######## tc_detect_conditioner ########
Figure 1. Routing congestion (tc_detect_conditioner).
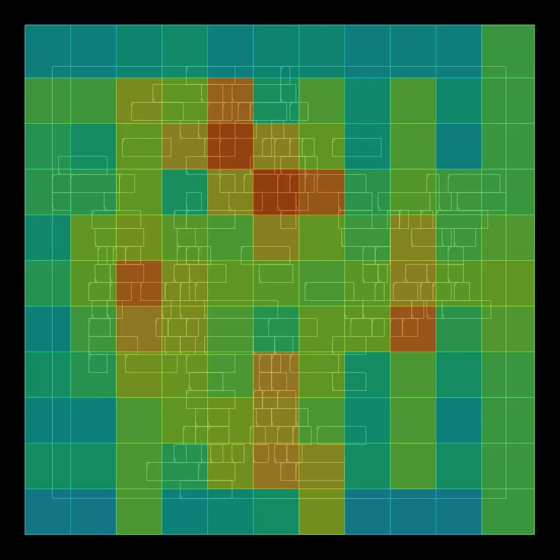

==> src/rtl/tc_detect_conditioner.sv <==
// Loop-sensor conditioner: per direction, synchronises the raw sensor, debounces
// presence, holds a vehicle request until that direction's green is seen, and counts its wait.
module tc_detect_channel #(
  parameter int DEBOUNCE_CYCLES = 8,
  parameter int CNT_W           = 4
) (
  input  logic       clk,
  input  logic       rst,
  input  logic       raw,
  input  logic       green,
  output logic       detect,
  output logic [7:0] wait_cycles
);

  typedef enum logic [1:0] {IDLE, QUALIFY, LATCHED} state_t;

  localparam logic [CNT_W-1:0] LAST = CNT_W'(DEBOUNCE_CYCLES - 1);

  state_t           state, state_next;
  logic [CNT_W-1:0] cnt, cnt_next;
  logic [7:0]       wait_q, wait_next;
  logic             sync1, sync2;

  always_ff @(posedge clk) begin
    if (rst) begin
      sync1  <= 1'b0;
      sync2  <= 1'b0;
      state  <= IDLE;
      cnt    <= '0;
      wait_q <= '0;
    end else begin
      sync1  <= raw;
      sync2  <= sync1;
      state  <= state_next;
      cnt    <= cnt_next;
      wait_q <= wait_next;
    end
  end

  // Own green overrides everything: the direction is being served, so any request is dropped.
  always_comb begin
    state_next = state;
    cnt_next   = cnt;
    wait_next  = '0;
    if (green) begin
      state_next = IDLE;
      cnt_next   = '0;
    end else begin
      case (state)
        IDLE: begin
          if (sync2) begin
            state_next = QUALIFY;
            cnt_next   = {{(CNT_W-1){1'b0}}, 1'b1};
          end else begin
            cnt_next = '0;
          end
        end
        QUALIFY: begin
          if (!sync2) begin
            state_next = IDLE;
            cnt_next   = '0;
          end else if (cnt == LAST) begin
            state_next = LATCHED;
          end else begin
            cnt_next = cnt + 1'b1;
          end
        end
        LATCHED: begin
          state_next = LATCHED;
          wait_next  = (wait_q == 8'hFF) ? 8'hFF : wait_q + 8'd1;
        end
        default: begin
          state_next = IDLE;
          cnt_next   = '0;
        end
      endcase
    end
  end

  assign detect      = (state == LATCHED);
  assign wait_cycles = wait_q;

endmodule

module tc_detect_conditioner #(
  parameter int DEBOUNCE_CYCLES = 8,
  parameter int CNT_W           = 4
) (
  input  logic       i_clk,
  input  logic       i_rst,
  input  logic       i_NS_raw,
  input  logic       i_EW_raw,
  input  logic       i_NS_green,
  input  logic       i_EW_green,
  output logic       o_NS_vehicle_detect,
  output logic       o_EW_vehicle_detect,
  output logic [7:0] o_NS_wait,
  output logic [7:0] o_EW_wait
);

  tc_detect_channel #(.DEBOUNCE_CYCLES(DEBOUNCE_CYCLES), .CNT_W(CNT_W)) ns_channel (
    .clk        (i_clk),
    .rst        (i_rst),
    .raw        (i_NS_raw),
    .green      (i_NS_green),
    .detect     (o_NS_vehicle_detect),
    .wait_cycles(o_NS_wait)
  );

  tc_detect_channel #(.DEBOUNCE_CYCLES(DEBOUNCE_CYCLES), .CNT_W(CNT_W)) ew_channel (
    .clk        (i_clk),
    .rst        (i_rst),
    .raw        (i_EW_raw),
    .green      (i_EW_green),
    .detect     (o_EW_vehicle_detect),
    .wait_cycles(o_EW_wait)
  );

endmodule

==> config.mk <==
export PLATFORM = sky130hd
export DESIGN_NAME = tc_detect_conditioner
export DESIGN_NICKNAME = d
export VERILOG_FILES = /design/src/rtl/tc_detect_conditioner.sv
export SDC_FILE = /design/constraint.sdc
export NUM_CORES = 1
export LEC_CHECK = 0
export CAP_MARGIN = 10
export CORE_MARGIN = 4
export CORE_UTILIZATION = 30
export DETAILED_ROUTE_END_ITERATION = 12
export DONT_BUFFER_PORTS = 1
export MAX_ROUTING_LAYER = met4
export PLACE_DENSITY = 0.49
export SETUP_SLACK_MARGIN = 0.5
export SKIP_LAST_GASP = 1
export SYNTH_ARGS = -nofsm -noshare
export SYNTH_HDL_FRONTEND = slang
export SYNTH_SLANG_ARGS = --single-unit
==> constraint.sdc <==
create_clock -name i_clk -period 1.9 [get_ports i_clk]
set_input_delay 0.38 -clock i_clk [delete_from_list [all_inputs] [get_ports i_clk]]
set_output_delay 0.38 -clock i_clk [all_outputs]
set_load 0.01 [all_outputs]
######## argmax_stream_flat ########
[src/rtl/argmax_stream_if.sv]
// Stream bundle for argmax_stream: score input channel plus the top-2 result channel.
interface argmax_stream_if #(
  parameter int unsigned WORD_SIZE = 16,
  parameter int unsigned IDX_W     = 4
);
  logic                 in_valid;
  logic                 in_ready;
  logic [WORD_SIZE-1:0] in_data;
  logic                 out_valid;
  logic                 out_ready;
  logic [IDX_W-1:0]     out_idx;
  logic [WORD_SIZE-1:0] out_val;
  logic [IDX_W-1:0]     out_idx2;
  logic [WORD_SIZE-1:0] out_val2;

  modport master (
    output in_valid, in_data, out_ready,
    input  in_ready, out_valid, out_idx, out_val, out_idx2, out_val2
  );

  modport slave (
    input  in_valid, in_data, out_ready,
    output in_ready, out_valid, out_idx, out_val, out_idx2, out_val2
  );
endinterface

[src/rtl/argmax_stream.sv]
// Serial top-2 arg-max over a frame of LAYER_SIZE scores, one score per valid/ready transfer.
module argmax_stream #(
  parameter int unsigned WORD_SIZE  = 16,
  parameter int unsigned LAYER_SIZE = 10,
  parameter bit          SIGNED     = 1'b1
) (
  input  logic        clk,
  input  logic        rst,
  argmax_stream_if.slave bus,
  output logic [15:0] frame_cnt
);
  localparam int unsigned IDX_W = $clog2(LAYER_SIZE);

  typedef enum logic {S_ACC = 1'b0, S_OUT = 1'b1} state_t;

  state_t               state;
  state_t               state_nxt;
  logic [IDX_W-1:0]     cnt;
  logic [IDX_W-1:0]     best_idx;
  logic [WORD_SIZE-1:0] best_val;
  logic [IDX_W-1:0]     sec_idx;
  logic [WORD_SIZE-1:0] sec_val;
  logic                 sec_empty;
  logic                 in_fire;
  logic                 out_fire;
  logic                 last_elem;

  function automatic logic gt(input logic [WORD_SIZE-1:0] a, input logic [WORD_SIZE-1:0] b);
    if (SIGNED) return $signed(a) > $signed(b);
    return a > b;
  endfunction

  assign in_fire   = bus.in_valid & bus.in_ready;
  assign out_fire  = bus.out_valid & bus.out_ready;
  assign last_elem = (cnt == IDX_W'(LAYER_SIZE - 1));

  always_ff @(posedge clk) begin
    if (rst) state <= S_ACC;
    else     state <= state_nxt;
  end

  always_comb begin
    state_nxt = state;
    case (state)
      S_ACC:   if (in_fire && last_elem) state_nxt = S_OUT;
      S_OUT:   if (out_fire)             state_nxt = S_ACC;
      default: state_nxt = S_ACC;
    endcase
  end

  always_comb begin
    bus.in_ready  = 1'b0;
    bus.out_valid = 1'b0;
    case (state)
      S_ACC:   bus.in_ready  = 1'b1;
      S_OUT:   bus.out_valid = 1'b1;
      default: bus.in_ready  = 1'b1;
    endcase
  end

  // Fold one score into the running top-2; ties keep the earlier index.
  always_ff @(posedge clk) begin
    if (rst) begin
      cnt       <= '0;
      best_idx  <= '0;
      best_val  <= '0;
      sec_idx   <= '0;
      sec_val   <= '0;
      sec_empty <= 1'b1;
    end else if (in_fire) begin
      cnt <= last_elem ? '0 : cnt + IDX_W'(1);
      if (cnt == '0) begin
        best_idx  <= '0;
        best_val  <= bus.in_data;
        sec_empty <= 1'b1;
      end else if (gt(bus.in_data, best_val)) begin
        sec_idx   <= best_idx;
        sec_val   <= best_val;
        sec_empty <= 1'b0;
        best_idx  <= cnt;
        best_val  <= bus.in_data;
      end else if (sec_empty || gt(bus.in_data, sec_val)) begin
        sec_idx   <= cnt;
        sec_val   <= bus.in_data;
        sec_empty <= 1'b0;
      end
    end
  end

  always_ff @(posedge clk) begin
    if (rst)           frame_cnt <= '0;
    else if (out_fire) frame_cnt <= frame_cnt + 16'd1;
  end

  // Fold registers only change in S_ACC, so they are stable whenever out_valid is high.
  assign bus.out_idx  = best_idx;
  assign bus.out_val  = best_val;
  assign bus.out_idx2 = sec_idx;
  assign bus.out_val2 = sec_val;
endmodule
[src/flat_wrapper.sv]
// flat-port wrapper written by rule: the top's interface ports become plain ports
module argmax_stream_flat 
#(
  parameter int unsigned WORD_SIZE  = 16,
  parameter int unsigned LAYER_SIZE = 10,
  parameter bit          SIGNED     = 1'b1
)
  (clk, rst, frame_cnt, bus_in_valid, bus_in_data, bus_out_ready, bus_in_ready, bus_out_valid, bus_out_idx, bus_out_val, bus_out_idx2, bus_out_val2);
  argmax_stream_if #(.WORD_SIZE(WORD_SIZE)) bus_i ();
  input  logic clk;
  input  logic rst;
  output logic [15:0] frame_cnt;
  input wire logic [$bits(bus_i.in_valid)-1:0] bus_in_valid;
  input wire logic [$bits(bus_i.in_data)-1:0] bus_in_data;
  input wire logic [$bits(bus_i.out_ready)-1:0] bus_out_ready;
  output wire logic [$bits(bus_i.in_ready)-1:0] bus_in_ready;
  output wire logic [$bits(bus_i.out_valid)-1:0] bus_out_valid;
  output wire logic [$bits(bus_i.out_idx)-1:0] bus_out_idx;
  output wire logic [$bits(bus_i.out_val)-1:0] bus_out_val;
  output wire logic [$bits(bus_i.out_idx2)-1:0] bus_out_idx2;
  output wire logic [$bits(bus_i.out_val2)-1:0] bus_out_val2;
  assign bus_i.in_valid = bus_in_valid;
  assign bus_i.in_data = bus_in_data;
  assign bus_i.out_ready = bus_out_ready;
  assign bus_in_ready = bus_i.in_ready;
  assign bus_out_valid = bus_i.out_valid;
  assign bus_out_idx = bus_i.out_idx;
  assign bus_out_val = bus_i.out_val;
  assign bus_out_idx2 = bus_i.out_idx2;
  assign bus_out_val2 = bus_i.out_val2;
  argmax_stream #(.WORD_SIZE(WORD_SIZE), .LAYER_SIZE(LAYER_SIZE), .SIGNED(SIGNED)) u_core (.clk(clk), .rst(rst), .bus(bus_i), .frame_cnt(frame_cnt));
endmodule
[config.mk]
export PLATFORM = sky130hd
export DESIGN_NAME = argmax_stream_flat
export DESIGN_NICKNAME = d
export VERILOG_FILES = /design/src/rtl/argmax_stream_if.sv /design/src/rtl/argmax_stream.sv /design/src/flat_wrapper.sv
export SDC_FILE = /design/constraint.sdc
export NUM_CORES = 1
export LEC_CHECK = 0
export CAP_MARGIN = 40
export CORE_MARGIN = 2
export CORE_UTILIZATION = 60
export CTS_CLUSTER_SIZE = 14
export DETAILED_ROUTE_END_ITERATION = 10
export DONT_BUFFER_PORTS = 1
export GPL_TIMING_DRIVEN = 0
export HOLD_SLACK_MARGIN = 0.06
export PLACE_DENSITY = 0.84
export SLEW_MARGIN = 10
export SYNTH_ARGS = -nofsm -noshare
export SYNTH_HDL_FRONTEND = slang
export SYNTH_SLANG_ARGS = --single-unit
[constraint.sdc]
create_clock -name clk -period 3.1 [get_ports clk]
set_input_delay 0.62 -clock clk [delete_from_list [all_inputs] [get_ports clk]]
set_output_delay 0.62 -clock clk [all_outputs]
set_load 0.005 [all_outputs]
######## twenty_bit_divider_flat ########
### config.mk
export PLATFORM = sky130hd
export DESIGN_NAME = twenty_bit_divider_flat
export DESIGN_NICKNAME = d
export VERILOG_FILES = /design/src/rtl/twenty_bit_divider_pkg.sv /design/src/rtl/twenty_bit_divider_if.sv /design/src/rtl/twenty_bit_subtractor.sv /design/src/rtl/twenty_bit_divider.sv /design/src/flat_wrapper.sv
export SDC_FILE = /design/constraint.sdc
export NUM_CORES = 1
export LEC_CHECK = 0
export CAP_MARGIN = 20
export CORE_AREA = 2 2 110 112
export CTS_CLUSTER_DIAMETER = 150
export DETAILED_ROUTE_END_ITERATION = 6
export DIE_AREA = 0 0 112 114
export GPL_ROUTABILITY_DRIVEN = 0
export PLACE_DENSITY_LB_ADDON = 0.12
export SYNTH_ARGS = -nofsm -noshare
export SYNTH_HDL_FRONTEND = slang
export SYNTH_SLANG_ARGS = --single-unit
export TNS_END_PERCENT = 100
### constraint.sdc
create_clock -name clk -period 2.9 [get_ports clk]
set_input_delay 0.58 -clock clk [delete_from_list [all_inputs] [get_ports clk]]
set_output_delay 0.58 -clock clk [all_outputs]
set_load 0.01 [all_outputs]
### src/rtl/twenty_bit_divider_pkg.sv
// twenty_bit_divider_pkg: shared widths, state encodings and divide-by-zero quotient
package twenty_bit_divider_pkg;
  localparam int WIDTH = 20;
  localparam int ITER_W = 5;
  localparam logic [1:0] S_IDLE = 2'd0;
  localparam logic [1:0] S_RUN = 2'd1;
  localparam logic [1:0] S_ZERO = 2'd2;
  localparam logic [1:0] S_DONE = 2'd3;
  localparam logic [WIDTH-1:0] DZ_QUOTIENT = 20'hFFFFF;
  localparam logic [ITER_W-1:0] LAST_ITER = ITER_W'(WIDTH - 1);
endpackage

### src/rtl/twenty_bit_divider_if.sv
// twenty_bit_divider_if: start/busy/done handshake and operand/result bus
interface twenty_bit_divider_if;
  import twenty_bit_divider_pkg::*;
  logic start;
  logic [WIDTH-1:0] dividend;
  logic [WIDTH-1:0] divisor;
  logic [WIDTH-1:0] quotient;
  logic [WIDTH-1:0] remainder;
  logic busy;
  logic done;
  logic div_by_zero;
  modport master(output start, dividend, divisor, input quotient, remainder, busy, done, div_by_zero);
  modport slave(input start, dividend, divisor, output quotient, remainder, busy, done, div_by_zero);
endinterface

### src/rtl/twenty_bit_subtractor.sv
// twenty_bit_subtractor: combinational unsigned a - b with borrow-out
module twenty_bit_subtractor
  import twenty_bit_divider_pkg::*;
(
  input  logic [WIDTH-1:0] a,
  input  logic [WIDTH-1:0] b,
  output logic [WIDTH-1:0] diff,
  output logic             bout
);
  assign {bout, diff} = {1'b0, a} - {1'b0, b};
endmodule

### src/rtl/twenty_bit_divider.sv
// twenty_bit_divider: iterative unsigned restoring divider, one quotient bit per cycle
module twenty_bit_divider
  import twenty_bit_divider_pkg::*;
(
  input logic clk,
  input logic rst,
  twenty_bit_divider_if.slave bus
);
  logic [1:0] state_q, state_d;
  logic [ITER_W-1:0] cnt_q, cnt_d;
  logic [WIDTH-1:0] r_q, r_d, q_q, q_d, d_q, d_d, quo_q, quo_d, rem_q, rem_d;
  logic dz_q, dz_d;
  logic [WIDTH:0] s;
  logic [WIDTH-1:0] diff;
  logic bout, acc, accept;
  assign s = {r_q, q_q[WIDTH-1]};
  twenty_bit_subtractor u_sub (.a(s[WIDTH-1:0]), .b(d_q), .diff(diff), .bout(bout));
  // s[WIDTH] set means the shifted remainder already exceeds any 20-bit divisor
  assign acc = s[WIDTH] | ~bout;
  assign accept = bus.start && (state_q == S_IDLE || state_q == S_DONE);
  always_comb begin
    state_d = state_q;
    cnt_d = cnt_q;
    r_d = r_q;
    q_d = q_q;
    d_d = d_q;
    quo_d = quo_q;
    rem_d = rem_q;
    dz_d = dz_q;
    if (accept) begin
      state_d = (bus.divisor == '0) ? S_ZERO : S_RUN;
      cnt_d = '0;
      r_d = '0;
      q_d = bus.dividend;
      d_d = bus.divisor;
      dz_d = 1'b0;
    end else if (state_q == S_RUN) begin
      r_d = acc ? diff : s[WIDTH-1:0];
      q_d = {q_q[WIDTH-2:0], acc};
      cnt_d = cnt_q + 1'b1;
      state_d = (cnt_q == LAST_ITER) ? S_DONE : S_RUN;
      quo_d = (cnt_q == LAST_ITER) ? q_d : quo_q;
      rem_d = (cnt_q == LAST_ITER) ? r_d : rem_q;
    end else if (state_q == S_ZERO) begin
      state_d = S_DONE;
      quo_d = DZ_QUOTIENT;
      rem_d = q_q;
      dz_d = 1'b1;
    end else if (state_q == S_DONE) begin
      state_d = S_IDLE;
    end
  end
  always_ff @(posedge clk) begin
    if (rst) begin
      state_q <= S_IDLE;
      cnt_q <= '0;
      r_q <= '0;
      q_q <= '0;
      d_q <= '0;
      quo_q <= '0;
      rem_q <= '0;
      dz_q <= 1'b0;
    end else begin
      state_q <= state_d;
      cnt_q <= cnt_d;
      r_q <= r_d;
      q_q <= q_d;
      d_q <= d_d;
      quo_q <= quo_d;
      rem_q <= rem_d;
      dz_q <= dz_d;
    end
  end
  assign bus.quotient = quo_q;
  assign bus.remainder = rem_q;
  assign bus.busy = (state_q == S_RUN);
  assign bus.done = (state_q == S_DONE);
  assign bus.div_by_zero = dz_q;
endmodule
### src/flat_wrapper.sv
// flat-port wrapper written by rule: the top's interface ports become plain ports
module twenty_bit_divider_flat import twenty_bit_divider_pkg::*;
  (clk, rst, bus_start, bus_dividend, bus_divisor, bus_quotient, bus_remainder, bus_busy, bus_done, bus_div_by_zero);
  twenty_bit_divider_if bus_i ();
  input logic clk;
  input logic rst;
  input wire logic [$bits(bus_i.start)-1:0] bus_start;
  input wire logic [$bits(bus_i.dividend)-1:0] bus_dividend;
  input wire logic [$bits(bus_i.divisor)-1:0] bus_divisor;
  output wire logic [$bits(bus_i.quotient)-1:0] bus_quotient;
  output wire logic [$bits(bus_i.remainder)-1:0] bus_remainder;
  output wire logic [$bits(bus_i.busy)-1:0] bus_busy;
  output wire logic [$bits(bus_i.done)-1:0] bus_done;
  output wire logic [$bits(bus_i.div_by_zero)-1:0] bus_div_by_zero;
  assign bus_i.start = bus_start;
  assign bus_i.dividend = bus_dividend;
  assign bus_i.divisor = bus_divisor;
  assign bus_quotient = bus_i.quotient;
  assign bus_remainder = bus_i.remainder;
  assign bus_busy = bus_i.busy;
  assign bus_done = bus_i.done;
  assign bus_div_by_zero = bus_i.div_by_zero;
  twenty_bit_divider u_core (.clk(clk), .rst(rst), .bus(bus_i));
endmodule
Figure 2. Met2 routing (twenty_bit_divider_flat).
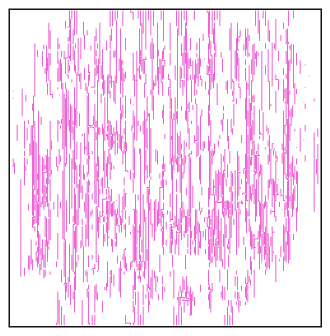
The wires run mostly vertical. 699 nets have wire on it.

==> impl_metrics.env, twenty_bit_divider_flat <==
# source this file to load flow results
export IMPL_placed_cells=880
export IMPL_powerClk_mw=1.14
export IMPL_dr_wl_met3_um=503
export IMPL_diodes=0
export IMPL_drt_iter0_markers=264
export IMPL_r2r_slack_ps=190
export IMPL_grt_pass1_vias=4937
export IMPL_post_cts_buffers=0
export IMPL_drv_slew=0
export IMPL_synth_flops=108
export IMPL_final_nets=812
export IMPL_p_clk_share_pct=24.1
export IMPL_grt_pass1_wl_um=23800
export IMPL_xor_area_share_pct=3.13
export IMPL_yosys_cell_count_top_type="dfxtp_1"
export IMPL_period_used_pct=93.5
export IMPL_grt_max_degree=106
export IMPL_finalHoldViolCount=0
export IMPL_status="complete, no violations"
export IMPL_enable_flop_cells=0
export IMPL_cts_resized=0
export IMPL_worstPathRequired_ps=3180
export IMPL_synth_logic_top_family="AND-OR/OR-AND gates"
export IMPL_synth_cells=673
export IMPL_inverters=33
export IMPL_finalPower_mw=4.73
export IMPL_final_area_um2=6970
export IMPL_vias_per_cell=5.59
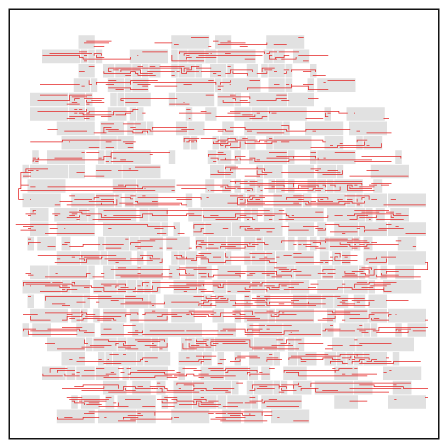
Figure 3: argmax_stream_flat, signal wires on met1.
The layer carries 3420 um of wire. The layer holds 42% of the routed length. The longest straight run is 34.5 um.
via count: 2819
Post-Route WL: 8240 um
GR Layer Usage met1: 32.2%

==> impl_metrics.env, argmax_stream_flat <==
# source this file to load flow results
export IMPL_end_kind="register"
export IMPL_grt_pass1_vias=2855
export IMPL_p_comb_mw=0.490
export IMPL_clk_share_pct=6.09
export IMPL_simple_gate_share_pct=18.4
export IMPL_yosys_cell_types_count=43
export IMPL_crit_end="u_core.bus.out_idx2[2]$_SDFFE_PP0P_"
export IMPL_use_met2_pct=45.2
export IMPL_drv_cap=0
export IMPL_status="complete, no violations"
export IMPL_drt_iter0_markers=168
export IMPL_worst_setup_path_start_kind="register"
export IMPL_cts_root_buf="clkbuf_8"
export IMPL_path_depth=11
export IMPL_post_cts_buffers=0
export IMPL_ys_area_um2=3540
export IMPL_arrival_ps=3140
export IMPL_synth_area_um2=3540
export IMPL_pre_cts_ws_ps=-31.9
export IMPL_cts_sinks=62
export IMPL_vias_per_cell=5.90
export IMPL_synth_area_per_cell_um2=9.08
export IMPL_min_period_ps=2950
export IMPL_numCtsBuffers=9
export IMPL_busiest_layer="met2"
export IMPL_final_area_um2=3880
export IMPL_finalSetupViolCount=0
export IMPL_flop_cell="dfxtp_1"
export IMPL_drc=0
Figure 4. Sequential cells grouped by signal name (tc_detect_conditioner).
Scale bar: 20 um. Other sequential cells in the stronger grey, the rest of the logic in the fainter grey.
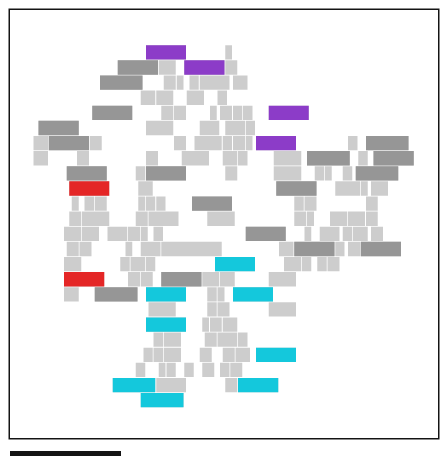
Red marks ew_channel.state, flops 2. Cyan marks ew_channel.wait_cycles, flops 8, where bottom centre. Purple marks ns_channel.cnt, flops 4, where top centre.
Another 18 sequential cells are not coloured.
final core utilization: 36.8%
fraction of area in registers: 39.5%

Notes on Figure 1 above:
most used routing layer: met2
routed len/inst: 13.5 um

==> impl_metrics.env, tc_detect_conditioner <==
# source this file to load flow results
export IMPL_status="complete, no violations"
export IMPL_n_clock_buffer=7
export IMPL_p_seq_mw=0.681
export IMPL_yosysTopAreaCellShare_pct=44.9
export IMPL_placed_cells=204
export IMPL_diodes=0
export IMPL_power_frac_comb_pct=1.2
export IMPL_fin_skew_ps=7.59
export IMPL_final_nets=170
export IMPL_pre_cts_ws_ps=410
export IMPL_crit_end="ns_channel.cnt[0]$_SDFFE_PP0P_"
export IMPL_ys_sh_adder_pct=3.51
export IMPL_wl_met2_um=1290
export IMPL_fin_ws_ps=557
export IMPL_buf_share_pct=0.456
export IMPL_core_um2=4470
export IMPL_path_cells="ha_2, and3b_2, or3_1, a31oi_1"
export IMPL_synth_warnings=0
export IMPL_mux_area_share_pct=0
export IMPL_end_kind="register"
export IMPL_sh_comb_area_pct=46.8
export IMPL_peakVddDrop_uv=307
export IMPL_post_cts_buffers=0
export IMPL_holdPathStages=1
export IMPL_finalHoldViolCount=0
export IMPL_xor_area_share_pct=1.84

######## bit_deserializer ########
Figure 5. Signal wires on met1 (bit_deserializer).
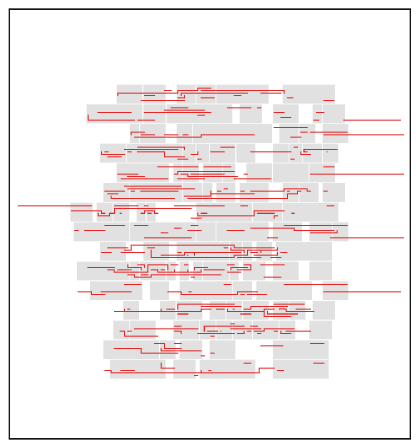

===== src/rtl/bit_deserializer.sv =====
// ---------------------------------------------------------------------------
// bit_deserializer
//
// Serial-in / parallel-out word assembler. Takes one bit on each clock where
// serial_valid is high and builds DATA_WIDTH-bit words. Each completed word is
// presented on a registered valid/ready output. If a word completes while the
// previous one has not been taken, the new word is dropped and a sticky
// overflow flag is raised.
//
// Parameters
//   DATA_WIDTH       word width in bits (>= 2)
//   SHIFT_DIRECTION  1: first received bit ends up in the LSB (shift right)
//                    0: first received bit ends up in the MSB (shift left)
//
// Ports
//   clk           in   system clock, rising edge
//   rst           in   synchronous active-high reset
//   serial_in     in   serial data bit
//   serial_valid  in   serial_in is valid this cycle
//   frame_sync    in   start a new word, discarding any partial word
//   data_out      out  assembled word (registered)
//   data_valid    out  data_out holds an unconsumed word
//   data_ready    in   consumer takes data_out when data_valid & data_ready
//   bit_count     out  bits collected in the current partial word
//   overflow      out  sticky: a completed word was dropped
//   overflow_clr  in   clears overflow (a simultaneous new drop wins)
// ---------------------------------------------------------------------------
module bit_deserializer #(
    parameter int DATA_WIDTH      = 8,
    parameter int SHIFT_DIRECTION = 1
) (
    input  logic                          clk,
    input  logic                          rst,
    input  logic                          serial_in,
    input  logic                          serial_valid,
    input  logic                          frame_sync,
    output logic [DATA_WIDTH-1:0]         data_out,
    output logic                          data_valid,
    input  logic                          data_ready,
    output logic [$clog2(DATA_WIDTH)-1:0] bit_count,
    output logic                          overflow,
    input  logic                          overflow_clr
);

    localparam int CW = $clog2(DATA_WIDTH);
    localparam logic [CW-1:0] LAST_BIT = CW'(DATA_WIDTH - 1);

    logic [DATA_WIDTH-1:0] sr;
    logic [DATA_WIDTH-1:0] shifted;
    logic [DATA_WIDTH-1:0] fresh;
    logic                  complete;
    logic                  accept;

    // The register contents after shifting in the current bit. "fresh" is the
    // same shift applied to an empty register, used when frame_sync starts a
    // new word so that no stale bits from the discarded partial word remain.
    always_comb begin
        shifted = '0;
        fresh   = '0;
        if (SHIFT_DIRECTION != 0) begin
            shifted = {serial_in, sr[DATA_WIDTH-1:1]};
            fresh   = {serial_in, {(DATA_WIDTH-1){1'b0}}};
        end else begin
            shifted = {sr[DATA_WIDTH-2:0], serial_in};
            fresh   = {{(DATA_WIDTH-1){1'b0}}, serial_in};
        end
    end

    // A word completes on the last bit of a frame, unless frame_sync arrives in
    // the same cycle: the sync restarts framing and the word is abandoned.
    assign complete = serial_valid && !frame_sync && (bit_count == LAST_BIT);
    assign accept   = data_valid && data_ready;

    // Shift register and bit counter. bit_count wraps to 0 on completion, so it
    // never reaches DATA_WIDTH; gaps (serial_valid low) simply hold state.
    always_ff @(posedge clk) begin
        if (rst) begin
            sr        <= '0;
            bit_count <= '0;
        end else if (frame_sync) begin
            sr        <= serial_valid ? fresh : '0;
            bit_count <= serial_valid ? CW'(1) : '0;
        end else if (serial_valid) begin
            sr        <= shifted;
            bit_count <= complete ? '0 : bit_count + CW'(1);
        end
    end

    // Output word register. A completed word is loaded whenever the output
    // slot is empty or being emptied this cycle, which gives back-to-back
    // words without a bubble. Otherwise the slot only clears on acceptance.
    always_ff @(posedge clk) begin
        if (rst) begin
            data_out   <= '0;
            data_valid <= 1'b0;
        end else if (complete && (!data_valid || data_ready)) begin
            data_out   <= shifted;
            data_valid <= 1'b1;
        end else if (accept) begin
            data_valid <= 1'b0;
        end
    end

    // Sticky overflow: set when a completed word finds the slot still occupied
    // and not being taken. Setting has priority over a same-cycle clear so an
    // event is never lost.
    always_ff @(posedge clk) begin
        if (rst) begin
            overflow <= 1'b0;
        end else if (complete && data_valid && !data_ready) begin
            overflow <= 1'b1;
        end else if (overflow_clr) begin
            overflow <= 1'b0;
        end
    end

endmodule


===== config.mk =====
export PLATFORM = sky130hd
export DESIGN_NAME = bit_deserializer
export DESIGN_NICKNAME = d
export VERILOG_FILES = /design/src/rtl/bit_deserializer.sv
export SDC_FILE = /design/constraint.sdc
export NUM_CORES = 1
export LEC_CHECK = 0
export ABC_AREA = 0
export CORE_ASPECT_RATIO = 1.1
export CORE_MARGIN = 8
export CORE_UTILIZATION = 50
export CTS_BUF_LIST = sky130_fd_sc_hd__clkbuf_4
export CTS_CLUSTER_DIAMETER = 50
export CTS_CLUSTER_SIZE = 12
export DETAILED_ROUTE_END_ITERATION = 10
export PLACE_DENSITY = 0.89
export SLEW_MARGIN = 40
export SYNTH_ARGS = -nofsm -noshare
export SYNTH_HDL_FRONTEND = slang
export SYNTH_SLANG_ARGS = --single-unit
export TNS_END_PERCENT = 10

===== constraint.sdc =====
create_clock -name clk -period 1.4 [get_ports clk]
set_input_delay 0.42 -clock clk [delete_from_list [all_inputs] [get_ports clk]]
set_output_delay 0.42 -clock clk [all_outputs]
set_load 0.005 [all_outputs]

######## clear_release_sequencer ########
[config.mk]
export PLATFORM = sky130hd
export DESIGN_NAME = clear_release_sequencer
export DESIGN_NICKNAME = d
export VERILOG_FILES = /design/src/rtl/clear_seq_pkg.sv /design/src/rtl/clear_seq_sync.sv /design/src/rtl/clear_release_sequencer.sv
export SDC_FILE = /design/constraint.sdc
export NUM_CORES = 1
export LEC_CHECK = 0
export CAP_MARGIN = 20
export CORE_AREA = 2 2 39 41
export CTS_CLUSTER_SIZE = 28
export DETAILED_ROUTE_END_ITERATION = 12
export DIE_AREA = 0 0 41 43
export DONT_BUFFER_PORTS = 1
export GPL_ROUTABILITY_DRIVEN = 0
export HOLD_SLACK_MARGIN = 0.02
export PLACE_DENSITY = 0.59
export SYNTH_ARGS = -nofsm -noshare
export SYNTH_HDL_FRONTEND = slang
export SYNTH_SLANG_ARGS = --single-unit
[constraint.sdc]
create_clock -name clk -period 1.79 [get_ports clk]
set_input_delay 0.2685 -clock clk [delete_from_list [all_inputs] [get_ports clk]]
set_output_delay 0.2685 -clock clk [all_outputs]
set_load 0.01 [all_outputs]
[src/rtl/clear_seq_pkg.sv]
// Shared constants, state encoding and helpers for the clear/release sequencer.
package clear_seq_pkg;

  localparam int unsigned DefSyncStages  = 2;
  localparam int unsigned DefHoldCycles  = 4;
  localparam int unsigned DefPulseCycles = 3;
  localparam int unsigned DefCntW        = 8;

  typedef logic [1:0] state_t;

  localparam state_t StAssert = 2'd0;
  localparam state_t StHold   = 2'd1;
  localparam state_t StIdle   = 2'd2;
  localparam state_t StSwclr  = 2'd3;

  function automatic int unsigned cnt_width(int unsigned hold, int unsigned pulse);
    int unsigned m;
    m = (hold > pulse) ? hold : pulse;
    return (m < 1) ? 1 : $clog2(m + 1);
  endfunction

  // Saturates at 2^w-1; callers keep w <= 32.
  function automatic logic [31:0] sat_inc(logic [31:0] v, int unsigned w);
    logic [31:0] max_v;
    max_v = (w >= 32) ? '1 : ((32'd1 << w) - 32'd1);
    return (v >= max_v) ? max_v : v + 32'd1;
  endfunction

endpackage

[src/rtl/clear_seq_sync.sv]
// N-stage synchronizer for reset release; cleared asynchronously, shifts in 1.
module clear_seq_sync #(
  parameter int unsigned STAGES = 2
) (
  input  logic clk,
  input  logic rst_n,
  output logic rst_sync
);

  logic [STAGES-1:0] sync_q;

  always_ff @(posedge clk or negedge rst_n) begin
    if (!rst_n) begin
      sync_q <= '0;
    end else begin
      sync_q <= (sync_q << 1) | STAGES'(1);
    end
  end

  assign rst_sync = sync_q[STAGES-1];

endmodule

[src/rtl/clear_release_sequencer.sv]
// Async-assert / sync-release clear generator with software clear pulses.
// Optional event counter enabled by defining CLEAR_SEQ_EVENT_CNT_EN.
module clear_release_sequencer
  import clear_seq_pkg::*;
#(
  parameter int unsigned SYNC_STAGES  = DefSyncStages,
  parameter int unsigned HOLD_CYCLES  = DefHoldCycles,
  parameter int unsigned PULSE_CYCLES = DefPulseCycles,
  parameter int unsigned CNT_W        = DefCntW
) (
  input  logic             clk,
  input  logic             rst_n,
  input  logic             clear_req,
  output logic             clear,
  output logic             clear_busy,
  output logic             release_pulse,
  output logic [CNT_W-1:0] event_cnt
);

  if (SYNC_STAGES < 2) begin : g_err_sync
    $error("SYNC_STAGES must be >= 2");
  end
  if (HOLD_CYCLES < 1) begin : g_err_hold
    $error("HOLD_CYCLES must be >= 1");
  end
  if (PULSE_CYCLES < 1) begin : g_err_pulse
    $error("PULSE_CYCLES must be >= 1");
  end
  if (CNT_W < 1 || CNT_W > 32) begin : g_err_cntw
    $error("CNT_W must be in 1..32");
  end

  localparam int unsigned CntW = cnt_width(HOLD_CYCLES, PULSE_CYCLES);
  localparam bit HoldOne = (HOLD_CYCLES == 1);
  // The ASSERT->HOLD edge is itself the first hold edge, hence the -2.
  localparam logic [CntW-1:0] HoldLoad  = (HOLD_CYCLES > 1) ? CntW'(HOLD_CYCLES - 2) : '0;
  localparam logic [CntW-1:0] PulseLoad = (PULSE_CYCLES > 0) ? CntW'(PULSE_CYCLES - 1) : '0;

  logic            rst_sync;
  state_t          state_q, state_d;
  logic [CntW-1:0] cnt_q, cnt_d;
  logic            clear_q;
  logic            rel_q, rel_d;

  clear_seq_sync #(
    .STAGES(SYNC_STAGES)
  ) u_sync (
    .clk     (clk),
    .rst_n   (rst_n),
    .rst_sync(rst_sync)
  );

  always_comb begin
    state_d = state_q;
    cnt_d   = cnt_q;
    rel_d   = 1'b0;
    unique case (state_q)
      StAssert: begin
        if (rst_sync) begin
          if (HoldOne) begin
            state_d = StIdle;
            rel_d   = 1'b1;
          end else begin
            state_d = StHold;
            cnt_d   = HoldLoad;
          end
        end
      end
      StHold: begin
        if (cnt_q == '0) begin
          state_d = StIdle;
          rel_d   = 1'b1;
        end else begin
          cnt_d = cnt_q - CntW'(1);
        end
      end
      StIdle: begin
        if (clear_req) begin
          state_d = StSwclr;
          cnt_d   = PulseLoad;
        end
      end
      StSwclr: begin
        // A fresh request restarts the pulse, taking priority over release.
        if (clear_req) begin
          cnt_d = PulseLoad;
        end else if (cnt_q == '0) begin
          state_d = StIdle;
          rel_d   = 1'b1;
        end else begin
          cnt_d = cnt_q - CntW'(1);
        end
      end
      default: state_d = StAssert;
    endcase
  end

  always_ff @(posedge clk or negedge rst_n) begin
    if (!rst_n) begin
      state_q <= StAssert;
      cnt_q   <= '0;
      clear_q <= 1'b1;
      rel_q   <= 1'b0;
    end else begin
      state_q <= state_d;
      cnt_q   <= cnt_d;
      clear_q <= (state_d != StIdle);
      rel_q   <= rel_d;
    end
  end

  assign clear         = clear_q;
  assign clear_busy    = clear_q;
  assign release_pulse = rel_q;

`ifdef CLEAR_SEQ_EVENT_CNT_EN
  logic [CNT_W-1:0] evt_q;

  always_ff @(posedge clk or negedge rst_n) begin
    if (!rst_n) begin
      evt_q <= '0;
    end else if (rel_q) begin
      evt_q <= CNT_W'(sat_inc(32'(evt_q), CNT_W));
    end
  end

  assign event_cnt = evt_q;
`else
  assign event_cnt = '0;
`endif

endmodule

######## fetch_queue ########
`src/rtl/fetch_queue.sv`:
```
// Fetch stage: issues PC to synchronous instruction memory, queues returned words
// tagged with their address, and hands them to the decoder over valid/ready.
module fetch_queue #(
   parameter int unsigned ADDR_W  = 5,
   parameter int unsigned INSTR_W = 8,
   parameter int unsigned DEPTH   = 4
) (
   input  logic               clk,
   input  logic               nReset,
   input  logic [ADDR_W-1:0]  pc_addr,
   output logic               pc_hold,
   input  logic               flush,
   output logic [ADDR_W-1:0]  imem_addr,
   input  logic [INSTR_W-1:0] imem_rdata,
   output logic               out_valid,
   input  logic               out_ready,
   output logic [INSTR_W-1:0] out_instr,
   output logic [ADDR_W-1:0]  out_addr
);

   localparam int unsigned PTR_W = (DEPTH > 1) ? $clog2(DEPTH) : 1;
   localparam int unsigned CNT_W = PTR_W + 1;

   typedef struct packed {
      logic [ADDR_W-1:0]  addr;
      logic [INSTR_W-1:0] instr;
   } entry_t;

   entry_t             mem [DEPTH];
   logic [PTR_W-1:0]   rd_ptr;
   logic [PTR_W-1:0]   wr_ptr;
   logic [PTR_W-1:0]   head_idx;
   logic [CNT_W-1:0]   count;
   logic [CNT_W-1:0]   count_nxt;
   logic               inflight;
   logic [ADDR_W-1:0]  inflight_addr;
   logic               issue;
   logic               push;
   logic               pop;
   entry_t             push_data;
   entry_t             head_nxt;
   entry_t             head_q;

   // Credit rule: an outstanding fetch reserves a slot, so a push never meets a full FIFO.
   assign pc_hold   = (count + CNT_W'(inflight)) >= CNT_W'(DEPTH);
   assign imem_addr = pc_addr;
   assign issue     = !pc_hold && !flush;
   assign push      = inflight && !flush;
   assign out_valid = (count != '0);
   assign pop       = out_valid && out_ready && !flush;
   assign push_data = '{addr: inflight_addr, instr: imem_rdata};
   assign out_instr = head_q.instr;
   assign out_addr  = head_q.addr;

   // Next head entry; bypass the word being written when the queue drains to it.
   always_comb begin
      count_nxt = count + CNT_W'(push) - CNT_W'(pop);
      head_idx  = rd_ptr + PTR_W'(pop);
      head_nxt  = mem[head_idx];
      if (push && ((count - CNT_W'(pop)) == '0)) begin
         head_nxt = push_data;
      end
   end

   always_ff @(posedge clk) begin
      if (push) begin
         mem[wr_ptr] <= push_data;
      end
   end

   // Head is held in a register so the output keeps its last value while empty.
   always_ff @(posedge clk or negedge nReset) begin
      if (!nReset) begin
         rd_ptr        <= '0;
         wr_ptr        <= '0;
         count         <= '0;
         inflight      <= 1'b0;
         inflight_addr <= '0;
         head_q        <= '0;
      end else if (flush) begin
         rd_ptr   <= '0;
         wr_ptr   <= '0;
         count    <= '0;
         inflight <= 1'b0;
      end else begin
         inflight <= issue;
         if (issue) begin
            inflight_addr <= pc_addr;
         end
         if (push) begin
            wr_ptr <= wr_ptr + PTR_W'(1);
         end
         if (pop) begin
            rd_ptr <= rd_ptr + PTR_W'(1);
         end
         count <= count_nxt;
         if (count_nxt != '0) begin
            head_q <= head_nxt;
         end
      end
   end

   a_no_overflow : assert property (@(posedge clk) disable iff (!nReset)
      push |-> (count < CNT_W'(DEPTH)));

endmodule
```
`config.mk`:
```
export PLATFORM = sky130hd
export DESIGN_NAME = fetch_queue
export DESIGN_NICKNAME = d
export VERILOG_FILES = /design/src/rtl/fetch_queue.sv
export SDC_FILE = /design/constraint.sdc
export NUM_CORES = 1
export LEC_CHECK = 0
export CAP_MARGIN = 20
export CORE_MARGIN = 3
export CORE_UTILIZATION = 45
export DETAILED_ROUTE_END_ITERATION = 12
export PLACE_DENSITY = 0.63
export SETUP_SLACK_MARGIN = 0.5
export SLEW_MARGIN = 20
export SYNTH_ARGS = -nofsm -noshare
export SYNTH_HDL_FRONTEND = slang
export SYNTH_SLANG_ARGS = --single-unit
```
`constraint.sdc`:
```
create_clock -name clk -period 7.13 [get_ports clk]
set_clock_uncertainty 0.05 [all_clocks]
set_input_delay 1.7825 -clock clk [delete_from_list [all_inputs] [get_ports clk]]
set_output_delay 1.7825 -clock clk [all_outputs]
set_load 0.005 [all_outputs]
```
######## reg_dump_ctrl_flat ########
===== config.mk =====
export PLATFORM = sky130hd
export DESIGN_NAME = reg_dump_ctrl_flat
export DESIGN_NICKNAME = d
export VERILOG_FILES = /design/src/rtl/mips_debug_pkg.sv /design/src/rtl/reg_dump_ctrl_if.sv /design/src/rtl/word_serializer.sv /design/src/rtl/reg_dump_ctrl.sv /design/src/flat_wrapper.sv
export SDC_FILE = /design/constraint.sdc
export NUM_CORES = 1
export LEC_CHECK = 0
export ABC_AREA = 1
export CORE_MARGIN = 4
export CORE_UTILIZATION = 25
export CTS_CLUSTER_DIAMETER = 80
export DETAILED_ROUTE_END_ITERATION = 16
export SYNTH_ARGS = -nofsm -noshare
export SYNTH_HDL_FRONTEND = slang
export SYNTH_SLANG_ARGS = --single-unit

===== constraint.sdc =====
create_clock -name i_clock -period 3.2 [get_ports i_clock]
set_clock_uncertainty 0.2 [all_clocks]
set_input_delay 0.32 -clock i_clock [delete_from_list [all_inputs] [get_ports i_clock]]
set_output_delay 0.32 -clock i_clock [all_outputs]
set_load 0.02 [all_outputs]

===== src/rtl/mips_debug_pkg.sv =====
// mips_debug_pkg: shared types and defaults for the register-dump debug path.
package mips_debug_pkg;
    typedef enum logic [1:0] {IDLE, LOAD, SEND, DONE} state_t;
    localparam int DATA_WIDTH_DEF = 32;
    localparam int NREGS_DEF = 32;
    localparam int BYTES_PER_WORD = DATA_WIDTH_DEF / 8;
endpackage


===== src/rtl/reg_dump_ctrl_if.sv =====
// reg_dump_ctrl_if: control, register-bank debug port and byte-sink signals of the dump controller.
interface reg_dump_ctrl_if import mips_debug_pkg::*; #(parameter int DATA_WIDTH = DATA_WIDTH_DEF);
    logic i_start, i_abort, i_tx_ready;
    logic [DATA_WIDTH-1:0] i_reg_data;
    logic [4:0] o_debug_addr;
    logic o_debug, o_freeze, o_tx_valid, o_done, o_busy;
    logic [7:0] o_tx_data;
    modport master (input i_start, i_abort, i_tx_ready, i_reg_data,
                    output o_debug_addr, o_debug, o_freeze, o_tx_valid, o_tx_data, o_done, o_busy);
    modport slave (output i_start, i_abort, i_tx_ready, i_reg_data,
                   input o_debug_addr, o_debug, o_freeze, o_tx_valid, o_tx_data, o_done, o_busy);
endinterface


===== src/rtl/word_serializer.sv =====
// word_serializer: sends a loaded word LSB byte first over a valid/ready byte channel.
module word_serializer import mips_debug_pkg::*; #(
    parameter int DATA_WIDTH = DATA_WIDTH_DEF,
    parameter int BPW = BYTES_PER_WORD
) (
    input  logic                  clk,
    input  logic                  rst,
    input  logic                  load,
    input  logic                  send,
    input  logic                  ready,
    input  logic [DATA_WIDTH-1:0] data,
    output logic                  valid,
    output logic [7:0]            tx_data,
    output logic                  last
);
    localparam int CW = BPW > 1 ? $clog2(BPW) : 1;
    logic [DATA_WIDTH-1:0] sr;
    logic [CW-1:0] cnt;
    logic xfer;
    assign valid = send;
    assign xfer = send && ready;
    // Data is gated so the sink sees zero whenever no byte is offered.
    assign tx_data = send ? sr[7:0] : 8'd0;
    assign last = xfer && cnt == CW'(BPW - 1);
    always_ff @(posedge clk) begin
        if (rst) begin
            sr <= '0;
            cnt <= '0;
        end else if (load) begin
            sr <= data;
            cnt <= '0;
        end else if (xfer) begin
            sr <= sr >> 8;
            cnt <= cnt + 1'b1;
        end
    end
endmodule


===== src/rtl/reg_dump_ctrl.sv =====
// reg_dump_ctrl: freezes the pipeline and streams every register-bank entry out as bytes.
module reg_dump_ctrl import mips_debug_pkg::*; #(
    parameter int DATA_WIDTH = DATA_WIDTH_DEF,
    parameter int NREGS = NREGS_DEF
) (
    input logic i_clock,
    input logic i_reset,
    reg_dump_ctrl_if.master bus
);
    state_t state, state_nxt;
    logic [4:0] addr, addr_nxt;
    logic word_last, last_reg;
    word_serializer #(.DATA_WIDTH(DATA_WIDTH), .BPW(DATA_WIDTH / 8)) u_ser (
        .clk(i_clock),
        .rst(i_reset),
        .load(state == LOAD),
        .send(state == SEND),
        .ready(bus.i_tx_ready),
        .data(bus.i_reg_data),
        .valid(bus.o_tx_valid),
        .tx_data(bus.o_tx_data),
        .last(word_last)
    );
    always_ff @(posedge i_clock) begin
        if (i_reset) begin
            state <= IDLE;
            addr <= '0;
        end else begin
            state <= state_nxt;
            addr <= addr_nxt;
        end
    end
    always_comb begin
        last_reg = addr == 5'(NREGS - 1);
        state_nxt = state;
        case (state)
            IDLE: state_nxt = bus.i_start ? LOAD : IDLE;
            LOAD: state_nxt = SEND;
            SEND: state_nxt = !word_last ? SEND : last_reg ? DONE : LOAD;
            default: state_nxt = IDLE;
        endcase
        if (bus.i_abort && state != IDLE) state_nxt = IDLE;
        // Address only advances between words; leaving the dump returns it to 0.
        addr_nxt = (state == SEND && state_nxt == LOAD) ? addr + 5'd1 :
                   (state_nxt == LOAD || state_nxt == SEND) ? addr : 5'd0;
    end
    assign bus.o_debug_addr = addr;
    assign bus.o_busy = state != IDLE;
    assign bus.o_debug = state != IDLE;
    assign bus.o_freeze = state != IDLE;
    assign bus.o_done = state == DONE;
endmodule


===== src/flat_wrapper.sv =====
// flat-port wrapper written by rule: the top's interface ports become plain ports
module reg_dump_ctrl_flat import mips_debug_pkg::*;
#(
    parameter int DATA_WIDTH = DATA_WIDTH_DEF,
    parameter int NREGS = NREGS_DEF
)
  (i_clock, i_reset, bus_i_start, bus_i_abort, bus_i_tx_ready, bus_i_reg_data, bus_o_debug_addr, bus_o_debug, bus_o_freeze, bus_o_tx_valid, bus_o_tx_data, bus_o_done, bus_o_busy);
  reg_dump_ctrl_if #(.DATA_WIDTH(DATA_WIDTH)) bus_i ();
  input logic i_clock;
  input logic i_reset;
  input wire logic [$bits(bus_i.i_start)-1:0] bus_i_start;
  input wire logic [$bits(bus_i.i_abort)-1:0] bus_i_abort;
  input wire logic [$bits(bus_i.i_tx_ready)-1:0] bus_i_tx_ready;
  input wire logic [$bits(bus_i.i_reg_data)-1:0] bus_i_reg_data;
  output wire logic [$bits(bus_i.o_debug_addr)-1:0] bus_o_debug_addr;
  output wire logic [$bits(bus_i.o_debug)-1:0] bus_o_debug;
  output wire logic [$bits(bus_i.o_freeze)-1:0] bus_o_freeze;
  output wire logic [$bits(bus_i.o_tx_valid)-1:0] bus_o_tx_valid;
  output wire logic [$bits(bus_i.o_tx_data)-1:0] bus_o_tx_data;
  output wire logic [$bits(bus_i.o_done)-1:0] bus_o_done;
  output wire logic [$bits(bus_i.o_busy)-1:0] bus_o_busy;
  assign bus_i.i_start = bus_i_start;
  assign bus_i.i_abort = bus_i_abort;
  assign bus_i.i_tx_ready = bus_i_tx_ready;
  assign bus_i.i_reg_data = bus_i_reg_data;
  assign bus_o_debug_addr = bus_i.o_debug_addr;
  assign bus_o_debug = bus_i.o_debug;
  assign bus_o_freeze = bus_i.o_freeze;
  assign bus_o_tx_valid = bus_i.o_tx_valid;
  assign bus_o_tx_data = bus_i.o_tx_data;
  assign bus_o_done = bus_i.o_done;
  assign bus_o_busy = bus_i.o_busy;
  reg_dump_ctrl #(.DATA_WIDTH(DATA_WIDTH), .NREGS(NREGS)) u_core (.i_clock(i_clock), .i_reset(i_reset), .bus(bus_i));
endmodule

######## vga_scan_gen ########
File: config.mk
export PLATFORM = sky130hd
export DESIGN_NAME = vga_scan_gen
export DESIGN_NICKNAME = d
export VERILOG_FILES = /design/src/rtl/vga_timing_pkg.sv /design/src/rtl/vga_counter.sv /design/src/rtl/vga_scan_gen.sv
export SDC_FILE = /design/constraint.sdc
export NUM_CORES = 1
export LEC_CHECK = 0
export ABC_CLOCK_PERIOD_IN_PS = 2200
export CAP_MARGIN = 20
export CORE_UTILIZATION = 45
export CTS_BUF_LIST = sky130_fd_sc_hd__clkbuf_8
export DETAILED_ROUTE_END_ITERATION = 8
export PLACE_DENSITY = 0.81
export SLEW_MARGIN = 5
export SYNTH_ARGS = -nofsm -noshare
export SYNTH_HDL_FRONTEND = slang
export SYNTH_SLANG_ARGS = --single-unit
File: constraint.sdc
create_clock -name clk -period 2.2 [get_ports clk]
set_clock_uncertainty 0.2 [all_clocks]
set_input_delay 0.44 -clock clk [delete_from_list [all_inputs] [get_ports clk]]
set_output_delay 0.44 -clock clk [all_outputs]
set_load 0.01 [all_outputs]
File: src/rtl/vga_timing_pkg.sv
// vga_timing_pkg: 640x480@60 timing constants, derived totals and decode helper shared by the scan generator and overlays.
package vga_timing_pkg;
    localparam int DEF_H_VIS = 640;
    localparam int DEF_H_FP  = 16;
    localparam int DEF_H_SW  = 96;
    localparam int DEF_H_BP  = 48;
    localparam int DEF_V_VIS = 480;
    localparam int DEF_V_FP  = 10;
    localparam int DEF_V_SW  = 2;
    localparam int DEF_V_BP  = 33;
    localparam int H_TOTAL      = DEF_H_VIS + DEF_H_FP + DEF_H_SW + DEF_H_BP;
    localparam int V_TOTAL      = DEF_V_VIS + DEF_V_FP + DEF_V_SW + DEF_V_BP;
    localparam int H_SYNC_START = DEF_H_VIS + DEF_H_FP;
    localparam int H_SYNC_END   = H_SYNC_START + DEF_H_SW - 1;
    localparam int V_SYNC_START = DEF_V_VIS + DEF_V_FP;
    localparam int V_SYNC_END   = V_SYNC_START + DEF_V_SW - 1;
    typedef logic [9:0] coord_t;
    function automatic logic in_span(input coord_t v, input coord_t lo, input coord_t hi);
        return v >= lo && v <= hi;
    endfunction
endpackage

File: src/rtl/vga_counter.sv
// vga_counter: pixel/line counter pair advancing on the pixel enable, flags the frame wrap.
module vga_counter
    import vga_timing_pkg::*;
#(
    parameter int H_TOT = H_TOTAL,
    parameter int V_TOT = V_TOTAL
) (
    input  logic       clk,
    input  logic       rst_n,
    input  logic       tick,
    output logic [9:0] x,
    output logic [9:0] y,
    output logic       wrap
);
    localparam coord_t X_LAST = coord_t'(H_TOT - 1);
    localparam coord_t Y_LAST = coord_t'(V_TOT - 1);
    always_ff @(posedge clk) begin
        if (!rst_n) begin
            x <= '0;
            y <= '0;
        end else if (tick) begin
            x <= (x == X_LAST) ? '0 : x + 10'd1;
            if (x == X_LAST)
                y <= (y == Y_LAST) ? '0 : y + 10'd1;
        end
    end
    assign wrap = tick && x == X_LAST && y == Y_LAST;
endmodule

File: src/rtl/vga_scan_gen.sv
// vga_scan_gen: VGA raster timing with registered sync/blank/colour, one pixel behind x,y.
module vga_scan_gen
    import vga_timing_pkg::*;
#(
    parameter int         H_VIS  = DEF_H_VIS,
    parameter int         H_FP   = DEF_H_FP,
    parameter int         H_SW   = DEF_H_SW,
    parameter int         H_BP   = DEF_H_BP,
    parameter int         V_VIS  = DEF_V_VIS,
    parameter int         V_FP   = DEF_V_FP,
    parameter int         V_SW   = DEF_V_SW,
    parameter int         V_BP   = DEF_V_BP,
    parameter logic [2:0] BG_RGB = 3'b000
) (
    input  logic       clk,
    input  logic       rst_n,
    output logic [9:0] x,
    output logic [9:0] y,
    input  logic [2:0] stbd_rgb,
    input  logic       stbd_valid,
    output logic       pixel_tick,
    output logic       hsync,
    output logic       vsync,
    output logic       video_on,
    output logic [2:0] rgb,
    output logic       frame_tick
);
    localparam coord_t X_VIS = coord_t'(H_VIS);
    localparam coord_t Y_VIS = coord_t'(V_VIS);
    localparam coord_t HS_LO = coord_t'(H_VIS + H_FP);
    localparam coord_t HS_HI = coord_t'(H_VIS + H_FP + H_SW - 1);
    localparam coord_t VS_LO = coord_t'(V_VIS + V_FP);
    localparam coord_t VS_HI = coord_t'(V_VIS + V_FP + V_SW - 1);
    logic div;
    logic visible;
    logic hsync_n;
    logic vsync_n;
    always_ff @(posedge clk) begin
        div <= rst_n ? ~div : 1'b0;
    end
    assign pixel_tick = div;
    vga_counter #(
        .H_TOT(H_VIS + H_FP + H_SW + H_BP),
        .V_TOT(V_VIS + V_FP + V_SW + V_BP)
    ) u_counter (
        .clk(clk),
        .rst_n(rst_n),
        .tick(div),
        .x(x),
        .y(y),
        .wrap(frame_tick)
    );
    always_comb begin
        visible = x < X_VIS && y < Y_VIS;
        hsync_n = !in_span(x, HS_LO, HS_HI);
        vsync_n = !in_span(y, VS_LO, VS_HI);
    end
    // All outputs load on the same tick so they stay aligned one pixel behind x,y.
    always_ff @(posedge clk) begin
        if (!rst_n) begin
            hsync    <= 1'b1;
            vsync    <= 1'b1;
            video_on <= 1'b0;
            rgb      <= 3'b000;
        end else if (div) begin
            hsync    <= hsync_n;
            vsync    <= vsync_n;
            video_on <= visible;
            rgb      <= !visible ? 3'b000 : (stbd_valid ? stbd_rgb : BG_RGB);
        end
    end
endmodule

Figure 6. Routing congestion (bit_deserializer).
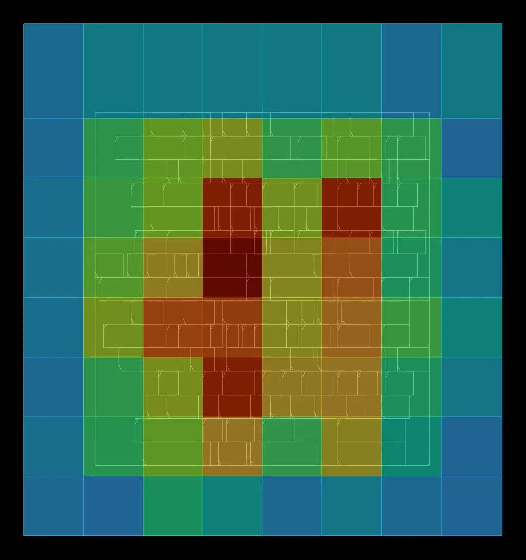
GRT met2 Usage: 21.5%
GR Layer Usage met1: 11.9%
final core utilization: 76.6%
met3 usage: 2.15%
routed len/inst: 15.1 um

About Figure 5:
The longest straight run is 20.5 um. The layer holds 42% of the routed length. The wires run mostly horizontal.

==> impl_metrics.env, bit_deserializer <==
# source this file to load flow results
export IMPL_fin_cells=130
export IMPL_worstPathRequired_ps=1630
export IMPL_antenna_found_initial=0
export IMPL_die_x_um=55.3
export IMPL_top_area_cell="dfxtp_1"
export IMPL_peakVddDrop_uv=769
export IMPL_max_stage_delay_ps=370
export IMPL_path_delay_family="flip-flops"
export IMPL_status="complete, no violations"
export IMPL_maxUsedRoutingLayer="met4"
export IMPL_core_um2=1580
export IMPL_grt_pass1_wl_um=3150
export IMPL_yosysTopAreaCellShare_pct=47.1
export IMPL_io_buffers=19
export IMPL_chip_area_um2=3280
export IMPL_largest_class="logic gates"
export IMPL_p_comb_mw=0.0844
export IMPL_synth_warnings=0
export IMPL_r2r_slack_ps=4
export IMPL_lay_top_cells="nand2b_1, mux2i_1, dlygate4sd2_1"
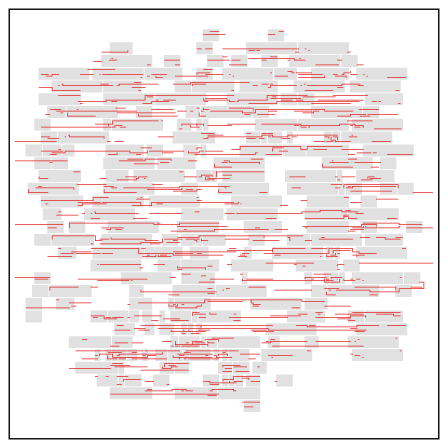
Figure 7: fetch_queue, signal wires on met1.
The longest straight run is 28.1 um. The layer carries 2470 um of wire. The layer holds 43% of the routed length.
Post-Route WL: 5780 um
GR Layer Usage met1: 19.8%
via count: 1692

==> impl_metrics.env, fetch_queue <==
# source this file to load flow results
export IMPL_status="complete, no violations"
export IMPL_dr_wl_met3_um=197
export IMPL_cts_tree="built"
export IMPL_ys_area_um2=3260
export IMPL_power_frac_comb_pct=31.7
export IMPL_r2r_start="count[1]$_DFF_PN0_"
export IMPL_p_comb_mw=0.475
export IMPL_synth_warnings=0
export IMPL_p_seq_share_pct=41.8
export IMPL_holdPathStages=2
export IMPL_path_delay_family="AND-OR/OR-AND gates"
export IMPL_min_period_ps=4660
export IMPL_lay_top_cells="edfxtp_1, clkdlybuf4s50_1, dfrtp_1"
export IMPL_nFillCells=582
export IMPL_mostFrequentLayoutCell="edfxtp_1"
export IMPL_arrival_ps=4880
export IMPL_track_usage_pct=15.6
export IMPL_max_freq_mhz=215
export IMPL_cpMostUsedCell="inv_1"
export IMPL_critPathKind="in2reg"
export IMPL_largest_class="sequential cells"
export IMPL_grt_max_degree=27
export IMPL_synth_cells=190
export IMPL_numCtsBuffers=9
export IMPL_yosysCellCount=190
export IMPL_core_um2=6910
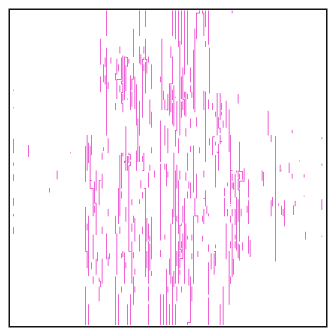
Figure 8: reg_dump_ctrl_flat, met2 routing.
The longest straight run is 38.4 um. The wires run mostly vertical. The layer holds 48% of the routed length. 259 nets have wire on it. The layer carries 2180 um of wire.

==> impl_metrics.env, reg_dump_ctrl_flat <==
# source this file to load flow results
export IMPL_status="complete, no violations"
export IMPL_yosysCellCount=255
export IMPL_grt_pass1_vias=1730
export IMPL_path_depth=8
export IMPL_ys_sh_adder_pct=1.89
export IMPL_use_met2_pct=16.8
export IMPL_grt_pass1_wl_um=7930
export IMPL_regArea_um2=821
export IMPL_whs_ps=269
export IMPL_synth_warnings=0
export IMPL_drv_cap=0
export IMPL_flop_cell="dfxtp_1"
export IMPL_worst_path_buf_inv=4
export IMPL_grt_max_degree=35
export IMPL_finalSetupViolCount=0
export IMPL_enable_flop_cells=0
export IMPL_timing_setup_tns_ps=0
export IMPL_clk_share_pct=4.11
export IMPL_floorplan_nets=295
export IMPL_power_frac_comb_pct=17.4
export IMPL_yosysTopAreaCellShare_pct=41.3
export IMPL_io_buffers=54
export IMPL_largest_reg_flops=32
export IMPL_area_growth_pct=36.3
export IMPL_p_comb_mw=0.205
export IMPL_lay_top_cells="nand2_1, clkdlybuf4s50_1, dfxtp_1"
export IMPL_tap_cells=102
export IMPL_use_met1_pct=12.4
export IMPL_maxUsedRoutingLayer="met4"
export IMPL_first_pass_iters=4
export IMPL_io_pins=55
export IMPL_critPathMaxFanout=34
export IMPL_power_switching_mw=0.304
export IMPL_yosys_cell_count_top_type="nand2_1"
export IMPL_drive_above_1_share_pct=13.1
export IMPL_cts_tree="built"
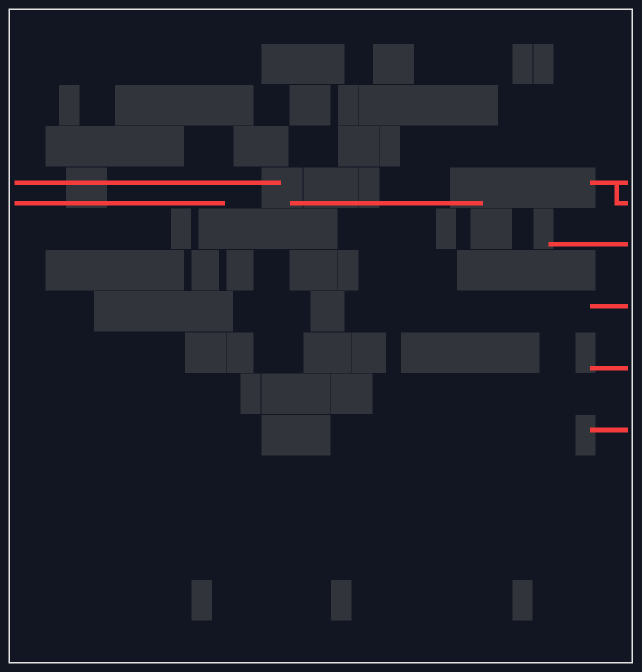
Figure 9: clear_release_sequencer, M3 wires.
The layer carries 58.9 um of wire. The layer holds 11% of the routed length.
via count: 256
met3 usage: 10.5%

==> impl_metrics.env, clear_release_sequencer <==
# source this file to load flow results
export IMPL_status="complete, no violations"
export IMPL_path_delay_family="AND-OR/OR-AND gates"
export IMPL_placed_area_um2=435
export IMPL_top_area_cell="dfrtp_1"
export IMPL_worst_setup_path_start_kind="register"
export IMPL_reg2reg_to="cnt_q[1]$_DFFE_PN0P_"
export IMPL_hold_class="in2reg"
export IMPL_cts_root_buf="clkbuf_4"
export IMPL_synth_warnings=0
export IMPL_worst_path_buf_inv=1
export IMPL_drv_slew=0
export IMPL_power_frac_comb_pct=29.3
export IMPL_cts_max_level=1
export IMPL_sh_comb_area_pct=37.7
export IMPL_area_leaders="dfrtp_1, buf_4, dfstp_2, ha_1, mux2_4"
export IMPL_lay_top_cells="conb_1, dfrtp_1, inv_1, clkbuf_4"
export IMPL_synth_seq_share_pct=49.6
export IMPL_drive_above_1_share_pct=11.1
export IMPL_min_to="clear$_DFF_PN1_"
export IMPL_r2r_slack_ps=450
export IMPL_mux_area_share_pct=3.29
export IMPL_peakVddDrop_uv=583
export IMPL_largest_register="cnt_q"
export IMPL_dr_wl_met3_um=58
export IMPL_synth_cells=42
export IMPL_min_period_ps=1340
export IMPL_fin_ws_ps=449
export IMPL_routedWlPerCell_um=9.18
export IMPL_p_seq_share_pct=48.6
export IMPL_rr_worst_depth=5
export IMPL_flop_cell="dfrtp_1"
export IMPL_warnings=27
export IMPL_gr_total_overflow=0
export IMPL_rsz0062_at_grt="false"
export IMPL_ys_top_cells_by_count="buf_4, dfrtp_1, inv_1"
export IMPL_drv_cap=0
export IMPL_min_delay_start="clear_req"
export IMPL_r2r_start="cnt_q[0]$_DFFE_PN0P_"
export IMPL_whs_ps=164
export IMPL_ys_area_um2=457
export IMPL_cts_resized=0
export IMPL_critPathKind="reg2reg"
Figure 10. Routing congestion (vga_scan_gen).
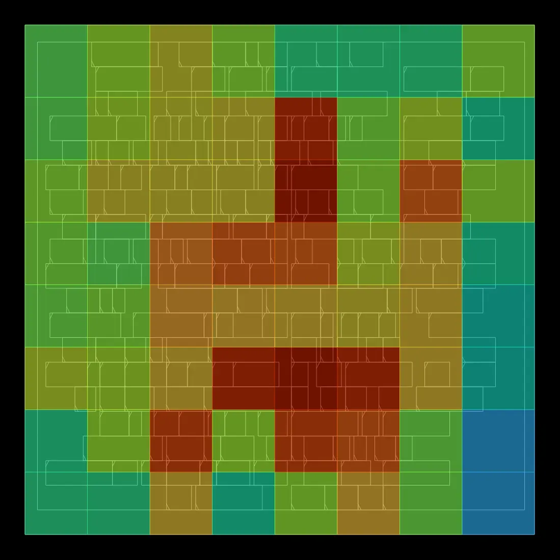
routed len/inst: 15.4 um
GRT met2 Usage: 39.6%
most used routing layer: met2

Figure 11. Sequential cells grouped by signal name (vga_scan_gen).
Scale bar: 20 um. Other sequential cells in the stronger grey, the rest of the logic in the fainter grey.
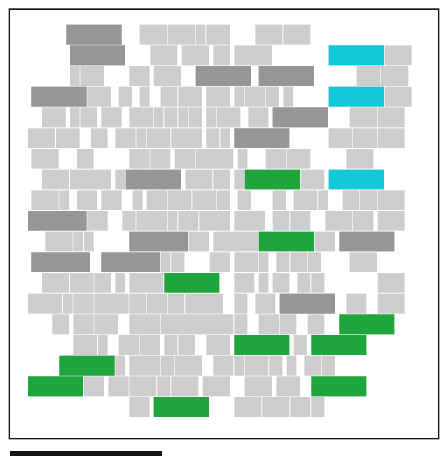
Green marks u_counter.y, flops 10. Cyan marks rgb, flops 3.
Another 14 sequential cells are not coloured.
final core utilization: 69.7%
Seq. cell area: 546 um^2
fraction of area in registers: 28.1%

==> impl_metrics.env, vga_scan_gen <==
# source this file to load flow results
export IMPL_use_met1_pct=28.1
export IMPL_min_period_ps=2370
export IMPL_top_area_cell="dfxtp_1"
export IMPL_sh_comb_area_pct=37.1
export IMPL_simple_gate_share_pct=26.5
export IMPL_critPathSlowestCell="nor4bb_1"
export IMPL_fin_ws_ps=-165
export IMPL_power_group_top="registers"
export IMPL_p_seq_share_pct=58.1
export IMPL_r2r_slack_ps=-10
export IMPL_io_buffers=33
export IMPL_period_used_pct=108
export IMPL_status="complete, but fails checks"
export IMPL_drv_slew=0
export IMPL_maxUsedRoutingLayer="met4"
export IMPL_n_clock_buffer=3
export IMPL_swShare_pct=23.1
export IMPL_pre_cts_ws_ps=-290
export IMPL_path_delay_family="simple AND/OR/NAND/NOR gates"
export IMPL_largest_class="logic gates"
export IMPL_ant_nets=0
export IMPL_async_reset_ff_share_pct=0
export IMPL_fin_cells=236
export IMPL_inverters=9
export IMPL_vias_per_cell=5.63
export IMPL_synth_flops=27
export IMPL_finalPower_mw=0.864
export IMPL_finalSetupViolCount=2
export IMPL_via_count=1328
export IMPL_wl_met1_um=1500
export IMPL_synth_area_um2=1330
export IMPL_yosysTopAreaCellShare_pct=40.8
export IMPL_io_pins=34
export IMPL_powerClk_mw=0.284
export IMPL_grt_pass1_wl_um=5780
export IMPL_cts_resized=6
export IMPL_clk_share_pct=2.32
export IMPL_floorplan_nets=154
export IMPL_cts_max_level=1
export IMPL_critPathMaxFanout=2
export IMPL_violations="setup timing"
export IMPL_chip_area_um2=3170
export IMPL_cts_sinks=27

######## wb_initiator ########
### config.mk
export PLATFORM = sky130hd
export DESIGN_NAME = wb_initiator
export DESIGN_NICKNAME = d
export VERILOG_FILES = /design/src/rtl/wb_initiator.sv
export SDC_FILE = /design/constraint.sdc
export NUM_CORES = 1
export LEC_CHECK = 0
export ABC_CLOCK_PERIOD_IN_PS = 3000
export CORE_UTILIZATION = 45
export CTS_BUF_LIST = sky130_fd_sc_hd__clkbuf_8
export DETAILED_ROUTE_END_ITERATION = 10
export GPL_TIMING_DRIVEN = 0
export PLACE_DENSITY = 0.81
export SETUP_SLACK_MARGIN = 0.15
export SKIP_LAST_GASP = 1
export SYNTH_ARGS = -nofsm -noshare
export SYNTH_HDL_FRONTEND = slang
export SYNTH_SLANG_ARGS = --single-unit
### constraint.sdc
create_clock -name wb_clk_i -period 3 [get_ports wb_clk_i]
set_clock_uncertainty 0.05 [all_clocks]
set_input_delay 0.6 -clock wb_clk_i [delete_from_list [all_inputs] [get_ports wb_clk_i]]
set_output_delay 0.6 -clock wb_clk_i [all_outputs]
set_load 0.02 [all_outputs]
### src/rtl/wb_initiator.sv
// Wishbone classic-cycle initiator: turns a valid/ready command into single or
// incrementing-burst transfers with one response per beat. Optional stall timeout: WB_INITIATOR_TIMEOUT_EN.
module wb_initiator #(
    parameter int unsigned TIMEOUT_CYCLES = 255,
    parameter logic [31:0] ADDR_INC       = 32'd4
) (
    input  logic        wb_clk_i,
    input  logic        wb_rst_ni,
    input  logic        cmd_valid,
    output logic        cmd_ready,
    input  logic        cmd_we,
    input  logic [31:0] cmd_adr,
    input  logic [31:0] cmd_dat,
    input  logic [3:0]  cmd_sel,
    input  logic [3:0]  cmd_len,
    output logic        rsp_valid,
    input  logic        rsp_ready,
    output logic [31:0] rsp_dat,
    output logic        rsp_err,
    output logic        rsp_last,
    output logic        busy,
    output logic        wbm_cyc_o,
    output logic        wbm_stb_o,
    output logic        wbm_we_o,
    output logic [3:0]  wbm_sel_o,
    output logic [31:0] wbm_adr_o,
    output logic [31:0] wbm_dat_o,
    input  logic        wbm_ack_i,
    input  logic [31:0] wbm_dat_i
);

    localparam logic [1:0] ST_IDLE = 2'd0;
    localparam logic [1:0] ST_BUS  = 2'd1;
    localparam logic [1:0] ST_RESP = 2'd2;

    logic [1:0]  state;
    logic        we_q;
    logic [31:0] adr_q;
    logic [31:0] dat_q;
    logic [3:0]  sel_q;
    logic [3:0]  len_q;
    logic [3:0]  beat_q;
    logic [31:0] rsp_dat_q;
    logic        rsp_err_q;
    logic        last_beat;
    logic        in_bus;
    logic        timeout_hit;

    assign last_beat = (beat_q == len_q);
    assign in_bus    = (state == ST_BUS);

`ifdef WB_INITIATOR_TIMEOUT_EN
    localparam logic [15:0] STALL_LIMIT = 16'(TIMEOUT_CYCLES - 1);
    logic [15:0] stall_q;

    // Counter is held at zero outside BUS, so every beat starts from a fresh count.
    always_ff @(posedge wb_clk_i or negedge wb_rst_ni) begin
        if (!wb_rst_ni) begin
            stall_q <= '0;
        end else if (!in_bus) begin
            stall_q <= '0;
        end else if (!wbm_ack_i) begin
            stall_q <= stall_q + 16'd1;
        end
    end

    assign timeout_hit = in_bus && !wbm_ack_i && (stall_q == STALL_LIMIT);
`else
    logic unused_timeout;
    assign unused_timeout = ^TIMEOUT_CYCLES;
    assign timeout_hit    = 1'b0;
`endif

    // NOTE: state registers use non-blocking assignments so every flop samples
    // pre-edge values regardless of block evaluation order.
    always_ff @(posedge wb_clk_i or negedge wb_rst_ni) begin
        if (!wb_rst_ni) begin
            state     <= ST_IDLE;
            we_q      <= 1'b0;
            adr_q     <= '0;
            dat_q     <= '0;
            sel_q     <= '0;
            len_q     <= '0;
            beat_q    <= '0;
            rsp_dat_q <= '0;
            rsp_err_q <= 1'b0;
        end else begin
            case (state)
                ST_IDLE: begin
                    if (cmd_valid) begin
                        we_q   <= cmd_we;
                        adr_q  <= cmd_adr;
                        dat_q  <= cmd_dat;
                        sel_q  <= cmd_sel;
                        len_q  <= cmd_len;
                        beat_q <= '0;
                        state  <= ST_BUS;
                    end
                end
                ST_BUS: begin
                    if (wbm_ack_i) begin
                        rsp_dat_q <= we_q ? 32'd0 : wbm_dat_i;
                        rsp_err_q <= 1'b0;
                        state     <= ST_RESP;
                    end else if (timeout_hit) begin
                        rsp_dat_q <= '0;
                        rsp_err_q <= 1'b1;
                        state     <= ST_RESP;
                    end
                end
                ST_RESP: begin
                    if (rsp_ready) begin
                        if (last_beat || rsp_err_q) begin
                            rsp_err_q <= 1'b0;
                            state     <= ST_IDLE;
                        end else begin
                            beat_q <= beat_q + 4'd1;
                            adr_q  <= adr_q + ADDR_INC;
                            state  <= ST_BUS;
                        end
                    end
                end
                default: state <= ST_IDLE;
            endcase
        end
    end

    assign cmd_ready = (state == ST_IDLE);
    assign busy      = (state != ST_IDLE);
    assign rsp_valid = (state == ST_RESP);
    assign rsp_dat   = rsp_dat_q;
    assign rsp_err   = rsp_err_q;
    assign rsp_last  = rsp_valid && (last_beat || rsp_err_q);

    // An aborted beat releases the bus at once, so cyc stays low through its RESP.
    assign wbm_cyc_o = in_bus || (rsp_valid && !rsp_err_q);
    assign wbm_stb_o = in_bus;
    assign wbm_we_o  = in_bus && we_q;
    assign wbm_sel_o = in_bus ? sel_q : 4'd0;
    assign wbm_adr_o = in_bus ? adr_q : 32'd0;
    assign wbm_dat_o = (in_bus && we_q) ? dat_q : 32'd0;

endmodule

######## vga_timing_cfg ########
<file path="config.mk">
export PLATFORM = sky130hd
export DESIGN_NAME = vga_timing_cfg
export DESIGN_NICKNAME = d
export VERILOG_FILES = /design/src/rtl/vga_timing_cfg_pkg.sv /design/src/rtl/vga_mode_rom.sv /design/src/rtl/vga_timing_cfg.sv
export SDC_FILE = /design/constraint.sdc
export NUM_CORES = 1
export LEC_CHECK = 0
export CAP_MARGIN = 20
export CORE_MARGIN = 8
export CORE_UTILIZATION = 45
export DETAILED_ROUTE_END_ITERATION = 10
export PLACE_DENSITY = 0.9
export SYNTH_ARGS = -nofsm -noshare
export SYNTH_HDL_FRONTEND = slang
export SYNTH_SLANG_ARGS = --single-unit
</file>
<file path="constraint.sdc">
create_clock -name Clk -period 2.5 [get_ports Clk]
set_input_delay 0.375 -clock Clk [delete_from_list [all_inputs] [get_ports Clk]]
set_output_delay 0.375 -clock Clk [all_outputs]
set_load 0.02 [all_outputs]
</file>
<file path="src/rtl/vga_timing_cfg_pkg.sv">
// Shared definitions for the VGA timing configuration block: mode encodings,
// the per-mode timing table and the widths of the timing parameter outputs.
package vga_timing_cfg_pkg;

    localparam int unsigned MODE_W    = 2;
    localparam int unsigned CNT_MAX_W = 11;
    localparam int unsigned TIMING_W  = 8;
    localparam int unsigned MAX_MODES = 4;

    typedef enum logic [MODE_W-1:0] {
        MODE_640X480   = 2'd0,
        MODE_800X600   = 2'd1,
        MODE_1024X768  = 2'd2,
        MODE_1280X1024 = 2'd3
    } vga_mode_e;

    // Raw table entry in the natural units: totals, sync widths and porches.
    typedef struct packed {
        logic [CNT_MAX_W-1:0] h_total;
        logic [CNT_MAX_W-1:0] v_total;
        logic [TIMING_W-1:0]  h_sync;
        logic [TIMING_W-1:0]  v_sync;
        logic [TIMING_W-1:0]  h_fp;
        logic [TIMING_W-1:0]  h_bp;
        logic [TIMING_W-1:0]  v_fp;
        logic [TIMING_W-1:0]  v_bp;
    } vga_timing_t;

    // Values as presented to the pixel/line counters.
    typedef struct packed {
        logic [CNT_MAX_W-1:0] h_count_max;
        logic [CNT_MAX_W-1:0] v_count_max;
        logic [TIMING_W-1:0]  h_sync_pulse;
        logic [TIMING_W-1:0]  v_sync_pulse;
        logic [TIMING_W-1:0]  h_left_margin;
        logic [TIMING_W-1:0]  h_right_margin;
        logic [TIMING_W-1:0]  v_left_margin;
        logic [TIMING_W-1:0]  v_right_margin;
    } vga_params_t;

    // Htot / Vtot / Hsync / Vsync / Hfp / Hbp / Vfp / Vbp
    localparam vga_timing_t MODE_TABLE [MAX_MODES] = '{
        '{11'd800,  11'd525,  8'd96,  8'd2, 8'd16, 8'd48,  8'd10, 8'd33},
        '{11'd1056, 11'd628,  8'd128, 8'd4, 8'd40, 8'd88,  8'd1,  8'd23},
        '{11'd1344, 11'd806,  8'd136, 8'd6, 8'd24, 8'd160, 8'd3,  8'd29},
        '{11'd1688, 11'd1066, 8'd112, 8'd3, 8'd48, 8'd248, 8'd1,  8'd38}
    };

    // Counters run 0..total-1; left margin is the back porch, right the front porch.
    function automatic vga_params_t timing_to_params(input vga_timing_t t);
        vga_params_t p;
        p.h_count_max    = t.h_total - 11'd1;
        p.v_count_max    = t.v_total - 11'd1;
        p.h_sync_pulse   = t.h_sync;
        p.v_sync_pulse   = t.v_sync;
        p.h_left_margin  = t.h_bp;
        p.h_right_margin = t.h_fp;
        p.v_left_margin  = t.v_bp;
        p.v_right_margin = t.v_fp;
        return p;
    endfunction

endpackage

</file>
<file path="src/rtl/vga_mode_rom.sv">
// Combinational mode-to-timing lookup for the VGA timing configuration block.
module vga_mode_rom
    import vga_timing_cfg_pkg::*;
(
    input  logic [MODE_W-1:0]    mode_i,
    output logic [CNT_MAX_W-1:0] h_count_max_o,
    output logic [CNT_MAX_W-1:0] v_count_max_o,
    output logic [TIMING_W-1:0]  h_sync_pulse_o,
    output logic [TIMING_W-1:0]  v_sync_pulse_o,
    output logic [TIMING_W-1:0]  h_left_margin_o,
    output logic [TIMING_W-1:0]  h_right_margin_o,
    output logic [TIMING_W-1:0]  v_left_margin_o,
    output logic [TIMING_W-1:0]  v_right_margin_o
);

    vga_params_t params;

    // Select the table entry for the requested mode and convert to counter form.
    always_comb begin
        params = timing_to_params(MODE_TABLE[mode_i]);
    end

    assign h_count_max_o    = params.h_count_max;
    assign v_count_max_o    = params.v_count_max;
    assign h_sync_pulse_o   = params.h_sync_pulse;
    assign v_sync_pulse_o   = params.v_sync_pulse;
    assign h_left_margin_o  = params.h_left_margin;
    assign h_right_margin_o = params.h_right_margin;
    assign v_left_margin_o  = params.v_left_margin;
    assign v_right_margin_o = params.v_right_margin;

endmodule

</file>
<file path="src/rtl/vga_timing_cfg.sv">
// VGA timing configuration: accepts mode-change requests on the config bus,
// holds them pending until the end of the current frame (or a timeout) and
// then switches all timing parameters together in a single clock edge.
module vga_timing_cfg
    import vga_timing_cfg_pkg::*;
#(
    parameter int unsigned CFG_W        = 8,
    parameter int unsigned VGA_ADDR     = 2,
    parameter int unsigned NUM_MODES    = 4,
    parameter int unsigned DEFAULT_MODE = 0,
    parameter int unsigned TIMEOUT_CYC  = 1048576
) (
    input  logic                 Clk,
    input  logic                 Rst,
    input  logic                 C_valid,
    input  logic [CFG_W-1:0]     C_addr,
    input  logic [CFG_W-1:0]     C_data,
    output logic                 C_rdy,
    input  logic                 Frame_end,
    output logic                 Err,
    output logic                 Busy,
    output logic                 Load_config,
    output logic [MODE_W-1:0]    Cur_mode,
    output logic [CNT_MAX_W-1:0] H_count_max,
    output logic [CNT_MAX_W-1:0] V_count_max,
    output logic [TIMING_W-1:0]  H_sync_pulse,
    output logic [TIMING_W-1:0]  V_sync_pulse,
    output logic [TIMING_W-1:0]  H_left_margin,
    output logic [TIMING_W-1:0]  V_left_margin,
    output logic [TIMING_W-1:0]  H_right_margin,
    output logic [TIMING_W-1:0]  V_right_margin
);

    typedef enum logic [1:0] {
        ST_IDLE = 2'd0,
        ST_PEND = 2'd1,
        ST_LOAD = 2'd2
    } state_e;

    localparam int unsigned      CNT_W      = (TIMEOUT_CYC > 1) ? $clog2(TIMEOUT_CYC) : 1;
    localparam logic [CNT_W-1:0] CNT_LAST   = CNT_W'(TIMEOUT_CYC - 1);
    localparam vga_mode_e        RST_MODE   = vga_mode_e'(MODE_W'(DEFAULT_MODE));
    localparam vga_params_t      RST_PARAMS = timing_to_params(MODE_TABLE[DEFAULT_MODE]);

    state_e           state_q, state_d;
    vga_mode_e        pend_q, pend_d;
    vga_mode_e        cur_mode_q;
    logic [CNT_W-1:0] cnt_q, cnt_d;
    logic             err_q, err_d;
    logic             init_q;
    vga_params_t      params_q;
    vga_params_t      rom_params;
    logic             apply;
    logic             accept;
    logic             timeout_hit;

    vga_mode_rom u_rom (
        .mode_i           (pend_q),
        .h_count_max_o    (rom_params.h_count_max),
        .v_count_max_o    (rom_params.v_count_max),
        .h_sync_pulse_o   (rom_params.h_sync_pulse),
        .v_sync_pulse_o   (rom_params.v_sync_pulse),
        .h_left_margin_o  (rom_params.h_left_margin),
        .h_right_margin_o (rom_params.h_right_margin),
        .v_left_margin_o  (rom_params.v_left_margin),
        .v_right_margin_o (rom_params.v_right_margin)
    );

    // init_q gates C_rdy and holds Load_config high until the first edge out of reset.
    assign C_rdy       = init_q && (state_q == ST_IDLE);
    assign Busy        = (state_q != ST_IDLE);
    assign Load_config = !init_q || (state_q == ST_LOAD);
    assign Err         = err_q;
    assign Cur_mode    = cur_mode_q;

    assign accept      = C_valid && C_rdy && (C_addr == CFG_W'(VGA_ADDR));
    assign timeout_hit = (TIMEOUT_CYC != 0) && (cnt_q == CNT_LAST);

    // Next-state logic: decode requests in IDLE, wait for frame end or timeout in PEND.
    always_comb begin
        state_d = state_q;
        pend_d  = pend_q;
        cnt_d   = cnt_q;
        err_d   = 1'b0;
        apply   = 1'b0;
        unique case (state_q)
            ST_IDLE: begin
                if (accept) begin
                    if (C_data >= CFG_W'(NUM_MODES)) begin
                        err_d = 1'b1;
                    end else if (C_data != CFG_W'(cur_mode_q)) begin
                        pend_d  = vga_mode_e'(C_data[MODE_W-1:0]);
                        cnt_d   = '0;
                        state_d = ST_PEND;
                    end
                end
            end
            ST_PEND: begin
                if (Frame_end || timeout_hit) begin
                    apply   = 1'b1;
                    state_d = ST_LOAD;
                end else if (cnt_q != '1) begin
                    cnt_d = cnt_q + CNT_W'(1);
                end
            end
            ST_LOAD: begin
                state_d = ST_IDLE;
            end
            default: begin
                state_d = ST_IDLE;
            end
        endcase
    end

    // State register.
    always_ff @(posedge Clk or negedge Rst) begin
        if (!Rst) begin
            state_q <= ST_IDLE;
        end else begin
            state_q <= state_d;
        end
    end

    // Pending request, timeout counter, error pulse and applied parameter set.
    always_ff @(posedge Clk or negedge Rst) begin
        if (!Rst) begin
            pend_q     <= vga_mode_e'('0);
            cnt_q      <= '0;
            err_q      <= 1'b0;
            init_q     <= 1'b0;
            cur_mode_q <= RST_MODE;
            params_q   <= RST_PARAMS;
        end else begin
            pend_q <= pend_d;
            cnt_q  <= cnt_d;
            err_q  <= err_d;
            init_q <= 1'b1;
            if (apply) begin
                cur_mode_q <= pend_q;
                params_q   <= rom_params;
            end
        end
    end

    assign H_count_max    = params_q.h_count_max;
    assign V_count_max    = params_q.v_count_max;
    assign H_sync_pulse   = params_q.h_sync_pulse;
    assign V_sync_pulse   = params_q.v_sync_pulse;
    assign H_left_margin  = params_q.h_left_margin;
    assign H_right_margin = params_q.h_right_margin;
    assign V_left_margin  = params_q.v_left_margin;
    assign V_right_margin = params_q.v_right_margin;

endmodule
</file>

==> gallery <==
M3 wires.
panel A
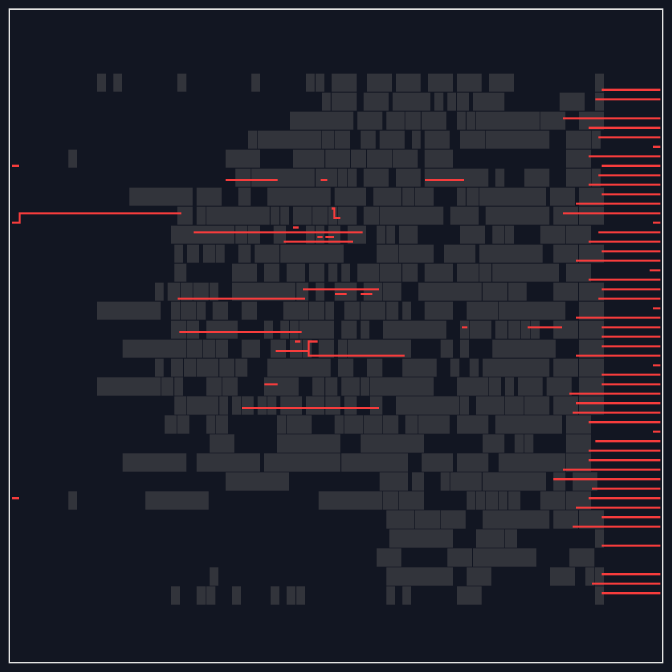
panel B
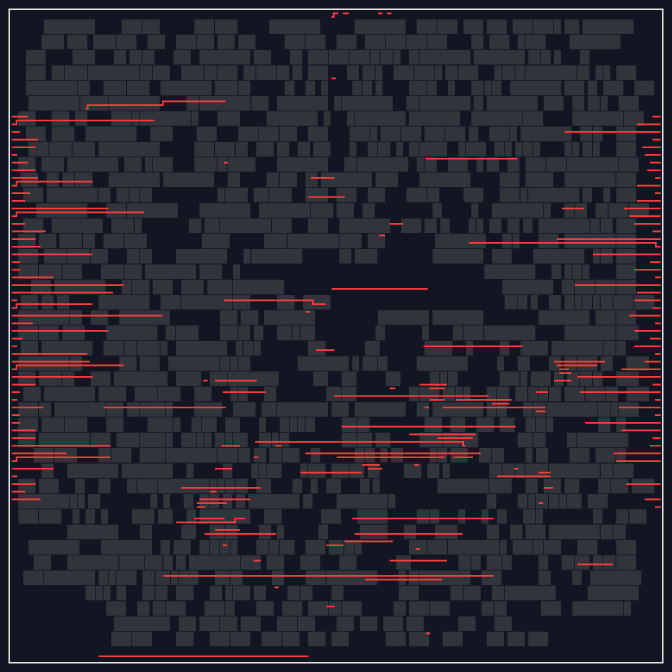
- vga_timing_cfg = panel A
- wb_initiator = panel B

Figure 12. Routing congestion (wb_initiator).
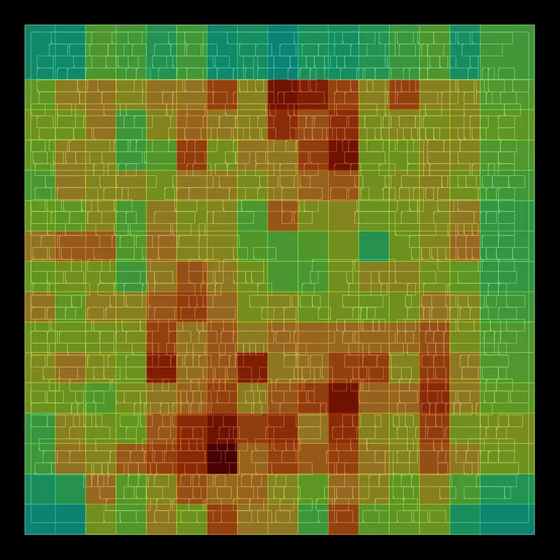
final core utilization: 67.2%
met3 usage: 7.06%
GR Layer Usage met1: 34.9%

Figure 13. Signal wires on met1 (wb_initiator).
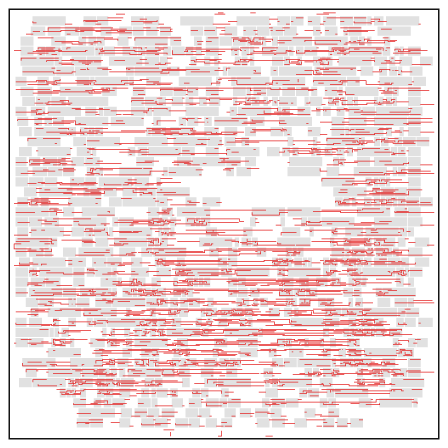
The layer holds 41% of the routed length. 849 nets have wire on it. The longest straight run is 48.8 um. The layer carries 7460 um of wire. The wires run mostly horizontal.

==> impl_metrics.env, wb_initiator <==
# source this file to load flow results
export IMPL_status="complete, no violations"
export IMPL_antenna_found_initial=0
export IMPL_yosys_cell_types_count=50
export IMPL_via_count=5578
export IMPL_p_comb_mw=4.69
export IMPL_async_reset_ff_share_pct=100
export IMPL_n_clock_buffer=9
export IMPL_ant_nets=0
export IMPL_buf_share_pct=28.2
export IMPL_gr_total_overflow=0
export IMPL_fp_utilization_pct=46.2
export IMPL_use_met2_pct=43.8
export IMPL_p_int_mw=4.67
export IMPL_cts_tree="built"
export IMPL_sh_comb_area_pct=33.7
export IMPL_wl_met1_um=7460
export IMPL_worst_path_buf_inv=4
export IMPL_wl_met2_um=8760
export IMPL_drt_iter0_markers=432
export IMPL_power_frac_comb_pct=56.1
export IMPL_min_period_ps=2750
export IMPL_chip_area_um2=13400
export IMPL_power_switching_mw=3.69
export IMPL_core_um2=12600
export IMPL_holdPathStages=2
export IMPL_reg2reg_to="adr_q[8]$_DFFE_PN0P_"
export IMPL_flops=111
export IMPL_yosysCellCount=601
export IMPL_die_x_um=116
export IMPL_r2r_slack_ps=380
export IMPL_fp_row_count=41
export IMPL_worstSetupStartpoint="state[1]$_DFFE_PN0P_"
Figure 14. Signal wires on met1 (vga_timing_cfg).
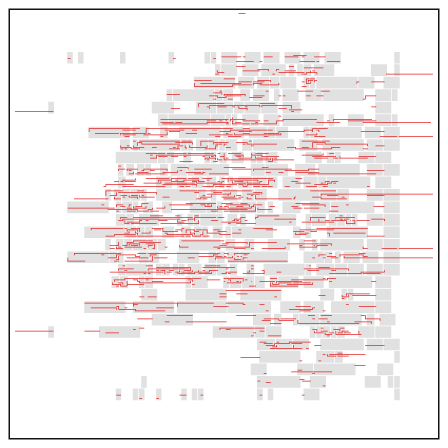
The layer holds 37% of the routed length. 285 nets have wire on it. The longest straight run is 28.1 um. The layer carries 2170 um of wire. The wires run mostly horizontal.

==> impl_metrics.env, vga_timing_cfg <==
# source this file to load flow results
export IMPL_critPathKind="in2reg"
export IMPL_yosysTopAreaCellShare_pct=32.5
export IMPL_path_depth=6
export IMPL_maxUsedRoutingLayer="met4"
export IMPL_power_per_cell_area_nw_per_um2=410
export IMPL_p_seq_share_pct=53.1
export IMPL_grt_pass1_wl_um=9430
export IMPL_clockBufferDepth=2
export IMPL_swShare_pct=22.4
export IMPL_inverters=9
export IMPL_drive_above_1_share_pct=11.9
export IMPL_synth_seq_share_pct=41.3
export IMPL_critPathMaxFanout=5
export IMPL_fin_skew_ps=7.69
export IMPL_p_seq_mw=0.714
export IMPL_n_clock_buffer=6
export IMPL_status="complete, no violations"
export IMPL_gr_total_overflow=0
export IMPL_signal_buffers=74
export IMPL_power_switching_mw=0.301
export IMPL_yosys_cell_count_top_type="buf_4"
export IMPL_drv_slew=0
export IMPL_drv_cap=0

######## arbitro_banco_registradores ########
Figure 15. Routing congestion (arbitro_banco_registradores).
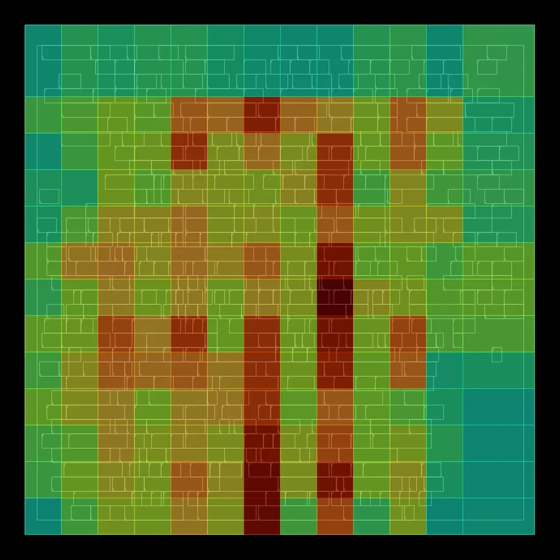

### src/rtl/arbitro_banco_registradores_pkg.sv
`default_nettype none
// +--------------------------------------------------------------------+
// | arbitro_banco_registradores_pkg                                    |
// | Shared types and constants for the register-bank front-end.        |
// | Revision: 1.0                                                      |
// +--------------------------------------------------------------------+
package arbitro_banco_registradores_pkg;
  localparam int DATA_W_DEF = 16;
  localparam int ADDR_W_DEF = 5;

  localparam logic RW_LEITURA = 1'b0;
  localparam logic RW_ESCRITA = 1'b1;

  typedef enum logic [1:0] {
    IDLE       = 2'd0,
    READ_ISSUE = 2'd1,
    READ_WAIT  = 2'd2,
    RESP       = 2'd3
  } estado_t;
endpackage
`default_nettype wire

### src/rtl/arbitro_banco_registradores_fifo_escrita.sv
`default_nettype none
// +--------------------------------------------------------------------+
// | fifo_escrita                                                       |
// | Write buffer of {reg,data} entries with a parallel hazard compare. |
// | Revision: 1.0                                                      |
// +--------------------------------------------------------------------+
module fifo_escrita
  import arbitro_banco_registradores_pkg::*;
#(
  parameter int DATA_W = DATA_W_DEF,
  parameter int ADDR_W = ADDR_W_DEF,
  parameter int DEPTH  = 2
) (
  input  logic              clk,
  input  logic              rst_n,
  input  logic              push,
  input  logic [ADDR_W-1:0] push_reg,
  input  logic [DATA_W-1:0] push_data,
  input  logic              pop,
  output logic              full,
  output logic              empty,
  output logic [ADDR_W-1:0] head_reg,
  output logic [DATA_W-1:0] head_data,
  input  logic [ADDR_W-1:0] qa,
  input  logic [ADDR_W-1:0] qb,
  output logic              hit
);
  localparam int PW = $clog2(DEPTH);
  localparam logic [PW:0] C_CHEIO = (PW+1)'(DEPTH);

  logic [ADDR_W-1:0] r_reg  [DEPTH];
  logic [DATA_W-1:0] r_data [DEPTH];
  logic [PW-1:0]     r_wr_ptr;
  logic [PW-1:0]     r_rd_ptr;
  logic [PW:0]       r_count;
  logic [DEPTH-1:0]  w_hit_vec;

  assign full      = (r_count == C_CHEIO);
  assign empty     = (r_count == '0);
  assign head_reg  = r_reg[r_rd_ptr];
  assign head_data = r_data[r_rd_ptr];
  assign hit       = |w_hit_vec;

  // A slot is live when its distance from the read pointer is below the count.
  for (genvar i = 0; i < DEPTH; i++) begin : g_slot
    logic [PW-1:0] w_ofs;
    assign w_ofs        = PW'(i) - r_rd_ptr;
    assign w_hit_vec[i] = ({1'b0, w_ofs} < r_count) &&
                          ((r_reg[i] == qa) || (r_reg[i] == qb));
  end

  always_ff @(posedge clk) begin
    if (push) begin
      r_reg[r_wr_ptr]  <= push_reg;
      r_data[r_wr_ptr] <= push_data;
    end
  end

  always_ff @(posedge clk or negedge rst_n) begin
    if (!rst_n) begin
      r_wr_ptr <= '0;
      r_rd_ptr <= '0;
      r_count  <= '0;
    end else begin
      if (push) r_wr_ptr <= r_wr_ptr + 1'b1;
      if (pop)  r_rd_ptr <= r_rd_ptr + 1'b1;
      unique case ({push, pop})
        2'b10:   r_count <= r_count + 1'b1;
        2'b01:   r_count <= r_count - 1'b1;
        default: ;
      endcase
    end
  end
endmodule
`default_nettype wire

### src/rtl/arbitro_banco_registradores.sv
`default_nettype none
// +--------------------------------------------------------------------+
// | arbitro_banco_registradores                                        |
// | Sequences buffered writes and RAW-ordered reads onto the bank port.|
// | Revision: 1.0                                                      |
// +--------------------------------------------------------------------+
module arbitro_banco_registradores
  import arbitro_banco_registradores_pkg::*;
#(
  parameter int DATA_W   = DATA_W_DEF,
  parameter int ADDR_W   = ADDR_W_DEF,
  parameter int WB_DEPTH = 2
) (
  input  logic              clk,
  input  logic              rst_n,
  input  logic              rd_valid,
  output logic              rd_ready,
  input  logic [ADDR_W-1:0] rd_a,
  input  logic [ADDR_W-1:0] rd_b,
  output logic              rsp_valid,
  input  logic              rsp_ready,
  output logic [DATA_W-1:0] rsp_a,
  output logic [DATA_W-1:0] rsp_b,
  input  logic              wr_valid,
  output logic              wr_ready,
  input  logic [ADDR_W-1:0] wr_reg,
  input  logic [DATA_W-1:0] wr_data,
  output logic [ADDR_W-1:0] bank_regA,
  output logic [ADDR_W-1:0] bank_regB,
  output logic [ADDR_W-1:0] bank_regC,
  output logic [DATA_W-1:0] bank_dado,
  output logic              bank_RW,
  input  logic [DATA_W-1:0] bank_saidaA,
  input  logic [DATA_W-1:0] bank_saidaB
);
  estado_t           r_estado;
  logic [ADDR_W-1:0] r_idx_a;
  logic [ADDR_W-1:0] r_idx_b;
  logic [DATA_W-1:0] r_rsp_a;
  logic [DATA_W-1:0] r_rsp_b;
  logic              r_rsp_valid;

  logic              w_full;
  logic              w_empty;
  logic              w_hit;
  logic              w_push;
  logic              w_pop;
  logic              w_leitura;
  logic [ADDR_W-1:0] w_head_reg;
  logic [DATA_W-1:0] w_head_data;

  // The port belongs to the read only in a hazard-free READ_ISSUE cycle.
  assign w_leitura = (r_estado == READ_ISSUE) && !w_hit;
  assign w_pop     = !w_empty && !w_leitura;
  assign wr_ready  = !w_full && (r_estado != READ_ISSUE);
  assign w_push    = wr_valid && wr_ready;
  assign rd_ready  = (r_estado == IDLE);

  assign bank_RW   = w_pop ? RW_ESCRITA : RW_LEITURA;
  assign bank_regA = r_idx_a;
  assign bank_regB = r_idx_b;
  assign bank_regC = w_pop ? w_head_reg  : '0;
  assign bank_dado = w_pop ? w_head_data : '0;

  assign rsp_valid = r_rsp_valid;
  assign rsp_a     = r_rsp_a;
  assign rsp_b     = r_rsp_b;

  fifo_escrita #(
    .DATA_W (DATA_W),
    .ADDR_W (ADDR_W),
    .DEPTH  (WB_DEPTH)
  ) u_fifo (
    .clk       (clk),
    .rst_n     (rst_n),
    .push      (w_push),
    .push_reg  (wr_reg),
    .push_data (wr_data),
    .pop       (w_pop),
    .full      (w_full),
    .empty     (w_empty),
    .head_reg  (w_head_reg),
    .head_data (w_head_data),
    .qa        (r_idx_a),
    .qb        (r_idx_b),
    .hit       (w_hit)
  );

  always_ff @(posedge clk or negedge rst_n) begin
    if (!rst_n) begin
      r_estado    <= IDLE;
      r_idx_a     <= '0;
      r_idx_b     <= '0;
      r_rsp_a     <= '0;
      r_rsp_b     <= '0;
      r_rsp_valid <= 1'b0;
    end else begin
      unique case (r_estado)
        IDLE: begin
          if (rd_valid) begin
            r_idx_a  <= rd_a;
            r_idx_b  <= rd_b;
            r_estado <= READ_ISSUE;
          end
        end
        READ_ISSUE: begin
          if (!w_hit) r_estado <= READ_WAIT;
        end
        READ_WAIT: begin
          r_rsp_a     <= bank_saidaA;
          r_rsp_b     <= bank_saidaB;
          r_rsp_valid <= 1'b1;
          r_estado    <= RESP;
        end
        RESP: begin
          if (rsp_ready) begin
            r_rsp_valid <= 1'b0;
            r_estado    <= IDLE;
          end
        end
        default: r_estado <= IDLE;
      endcase
    end
  end
endmodule
`default_nettype wire

### config.mk
export PLATFORM = sky130hd
export DESIGN_NAME = arbitro_banco_registradores
export DESIGN_NICKNAME = d
export VERILOG_FILES = /design/src/rtl/arbitro_banco_registradores_pkg.sv /design/src/rtl/arbitro_banco_registradores_fifo_escrita.sv /design/src/rtl/arbitro_banco_registradores.sv
export SDC_FILE = /design/constraint.sdc
export NUM_CORES = 1
export LEC_CHECK = 0
export CORE_MARGIN = 2
export CORE_UTILIZATION = 45
export CTS_CLUSTER_SIZE = 24
export DETAILED_ROUTE_END_ITERATION = 7
export PLACE_DENSITY = 0.8
export REMOVE_ABC_BUFFERS = 1
export SLEW_MARGIN = 20
export SYNTH_ARGS = -nofsm -noshare
export SYNTH_HDL_FRONTEND = slang
export SYNTH_SLANG_ARGS = --single-unit
### constraint.sdc
create_clock -name clk -period 2.53 [get_ports clk]
set_input_delay 0.759 -clock clk [delete_from_list [all_inputs] [get_ports clk]]
set_output_delay 0.759 -clock clk [all_outputs]
set_load 0.005 [all_outputs]
######## ex_reg_flat ########
<file path="src/rtl/ex_reg_pkg.sv">
// Shared widths and opcode/exception encodings for the EX pipeline register.
// Codes are plain constants so every stage can compare against them directly.
package ex_reg_pkg;
    localparam int WORD_DATA_W = 32;
    localparam int WORD_ADDR_W = 30;
    localparam int REG_ADDR_W  = 5;
    localparam int MEM_OP_W    = 2;
    localparam int CTRL_OP_W   = 2;
    localparam int EXP_W       = 3;
    localparam int OVF_CNT_W   = 8;

    localparam logic [MEM_OP_W-1:0] MEM_OP_NOP = 2'd0;
    localparam logic [MEM_OP_W-1:0] MEM_OP_LDW = 2'd1;
    localparam logic [MEM_OP_W-1:0] MEM_OP_STW = 2'd2;

    localparam logic [CTRL_OP_W-1:0] CTRL_OP_NOP  = 2'd0;
    localparam logic [CTRL_OP_W-1:0] CTRL_OP_WRCR = 2'd1;
    localparam logic [CTRL_OP_W-1:0] CTRL_OP_EXRT = 2'd2;

    localparam logic [EXP_W-1:0] ISA_EXP_NO_EXP     = 3'd0;
    localparam logic [EXP_W-1:0] ISA_EXP_EXT_INT    = 3'd1;
    localparam logic [EXP_W-1:0] ISA_EXP_UNDEF_INSN = 3'd2;
    localparam logic [EXP_W-1:0] ISA_EXP_OVERFLOW   = 3'd3;
    localparam logic [EXP_W-1:0] ISA_EXP_MISS_ALIGN = 3'd4;
    localparam logic [EXP_W-1:0] ISA_EXP_TRAP       = 3'd5;
    localparam logic [EXP_W-1:0] ISA_EXP_PRV_VIO    = 3'd6;
endpackage

</file>
<file path="src/rtl/ex_reg_if.sv">
// ID/ALU-to-EX bundle: the master drives decode results and pipeline control,
// the slave (the EX register) returns the registered stage contents.
interface ex_reg_if;
    import ex_reg_pkg::*;

    logic [WORD_DATA_W-1:0] alu_out;
    logic                   alu_of;
    logic                   stall;
    logic                   flush;
    logic                   int_detect;
    logic [WORD_ADDR_W-1:0] id_pc;
    logic                   id_en;
    logic                   id_br_flag;
    logic [MEM_OP_W-1:0]    id_mem_op;
    logic [WORD_DATA_W-1:0] id_mem_wr_data;
    logic [CTRL_OP_W-1:0]   id_ctrl_op;
    logic [REG_ADDR_W-1:0]  id_dst_addr;
    logic                   id_gpr_we_;
    logic [EXP_W-1:0]       id_exp_code;

    logic [WORD_ADDR_W-1:0] ex_pc;
    logic                   ex_en;
    logic                   ex_br_flag;
    logic [MEM_OP_W-1:0]    ex_mem_op;
    logic [WORD_DATA_W-1:0] ex_mem_wr_data;
    logic [CTRL_OP_W-1:0]   ex_ctrl_op;
    logic [REG_ADDR_W-1:0]  ex_dst_addr;
    logic                   ex_gpr_we_;
    logic [EXP_W-1:0]       ex_exp_code;
    logic [WORD_DATA_W-1:0] ex_out;
    logic [OVF_CNT_W-1:0]   ovf_cnt;

    modport master (
        output alu_out, alu_of, stall, flush, int_detect,
               id_pc, id_en, id_br_flag, id_mem_op, id_mem_wr_data,
               id_ctrl_op, id_dst_addr, id_gpr_we_, id_exp_code,
        input  ex_pc, ex_en, ex_br_flag, ex_mem_op, ex_mem_wr_data,
               ex_ctrl_op, ex_dst_addr, ex_gpr_we_, ex_exp_code, ex_out, ovf_cnt
    );

    modport slave (
        input  alu_out, alu_of, stall, flush, int_detect,
               id_pc, id_en, id_br_flag, id_mem_op, id_mem_wr_data,
               id_ctrl_op, id_dst_addr, id_gpr_we_, id_exp_code,
        output ex_pc, ex_en, ex_br_flag, ex_mem_op, ex_mem_wr_data,
               ex_ctrl_op, ex_dst_addr, ex_gpr_we_, ex_exp_code, ex_out, ovf_cnt
    );
endinterface

</file>
<file path="src/rtl/ex_reg.sv">
// EX pipeline register: latches ALU result and ID control, converting signed
// overflow into an exception and counting such conversions (saturating).
module ex_reg
    import ex_reg_pkg::*;
(
    input logic    clk,
    input logic    reset,
    ex_reg_if.slave bus
);
    logic [WORD_ADDR_W-1:0] pc_q, pc_d;
    logic                   en_q, en_d;
    logic                   br_flag_q, br_flag_d;
    logic [MEM_OP_W-1:0]    mem_op_q, mem_op_d;
    logic [WORD_DATA_W-1:0] mem_wr_data_q, mem_wr_data_d;
    logic [CTRL_OP_W-1:0]   ctrl_op_q, ctrl_op_d;
    logic [REG_ADDR_W-1:0]  dst_addr_q, dst_addr_d;
    logic                   gpr_we_q, gpr_we_d;
    logic [EXP_W-1:0]       exp_code_q, exp_code_d;
    logic [WORD_DATA_W-1:0] out_q, out_d;
    logic [OVF_CNT_W-1:0]   ovf_cnt_q, ovf_cnt_d;
    logic                   ovf_conv;

    function automatic logic [OVF_CNT_W-1:0] sat_inc(input logic [OVF_CNT_W-1:0] v);
        return (v == {OVF_CNT_W{1'b1}}) ? v : v + 1'b1;
    endfunction

    // An exception already raised upstream takes precedence over overflow.
    assign ovf_conv = bus.alu_of && bus.id_en && (bus.id_exp_code == ISA_EXP_NO_EXP);

    always_comb begin
        pc_d          = bus.id_pc;
        en_d          = bus.id_en;
        br_flag_d     = bus.id_br_flag;
        mem_op_d      = bus.id_mem_op;
        mem_wr_data_d = bus.id_mem_wr_data;
        ctrl_op_d     = bus.id_ctrl_op;
        dst_addr_d    = bus.id_dst_addr;
        gpr_we_d      = bus.id_gpr_we_;
        exp_code_d    = bus.id_exp_code;
        out_d         = bus.alu_out;
        ovf_cnt_d     = ovf_cnt_q;
        if (bus.flush) begin
            en_d          = 1'b0;
            br_flag_d     = 1'b0;
            mem_op_d      = MEM_OP_NOP;
            mem_wr_data_d = '0;
            ctrl_op_d     = CTRL_OP_NOP;
            dst_addr_d    = '0;
            gpr_we_d      = 1'b1;
            exp_code_d    = ISA_EXP_NO_EXP;
            out_d         = '0;
        end else if (bus.int_detect || ovf_conv) begin
            // Kill side effects; PC and ALU result stay visible for the handler.
            mem_op_d   = MEM_OP_NOP;
            ctrl_op_d  = CTRL_OP_NOP;
            gpr_we_d   = 1'b1;
            exp_code_d = bus.int_detect ? ISA_EXP_EXT_INT : ISA_EXP_OVERFLOW;
            if (!bus.int_detect) ovf_cnt_d = sat_inc(ovf_cnt_q);
        end
    end

    always_ff @(posedge clk) begin
        if (reset) begin
            pc_q          <= '0;
            en_q          <= 1'b0;
            br_flag_q     <= 1'b0;
            mem_op_q      <= MEM_OP_NOP;
            mem_wr_data_q <= '0;
            ctrl_op_q     <= CTRL_OP_NOP;
            dst_addr_q    <= '0;
            gpr_we_q      <= 1'b1;
            exp_code_q    <= ISA_EXP_NO_EXP;
            out_q         <= '0;
            ovf_cnt_q     <= '0;
        end else if (!bus.stall) begin
            pc_q          <= pc_d;
            en_q          <= en_d;
            br_flag_q     <= br_flag_d;
            mem_op_q      <= mem_op_d;
            mem_wr_data_q <= mem_wr_data_d;
            ctrl_op_q     <= ctrl_op_d;
            dst_addr_q    <= dst_addr_d;
            gpr_we_q      <= gpr_we_d;
            exp_code_q    <= exp_code_d;
            out_q         <= out_d;
            ovf_cnt_q     <= ovf_cnt_d;
        end
    end

    assign bus.ex_pc          = pc_q;
    assign bus.ex_en          = en_q;
    assign bus.ex_br_flag     = br_flag_q;
    assign bus.ex_mem_op      = mem_op_q;
    assign bus.ex_mem_wr_data = mem_wr_data_q;
    assign bus.ex_ctrl_op     = ctrl_op_q;
    assign bus.ex_dst_addr    = dst_addr_q;
    assign bus.ex_gpr_we_     = gpr_we_q;
    assign bus.ex_exp_code    = exp_code_q;
    assign bus.ex_out         = out_q;
    assign bus.ovf_cnt        = ovf_cnt_q;
endmodule

</file>
<file path="src/flat_wrapper.sv">
// flat-port wrapper written by rule: the top's interface ports become plain ports
module ex_reg_flat import ex_reg_pkg::*;
  (clk, reset, bus_alu_out, bus_alu_of, bus_stall, bus_flush, bus_int_detect, bus_id_pc, bus_id_en, bus_id_br_flag, bus_id_mem_op, bus_id_mem_wr_data, bus_id_ctrl_op, bus_id_dst_addr, bus_id_gpr_we_, bus_id_exp_code, bus_ex_pc, bus_ex_en, bus_ex_br_flag, bus_ex_mem_op, bus_ex_mem_wr_data, bus_ex_ctrl_op, bus_ex_dst_addr, bus_ex_gpr_we_, bus_ex_exp_code, bus_ex_out, bus_ovf_cnt);
  ex_reg_if bus_i ();
  input logic clk;
  input logic reset;
  input wire logic [$bits(bus_i.alu_out)-1:0] bus_alu_out;
  input wire logic [$bits(bus_i.alu_of)-1:0] bus_alu_of;
  input wire logic [$bits(bus_i.stall)-1:0] bus_stall;
  input wire logic [$bits(bus_i.flush)-1:0] bus_flush;
  input wire logic [$bits(bus_i.int_detect)-1:0] bus_int_detect;
  input wire logic [$bits(bus_i.id_pc)-1:0] bus_id_pc;
  input wire logic [$bits(bus_i.id_en)-1:0] bus_id_en;
  input wire logic [$bits(bus_i.id_br_flag)-1:0] bus_id_br_flag;
  input wire logic [$bits(bus_i.id_mem_op)-1:0] bus_id_mem_op;
  input wire logic [$bits(bus_i.id_mem_wr_data)-1:0] bus_id_mem_wr_data;
  input wire logic [$bits(bus_i.id_ctrl_op)-1:0] bus_id_ctrl_op;
  input wire logic [$bits(bus_i.id_dst_addr)-1:0] bus_id_dst_addr;
  input wire logic [$bits(bus_i.id_gpr_we_)-1:0] bus_id_gpr_we_;
  input wire logic [$bits(bus_i.id_exp_code)-1:0] bus_id_exp_code;
  output wire logic [$bits(bus_i.ex_pc)-1:0] bus_ex_pc;
  output wire logic [$bits(bus_i.ex_en)-1:0] bus_ex_en;
  output wire logic [$bits(bus_i.ex_br_flag)-1:0] bus_ex_br_flag;
  output wire logic [$bits(bus_i.ex_mem_op)-1:0] bus_ex_mem_op;
  output wire logic [$bits(bus_i.ex_mem_wr_data)-1:0] bus_ex_mem_wr_data;
  output wire logic [$bits(bus_i.ex_ctrl_op)-1:0] bus_ex_ctrl_op;
  output wire logic [$bits(bus_i.ex_dst_addr)-1:0] bus_ex_dst_addr;
  output wire logic [$bits(bus_i.ex_gpr_we_)-1:0] bus_ex_gpr_we_;
  output wire logic [$bits(bus_i.ex_exp_code)-1:0] bus_ex_exp_code;
  output wire logic [$bits(bus_i.ex_out)-1:0] bus_ex_out;
  output wire logic [$bits(bus_i.ovf_cnt)-1:0] bus_ovf_cnt;
  assign bus_i.alu_out = bus_alu_out;
  assign bus_i.alu_of = bus_alu_of;
  assign bus_i.stall = bus_stall;
  assign bus_i.flush = bus_flush;
  assign bus_i.int_detect = bus_int_detect;
  assign bus_i.id_pc = bus_id_pc;
  assign bus_i.id_en = bus_id_en;
  assign bus_i.id_br_flag = bus_id_br_flag;
  assign bus_i.id_mem_op = bus_id_mem_op;
  assign bus_i.id_mem_wr_data = bus_id_mem_wr_data;
  assign bus_i.id_ctrl_op = bus_id_ctrl_op;
  assign bus_i.id_dst_addr = bus_id_dst_addr;
  assign bus_i.id_gpr_we_ = bus_id_gpr_we_;
  assign bus_i.id_exp_code = bus_id_exp_code;
  assign bus_ex_pc = bus_i.ex_pc;
  assign bus_ex_en = bus_i.ex_en;
  assign bus_ex_br_flag = bus_i.ex_br_flag;
  assign bus_ex_mem_op = bus_i.ex_mem_op;
  assign bus_ex_mem_wr_data = bus_i.ex_mem_wr_data;
  assign bus_ex_ctrl_op = bus_i.ex_ctrl_op;
  assign bus_ex_dst_addr = bus_i.ex_dst_addr;
  assign bus_ex_gpr_we_ = bus_i.ex_gpr_we_;
  assign bus_ex_exp_code = bus_i.ex_exp_code;
  assign bus_ex_out = bus_i.ex_out;
  assign bus_ovf_cnt = bus_i.ovf_cnt;
  ex_reg u_core (.clk(clk), .reset(reset), .bus(bus_i));
endmodule
</file>
<file path="config.mk">
export PLATFORM = sky130hd
export DESIGN_NAME = ex_reg_flat
export DESIGN_NICKNAME = d
export VERILOG_FILES = /design/src/rtl/ex_reg_pkg.sv /design/src/rtl/ex_reg_if.sv /design/src/rtl/ex_reg.sv /design/src/flat_wrapper.sv
export SDC_FILE = /design/constraint.sdc
export NUM_CORES = 1
export LEC_CHECK = 0
export CORE_UTILIZATION = 30
export CTS_CLUSTER_DIAMETER = 150
export DETAILED_ROUTE_END_ITERATION = 7
export GPL_TIMING_DRIVEN = 0
export PLACE_DENSITY = 0.64
export SLEW_MARGIN = 10
export SYNTH_ARGS = -nofsm -noshare
export SYNTH_HDL_FRONTEND = slang
export SYNTH_SLANG_ARGS = --single-unit
</file>
<file path="constraint.sdc">
create_clock -name clk -period 1.9 [get_ports clk]
set_input_delay 0.38 -clock clk [delete_from_list [all_inputs] [get_ports clk]]
set_output_delay 0.38 -clock clk [all_outputs]
set_load 0.05 [all_outputs]
</file>
######## mem_lsu_flat ########
File: config.mk
export PLATFORM = sky130hd
export DESIGN_NAME = mem_lsu_flat
export DESIGN_NICKNAME = d
export VERILOG_FILES = /design/src/rtl/mem_lsu_pkg.sv /design/src/rtl/mem_lsu_if.sv /design/src/rtl/mem_lsu_align.sv /design/src/rtl/mem_lsu.sv /design/src/flat_wrapper.sv
export SDC_FILE = /design/constraint.sdc
export NUM_CORES = 1
export LEC_CHECK = 0
export CAP_MARGIN = 20
export CELL_PAD_IN_SITES_DETAIL_PLACEMENT = 0
export CELL_PAD_IN_SITES_GLOBAL_PLACEMENT = 2
export CORE_ASPECT_RATIO = 1.5
export CORE_MARGIN = 2
export CORE_UTILIZATION = 24
export DETAILED_ROUTE_END_ITERATION = 10
export PLACE_DENSITY = 0.75
export RECOVER_POWER = 25
export SETUP_SLACK_MARGIN = 0.5
export SLEW_MARGIN = 40
export SYNTH_ARGS = -nofsm -noshare
export SYNTH_HDL_FRONTEND = slang
export SYNTH_HIERARCHICAL = 1
export SYNTH_SLANG_ARGS = --single-unit
File: constraint.sdc
create_clock -name ACLK -period 1.7 [get_ports ACLK]
set_input_delay 0.17 -clock ACLK [delete_from_list [all_inputs] [get_ports ACLK]]
set_output_delay 0.17 -clock ACLK [all_outputs]
set_load 0.01 [all_outputs]
File: src/rtl/mem_lsu_pkg.sv
// rtl/mem_lsu_pkg.sv - shared types and constants for the memory-stage load/store unit
package mem_lsu_pkg;

   typedef enum logic [2:0] {
      IDLE,
      RD_ADDR,
      RD_DATA,
      WR_REQ,
      WR_RESP,
      DONE
   } lsu_state_e;

   typedef enum logic [1:0] {
      SZ_B,
      SZ_H,
      SZ_W
   } lsu_size_e;

   localparam logic [2:0] F3_B  = 3'b000;
   localparam logic [2:0] F3_H  = 3'b001;
   localparam logic [2:0] F3_W  = 3'b010;
   localparam logic [2:0] F3_BU = 3'b100;
   localparam logic [2:0] F3_HU = 3'b101;

   localparam logic [1:0] RESP_OKAY = 2'b00;

   // Reserved funct3 codes fall through to word access.
   function automatic lsu_size_e f3_size(input logic [2:0] f3);
      case (f3)
         F3_B, F3_BU: return SZ_B;
         F3_H, F3_HU: return SZ_H;
         default:     return SZ_W;
      endcase
   endfunction

endpackage

File: src/rtl/mem_lsu_if.sv
// rtl/mem_lsu_if.sv - AXI4-Lite data-port channels with master/slave views
interface mem_lsu_if #(
   parameter int ADDR_W = 32,
   parameter int DATA_W = 32
);
   logic [ADDR_W-1:0]   AWADDR;
   logic                AWVALID;
   logic                AWREADY;
   logic [DATA_W-1:0]   WDATA;
   logic [DATA_W/8-1:0] WSTRB;
   logic                WVALID;
   logic                WREADY;
   logic [1:0]          BRESP;
   logic                BVALID;
   logic                BREADY;
   logic [ADDR_W-1:0]   ARADDR;
   logic                ARVALID;
   logic                ARREADY;
   logic [DATA_W-1:0]   RDATA;
   logic [1:0]          RRESP;
   logic                RVALID;
   logic                RREADY;

   modport master (
      output AWADDR, AWVALID, WDATA, WSTRB, WVALID, BREADY, ARADDR, ARVALID, RREADY,
      input  AWREADY, WREADY, BRESP, BVALID, ARREADY, RDATA, RRESP, RVALID
   );

   modport slave (
      input  AWADDR, AWVALID, WDATA, WSTRB, WVALID, BREADY, ARADDR, ARVALID, RREADY,
      output AWREADY, WREADY, BRESP, BVALID, ARREADY, RDATA, RRESP, RVALID
   );
endinterface

File: src/rtl/mem_lsu_align.sv
// rtl/mem_lsu_align.sv - store lane shift/strobes, misalign detect, load extract/extend
module lsu_align
   import mem_lsu_pkg::*;
(
   input  logic [2:0]  st_funct3,
   input  logic [1:0]  st_addr_lo,
   input  logic [31:0] st_wdata,
   output logic [31:0] st_data,
   output logic [3:0]  st_strb,
   output logic        st_misaligned,
   input  logic [2:0]  ld_funct3,
   input  logic [1:0]  ld_addr_lo,
   input  logic [31:0] ld_rdata,
   output logic [31:0] ld_data
);
   lsu_size_e   st_sz;
   logic [31:0] ld_sh;

   always_comb begin
      st_sz   = f3_size(st_funct3);
      st_data = st_wdata << {st_addr_lo, 3'b000};
      case (st_sz)
         SZ_B: begin
            st_strb       = 4'b0001 << st_addr_lo;
            st_misaligned = 1'b0;
         end
         SZ_H: begin
            st_strb       = 4'b0011 << st_addr_lo;
            st_misaligned = st_addr_lo[0];
         end
         default: begin
            st_strb       = 4'b1111;
            st_misaligned = (st_addr_lo != 2'b00);
         end
      endcase
   end

   // Selected byte/half is brought down to lane 0 before extension.
   always_comb begin
      ld_sh = ld_rdata >> {ld_addr_lo, 3'b000};
      case (ld_funct3)
         F3_B:    ld_data = {{24{ld_sh[7]}}, ld_sh[7:0]};
         F3_BU:   ld_data = {24'h0, ld_sh[7:0]};
         F3_H:    ld_data = {{16{ld_sh[15]}}, ld_sh[15:0]};
         F3_HU:   ld_data = {16'h0, ld_sh[15:0]};
         default: ld_data = ld_rdata;
      endcase
   end
endmodule

File: src/rtl/mem_lsu.sv
// rtl/mem_lsu.sv - MEM-stage load/store unit: one AXI4-Lite transaction per op, stalls pipeline
module mem_lsu
   import mem_lsu_pkg::*;
#(
   parameter int ADDR_W = 32,
   parameter int DATA_W = 32
) (
   input  logic              ACLK,
   input  logic              ARESETn,
   input  logic              req_valid,
   input  logic              req_we,
   input  logic [2:0]        req_funct3,
   input  logic [ADDR_W-1:0] req_addr,
   input  logic [DATA_W-1:0] req_wdata,
   output logic              stall_req,
   output logic [DATA_W-1:0] load_data,
   output logic              load_valid,
   output logic              misalign_err,
   output logic              bus_err,
   mem_lsu_if.master         axi
);
   lsu_state_e        state_q, state_d;
   logic [ADDR_W-1:0] addr_q;
   logic [2:0]        funct3_q;
   logic              we_q;
   logic              mis_q;
   logic              err_q;
   logic [DATA_W-1:0] wdata_q;
   logic [3:0]        strb_q;
   logic              aw_done_q, w_done_q;
   logic [DATA_W-1:0] load_data_q;

   logic [DATA_W-1:0] st_data;
   logic [3:0]        st_strb;
   logic              st_misaligned;
   logic [DATA_W-1:0] ld_data;
   logic              accept;

   lsu_align u_align (
      .st_funct3     (req_funct3),
      .st_addr_lo    (req_addr[1:0]),
      .st_wdata      (req_wdata),
      .st_data       (st_data),
      .st_strb       (st_strb),
      .st_misaligned (st_misaligned),
      .ld_funct3     (funct3_q),
      .ld_addr_lo    (addr_q[1:0]),
      .ld_rdata      (axi.RDATA),
      .ld_data       (ld_data)
   );

   assign accept = (state_q == IDLE) && req_valid;

   always_ff @(posedge ACLK or negedge ARESETn) begin
      if (!ARESETn) state_q <= IDLE;
      else          state_q <= state_d;
   end

   always_comb begin
      state_d = state_q;
      case (state_q)
         IDLE: begin
            if (req_valid) begin
               if (st_misaligned) state_d = DONE;
               else if (req_we)   state_d = WR_REQ;
               else               state_d = RD_ADDR;
            end
         end
         RD_ADDR: if (axi.ARREADY) state_d = RD_DATA;
         RD_DATA: if (axi.RVALID)  state_d = DONE;
         // AW and W may complete in either order or together.
         WR_REQ: begin
            if ((aw_done_q || axi.AWREADY) && (w_done_q || axi.WREADY))
               state_d = WR_RESP;
         end
         WR_RESP: if (axi.BVALID) state_d = DONE;
         DONE:    state_d = IDLE;
         default: state_d = IDLE;
      endcase
   end

   always_ff @(posedge ACLK or negedge ARESETn) begin
      if (!ARESETn) begin
         addr_q      <= '0;
         funct3_q    <= '0;
         we_q        <= 1'b0;
         mis_q       <= 1'b0;
         err_q       <= 1'b0;
         wdata_q     <= '0;
         strb_q      <= '0;
         aw_done_q   <= 1'b0;
         w_done_q    <= 1'b0;
         load_data_q <= '0;
      end else begin
         if (accept) begin
            addr_q    <= req_addr;
            funct3_q  <= req_funct3;
            we_q      <= req_we;
            mis_q     <= st_misaligned;
            err_q     <= 1'b0;
            wdata_q   <= st_data;
            strb_q    <= st_strb;
            aw_done_q <= 1'b0;
            w_done_q  <= 1'b0;
         end
         if (state_q == WR_REQ) begin
            if (axi.AWVALID && axi.AWREADY) aw_done_q <= 1'b1;
            if (axi.WVALID && axi.WREADY)   w_done_q  <= 1'b1;
         end
         // Errored reads return zero so MEM/WB never sees stale bus data.
         if (state_q == RD_DATA && axi.RVALID) begin
            load_data_q <= (axi.RRESP == RESP_OKAY) ? ld_data : '0;
            err_q       <= (axi.RRESP != RESP_OKAY);
         end
         if (state_q == WR_RESP && axi.BVALID)
            err_q <= (axi.BRESP != RESP_OKAY);
      end
   end

   always_comb begin
      axi.ARVALID  = (state_q == RD_ADDR);
      axi.ARADDR   = {addr_q[ADDR_W-1:2], 2'b00};
      axi.RREADY   = (state_q == RD_DATA);
      axi.AWVALID  = (state_q == WR_REQ) && !aw_done_q;
      axi.AWADDR   = {addr_q[ADDR_W-1:2], 2'b00};
      axi.WVALID   = (state_q == WR_REQ) && !w_done_q;
      axi.WDATA    = wdata_q;
      axi.WSTRB    = strb_q;
      axi.BREADY   = (state_q == WR_RESP);
      stall_req    = req_valid && (state_q != DONE) && !((state_q == IDLE) && st_misaligned);
      misalign_err = accept && st_misaligned;
      load_valid   = (state_q == DONE) && !we_q && !mis_q;
      bus_err      = (state_q == DONE) && err_q;
      load_data    = load_data_q;
   end
endmodule

File: src/flat_wrapper.sv
// flat-port wrapper written by rule: the top's interface ports become plain ports
module mem_lsu_flat import mem_lsu_pkg::*;
#(
   parameter int ADDR_W = 32,
   parameter int DATA_W = 32
)
  (ACLK, ARESETn, req_valid, req_we, req_funct3, req_addr, req_wdata, stall_req, load_data, load_valid, misalign_err, bus_err, axi_AWADDR, axi_AWVALID, axi_WDATA, axi_WSTRB, axi_WVALID, axi_BREADY, axi_ARADDR, axi_ARVALID, axi_RREADY, axi_AWREADY, axi_WREADY, axi_BRESP, axi_BVALID, axi_ARREADY, axi_RDATA, axi_RRESP, axi_RVALID);
  mem_lsu_if #(.ADDR_W(ADDR_W), .DATA_W(DATA_W)) axi_i ();
  input  logic ACLK;
  input  logic ARESETn;
  input  logic req_valid;
  input  logic req_we;
  input  logic [2:0] req_funct3;
  input  logic [ADDR_W-1:0] req_addr;
  input  logic [DATA_W-1:0] req_wdata;
  output logic stall_req;
  output logic [DATA_W-1:0] load_data;
  output logic load_valid;
  output logic misalign_err;
  output logic bus_err;
  output wire logic [$bits(axi_i.AWADDR)-1:0] axi_AWADDR;
  output wire logic [$bits(axi_i.AWVALID)-1:0] axi_AWVALID;
  output wire logic [$bits(axi_i.WDATA)-1:0] axi_WDATA;
  output wire logic [$bits(axi_i.WSTRB)-1:0] axi_WSTRB;
  output wire logic [$bits(axi_i.WVALID)-1:0] axi_WVALID;
  output wire logic [$bits(axi_i.BREADY)-1:0] axi_BREADY;
  output wire logic [$bits(axi_i.ARADDR)-1:0] axi_ARADDR;
  output wire logic [$bits(axi_i.ARVALID)-1:0] axi_ARVALID;
  output wire logic [$bits(axi_i.RREADY)-1:0] axi_RREADY;
  input wire logic [$bits(axi_i.AWREADY)-1:0] axi_AWREADY;
  input wire logic [$bits(axi_i.WREADY)-1:0] axi_WREADY;
  input wire logic [$bits(axi_i.BRESP)-1:0] axi_BRESP;
  input wire logic [$bits(axi_i.BVALID)-1:0] axi_BVALID;
  input wire logic [$bits(axi_i.ARREADY)-1:0] axi_ARREADY;
  input wire logic [$bits(axi_i.RDATA)-1:0] axi_RDATA;
  input wire logic [$bits(axi_i.RRESP)-1:0] axi_RRESP;
  input wire logic [$bits(axi_i.RVALID)-1:0] axi_RVALID;
  assign axi_AWADDR = axi_i.AWADDR;
  assign axi_AWVALID = axi_i.AWVALID;
  assign axi_WDATA = axi_i.WDATA;
  assign axi_WSTRB = axi_i.WSTRB;
  assign axi_WVALID = axi_i.WVALID;
  assign axi_BREADY = axi_i.BREADY;
  assign axi_ARADDR = axi_i.ARADDR;
  assign axi_ARVALID = axi_i.ARVALID;
  assign axi_RREADY = axi_i.RREADY;
  assign axi_i.AWREADY = axi_AWREADY;
  assign axi_i.WREADY = axi_WREADY;
  assign axi_i.BRESP = axi_BRESP;
  assign axi_i.BVALID = axi_BVALID;
  assign axi_i.ARREADY = axi_ARREADY;
  assign axi_i.RDATA = axi_RDATA;
  assign axi_i.RRESP = axi_RRESP;
  assign axi_i.RVALID = axi_RVALID;
  mem_lsu #(.ADDR_W(ADDR_W), .DATA_W(DATA_W)) u_core (.ACLK(ACLK), .ARESETn(ARESETn), .req_valid(req_valid), .req_we(req_we), .req_funct3(req_funct3), .req_addr(req_addr), .req_wdata(req_wdata), .stall_req(stall_req), .load_data(load_data), .load_valid(load_valid), .misalign_err(misalign_err), .bus_err(bus_err), .axi(axi_i));
endmodule
Figure 16. Signal wires on met1 (arbitro_banco_registradores).
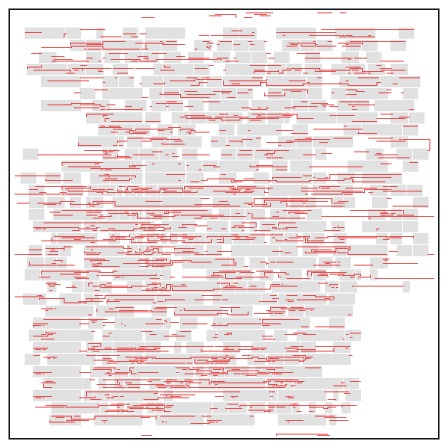
The wires run mostly horizontal. The layer carries 3870 um of wire. The layer holds 38% of the routed length. 459 nets have wire on it.

About Figure 15:
most used routing layer: met2
GRT Total Usage: 22.4%
met3 usage: 5.40%
GR Layer Usage met1: 26.9%
final core utilization: 71.5%

==> impl_metrics.env, arbitro_banco_registradores <==
# source this file to load flow results
export IMPL_status="complete, but fails checks"
export IMPL_violations="setup timing"
export IMPL_io_pins=135
export IMPL_first_pass_iters=4
export IMPL_rsz0062_at_grt="true"
export IMPL_end_kind="output port"
export IMPL_drv_slew=0
export IMPL_synth_area_um2=3840
export IMPL_top_area_cell="edfxtp_1"
export IMPL_die_x_um=96.3
export IMPL_synthAoiAreaFrac_pct=2.90
export IMPL_finalPower_mw=8.02
export IMPL_p_comb_mw=4.37
export IMPL_synth_seq_share_pct=64.8
export IMPL_p_seq_share_pct=31.7
export IMPL_cts_max_level=3
export IMPL_diodes=0
export IMPL_critPathKind="reg2out"
export IMPL_crit_end="bank_dado[6]"
export IMPL_ys_top_cells_by_count="dfrtp_1, mux2_2, edfxtp_1"
export IMPL_clockBufferDepth=2
export IMPL_power_per_cell_area_nw_per_um2=1360
export IMPL_finalSetupViolCount=24
export IMPL_yosysTopAreaCellShare_pct=32.9
export IMPL_power_frac_comb_pct=54.5
export IMPL_sh_comb_area_pct=24.6
export IMPL_r2r_start="u_fifo.r_reg[0][2]$_DFFE_PP_"
export IMPL_wl_met1_um=3870
export IMPL_drc=0
export IMPL_p_seq_mw=2.55
export IMPL_mux_area_share_pct=18.1
export IMPL_power_group_top="combinational logic"
export IMPL_fin_ws_ps=-658
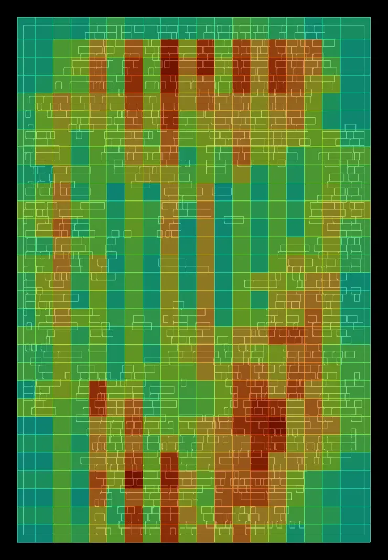
Figure 17: mem_lsu_flat, routing congestion.
most used routing layer: met2
final core utilization: 40.9%

==> impl_metrics.env, mem_lsu_flat <==
# source this file to load flow results
export IMPL_power_frac_comb_pct=61.9
export IMPL_violations="setup timing"
export IMPL_clockBufferDepth=2
export IMPL_xor_area_share_pct=0
export IMPL_cts_sinks=111
export IMPL_track_usage_pct=16.2
export IMPL_status="complete, but fails checks"
export IMPL_yosysTopAreaCellShare_pct=44.5
export IMPL_fin_ws_ps=-88.5
export IMPL_diodes=1
export IMPL_p_int_mw=11.8
export IMPL_die_height_um=202
export IMPL_critPathMaxFanout=9
export IMPL_cts_max_level=3
export IMPL_largest_class="non-clock buffers"
export IMPL_synth_cells=550
export IMPL_signal_buffers=393
export IMPL_finalSetupViolCount=23
export IMPL_worst_slew_pin_slew_ps=1200
export IMPL_yosys_cell_types_count=52
export IMPL_fp_row_count=72
export IMPL_antenna_found_initial=1
export IMPL_placed_area_um2=9110
export IMPL_final_area_um2=10500
export IMPL_worstPathRequired_ps=1960
export IMPL_gr_usage_met3_pct=2.62
export IMPL_grt_pass1_vias=5646
export IMPL_flops=111
export IMPL_comb_area_um2=3110
export IMPL_placed_cells=1081
export IMPL_nFillCells=2544
export IMPL_ys_sh_adder_pct=0
export IMPL_path_cells="mux4_2, o211ai_4, buf_6, o21ai_0, a22o_1"
export IMPL_max_freq_mhz=559
export IMPL_arrival_ps=2050
export IMPL_swShare_pct=36.1
export IMPL_yosys_cell_count_top_type="dfrtp_1"
export IMPL_power_per_cell_area_nw_per_um2=1760
export IMPL_die_x_um=136
export IMPL_rsz0062_at_grt="true"
Figure 18. Signal wires on met4 (ex_reg_flat).
Scale bar: 20 um.
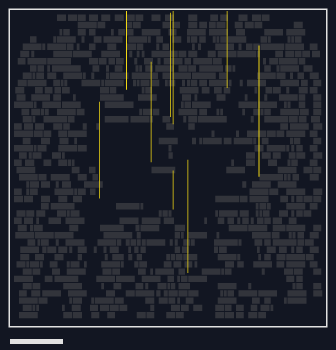
The layer holds 2.5% of the routed length. The layer carries 318 um of wire.

==> impl_metrics.env, ex_reg_flat <==
# source this file to load flow results
export IMPL_placed_area_um2=6590
export IMPL_status="complete, no violations"
export IMPL_whs_ps=466
export IMPL_synth_logic_top_family="AND-OR/OR-AND gates"
export IMPL_fin_skew_ps=2.64
export IMPL_wl_met1_um=5440
export IMPL_final_area_um2=7060
export IMPL_grt_pass1_wl_um=20400
export IMPL_rsz0062_at_grt="false"
export IMPL_end_kind="output port"
export IMPL_diodes=0
export IMPL_ys_sh_adder_pct=0.307
export IMPL_max_freq_mhz=559
export IMPL_min_to="u_core.bus.ex_exp_code[1]$_SDFFE_PP0N_"
export IMPL_maxUsedRoutingLayer="met4"
export IMPL_inverters=2
export IMPL_peakVddDrop_uv=720
export IMPL_busiest_layer="met2"
export IMPL_wl_met2_um=6120
export IMPL_use_met2_pct=32.3
export IMPL_gr_total_overflow=0

######## seq_alu ########
Figure 19. Met2 routing (seq_alu).
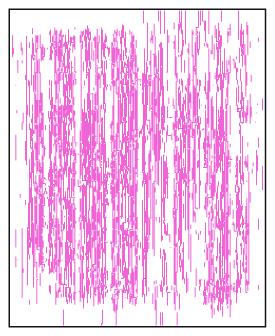

<file path="config.mk">
export PLATFORM = sky130hd
export DESIGN_NAME = seq_alu
export DESIGN_NICKNAME = d
export VERILOG_FILES = /design/src/rtl/seq_alu.sv
export SDC_FILE = /design/constraint.sdc
export NUM_CORES = 1
export LEC_CHECK = 0
export CAP_MARGIN = 20
export CORE_ASPECT_RATIO = 1.25
export CORE_MARGIN = 2
export CORE_UTILIZATION = 45
export DETAILED_ROUTE_END_ITERATION = 7
export MAX_ROUTING_LAYER = met4
export PLACE_DENSITY_LB_ADDON = 0.15
export RECOVER_POWER = 50
export SYNTH_ARGS = -nofsm -noshare
export SYNTH_HDL_FRONTEND = slang
export SYNTH_SLANG_ARGS = --single-unit
</file>
<file path="constraint.sdc">
create_clock -name clk -period 4.9 [get_ports clk]
set_clock_uncertainty 0.15 [all_clocks]
set_input_delay 0.98 -clock clk [delete_from_list [all_inputs] [get_ports clk]]
set_output_delay 0.98 -clock clk [all_outputs]
set_load 0.05 [all_outputs]
</file>
<file path="src/rtl/seq_alu.sv">
// seq_alu: handshaked multi-cycle ALU with registered 2*WIDTH result and status flags
//   clk, rst (async, active-high)
//   in_valid/in_ready + a, b, cmd : command channel, captured on accept
//   out_valid/out_ready + res, zero, carry, dz_err : result channel, held until taken
//   busy : MUL/DIV iterative engine running
module seq_alu #(
  parameter int WIDTH = 8
) (
  input  logic               clk,
  input  logic               rst,
  input  logic               in_valid,
  output logic               in_ready,
  input  logic [WIDTH-1:0]   a,
  input  logic [WIDTH-1:0]   b,
  input  logic [3:0]         cmd,
  output logic               out_valid,
  input  logic               out_ready,
  output logic [2*WIDTH-1:0] res,
  output logic               zero,
  output logic               carry,
  output logic               dz_err,
  output logic               busy
);
  localparam int W2 = 2 * WIDTH;
  localparam int CW = $clog2(WIDTH);
  typedef enum logic [1:0] {IDLE, BUSY, DONE} state_t;
  state_t state, state_n;
  logic [W2-1:0] ae, be, sres, p, p_n;
  logic [WIDTH-1:0] opnd;
  logic [WIDTH:0] msum, dshift, ddiff;
  logic [CW-1:0] cnt;
  logic scarry, sdz, accept, multi, last, is_div;
  assign ae = {{WIDTH{1'b0}}, a};
  assign be = {{WIDTH{1'b0}}, b};
  assign in_ready = !rst && (state == IDLE || (state == DONE && out_ready));
  assign out_valid = state == DONE;
  assign busy = state == BUSY;
  assign accept = in_valid && in_ready;
  // MUL/DIV by zero resolve in one cycle; only nonzero divisors/multipliers iterate
  assign multi = (cmd == 4'd10 || cmd == 4'd13) && b != '0;
  assign last = cnt == CW'(WIDTH - 1);
  // p holds {accumulator, multiplier} for MUL and {remainder, dividend/quotient} for DIV
  assign msum = {1'b0, p[W2-1:WIDTH]} + (p[0] ? {1'b0, opnd} : '0);
  assign dshift = {p[W2-1:WIDTH], p[WIDTH-1]};
  assign ddiff = dshift - {1'b0, opnd};
  assign p_n = !is_div ? {msum, p[WIDTH-1:1]} :
               ddiff[WIDTH] ? {dshift[WIDTH-1:0], p[WIDTH-2:0], 1'b0} :
                              {ddiff[WIDTH-1:0], p[WIDTH-2:0], 1'b1};
  always_comb begin
    sres = '0;
    scarry = 1'b0;
    sdz = 1'b0;
    case (cmd)
      4'd0: begin sres = ae + be; scarry = sres[WIDTH]; end
      4'd1: begin sres = ae - be; scarry = a < b; end
      4'd2: sres = ae & be;
      4'd3: sres = ae | be;
      4'd4: sres = ae ^ be;
      4'd5: sres = {{WIDTH{1'b0}}, ~(a | b)};
      4'd6: sres = {{WIDTH{1'b0}}, ~(a & b)};
      4'd7: sres = {{WIDTH{1'b0}}, ~(a ^ b)};
      4'd8: sres = ae << b;
      4'd9: sres = ae >> b;
      4'd10: begin sres = {a, {WIDTH{1'b1}}}; sdz = 1'b1; end
      4'd11: sres = ae + W2'(1);
      4'd12: begin sres = ae - W2'(1); scarry = a == '0; end
      4'd13: sres = '0;
      4'd14: sres = ae;
      default: sres = {{WIDTH{1'b0}}, ~a};
    endcase
  end
  always_comb begin
    state_n = accept ? (multi ? BUSY : DONE) :
              (state == BUSY && last) ? DONE :
              (state == DONE && out_ready) ? IDLE : state;
  end
  always_ff @(posedge clk or posedge rst) begin
    if (rst) begin
      state <= IDLE;
      res <= '0;
      zero <= 1'b0;
      carry <= 1'b0;
      dz_err <= 1'b0;
      p <= '0;
      opnd <= '0;
      cnt <= '0;
      is_div <= 1'b0;
    end else begin
      state <= state_n;
      if (accept) begin
        is_div <= cmd == 4'd10;
        opnd <= cmd == 4'd10 ? b : a;
        p <= cmd == 4'd10 ? ae : be;
        cnt <= '0;
        if (!multi) begin
          res <= sres;
          zero <= sres == '0;
          carry <= scarry;
          dz_err <= sdz;
        end
      end else if (state == BUSY) begin
        p <= p_n;
        cnt <= cnt + CW'(1);
        if (last) begin
          res <= p_n;
          zero <= p_n == '0;
          carry <= 1'b0;
          dz_err <= 1'b0;
        end
      end
    end
  end
endmodule
</file>
######## instr_encoder ########
<file path="config.mk">
export PLATFORM = sky130hd
export DESIGN_NAME = instr_encoder
export DESIGN_NICKNAME = d
export VERILOG_FILES = /design/src/rtl/instr_encoder.sv
export SDC_FILE = /design/constraint.sdc
export NUM_CORES = 1
export LEC_CHECK = 0
export CORE_MARGIN = 10
export CORE_UTILIZATION = 40
export CTS_CLUSTER_DIAMETER = 60
export CTS_CLUSTER_SIZE = 10
export DETAILED_ROUTE_END_ITERATION = 6
export GPL_ROUTABILITY_DRIVEN = 0
export PLACE_DENSITY_LB_ADDON = 0.2
export SYNTH_ARGS = -nofsm -noshare
export SYNTH_HDL_FRONTEND = slang
export SYNTH_SLANG_ARGS = --single-unit
</file>
<file path="constraint.sdc">
create_clock -name clk -period 4.3 [get_ports clk]
set_input_delay 0.43 -clock clk [delete_from_list [all_inputs] [get_ports clk]]
set_output_delay 0.43 -clock clk [all_outputs]
set_load 0.05 [all_outputs]
</file>
<file path="src/rtl/instr_encoder.sv">
// MIPS instruction encoder: turns mnemonic/field requests into 32-bit words and
// queues them with their byte addresses for an instruction-memory writer.
module instr_encoder #(
  parameter logic [31:0] BASE_ADDR = 32'h0000_0000,
  parameter int          DEPTH     = 2
) (
  input  logic        clk,
  input  logic        reset_n,
  input  logic        clr,
  input  logic        in_valid,
  output logic        in_ready,
  input  logic [3:0]  in_op,
  input  logic [4:0]  in_rs,
  input  logic [4:0]  in_rt,
  input  logic [4:0]  in_rd,
  input  logic [15:0] in_imm,
  input  logic [25:0] in_target,
  output logic        out_valid,
  input  logic        out_ready,
  output logic [31:0] out_word,
  output logic [31:0] out_addr,
  output logic        err
);

  localparam int PTR_W = (DEPTH > 1) ? $clog2(DEPTH) : 1;
  localparam int CNT_W = $clog2(DEPTH + 1);
  localparam logic [PTR_W-1:0] LAST_PTR  = PTR_W'(DEPTH - 1);
  localparam logic [CNT_W-1:0] DEPTH_CNT = CNT_W'(DEPTH);

  // A transfer happens on a side only in a cycle where both valid and ready are 1;
  // ready never depends on valid, and in_ready never looks at out_ready.
  logic [31:0]      mem_q [DEPTH];
  logic [31:0]      mem_d [DEPTH];
  logic [PTR_W-1:0] wr_ptr_q, wr_ptr_d;
  logic [PTR_W-1:0] rd_ptr_q, rd_ptr_d;
  logic [CNT_W-1:0] cnt_q, cnt_d;
  logic [31:0]      addr_q, addr_d;
  logic             err_q, err_d;

  logic [31:0] enc_word;
  logic        enc_legal;
  logic        push, pop, push_word;

  always_comb begin
    enc_word  = 32'h0;
    enc_legal = 1'b1;
    unique case (in_op)
      4'd0: enc_word = {6'b000000, in_rs, in_rt, in_rd, 5'b0, 6'b100000};
      4'd1: enc_word = {6'b000000, in_rs, in_rt, in_rd, 5'b0, 6'b100010};
      4'd2: enc_word = {6'b000000, in_rs, in_rt, in_rd, 5'b0, 6'b101010};
      4'd3: enc_word = {6'b000000, in_rs, 15'b0, 6'b001000};
      4'd4: enc_word = {6'b001110, in_rs, in_rt, in_imm};
      4'd5: enc_word = {6'b000101, in_rs, in_rt, in_imm};
      4'd6: enc_word = {6'b000010, in_target};
      4'd7: enc_word = {6'b000011, in_target};
      4'd8: enc_word = {6'b100011, in_rs, in_rt, in_imm};
      4'd9: enc_word = {6'b101011, in_rs, in_rt, in_imm};
      default: enc_legal = 1'b0;
    endcase
  end

  assign in_ready  = (cnt_q < DEPTH_CNT);
  assign out_valid = (cnt_q != '0);
  assign out_word  = out_valid ? mem_q[rd_ptr_q] : 32'h0;
  assign out_addr  = addr_q;
  assign err       = err_q;

  assign push      = in_valid & in_ready;
  assign pop       = out_valid & out_ready;
  assign push_word = push & enc_legal;

  always_comb begin
    mem_d    = mem_q;
    wr_ptr_d = wr_ptr_q;
    rd_ptr_d = rd_ptr_q;
    cnt_d    = cnt_q;
    addr_d   = addr_q;
    err_d    = err_q;
    if (clr) begin
      wr_ptr_d = '0;
      rd_ptr_d = '0;
      cnt_d    = '0;
      addr_d   = BASE_ADDR;
      err_d    = 1'b0;
    end else begin
      if (pop) begin
        rd_ptr_d = (rd_ptr_q == LAST_PTR) ? '0 : rd_ptr_q + 1'b1;
        addr_d   = addr_q + 32'd4;
      end
      if (push_word) begin
        mem_d[wr_ptr_q] = enc_word;
        wr_ptr_d        = (wr_ptr_q == LAST_PTR) ? '0 : wr_ptr_q + 1'b1;
      end
      // Illegal ops complete the handshake but only leave the sticky flag behind.
      if (push && !enc_legal) err_d = 1'b1;
      cnt_d = cnt_q + CNT_W'(push_word) - CNT_W'(pop);
    end
  end

  always_ff @(posedge clk) begin
    if (!reset_n) begin
      for (int i = 0; i < DEPTH; i++) mem_q[i] <= 32'h0;
      wr_ptr_q <= '0;
      rd_ptr_q <= '0;
      cnt_q    <= '0;
      addr_q   <= BASE_ADDR;
      err_q    <= 1'b0;
    end else begin
      mem_q    <= mem_d;
      wr_ptr_q <= wr_ptr_d;
      rd_ptr_q <= rd_ptr_d;
      cnt_q    <= cnt_d;
      addr_q   <= addr_d;
      err_q    <= err_d;
    end
  end

endmodule

</file>
######## int_to_fp_flat ########
File: src/rtl/fpu_pkg.sv
// Shared FPU definitions: field layout of the 32-bit custom float, exponent
// constants and the one-hot status encoding common to the converter and adder.
package fpu_pkg;

    localparam int EXP_BIAS = 31;
    localparam int EXP_W    = 6;
    localparam int MANT_W   = 25;
    localparam int EXP_MAX  = 63;

    localparam int SIGN_POS = 31;
    localparam int EXP_MSB  = 30;
    localparam int EXP_LSB  = 25;
    localparam int MANT_MSB = 24;
    localparam int MANT_LSB = 0;

    // Biased exponent of a 32-bit integer whose top bit is set; no integer can exceed it
    localparam logic [EXP_W-1:0] INT_EXP_TOP = 6'(EXP_BIAS + 31);

    typedef enum logic [3:0] {
        ST_EXACT     = 4'b0001,
        ST_INEXACT   = 4'b0010,
        ST_OVERFLOW  = 4'b0100,
        ST_UNDERFLOW = 4'b1000
    } status_out_t;

    function automatic logic [31:0] fp_pack(
        input logic              sign,
        input logic [EXP_W-1:0]  exp,
        input logic [MANT_W-1:0] mant
    );
        fp_pack = {sign, exp, mant};
    endfunction

endpackage

File: src/rtl/int_to_fp_if.sv
// Request/result bundle of the integer-to-float converter.
interface int_to_fp_if;
    import fpu_pkg::*;

    logic        start;
    logic [31:0] int_in;
    logic [31:0] data_out;
    logic [3:0]  status_out;
    logic        busy;
    logic        done;

    modport master (
        output start,
        output int_in,
        input  data_out,
        input  status_out,
        input  busy,
        input  done
    );

    modport slave (
        input  start,
        input  int_in,
        output data_out,
        output status_out,
        output busy,
        output done
    );

endinterface

File: src/rtl/fp_round_pack.sv
// Rounds a normalized 32-bit magnitude to the 25-bit mantissa (nearest, ties
// away from zero) and packs it with sign and exponent.
module fp_round_pack
    import fpu_pkg::*;
(
    input  logic             sign,
    input  logic [EXP_W-1:0] exp,
    input  logic [31:0]      mag,
    output logic [31:0]      word,
    output logic             inexact
);

    logic [MANT_W-1:0] mant_s;
    logic [EXP_W-1:0]  exp_s;
    logic              guard_s;
    logic              sticky_s;

    // Round the mantissa, carrying into the exponent on all-ones overflow
    always_comb begin
        mant_s   = mag[30:6];
        exp_s    = exp;
        guard_s  = mag[5];
        sticky_s = |mag[4:0];
        if (guard_s) begin
            if (&mag[30:6]) begin
                mant_s = {MANT_W{1'b0}};
                if (exp < INT_EXP_TOP) begin
                    exp_s = exp + 6'd1;
                end else begin
                    exp_s = exp;
                end
            end else begin
                mant_s = mag[30:6] + 25'd1;
                exp_s  = exp;
            end
        end else begin
            mant_s = mag[30:6];
            exp_s  = exp;
        end
    end

    // Without the hidden bit the magnitude is zero, which encodes as all zeros
    always_comb begin
        word    = 32'd0;
        inexact = 1'b0;
        if (mag[31]) begin
            word    = fp_pack(sign, exp_s, mant_s);
            inexact = guard_s | sticky_s;
        end else begin
            word    = 32'd0;
            inexact = 1'b0;
        end
    end

endmodule

File: src/rtl/int_to_fp.sv
// Iterative signed-integer to custom-float converter: one normalization shift
// per cycle, then round and present the result with a one-cycle done pulse.
module int_to_fp
    import fpu_pkg::*;
(
    input  logic       clock100KHz,
    input  logic       reset,
    int_to_fp_if.slave bus
);

    typedef enum logic [2:0] {
        S_IDLE  = 3'd0,
        S_ABS   = 3'd1,
        S_NORM  = 3'd2,
        S_ROUND = 3'd3,
        S_OUT   = 3'd4
    } state_t;

    state_t           state_r;
    logic [31:0]      int_r;
    logic             sign_r;
    logic [31:0]      mag_r;
    logic [EXP_W-1:0] exp_r;
    logic [31:0]      packed_r;
    logic             inexact_r;
    logic [31:0]      data_out_r;
    status_out_t      status_r;
    logic             busy_r;
    logic             done_r;

    logic [31:0]      abs_s;
    logic [31:0]      rp_word_s;
    logic             rp_inexact_s;

    // Two's-complement magnitude; -2^31 wraps to 0x80000000, which is its true magnitude
    always_comb begin
        abs_s = int_r;
        if (int_r[31]) begin
            abs_s = ~int_r + 32'd1;
        end else begin
            abs_s = int_r;
        end
    end

    fp_round_pack u_round_pack (
        .sign    (sign_r),
        .exp     (exp_r),
        .mag     (mag_r),
        .word    (rp_word_s),
        .inexact (rp_inexact_s)
    );

    // Conversion FSM with registered results and handshake outputs
    always_ff @(posedge clock100KHz or negedge reset) begin
        if (!reset) begin
            state_r    <= S_IDLE;
            int_r      <= 32'd0;
            sign_r     <= 1'b0;
            mag_r      <= 32'd0;
            exp_r      <= 6'd0;
            packed_r   <= 32'd0;
            inexact_r  <= 1'b0;
            data_out_r <= 32'd0;
            status_r   <= ST_EXACT;
            busy_r     <= 1'b0;
            done_r     <= 1'b0;
        end else begin
            done_r <= 1'b0;
            case (state_r)
                S_IDLE: begin
                    if (bus.start) begin
                        int_r   <= bus.int_in;
                        busy_r  <= 1'b1;
                        state_r <= S_ABS;
                    end
                end
                S_ABS: begin
                    sign_r <= int_r[31];
                    mag_r  <= abs_s;
                    exp_r  <= INT_EXP_TOP;
                    if (abs_s == 32'd0) begin
                        packed_r  <= 32'd0;
                        inexact_r <= 1'b0;
                        state_r   <= S_OUT;
                    end else begin
                        state_r <= S_NORM;
                    end
                end
                S_NORM: begin
                    if (mag_r[31]) begin
                        state_r <= S_ROUND;
                    end else begin
                        mag_r <= {mag_r[30:0], 1'b0};
                        exp_r <= exp_r - 6'd1;
                    end
                end
                S_ROUND: begin
                    packed_r  <= rp_word_s;
                    inexact_r <= rp_inexact_s;
                    state_r   <= S_OUT;
                end
                S_OUT: begin
                    data_out_r <= packed_r;
                    status_r   <= inexact_r ? ST_INEXACT : ST_EXACT;
                    done_r     <= 1'b1;
                    busy_r     <= 1'b0;
                    state_r    <= S_IDLE;
                end
                default: begin
                    busy_r  <= 1'b0;
                    state_r <= S_IDLE;
                end
            endcase
        end
    end

    assign bus.data_out   = data_out_r;
    assign bus.status_out = status_r;
    assign bus.busy       = busy_r;
    assign bus.done       = done_r;

endmodule

File: src/flat_wrapper.sv
// flat-port wrapper written by rule: the top's interface ports become plain ports
module int_to_fp_flat import fpu_pkg::*;
  (clock100KHz, reset, bus_start, bus_int_in, bus_data_out, bus_status_out, bus_busy, bus_done);
  int_to_fp_if bus_i ();
  input  logic clock100KHz;
  input  logic reset;
  input wire logic [$bits(bus_i.start)-1:0] bus_start;
  input wire logic [$bits(bus_i.int_in)-1:0] bus_int_in;
  output wire logic [$bits(bus_i.data_out)-1:0] bus_data_out;
  output wire logic [$bits(bus_i.status_out)-1:0] bus_status_out;
  output wire logic [$bits(bus_i.busy)-1:0] bus_busy;
  output wire logic [$bits(bus_i.done)-1:0] bus_done;
  assign bus_i.start = bus_start;
  assign bus_i.int_in = bus_int_in;
  assign bus_data_out = bus_i.data_out;
  assign bus_status_out = bus_i.status_out;
  assign bus_busy = bus_i.busy;
  assign bus_done = bus_i.done;
  int_to_fp u_core (.clock100KHz(clock100KHz), .reset(reset), .bus(bus_i));
endmodule
File: config.mk
export PLATFORM = sky130hd
export DESIGN_NAME = int_to_fp_flat
export DESIGN_NICKNAME = d
export VERILOG_FILES = /design/src/rtl/fpu_pkg.sv /design/src/rtl/int_to_fp_if.sv /design/src/rtl/fp_round_pack.sv /design/src/rtl/int_to_fp.sv /design/src/flat_wrapper.sv
export SDC_FILE = /design/constraint.sdc
export NUM_CORES = 1
export LEC_CHECK = 0
export ABC_CLOCK_PERIOD_IN_PS = 4000
export CAP_MARGIN = 10
export CELL_PAD_IN_SITES_DETAIL_PLACEMENT = 1
export CELL_PAD_IN_SITES_GLOBAL_PLACEMENT = 1
export CORE_MARGIN = 1.5
export CORE_UTILIZATION = 45
export CTS_CLUSTER_DIAMETER = 40
export DETAILED_ROUTE_END_ITERATION = 10
export GPL_TIMING_DRIVEN = 0
export MAX_ROUTING_LAYER = met4
export PLACE_DENSITY_LB_ADDON = 0.1
export SLEW_MARGIN = 5
export SYNTH_ARGS = -nofsm -noshare
export SYNTH_HDL_FRONTEND = slang
export SYNTH_SLANG_ARGS = --single-unit
File: constraint.sdc
create_clock -name clock100KHz -period 4 [get_ports clock100KHz]
set_clock_uncertainty 0.05 [all_clocks]
set_input_delay 0.4 -clock clock100KHz [delete_from_list [all_inputs] [get_ports clock100KHz]]
set_output_delay 0.4 -clock clock100KHz [all_outputs]
set_load 0.005 [all_outputs]
Figure 20. Signal wires on met1 (instr_encoder).
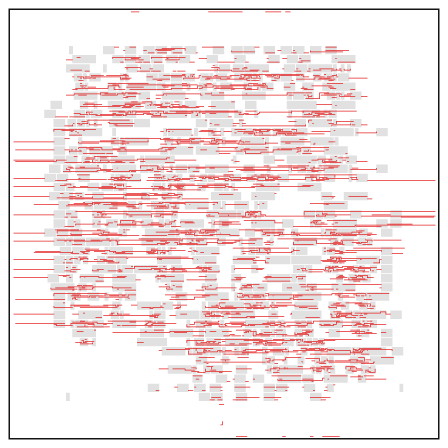
The layer holds 43% of the routed length. The wires run mostly horizontal. 659 nets have wire on it. The longest straight run is 42.8 um.

==> impl_metrics.env, instr_encoder <==
# source this file to load flow results
export IMPL_placed_cells=775
export IMPL_yosys_cell_count_top_type="nor2_1"
export IMPL_regArea_um2=1940
export IMPL_mostFrequentLayoutCell="clkdlybuf4s50_1"
export IMPL_lay_top_cells="clkdlybuf4s50_1, nor2_1, dfxtp_1"
export IMPL_gr_usage_met3_pct=4.34
export IMPL_vias_per_cell=5.48
export IMPL_synth_cells=540
export IMPL_critPathMaxFanout=32
export IMPL_hpwl_um=9680
export IMPL_comb_area_um2=2490
export IMPL_drc=0
export IMPL_synth_area_per_cell_um2=8.57
export IMPL_finalHoldViolCount=0
export IMPL_r2r_start="cnt_q[1]$_SDFF_PP0_"
export IMPL_final_nets=712
export IMPL_worst_slew_pin_slew_ps=1210
export IMPL_critPathSlowestCell="dfxtp_2"
export IMPL_path_clk_slew_ps=60
export IMPL_p_leak_nw=1.98
export IMPL_fp_row_count=39
export IMPL_logic_gates=391
export IMPL_yosys_cell_types_count=51
export IMPL_status="complete, no violations"
export IMPL_fin_skew_ps=5.42
export IMPL_cts_resized=0
export IMPL_dr_wl_met3_um=832
export IMPL_max_stage_delay_ps=1040
export IMPL_finalPower_mw=1.90
export IMPL_drt_iter0_markers=310
export IMPL_io_pins=133
export IMPL_holdPathStages=2
export IMPL_nFillCells=1080
export IMPL_grt_pass1_wl_um=21400
export IMPL_p_int_mw=1.43
export IMPL_inverters=10
export IMPL_seq_share_pct=31.2
Figure 21. Routing congestion (seq_alu).
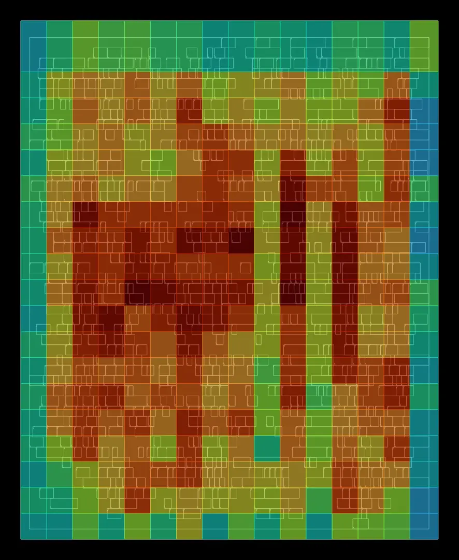
GRT met2 Usage: 56.5%
GRT Total Usage: 32.7%
final core utilization: 53.7%

Notes on Figure 19 above:
785 nets have wire on it. The longest straight run is 61.0 um. The layer carries 12200 um of wire.

==> impl_metrics.env, seq_alu <==
# source this file to load flow results
export IMPL_post_cts_buffers=0
export IMPL_drt_iter0_markers=799
export IMPL_yosys_cell_count_top_type="nand2_1"
export IMPL_top_regs="p x16, res x16, opnd x8"
export IMPL_power_frac_comb_pct=68.4
export IMPL_mostFrequentLayoutCell="nand2_1"
export IMPL_cts_max_level=2
export IMPL_violations="capacitance limit, slew limit"
export IMPL_min_period_ps=4480
export IMPL_drv_slew=31
export IMPL_drv_cap=1
export IMPL_rsz0062_at_grt="false"
export IMPL_p_seq_share_pct=21.5
export IMPL_chip_area_um2=15300
export IMPL_fp_utilization_pct=46.4
export IMPL_cts_resized=0
export IMPL_top_area_cell="dfrtp_1"
export IMPL_worstPathRequired_ps=4980
export IMPL_synth_logic_top_family="AND-OR/OR-AND gates"
export IMPL_status="complete, but fails checks"
export IMPL_finalHoldViolCount=0
Figure 22. Routing congestion (int_to_fp_flat).
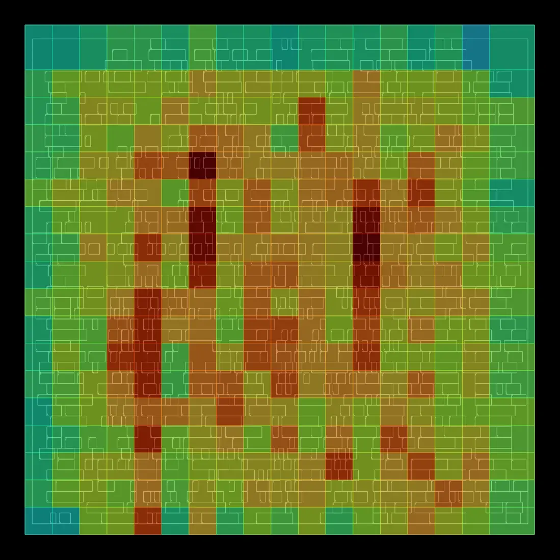
routed len/inst: 19.7 um
GRT met2 Usage: 42.5%
final core utilization: 56.9%

Figure 23. Met2 routing (int_to_fp_flat).
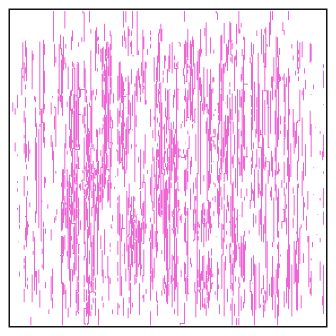
702 nets have wire on it. The layer carries 9640 um of wire.

==> impl_metrics.env, int_to_fp_flat <==
# source this file to load flow results
export IMPL_status="complete, no violations"
export IMPL_synth_flops=143
export IMPL_power_frac_comb_pct=41.0
export IMPL_critPathSlowestCell="nor3b_1"
export IMPL_clockBufferDepth=2
export IMPL_drt_iter0_markers=252
export IMPL_min_to="u_core.bus.busy$_DFFE_PN0P_"
export IMPL_busiest_layer="met2"
export IMPL_synth_area_um2=7100
export IMPL_n_clock_buffer=18
export IMPL_cts_max_level=4
export IMPL_fin_ws_ps=247
export IMPL_peakVddDrop_uv=344
export IMPL_core_um2=15300
export IMPL_path_depth=11
export IMPL_clk_share_pct=6.84
export IMPL_final_area_um2=8720
export IMPL_diodes=0
export IMPL_cts_sinks=143
export IMPL_area_leaders="dfrtp_1, mux2_2, xor2_1, o21ai_0, a22oi_1"
export IMPL_signal_buffers=126
export IMPL_synth_cells=649
export IMPL_worstPathRequired_ps=4220
export IMPL_placed_cells=934
export IMPL_sh_comb_area_pct=37.4
export IMPL_yosysCellCount=649
export IMPL_rr_worst_depth=11
export IMPL_gr_total_overflow=0
export IMPL_r2r_slack_ps=250
export IMPL_hpwl_um=13900
export IMPL_inverters=12
export IMPL_worst_path_buf_inv=2
export IMPL_logic_gates=443
export IMPL_synth_seq_share_pct=50.4
export IMPL_io_pins=73
export IMPL_arrival_ps=3970
export IMPL_p_leak_nw=3.55
export IMPL_first_pass_iters=7
export IMPL_drc=0

######## dot_result_packer ########
## src/rtl/dot_pkg.sv

```systemverilog
// Shared constants and the packer state encoding for the dot-product result packer.
package dot_pkg;

    localparam int NO_OF_UNITS   = 8;
    localparam int ELEMENT_WIDTH = 32;
    localparam int FIFO_DEPTH    = 4;

    typedef enum logic [1:0] {
        IDLE    = 2'd0,
        COLLECT = 2'd1,
        DRAIN   = 2'd2
    } packer_state_t;

endpackage

```

## src/rtl/result_fifo.sv

```systemverilog
// Word FIFO with a registered head stage. The head register is a copy of the
// oldest stored entry, so an entry occupies its slot until it is popped and the
// total capacity is exactly 'depth' words. 'depth' must be a power of two >= 2.
module result_fifo #(
    parameter int width = 257,
    parameter int depth = 4
) (
    input  logic             clk,
    input  logic             reset,
    input  logic             push,
    input  logic [width-1:0] push_data,
    input  logic             pop_ready,
    output logic             full,
    output logic             empty,
    output logic [width-1:0] head_data,
    output logic             head_valid
);

    localparam int AW = $clog2(depth);
    localparam int CW = $clog2(depth) + 1;

    logic [width-1:0] mem_r [depth];
    logic [AW-1:0]    wr_ptr_r;
    logic [AW-1:0]    rd_ptr_r;
    logic [AW-1:0]    rd_next_s;
    logic [CW-1:0]    count_r;
    logic [width-1:0] head_data_r;
    logic             head_valid_r;
    logic             pop_s;
    logic             full_s;
    logic             wr_en_s;

    // Handshake decode: a push into a full FIFO only lands when the head leaves on the same edge.
    always_comb begin
        pop_s     = head_valid_r & pop_ready;
        full_s    = (count_r == CW'(depth));
        wr_en_s   = push & (~full_s | pop_s);
        rd_next_s = rd_ptr_r + AW'(1);
    end

    // Storage array write port; contents need no reset because occupancy gates every read.
    always_ff @(posedge clk) begin
        if (wr_en_s) begin
            mem_r[wr_ptr_r] <= push_data;
        end
    end

    // Pointer and occupancy bookkeeping.
    always_ff @(posedge clk or posedge reset) begin
        if (reset) begin
            wr_ptr_r <= '0;
            rd_ptr_r <= '0;
            count_r  <= '0;
        end else begin
            if (wr_en_s) begin
                wr_ptr_r <= wr_ptr_r + AW'(1);
            end
            if (pop_s) begin
                rd_ptr_r <= rd_next_s;
            end
            case ({wr_en_s, pop_s})
                2'b10:   count_r <= count_r + CW'(1);
                2'b01:   count_r <= count_r - CW'(1);
                default: count_r <= count_r;
            endcase
        end
    end

    // Head register: refill from entries already stored before this edge, so a
    // word pushed into an empty FIFO shows up one clock after its push edge.
    always_ff @(posedge clk or posedge reset) begin
        if (reset) begin
            head_data_r  <= '0;
            head_valid_r <= 1'b0;
        end else if (pop_s) begin
            if (count_r > CW'(1)) begin
                head_data_r  <= mem_r[rd_next_s];
                head_valid_r <= 1'b1;
            end else begin
                head_valid_r <= 1'b0;
            end
        end else if (!head_valid_r && (count_r != CW'(0))) begin
            head_data_r  <= mem_r[rd_ptr_r];
            head_valid_r <= 1'b1;
        end
    end

    assign full       = full_s;
    assign empty      = (count_r == CW'(0));
    assign head_data  = head_data_r;
    assign head_valid = head_valid_r;

endmodule

```

## src/rtl/dot_result_packer.sv

```systemverilog
// Collects dot-product results, one per rising edge of 'finish', into words of
// no_of_units lanes (first result in the MSB lane) and streams them out through
// a small FIFO with valid/ready handshake, a last tag and a completion pulse.
module dot_result_packer
    import dot_pkg::*;
#(
    parameter int no_of_units   = NO_OF_UNITS,
    parameter int element_width = ELEMENT_WIDTH,
    parameter int fifo_depth    = FIFO_DEPTH
) (
    input  logic                                 clk,
    input  logic                                 reset,
    input  logic                                 start,
    input  logic [31:0]                          no_of_rows,
    input  logic                                 finish,
    input  logic [element_width-1:0]             dot_product_output,
    output logic [element_width*no_of_units-1:0] out_data,
    output logic                                 out_valid,
    input  logic                                 out_ready,
    output logic                                 out_last,
    output logic                                 done,
    output logic                                 overflow
);

    localparam int DW = element_width * no_of_units;

    packer_state_t  state_r;
    logic [31:0]    rows_r;
    logic [31:0]    row_cnt_r;
    logic [31:0]    lane_r;
    logic [DW-1:0]  word_r;
    logic           finish_q_r;
    logic           done_r;
    logic           overflow_r;

    logic           rise_s;
    logic           accept_s;
    logic [31:0]    cnt_next_s;
    logic           at_end_s;
    logic           push_s;
    logic           last_s;
    logic [DW-1:0]  next_word_s;
    logic           pop_s;
    logic           drop_s;

    logic           fifo_full_s;
    logic           fifo_empty_s;
    logic [DW:0]    fifo_head_s;
    logic           fifo_valid_s;

    // Result acceptance, lane insertion and push decision for the current cycle.
    always_comb begin
        rise_s     = finish & ~finish_q_r;
        accept_s   = (state_r == COLLECT) & rise_s;
        cnt_next_s = row_cnt_r + 32'd1;
        at_end_s   = (cnt_next_s == rows_r);
        push_s     = accept_s & ((lane_r == 32'(no_of_units - 1)) | at_end_s);
        last_s     = accept_s & at_end_s;
        pop_s      = fifo_valid_s & out_ready;
        drop_s     = push_s & fifo_full_s & ~pop_s;
        next_word_s = word_r;
        for (int i = 0; i < no_of_units; i++) begin
            if (lane_r == 32'(i)) begin
                next_word_s[element_width*(no_of_units-i)-1 -: element_width] = dot_product_output;
            end else begin
                next_word_s[element_width*(no_of_units-i)-1 -: element_width] =
                    word_r[element_width*(no_of_units-i)-1 -: element_width];
            end
        end
    end

    // Control FSM with the finish edge register, counters, partial word and status flags.
    always_ff @(posedge clk or posedge reset) begin
        if (reset) begin
            state_r    <= IDLE;
            rows_r     <= 32'd0;
            row_cnt_r  <= 32'd0;
            lane_r     <= 32'd0;
            word_r     <= '0;
            finish_q_r <= 1'b0;
            done_r     <= 1'b0;
            overflow_r <= 1'b0;
        end else begin
            finish_q_r <= finish;
            done_r     <= 1'b0;
            if (drop_s) begin
                overflow_r <= 1'b1;
            end
            case (state_r)
                IDLE: begin
                    if (start) begin
                        if (no_of_rows == 32'd0) begin
                            done_r <= 1'b1;
                        end else begin
                            rows_r    <= no_of_rows;
                            row_cnt_r <= 32'd0;
                            lane_r    <= 32'd0;
                            word_r    <= '0;
                            state_r   <= COLLECT;
                        end
                    end
                end
                COLLECT: begin
                    if (accept_s) begin
                        row_cnt_r <= cnt_next_s;
                        if (push_s) begin
                            word_r <= '0;
                            lane_r <= 32'd0;
                        end else begin
                            word_r <= next_word_s;
                            lane_r <= lane_r + 32'd1;
                        end
                        if (last_s) begin
                            state_r <= DRAIN;
                        end
                    end
                end
                DRAIN: begin
                    if (pop_s && fifo_head_s[DW]) begin
                        state_r <= IDLE;
                        done_r  <= 1'b1;
                    end else if (fifo_empty_s) begin
                        // The last-tagged word was dropped on overflow; nothing left to wait for.
                        state_r <= IDLE;
                    end
                end
                default: begin
                    state_r <= IDLE;
                end
            endcase
        end
    end

    result_fifo #(
        .width (DW + 1),
        .depth (fifo_depth)
    ) u_fifo (
        .clk        (clk),
        .reset      (reset),
        .push       (push_s),
        .push_data  ({last_s, next_word_s}),
        .pop_ready  (out_ready),
        .full       (fifo_full_s),
        .empty      (fifo_empty_s),
        .head_data  (fifo_head_s),
        .head_valid (fifo_valid_s)
    );

    assign out_data  = fifo_head_s[DW-1:0];
    assign out_last  = fifo_head_s[DW];
    assign out_valid = fifo_valid_s;
    assign done      = done_r;
    assign overflow  = overflow_r;

endmodule

```

## config.mk

```make
export PLATFORM = sky130hd
export DESIGN_NAME = dot_result_packer
export DESIGN_NICKNAME = d
export VERILOG_FILES = /design/src/rtl/dot_pkg.sv /design/src/rtl/result_fifo.sv /design/src/rtl/dot_result_packer.sv
export SDC_FILE = /design/constraint.sdc
export NUM_CORES = 2
export LEC_CHECK = 0
export CAP_MARGIN = 40
export CORE_UTILIZATION = 60
export CTS_CLUSTER_DIAMETER = 80
export DETAILED_ROUTE_END_ITERATION = 12
export GPL_TIMING_DRIVEN = 0
export MAX_ROUTING_LAYER = met4
export PLACE_DENSITY_LB_ADDON = 0.12
export SYNTH_ARGS = -nofsm -noshare
export SYNTH_HDL_FRONTEND = slang
export SYNTH_SLANG_ARGS = --single-unit
```

## constraint.sdc

```tcl
create_clock -name clk -period 27 [get_ports clk]
set_input_delay 5.4 -clock clk [delete_from_list [all_inputs] [get_ports clk]]
set_output_delay 5.4 -clock clk [all_outputs]
set_load 0.1 [all_outputs]
```

######## disp_src_seq_flat ########
==> config.mk <==
export PLATFORM = sky130hd
export DESIGN_NAME = disp_src_seq_flat
export DESIGN_NICKNAME = d
export VERILOG_FILES = /design/src/rtl/disp_src_seq_if.sv /design/src/rtl/disp_src_seq.sv /design/src/flat_wrapper.sv
export SDC_FILE = /design/constraint.sdc
export NUM_CORES = 1
export LEC_CHECK = 0
export ABC_AREA = 1
export CAP_MARGIN = 15
export CELL_PAD_IN_SITES_DETAIL_PLACEMENT = 1
export CELL_PAD_IN_SITES_GLOBAL_PLACEMENT = 1
export CORE_ASPECT_RATIO = 0.8
export CORE_UTILIZATION = 28
export DETAILED_ROUTE_END_ITERATION = 7
export PLACE_DENSITY_LB_ADDON = 0.12
export SLEW_MARGIN = 20
export SYNTH_ARGS = -nofsm -noshare
export SYNTH_HDL_FRONTEND = slang
export SYNTH_SLANG_ARGS = --single-unit
==> constraint.sdc <==
create_clock -name clk -period 2.59 [get_ports clk]
set_input_delay 0.3885 -clock clk [delete_from_list [all_inputs] [get_ports clk]]
set_output_delay 0.3885 -clock clk [all_outputs]
set_load 0.005 [all_outputs]
==> src/rtl/disp_src_seq_if.sv <==
// Handshake bundle between the display sequencer and its neighbours.
// The sequencer takes the slave view. Upstream sources and the display driver take the master view.
interface disp_src_seq_if #(
    parameter int WIDTH = 16,
    parameter int NCH   = 4,
    parameter int SELW  = 2
);
    logic                   tick;
    logic                   btn_next;
    logic                   btn_hold;
    logic                   auto_en;
    logic [NCH*WIDTH-1:0]   ch_data;
    logic [NCH-1:0]         ch_valid;
    logic [WIDTH-1:0]       disp_num;
    logic [SELW-1:0]        ch_sel;
    logic                   held;
    logic                   auto_on;

    modport master (
        output tick, btn_next, btn_hold, auto_en, ch_data, ch_valid,
        input  disp_num, ch_sel, held, auto_on
    );

    modport slave (
        input  tick, btn_next, btn_hold, auto_en, ch_data, ch_valid,
        output disp_num, ch_sel, held, auto_on
    );
endinterface

==> src/rtl/disp_src_seq.sv <==
// Display-source sequencer: picks one of NCH channels for the 7-segment path.
// Channels change on button edges or by timed auto-rotation, and a hold mode freezes the shown value.
module disp_src_seq #(
    parameter int WIDTH     = 16,
    parameter int NCH       = 4,
    parameter int SELW      = 2,
    parameter int ROT_TICKS = 3
) (
    input  logic             clk,
    input  logic             rst,
    disp_src_seq_if.slave    bus
);
    localparam int CW = (ROT_TICKS > 1) ? $clog2(ROT_TICKS) : 1;

    typedef enum logic [1:0] {
        LIVE = 2'd0,
        AUTO = 2'd1,
        HOLD = 2'd2
    } state_e;

    state_e            state_q;
    logic [SELW-1:0]   ch_sel_q;
    logic [WIDTH-1:0]  disp_q;
    logic [CW-1:0]     rot_q;
    logic              held_q;
    logic              auto_on_q;
    logic              prev_next_q;
    logic              prev_hold_q;

    logic              next_e;
    logic              hold_e;
    logic [SELW-1:0]   sel_adv_d;
    logic [WIDTH-1:0]  disp_d;

    assign next_e = bus.btn_next & ~prev_next_q;
    assign hold_e = bus.btn_hold & ~prev_hold_q;

    // Scanning the largest offset first lets the nearest valid channel win.
    // NOTE: every always_comb output gets a default before any branch, so no latch is inferred.
    always_comb begin
        sel_adv_d = ch_sel_q;
        for (int k = 0; k < NCH; k++) begin
            if (SELW'(k) == ch_sel_q) begin
                for (int i = NCH - 1; i >= 1; i--) begin
                    if (bus.ch_valid[(k + i) % NCH]) begin
                        sel_adv_d = SELW'((k + i) % NCH);
                    end
                end
            end
        end
    end

    always_comb begin
        disp_d = '0;
        for (int k = 0; k < NCH; k++) begin
            if (SELW'(k) == ch_sel_q && bus.ch_valid[k]) begin
                disp_d = bus.ch_data[k*WIDTH +: WIDTH];
            end
        end
    end

    // NOTE: all state uses non-blocking assignments, so every flop samples the same pre-edge values.
    always_ff @(posedge clk) begin
        // NOTE: reset clears every register, and the edge detectors load the live button levels.
        if (rst) begin
            state_q     <= LIVE;
            ch_sel_q    <= '0;
            disp_q      <= '0;
            rot_q       <= '0;
            held_q      <= 1'b0;
            auto_on_q   <= 1'b0;
            prev_next_q <= bus.btn_next;
            prev_hold_q <= bus.btn_hold;
        end else begin
            prev_next_q <= bus.btn_next;
            prev_hold_q <= bus.btn_hold;

            if (state_q != HOLD) begin
                disp_q <= disp_d;
            end

            unique case (state_q)
                LIVE: begin
                    if (hold_e) begin
                        state_q <= HOLD;
                        held_q  <= 1'b1;
                    end else if (bus.auto_en) begin
                        state_q   <= AUTO;
                        auto_on_q <= 1'b1;
                        rot_q     <= '0;
                    end else if (next_e) begin
                        ch_sel_q <= sel_adv_d;
                    end
                end
                AUTO: begin
                    if (hold_e) begin
                        state_q   <= HOLD;
                        held_q    <= 1'b1;
                        auto_on_q <= 1'b0;
                    end else if (!bus.auto_en) begin
                        state_q   <= LIVE;
                        auto_on_q <= 1'b0;
                    end else if (next_e) begin
                        ch_sel_q <= sel_adv_d;
                        rot_q    <= '0;
                    end else if (bus.tick) begin
                        if (rot_q == CW'(ROT_TICKS - 1)) begin
                            ch_sel_q <= sel_adv_d;
                            rot_q    <= '0;
                        end else begin
                            rot_q <= rot_q + CW'(1);
                        end
                    end
                end
                HOLD: begin
                    if (hold_e) begin
                        rot_q  <= '0;
                        held_q <= 1'b0;
                        if (bus.auto_en) begin
                            state_q   <= AUTO;
                            auto_on_q <= 1'b1;
                        end else begin
                            state_q <= LIVE;
                        end
                    end
                end
                default: begin
                    state_q   <= LIVE;
                    held_q    <= 1'b0;
                    auto_on_q <= 1'b0;
                end
            endcase
        end
    end

    assign bus.disp_num = disp_q;
    assign bus.ch_sel   = ch_sel_q;
    assign bus.held     = held_q;
    assign bus.auto_on  = auto_on_q;
endmodule
==> src/flat_wrapper.sv <==
// flat-port wrapper written by rule: the top's interface ports become plain ports
module disp_src_seq_flat 
#(
    parameter int WIDTH     = 16,
    parameter int NCH       = 4,
    parameter int SELW      = 2,
    parameter int ROT_TICKS = 3
)
  (clk, rst, bus_tick, bus_btn_next, bus_btn_hold, bus_auto_en, bus_ch_data, bus_ch_valid, bus_disp_num, bus_ch_sel, bus_held, bus_auto_on);
  disp_src_seq_if #(.WIDTH(WIDTH), .NCH(NCH), .SELW(SELW)) bus_i ();
  input  logic clk;
  input  logic rst;
  input wire logic [$bits(bus_i.tick)-1:0] bus_tick;
  input wire logic [$bits(bus_i.btn_next)-1:0] bus_btn_next;
  input wire logic [$bits(bus_i.btn_hold)-1:0] bus_btn_hold;
  input wire logic [$bits(bus_i.auto_en)-1:0] bus_auto_en;
  input wire logic [$bits(bus_i.ch_data)-1:0] bus_ch_data;
  input wire logic [$bits(bus_i.ch_valid)-1:0] bus_ch_valid;
  output wire logic [$bits(bus_i.disp_num)-1:0] bus_disp_num;
  output wire logic [$bits(bus_i.ch_sel)-1:0] bus_ch_sel;
  output wire logic [$bits(bus_i.held)-1:0] bus_held;
  output wire logic [$bits(bus_i.auto_on)-1:0] bus_auto_on;
  assign bus_i.tick = bus_tick;
  assign bus_i.btn_next = bus_btn_next;
  assign bus_i.btn_hold = bus_btn_hold;
  assign bus_i.auto_en = bus_auto_en;
  assign bus_i.ch_data = bus_ch_data;
  assign bus_i.ch_valid = bus_ch_valid;
  assign bus_disp_num = bus_i.disp_num;
  assign bus_ch_sel = bus_i.ch_sel;
  assign bus_held = bus_i.held;
  assign bus_auto_on = bus_i.auto_on;
  disp_src_seq #(.WIDTH(WIDTH), .NCH(NCH), .SELW(SELW), .ROT_TICKS(ROT_TICKS)) u_core (.clk(clk), .rst(rst), .bus(bus_i));
endmodule
######## mcntl_noc_tx ########
File: src/rtl/mcntl_noc_tx_pkg.sv
// mcntl_noc_tx_pkg
//   Shared definitions for the manager-side transmit path:
//   - flit field widths and the packed flit bundle carried through the buffer
//   - framing control encodings (SOM_EOM / SOM / MOM / EOM)
//   - transmit FSM state encodings
//   - default buffer depth and almost-full threshold
package mcntl_noc_tx_pkg;

  localparam int CNTL_W  = 2;
  localparam int TYPE_W  = 3;
  localparam int PTYPE_W = 4;
  localparam int DATA_W  = 64;
  localparam int MGRID_W = 4;

  localparam int MGR_CNTL_TX_FIFO_DEPTH = 8;
  localparam int MGR_CNTL_TX_AFULL      = 4;

  typedef enum logic [CNTL_W-1:0] {
    CNTL_SOM_EOM = 2'd0,
    CNTL_SOM     = 2'd1,
    CNTL_MOM     = 2'd2,
    CNTL_EOM     = 2'd3
  } cntl_e;

  typedef enum logic [1:0] {
    TX_STATE_IDLE = 2'd0,
    TX_STATE_PKT  = 2'd1
  } tx_state_e;

  typedef struct packed {
    logic [CNTL_W-1:0]  cntl;
    logic [TYPE_W-1:0]  pkt_type;
    logic [PTYPE_W-1:0] pay_type;
    logic [DATA_W-1:0]  data;
    logic               pvalid;
    logic [MGRID_W-1:0] mgr_id;
  } tx_flit_t;

  localparam int MGR_CNTL_TX_FLIT_W = $bits(tx_flit_t);

  // True for the two encodings that open a packet.
  function automatic logic is_som(input logic [CNTL_W-1:0] c);
    return (c == CNTL_SOM) || (c == CNTL_SOM_EOM);
  endfunction

endpackage

File: src/rtl/mcntl_tx_fifo.sv
// mcntl_tx_fifo
//   Single-clock flit buffer holding packed tx_flit_t bundles.
// Ports:
//   clk, reset_poweron  clock, synchronous active-low reset (empties buffer)
//   wr, wr_flit         write request and flit; dropped when full unless a
//                       pop happens in the same cycle
//   pop                 remove head entry (ignored when empty)
//   head                current head flit (valid while !empty)
//   empty, full         occupancy flags
//   free_cnt            number of free entries
module mcntl_tx_fifo
  import mcntl_noc_tx_pkg::*;
#(
  parameter int DEPTH = MGR_CNTL_TX_FIFO_DEPTH
) (
  input  logic                     clk,
  input  logic                     reset_poweron,
  input  logic                     wr,
  input  tx_flit_t                 wr_flit,
  input  logic                     pop,
  output tx_flit_t                 head,
  output logic                     empty,
  output logic                     full,
  output logic [$clog2(DEPTH):0]   free_cnt
);

  localparam int AW = $clog2(DEPTH);

  tx_flit_t        mem [DEPTH];
  logic [AW-1:0]   wr_ptr;
  logic [AW-1:0]   rd_ptr;
  logic [AW:0]     count;
  logic            do_wr;
  logic            do_pop;

  assign empty    = (count == '0);
  assign full     = (count == (AW+1)'(DEPTH));
  assign free_cnt = (AW+1)'(DEPTH) - count;
  assign head     = mem[rd_ptr];

  // A write into a full buffer still lands when the head leaves in the
  // same cycle, since the freed slot is the one being overwritten last.
  assign do_pop = pop && !empty;
  assign do_wr  = wr && (!full || do_pop);

  always_ff @(posedge clk) begin
    if (!reset_poweron) begin
      wr_ptr <= '0;
      rd_ptr <= '0;
      count  <= '0;
    end else begin
      if (do_wr)  wr_ptr <= wr_ptr + 1'b1;
      if (do_pop) rd_ptr <= rd_ptr + 1'b1;
      case ({do_wr, do_pop})
        2'b10:   count <= count + 1'b1;
        2'b01:   count <= count - 1'b1;
        default: count <= count;
      endcase
    end
  end

  // Storage needs no reset: the pointers define what is valid.
  always_ff @(posedge clk) begin
    if (do_wr) mem[wr_ptr] <= wr_flit;
  end

endmodule

File: src/rtl/mcntl_noc_tx.sv
// mcntl_noc_tx
//   Manager-side transmit controller: buffers flits from the MWC, repairs
//   packet framing and drives the manager NoC data-path port.
// Ports:
//   clk, reset_poweron            clock, synchronous active-low reset
//   mwc__mcntl__tx_*              flit from MWC (valid, cntl, type, ptype,
//                                 data, pvalid, mgrId)
//   mcntl__mwc__tx_ready          registered; MWC may send while high and
//                                 may issue up to 2 more flits after it falls
//   mcntl__noc__dp_*              registered flit to NoC
//   noc__mcntl__dp_ready          NoC ready (registered internally)
//   sys__mgr__mgrId               local manager id for loopback detection
//   mcntl__sts__pkt_cnt           packets sent, wrapping
//   mcntl__sts__err_cnt           framing/overflow errors, saturating
//   mcntl__sts__loopback          pulse with an outgoing SOM/SOM_EOM to self
module mcntl_noc_tx
  import mcntl_noc_tx_pkg::*;
#(
  parameter int FIFO_DEPTH = MGR_CNTL_TX_FIFO_DEPTH,
  parameter int FIFO_AFULL = MGR_CNTL_TX_AFULL,
  parameter int ERR_CNT_W  = 8
) (
  input  logic                 clk,
  input  logic                 reset_poweron,
  input  logic                 mwc__mcntl__tx_valid,
  input  logic [CNTL_W-1:0]    mwc__mcntl__tx_cntl,
  input  logic [TYPE_W-1:0]    mwc__mcntl__tx_type,
  input  logic [PTYPE_W-1:0]   mwc__mcntl__tx_ptype,
  input  logic [DATA_W-1:0]    mwc__mcntl__tx_data,
  input  logic                 mwc__mcntl__tx_pvalid,
  input  logic [MGRID_W-1:0]   mwc__mcntl__tx_mgrId,
  output logic                 mcntl__mwc__tx_ready,
  output logic                 mcntl__noc__dp_valid,
  output logic [CNTL_W-1:0]    mcntl__noc__dp_cntl,
  output logic [TYPE_W-1:0]    mcntl__noc__dp_type,
  output logic [PTYPE_W-1:0]   mcntl__noc__dp_ptype,
  output logic [DATA_W-1:0]    mcntl__noc__dp_data,
  output logic                 mcntl__noc__dp_pvalid,
  output logic [MGRID_W-1:0]   mcntl__noc__dp_mgrId,
  input  logic                 noc__mcntl__dp_ready,
  input  logic [MGRID_W-1:0]   sys__mgr__mgrId,
  output logic [15:0]          mcntl__sts__pkt_cnt,
  output logic [ERR_CNT_W-1:0] mcntl__sts__err_cnt,
  output logic                 mcntl__sts__loopback
);

  localparam int CW = $clog2(FIFO_DEPTH) + 1;
  localparam logic [ERR_CNT_W:0] ERR_MAX = {1'b0, {ERR_CNT_W{1'b1}}};

  logic               in_valid_q;
  tx_flit_t           in_flit_q;
  logic               ready_d1;
  tx_flit_t           head;
  logic               empty;
  logic               full;
  logic [CW-1:0]      free_cnt;
  logic               pop;
  logic               overflow;
  tx_state_e          state;
  tx_state_e          state_nxt;
  logic               fwd;
  logic               pkt_inc;
  logic               frm_err;
  logic [CNTL_W-1:0]  out_cntl;
  logic [1:0]         err_inc;
  logic [ERR_CNT_W:0] err_sum;

  // Input staging register: the MWC flit is captured unconditionally and
  // written into the buffer one cycle later, giving the 3-cycle
  // empty-to-output latency (stage, ready/pop, output register).
  always_ff @(posedge clk) begin
    if (!reset_poweron) begin
      in_valid_q <= 1'b0;
      in_flit_q  <= '0;
    end else begin
      in_valid_q <= mwc__mcntl__tx_valid;
      in_flit_q  <= '{cntl:     mwc__mcntl__tx_cntl,
                      pkt_type: mwc__mcntl__tx_type,
                      pay_type: mwc__mcntl__tx_ptype,
                      data:     mwc__mcntl__tx_data,
                      pvalid:   mwc__mcntl__tx_pvalid,
                      mgr_id:   mwc__mcntl__tx_mgrId};
    end
  end

  mcntl_tx_fifo #(
    .DEPTH (FIFO_DEPTH)
  ) u_fifo (
    .clk           (clk),
    .reset_poweron (reset_poweron),
    .wr            (in_valid_q),
    .wr_flit       (in_flit_q),
    .pop           (pop),
    .head          (head),
    .empty         (empty),
    .full          (full),
    .free_cnt      (free_cnt)
  );

  assign pop      = !empty && ready_d1;
  assign overflow = in_valid_q && full && !pop;

  // The staged flit already owns a slot, so it is subtracted from the free
  // space before comparing; this keeps the 2-flit skid after ready falls
  // from overrunning the buffer.
  always_ff @(posedge clk) begin
    if (!reset_poweron) begin
      ready_d1             <= 1'b0;
      mcntl__mwc__tx_ready <= 1'b0;
    end else begin
      ready_d1             <= noc__mcntl__dp_ready;
      mcntl__mwc__tx_ready <= (free_cnt >= (CW'(FIFO_AFULL) + CW'(in_valid_q)));
    end
  end

  // FSM state register.
  always_ff @(posedge clk) begin
    if (!reset_poweron) state <= TX_STATE_IDLE;
    else                state <= state_nxt;
  end

  // Framing FSM, evaluated on the head flit whenever it is popped. Stray
  // MOM/EOM in IDLE are discarded; a new SOM inside a packet is rewritten
  // to EOM so that it closes the open packet.
  always_comb begin
    state_nxt = state;
    fwd       = 1'b0;
    pkt_inc   = 1'b0;
    frm_err   = 1'b0;
    out_cntl  = head.cntl;
    if (pop) begin
      case (state)
        TX_STATE_IDLE: begin
          case (head.cntl)
            CNTL_SOM_EOM: begin
              fwd     = 1'b1;
              pkt_inc = 1'b1;
            end
            CNTL_SOM: begin
              fwd       = 1'b1;
              state_nxt = TX_STATE_PKT;
            end
            default: frm_err = 1'b1;
          endcase
        end
        TX_STATE_PKT: begin
          case (head.cntl)
            CNTL_MOM: fwd = 1'b1;
            CNTL_EOM: begin
              fwd       = 1'b1;
              pkt_inc   = 1'b1;
              state_nxt = TX_STATE_IDLE;
            end
            default: begin
              fwd       = 1'b1;
              out_cntl  = CNTL_EOM;
              frm_err   = 1'b1;
              pkt_inc   = 1'b1;
              state_nxt = TX_STATE_IDLE;
            end
          endcase
        end
        default: state_nxt = TX_STATE_IDLE;
      endcase
    end
  end

  // NoC output register. Payload fields only load on a forwarded flit.
  always_ff @(posedge clk) begin
    if (!reset_poweron) begin
      mcntl__noc__dp_valid  <= 1'b0;
      mcntl__noc__dp_cntl   <= '0;
      mcntl__noc__dp_type   <= '0;
      mcntl__noc__dp_ptype  <= '0;
      mcntl__noc__dp_data   <= '0;
      mcntl__noc__dp_pvalid <= 1'b0;
      mcntl__noc__dp_mgrId  <= '0;
      mcntl__sts__loopback  <= 1'b0;
    end else begin
      mcntl__noc__dp_valid <= fwd;
      mcntl__sts__loopback <= fwd && is_som(out_cntl) &&
                              (head.mgr_id == sys__mgr__mgrId);
      if (fwd) begin
        mcntl__noc__dp_cntl   <= out_cntl;
        mcntl__noc__dp_type   <= head.pkt_type;
        mcntl__noc__dp_ptype  <= head.pay_type;
        mcntl__noc__dp_data   <= head.data;
        mcntl__noc__dp_pvalid <= head.pvalid;
        mcntl__noc__dp_mgrId  <= head.mgr_id;
      end
    end
  end

  // Overflow and framing error can land together and add 2 at once.
  assign err_inc = {1'b0, overflow} + {1'b0, frm_err};
  assign err_sum = {1'b0, mcntl__sts__err_cnt} + (ERR_CNT_W+1)'(err_inc);

  // Status counters: packet count wraps, error count saturates.
  always_ff @(posedge clk) begin
    if (!reset_poweron) begin
      mcntl__sts__pkt_cnt <= '0;
      mcntl__sts__err_cnt <= '0;
    end else begin
      mcntl__sts__pkt_cnt <= mcntl__sts__pkt_cnt + 16'(pkt_inc);
      mcntl__sts__err_cnt <= (err_sum > ERR_MAX) ? ERR_MAX[ERR_CNT_W-1:0]
                                                 : err_sum[ERR_CNT_W-1:0];
    end
  end

  // A write landing on a full buffer means the MWC ignored tx_ready.
  a_no_overflow : assert property (@(posedge clk) disable iff (!reset_poweron) !overflow);

endmodule
File: config.mk
export PLATFORM = sky130hd
export DESIGN_NAME = mcntl_noc_tx
export DESIGN_NICKNAME = d
export VERILOG_FILES = /design/src/rtl/mcntl_noc_tx_pkg.sv /design/src/rtl/mcntl_tx_fifo.sv /design/src/rtl/mcntl_noc_tx.sv
export SDC_FILE = /design/constraint.sdc
export NUM_CORES = 1
export LEC_CHECK = 0
export CELL_PAD_IN_SITES_DETAIL_PLACEMENT = 1
export CELL_PAD_IN_SITES_GLOBAL_PLACEMENT = 2
export CORE_MARGIN = 2
export CORE_UTILIZATION = 41
export CTS_CLUSTER_DIAMETER = 200
export DETAILED_ROUTE_END_ITERATION = 12
export MAX_ROUTING_LAYER = met4
export PLACE_DENSITY_LB_ADDON = 0.1
export SLEW_MARGIN = 10
export SYNTH_ARGS = -nofsm -noshare
export SYNTH_HDL_FRONTEND = slang
export SYNTH_SLANG_ARGS = --single-unit
File: constraint.sdc
create_clock -name clk -period 9.39 [get_ports clk]
set_input_delay 2.3475 -clock clk [delete_from_list [all_inputs] [get_ports clk]]
set_output_delay 2.3475 -clock clk [all_outputs]
set_load 0.1 [all_outputs]
######## booth_dot_product_seq ########
--- src/rtl/booth_dot_product_seq.sv ---
// Sequencer around an 8-bit Booth multiplier: it accumulates a signed dot product over operand pairs
// until in_last. Saturating accumulation is enabled by defining BOOTH_DOT_SATURATE_EN.
module booth_dot_product_seq #(
  parameter int ACC_W = 24,
  parameter int CNT_W = 8
) (
  input  logic             clk,
  input  logic             rst,
  input  logic             in_valid,
  output logic             in_ready,
  input  logic [7:0]       in_a,
  input  logic [7:0]       in_b,
  input  logic             in_last,
  output logic [7:0]       mul_m,
  output logic [7:0]       mul_r,
  output logic             mul_start,
  input  logic             mul_ready,
  input  logic [15:0]      mul_ans,
  output logic             out_valid,
  input  logic             out_ready,
  output logic [ACC_W-1:0] out_sum,
  output logic [CNT_W-1:0] out_count,
  output logic             out_ovf
);

  typedef enum logic [2:0] {
    IDLE      = 3'd0,
    ISSUE     = 3'd1,
    WAIT_BUSY = 3'd2,
    WAIT_DONE = 3'd3,
    ACCUM     = 3'd4,
    OUT       = 3'd5
  } state_e;

  state_e            state_q, state_d;
  logic [7:0]        m_q, m_d;
  logic [7:0]        r_q, r_d;
  logic              last_q, last_d;
  logic              start_q, start_d;
  logic [15:0]       prod_q, prod_d;
  logic [ACC_W-1:0]  acc_q, acc_d;
  logic [CNT_W-1:0]  cnt_q, cnt_d;
  logic              ovf_q, ovf_d;

  logic signed [ACC_W-1:0] prod_ext;
  logic        [ACC_W:0]   sum_w;
  logic                    add_ovf;
  logic        [ACC_W-1:0] add_res;

  // One guard bit above ACC_W: overflow is when it disagrees with the ACC_W-bit sign.
  assign prod_ext = ACC_W'($signed(prod_q));
  assign sum_w    = {acc_q[ACC_W-1], acc_q} + {prod_ext[ACC_W-1], prod_ext};
  assign add_ovf  = sum_w[ACC_W] ^ sum_w[ACC_W-1];

`ifdef BOOTH_DOT_SATURATE_EN
  always_comb begin
    add_res = sum_w[ACC_W-1:0];
    if (add_ovf) begin
      add_res = sum_w[ACC_W] ? {1'b1, {(ACC_W-1){1'b0}}} : {1'b0, {(ACC_W-1){1'b1}}};
    end
  end
`else
  assign add_res = sum_w[ACC_W-1:0];
`endif

  always_comb begin
    state_d = state_q;
    m_d     = m_q;
    r_d     = r_q;
    last_d  = last_q;
    start_d = 1'b0;
    prod_d  = prod_q;
    acc_d   = acc_q;
    cnt_d   = cnt_q;
    ovf_d   = ovf_q;
    unique case (state_q)
      IDLE: begin
        if (in_valid) begin
          m_d     = in_a;
          r_d     = in_b;
          last_d  = in_last;
          state_d = ISSUE;
        end
      end
      // The start pulse is registered, so it appears in the first WAIT_BUSY cycle.
      ISSUE: begin
        if (mul_ready) begin
          start_d = 1'b1;
          state_d = WAIT_BUSY;
        end
      end
      WAIT_BUSY: begin
        if (!mul_ready) state_d = WAIT_DONE;
      end
      WAIT_DONE: begin
        if (mul_ready) begin
          prod_d  = mul_ans;
          state_d = ACCUM;
        end
      end
      ACCUM: begin
        acc_d   = add_res;
        cnt_d   = cnt_q + 1'b1;
        ovf_d   = ovf_q | add_ovf;
        state_d = last_q ? OUT : IDLE;
      end
      OUT: begin
        if (out_ready) begin
          acc_d   = '0;
          cnt_d   = '0;
          ovf_d   = 1'b0;
          state_d = IDLE;
        end
      end
      default: state_d = IDLE;
    endcase
  end

  always_ff @(posedge clk) begin
    if (rst) begin
      state_q <= IDLE;
      m_q     <= '0;
      r_q     <= '0;
      last_q  <= 1'b0;
      start_q <= 1'b0;
      prod_q  <= '0;
      acc_q   <= '0;
      cnt_q   <= '0;
      ovf_q   <= 1'b0;
    end else begin
      state_q <= state_d;
      m_q     <= m_d;
      r_q     <= r_d;
      last_q  <= last_d;
      start_q <= start_d;
      prod_q  <= prod_d;
      acc_q   <= acc_d;
      cnt_q   <= cnt_d;
      ovf_q   <= ovf_d;
    end
  end

  assign in_ready  = (state_q == IDLE);
  assign out_valid = (state_q == OUT);
  assign mul_m     = m_q;
  assign mul_r     = r_q;
  assign mul_start = start_q;
  assign out_sum   = acc_q;
  assign out_count = cnt_q;
  assign out_ovf   = ovf_q;

endmodule

--- config.mk ---
export PLATFORM = sky130hd
export DESIGN_NAME = booth_dot_product_seq
export DESIGN_NICKNAME = d
export VERILOG_FILES = /design/src/rtl/booth_dot_product_seq.sv
export SDC_FILE = /design/constraint.sdc
export NUM_CORES = 1
export LEC_CHECK = 0
export CORE_UTILIZATION = 50
export DETAILED_ROUTE_END_ITERATION = 10
export PLACE_DENSITY_LB_ADDON = 0.1
export SYNTH_ARGS = -nofsm -noshare
export SYNTH_HDL_FRONTEND = slang
export SYNTH_SLANG_ARGS = --single-unit
--- constraint.sdc ---
create_clock -name clk -period 3.01 [get_ports clk]
set_input_delay 0.4515 -clock clk [delete_from_list [all_inputs] [get_ports clk]]
set_output_delay 0.4515 -clock clk [all_outputs]
set_load 0.02 [all_outputs]
Figure 24. Signal wires on met1 (dot_result_packer).
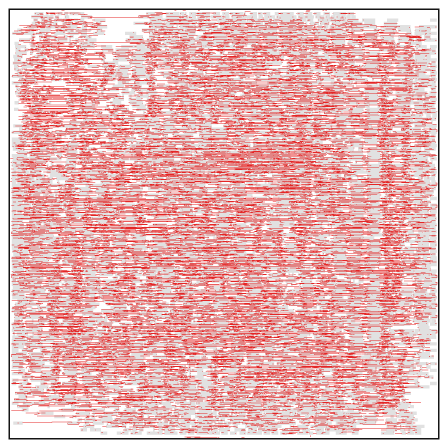
The layer carries 90.2 mm of wire. The longest straight run is 109 um. The layer holds 37% of the routed length.

==> impl_metrics.env, dot_result_packer <==
# source this file to load flow results
export IMPL_ys_sh_adder_pct=0.221
export IMPL_largest_class="sequential cells"
export IMPL_cts_tree="built"
export IMPL_diodes=14
export IMPL_buf_share_pct=12.4
export IMPL_area_leaders="edfxtp_1, dfrtp_1, mux2_2, o21ai_0, a22o_1"
export IMPL_vias_per_cell=6.79
export IMPL_gr_total_overflow=0
export IMPL_status="complete, no violations"
export IMPL_rsz0062_at_grt="false"
export IMPL_period_used_pct=35.1
export IMPL_drt_iter0_markers=8220
export IMPL_path_delay_family="buffers and inverters"
export IMPL_min_period_ps=9480
export IMPL_cts_sinks=1650
export IMPL_whs_ps=463
export IMPL_min_delay_start="u_fifo.head_data[101]$_DFFE_PP0P_"
export IMPL_path_clk_slew_ps=60
export IMPL_signal_buffers=1241
export IMPL_largest_reg_flops=1028
export IMPL_critPathMaxFanout=58
export IMPL_chip_area_um2=124000
export IMPL_path_cells="clkdlybuf4s50_1, nand4bb_1, clkbuf_1, nor4_1, o211ai_1, nor4_1, o221a_1, and4_1, a31oi_1, a21oi_1, and2_4, buf_16, buf_16, buf_16"
export IMPL_post_cts_buffers=0
export IMPL_hpwl_um=167000
export IMPL_fin_ws_ps=17520
export IMPL_logic_gates=3700
export IMPL_seq_share_pct=51.5
export IMPL_ys_top_cells_by_count="edfxtp_1, dfrtp_1, nand2_1"
export IMPL_synth_flops=1650
export IMPL_p_leak_nw=33.6
export IMPL_crit_end="u_fifo.mem_r[1][75]$_DFFE_PP_"
export IMPL_cts_max_level=4
export IMPL_path_depth=14
export IMPL_p_clk_share_pct=20.1
export IMPL_sh_comb_area_pct=27.7
export IMPL_drive_above_1_share_pct=17.5
export IMPL_wl_met1_um=90200
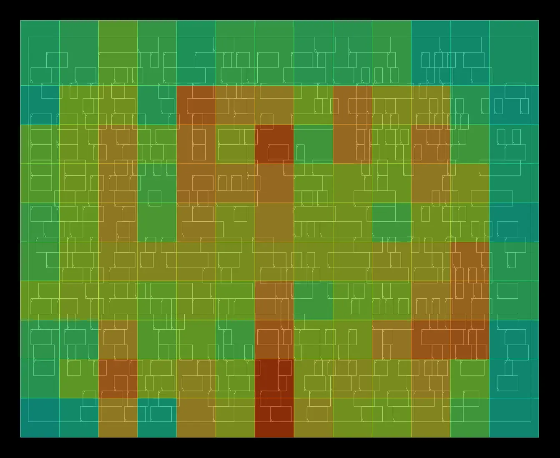
Figure 25: disp_src_seq_flat, routing congestion.
routed len/inst: 13.7 um
met3 usage: 5.18%

Figure 26. Met2 routing (disp_src_seq_flat).
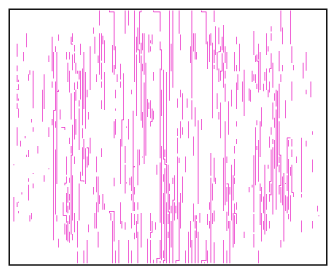
The wires run mostly vertical. The longest straight run is 38.1 um.

==> impl_metrics.env, disp_src_seq_flat <==
# source this file to load flow results
export IMPL_core_um2=6040
export IMPL_p_comb_mw=0.358
export IMPL_fp_row_count=25
export IMPL_worst_setup_path_start_kind="register"
export IMPL_grt_pass1_wl_um=9820
export IMPL_logic_gates=196
export IMPL_min_period_ps=1770
export IMPL_gr_total_overflow=0
export IMPL_rsz0062_at_grt="false"
export IMPL_simple_gate_share_pct=46.7
export IMPL_p_int_mw=0.770
export IMPL_chip_area_um2=6740
export IMPL_ys_area_um2=1800
export IMPL_busiest_layer="met2"
export IMPL_lay_top_cells="clkdlybuf4s50_1, nand2_1, inv_1"
export IMPL_status="complete, no violations"
export IMPL_timing_setup_tns_ps=0
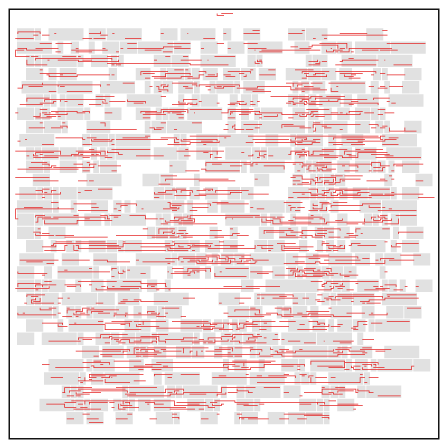
Figure 27: booth_dot_product_seq, signal wires on met1.
The layer carries 3890 um of wire. The longest straight run is 27.6 um.

==> impl_metrics.env, booth_dot_product_seq <==
# source this file to load flow results
export IMPL_flop_cell="dfxtp_1"
export IMPL_busiest_layer="met2"
export IMPL_p_leak_nw=1.92
export IMPL_n_clock_buffer=12
export IMPL_power_per_cell_area_nw_per_um2=417
export IMPL_warnings=26
export IMPL_largest_reg_flops=24
export IMPL_via_count=3454
export IMPL_clockBufferDepth=2
export IMPL_use_met2_pct=41.6
export IMPL_worstPathRequired_ps=3230
export IMPL_finalHoldViolCount=0
export IMPL_p_seq_mw=0.996
export IMPL_p_comb_mw=0.299
export IMPL_max_freq_mhz=363
export IMPL_yosysCellCount=458
export IMPL_drc=0
export IMPL_crit_end="out_ovf$_SDFFE_PP0P_"
export IMPL_die_height_um=88.0
export IMPL_min_to="mul_m[4]$_SDFFE_PP0P_"
export IMPL_peakVddDrop_uv=383
export IMPL_simple_gate_share_pct=20.2
export IMPL_cts_resized=0
export IMPL_status="complete, no violations"
export IMPL_grt_max_degree=37
export IMPL_power_group_top="registers"
export IMPL_drive_above_1_share_pct=4.96
export IMPL_worstSetupStartpoint="out_sum[0]$_SDFFE_PP0P_"
export IMPL_flops=70
export IMPL_gr_usage_met3_pct=8.86
export IMPL_drv_slew=0
export IMPL_holdPathStages=2
export IMPL_io_buffers=89
export IMPL_finalSetupViolCount=0
export IMPL_finalPower_mw=2.02
export IMPL_track_usage_pct=24.4
export IMPL_core_um2=6980
export IMPL_drt_iter0_markers=159
export IMPL_relSlewSlack_pct=52.3
export IMPL_power_frac_comb_pct=14.8
export IMPL_io_pins=90
export IMPL_floorplan_nets=522
export IMPL_yosys_cell_count_top_type="nand2_1"
export IMPL_yosys_cell_types_count=48
export IMPL_xor_area_share_pct=6.64
Figure 28. Routing congestion (mcntl_noc_tx).
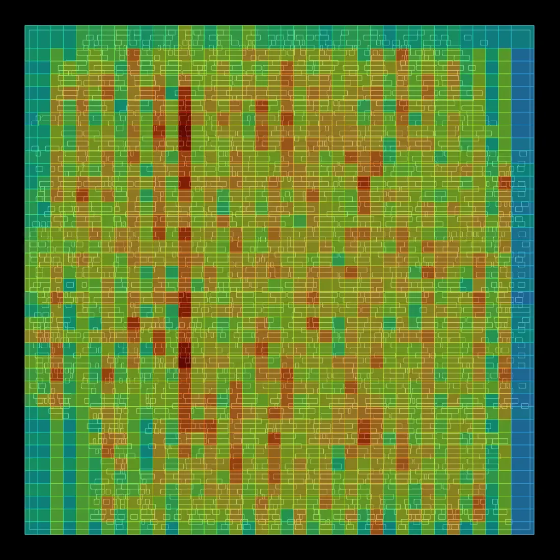
GR Layer Usage met1: 23.4%
met3 usage: 2.86%
GRT Total Usage: 18.3%
most used routing layer: met2
routed len/inst: 23.2 um

==> impl_metrics.env, mcntl_noc_tx <==
# source this file to load flow results
export IMPL_ant_nets=0
export IMPL_finalSetupViolCount=0
export IMPL_gp_congestion=0.711
export IMPL_regArea_um2=22700
export IMPL_tap_cells=959
export IMPL_synth_cells=1565
export IMPL_gr_total_overflow=0
export IMPL_warnings=29
export IMPL_max_freq_mhz=218
export IMPL_power_switching_mw=1.84
export IMPL_path_cells="clkdlybuf4s50_1"
export IMPL_worstSetupStartpoint="mcntl__sts__pkt_cnt[7]$_SDFF_PN0_"
export IMPL_routed_wl_um=65400
export IMPL_p_seq_share_pct=50.4
export IMPL_status="complete, no violations"
export IMPL_mux_area_share_pct=14.4
export IMPL_ys_area_um2=30000
export IMPL_antenna_found_initial=1
export IMPL_cts_root_buf="clkbuf_16"
export IMPL_power_frac_comb_pct=8.1
export IMPL_yosys_cell_types_count=47
export IMPL_simple_gate_share_pct=4.42
export IMPL_cts_sinks=823
export IMPL_drc=0
export IMPL_yosysTopAreaCellShare_pct=62.5
export IMPL_worst_path_buf_inv=1
export IMPL_relSlewSlack_pct=22.1
export IMPL_flops=823
export IMPL_grt_pass1_vias=16000
export IMPL_buf_share_pct=5.91
export IMPL_placed_cells=2659
export IMPL_area_growth_pct=19.4
export IMPL_max_stage_delay_ps=1180
export IMPL_async_reset_ff_share_pct=0
export IMPL_vias_per_cell=5.17


==> notes/layouts.md <==
Pictures saved along the way, in no particular order.

Sequential cells grouped by signal name.
shot_01.png
Scale bar: 20 um. Other sequential cells in the stronger grey, the rest of the logic in the fainter grey.
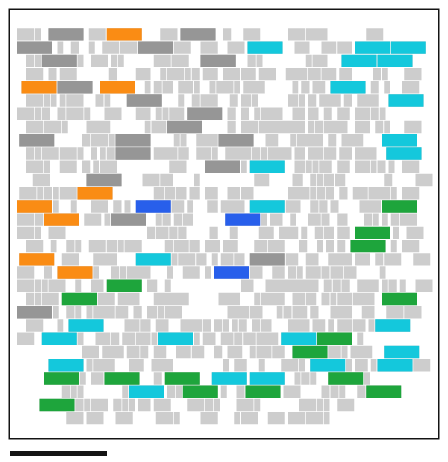
shot_02.png
Scale bar: 10 um. Other sequential cells in the stronger grey, the rest of the logic in the fainter grey.
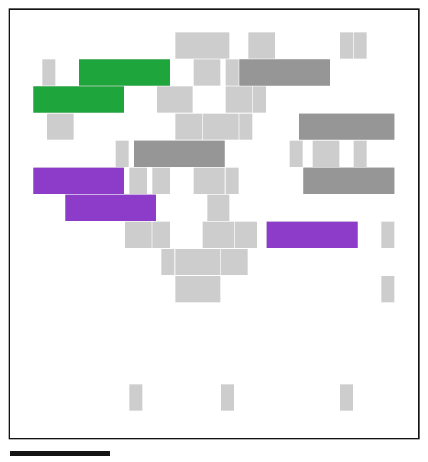
shot_03.png
Scale bar: 20 um. Other sequential cells in the stronger grey, the rest of the logic in the fainter grey.
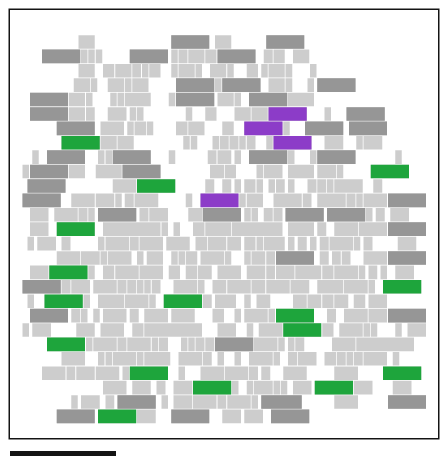
shot_04.png
Scale bar: 20 um. Other sequential cells in the stronger grey, the rest of the logic in the fainter grey.
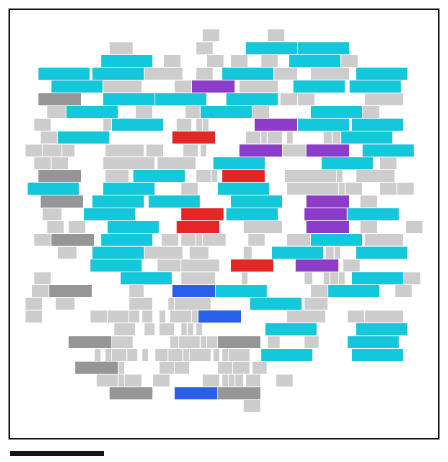
shot_05.png
Scale bar: 20 um. Other sequential cells in the stronger grey, the rest of the logic in the fainter grey.
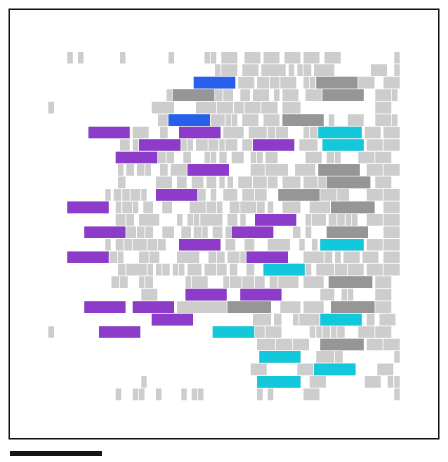
shot_06.png
Scale bar: 20 um. Other sequential cells in the stronger grey, the rest of the logic in the fainter grey.
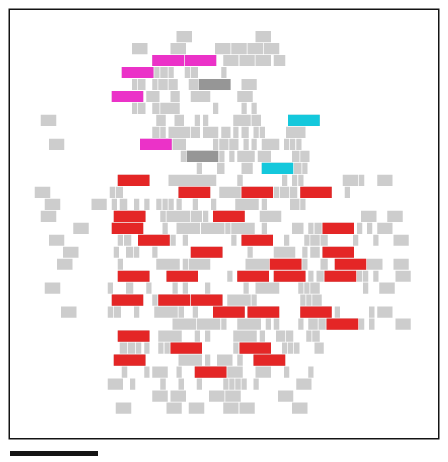
shot_05.png: vga_timing_cfg
shot_03.png: argmax_stream_flat
shot_06.png: reg_dump_ctrl_flat
shot_02.png: clear_release_sequencer
shot_01.png: booth_dot_product_seq
shot_04.png: fetch_queue


==> gallery <==
Signal wires on met4.
(a)
Scale bar: 100 um.
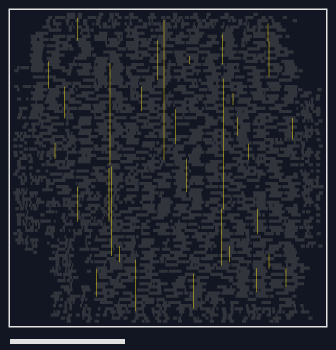
(b)
Scale bar: 50 um.
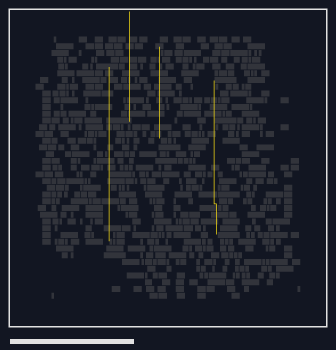
(c)
Scale bar: 20 um.
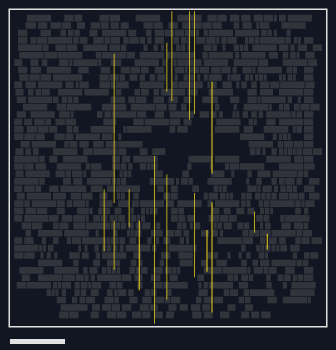
(d)
Scale bar: 20 um.
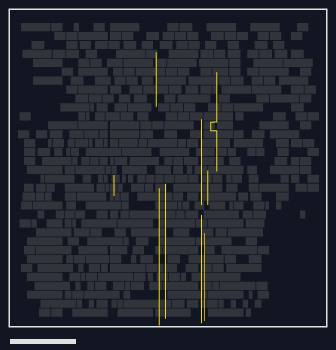
(e)
Scale bar: 20 um.
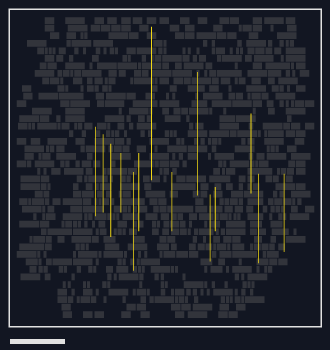
(f)
Scale bar: 100 um.
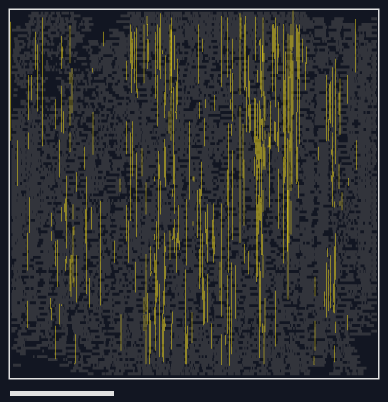
(e) -> twenty_bit_divider_flat
(d) -> arbitro_banco_registradores
(c) -> wb_initiator
(b) -> instr_encoder
(a) -> mcntl_noc_tx
(f) -> dot_result_packer
The one with the smallest die is (d).
The one with the largest die is (f).

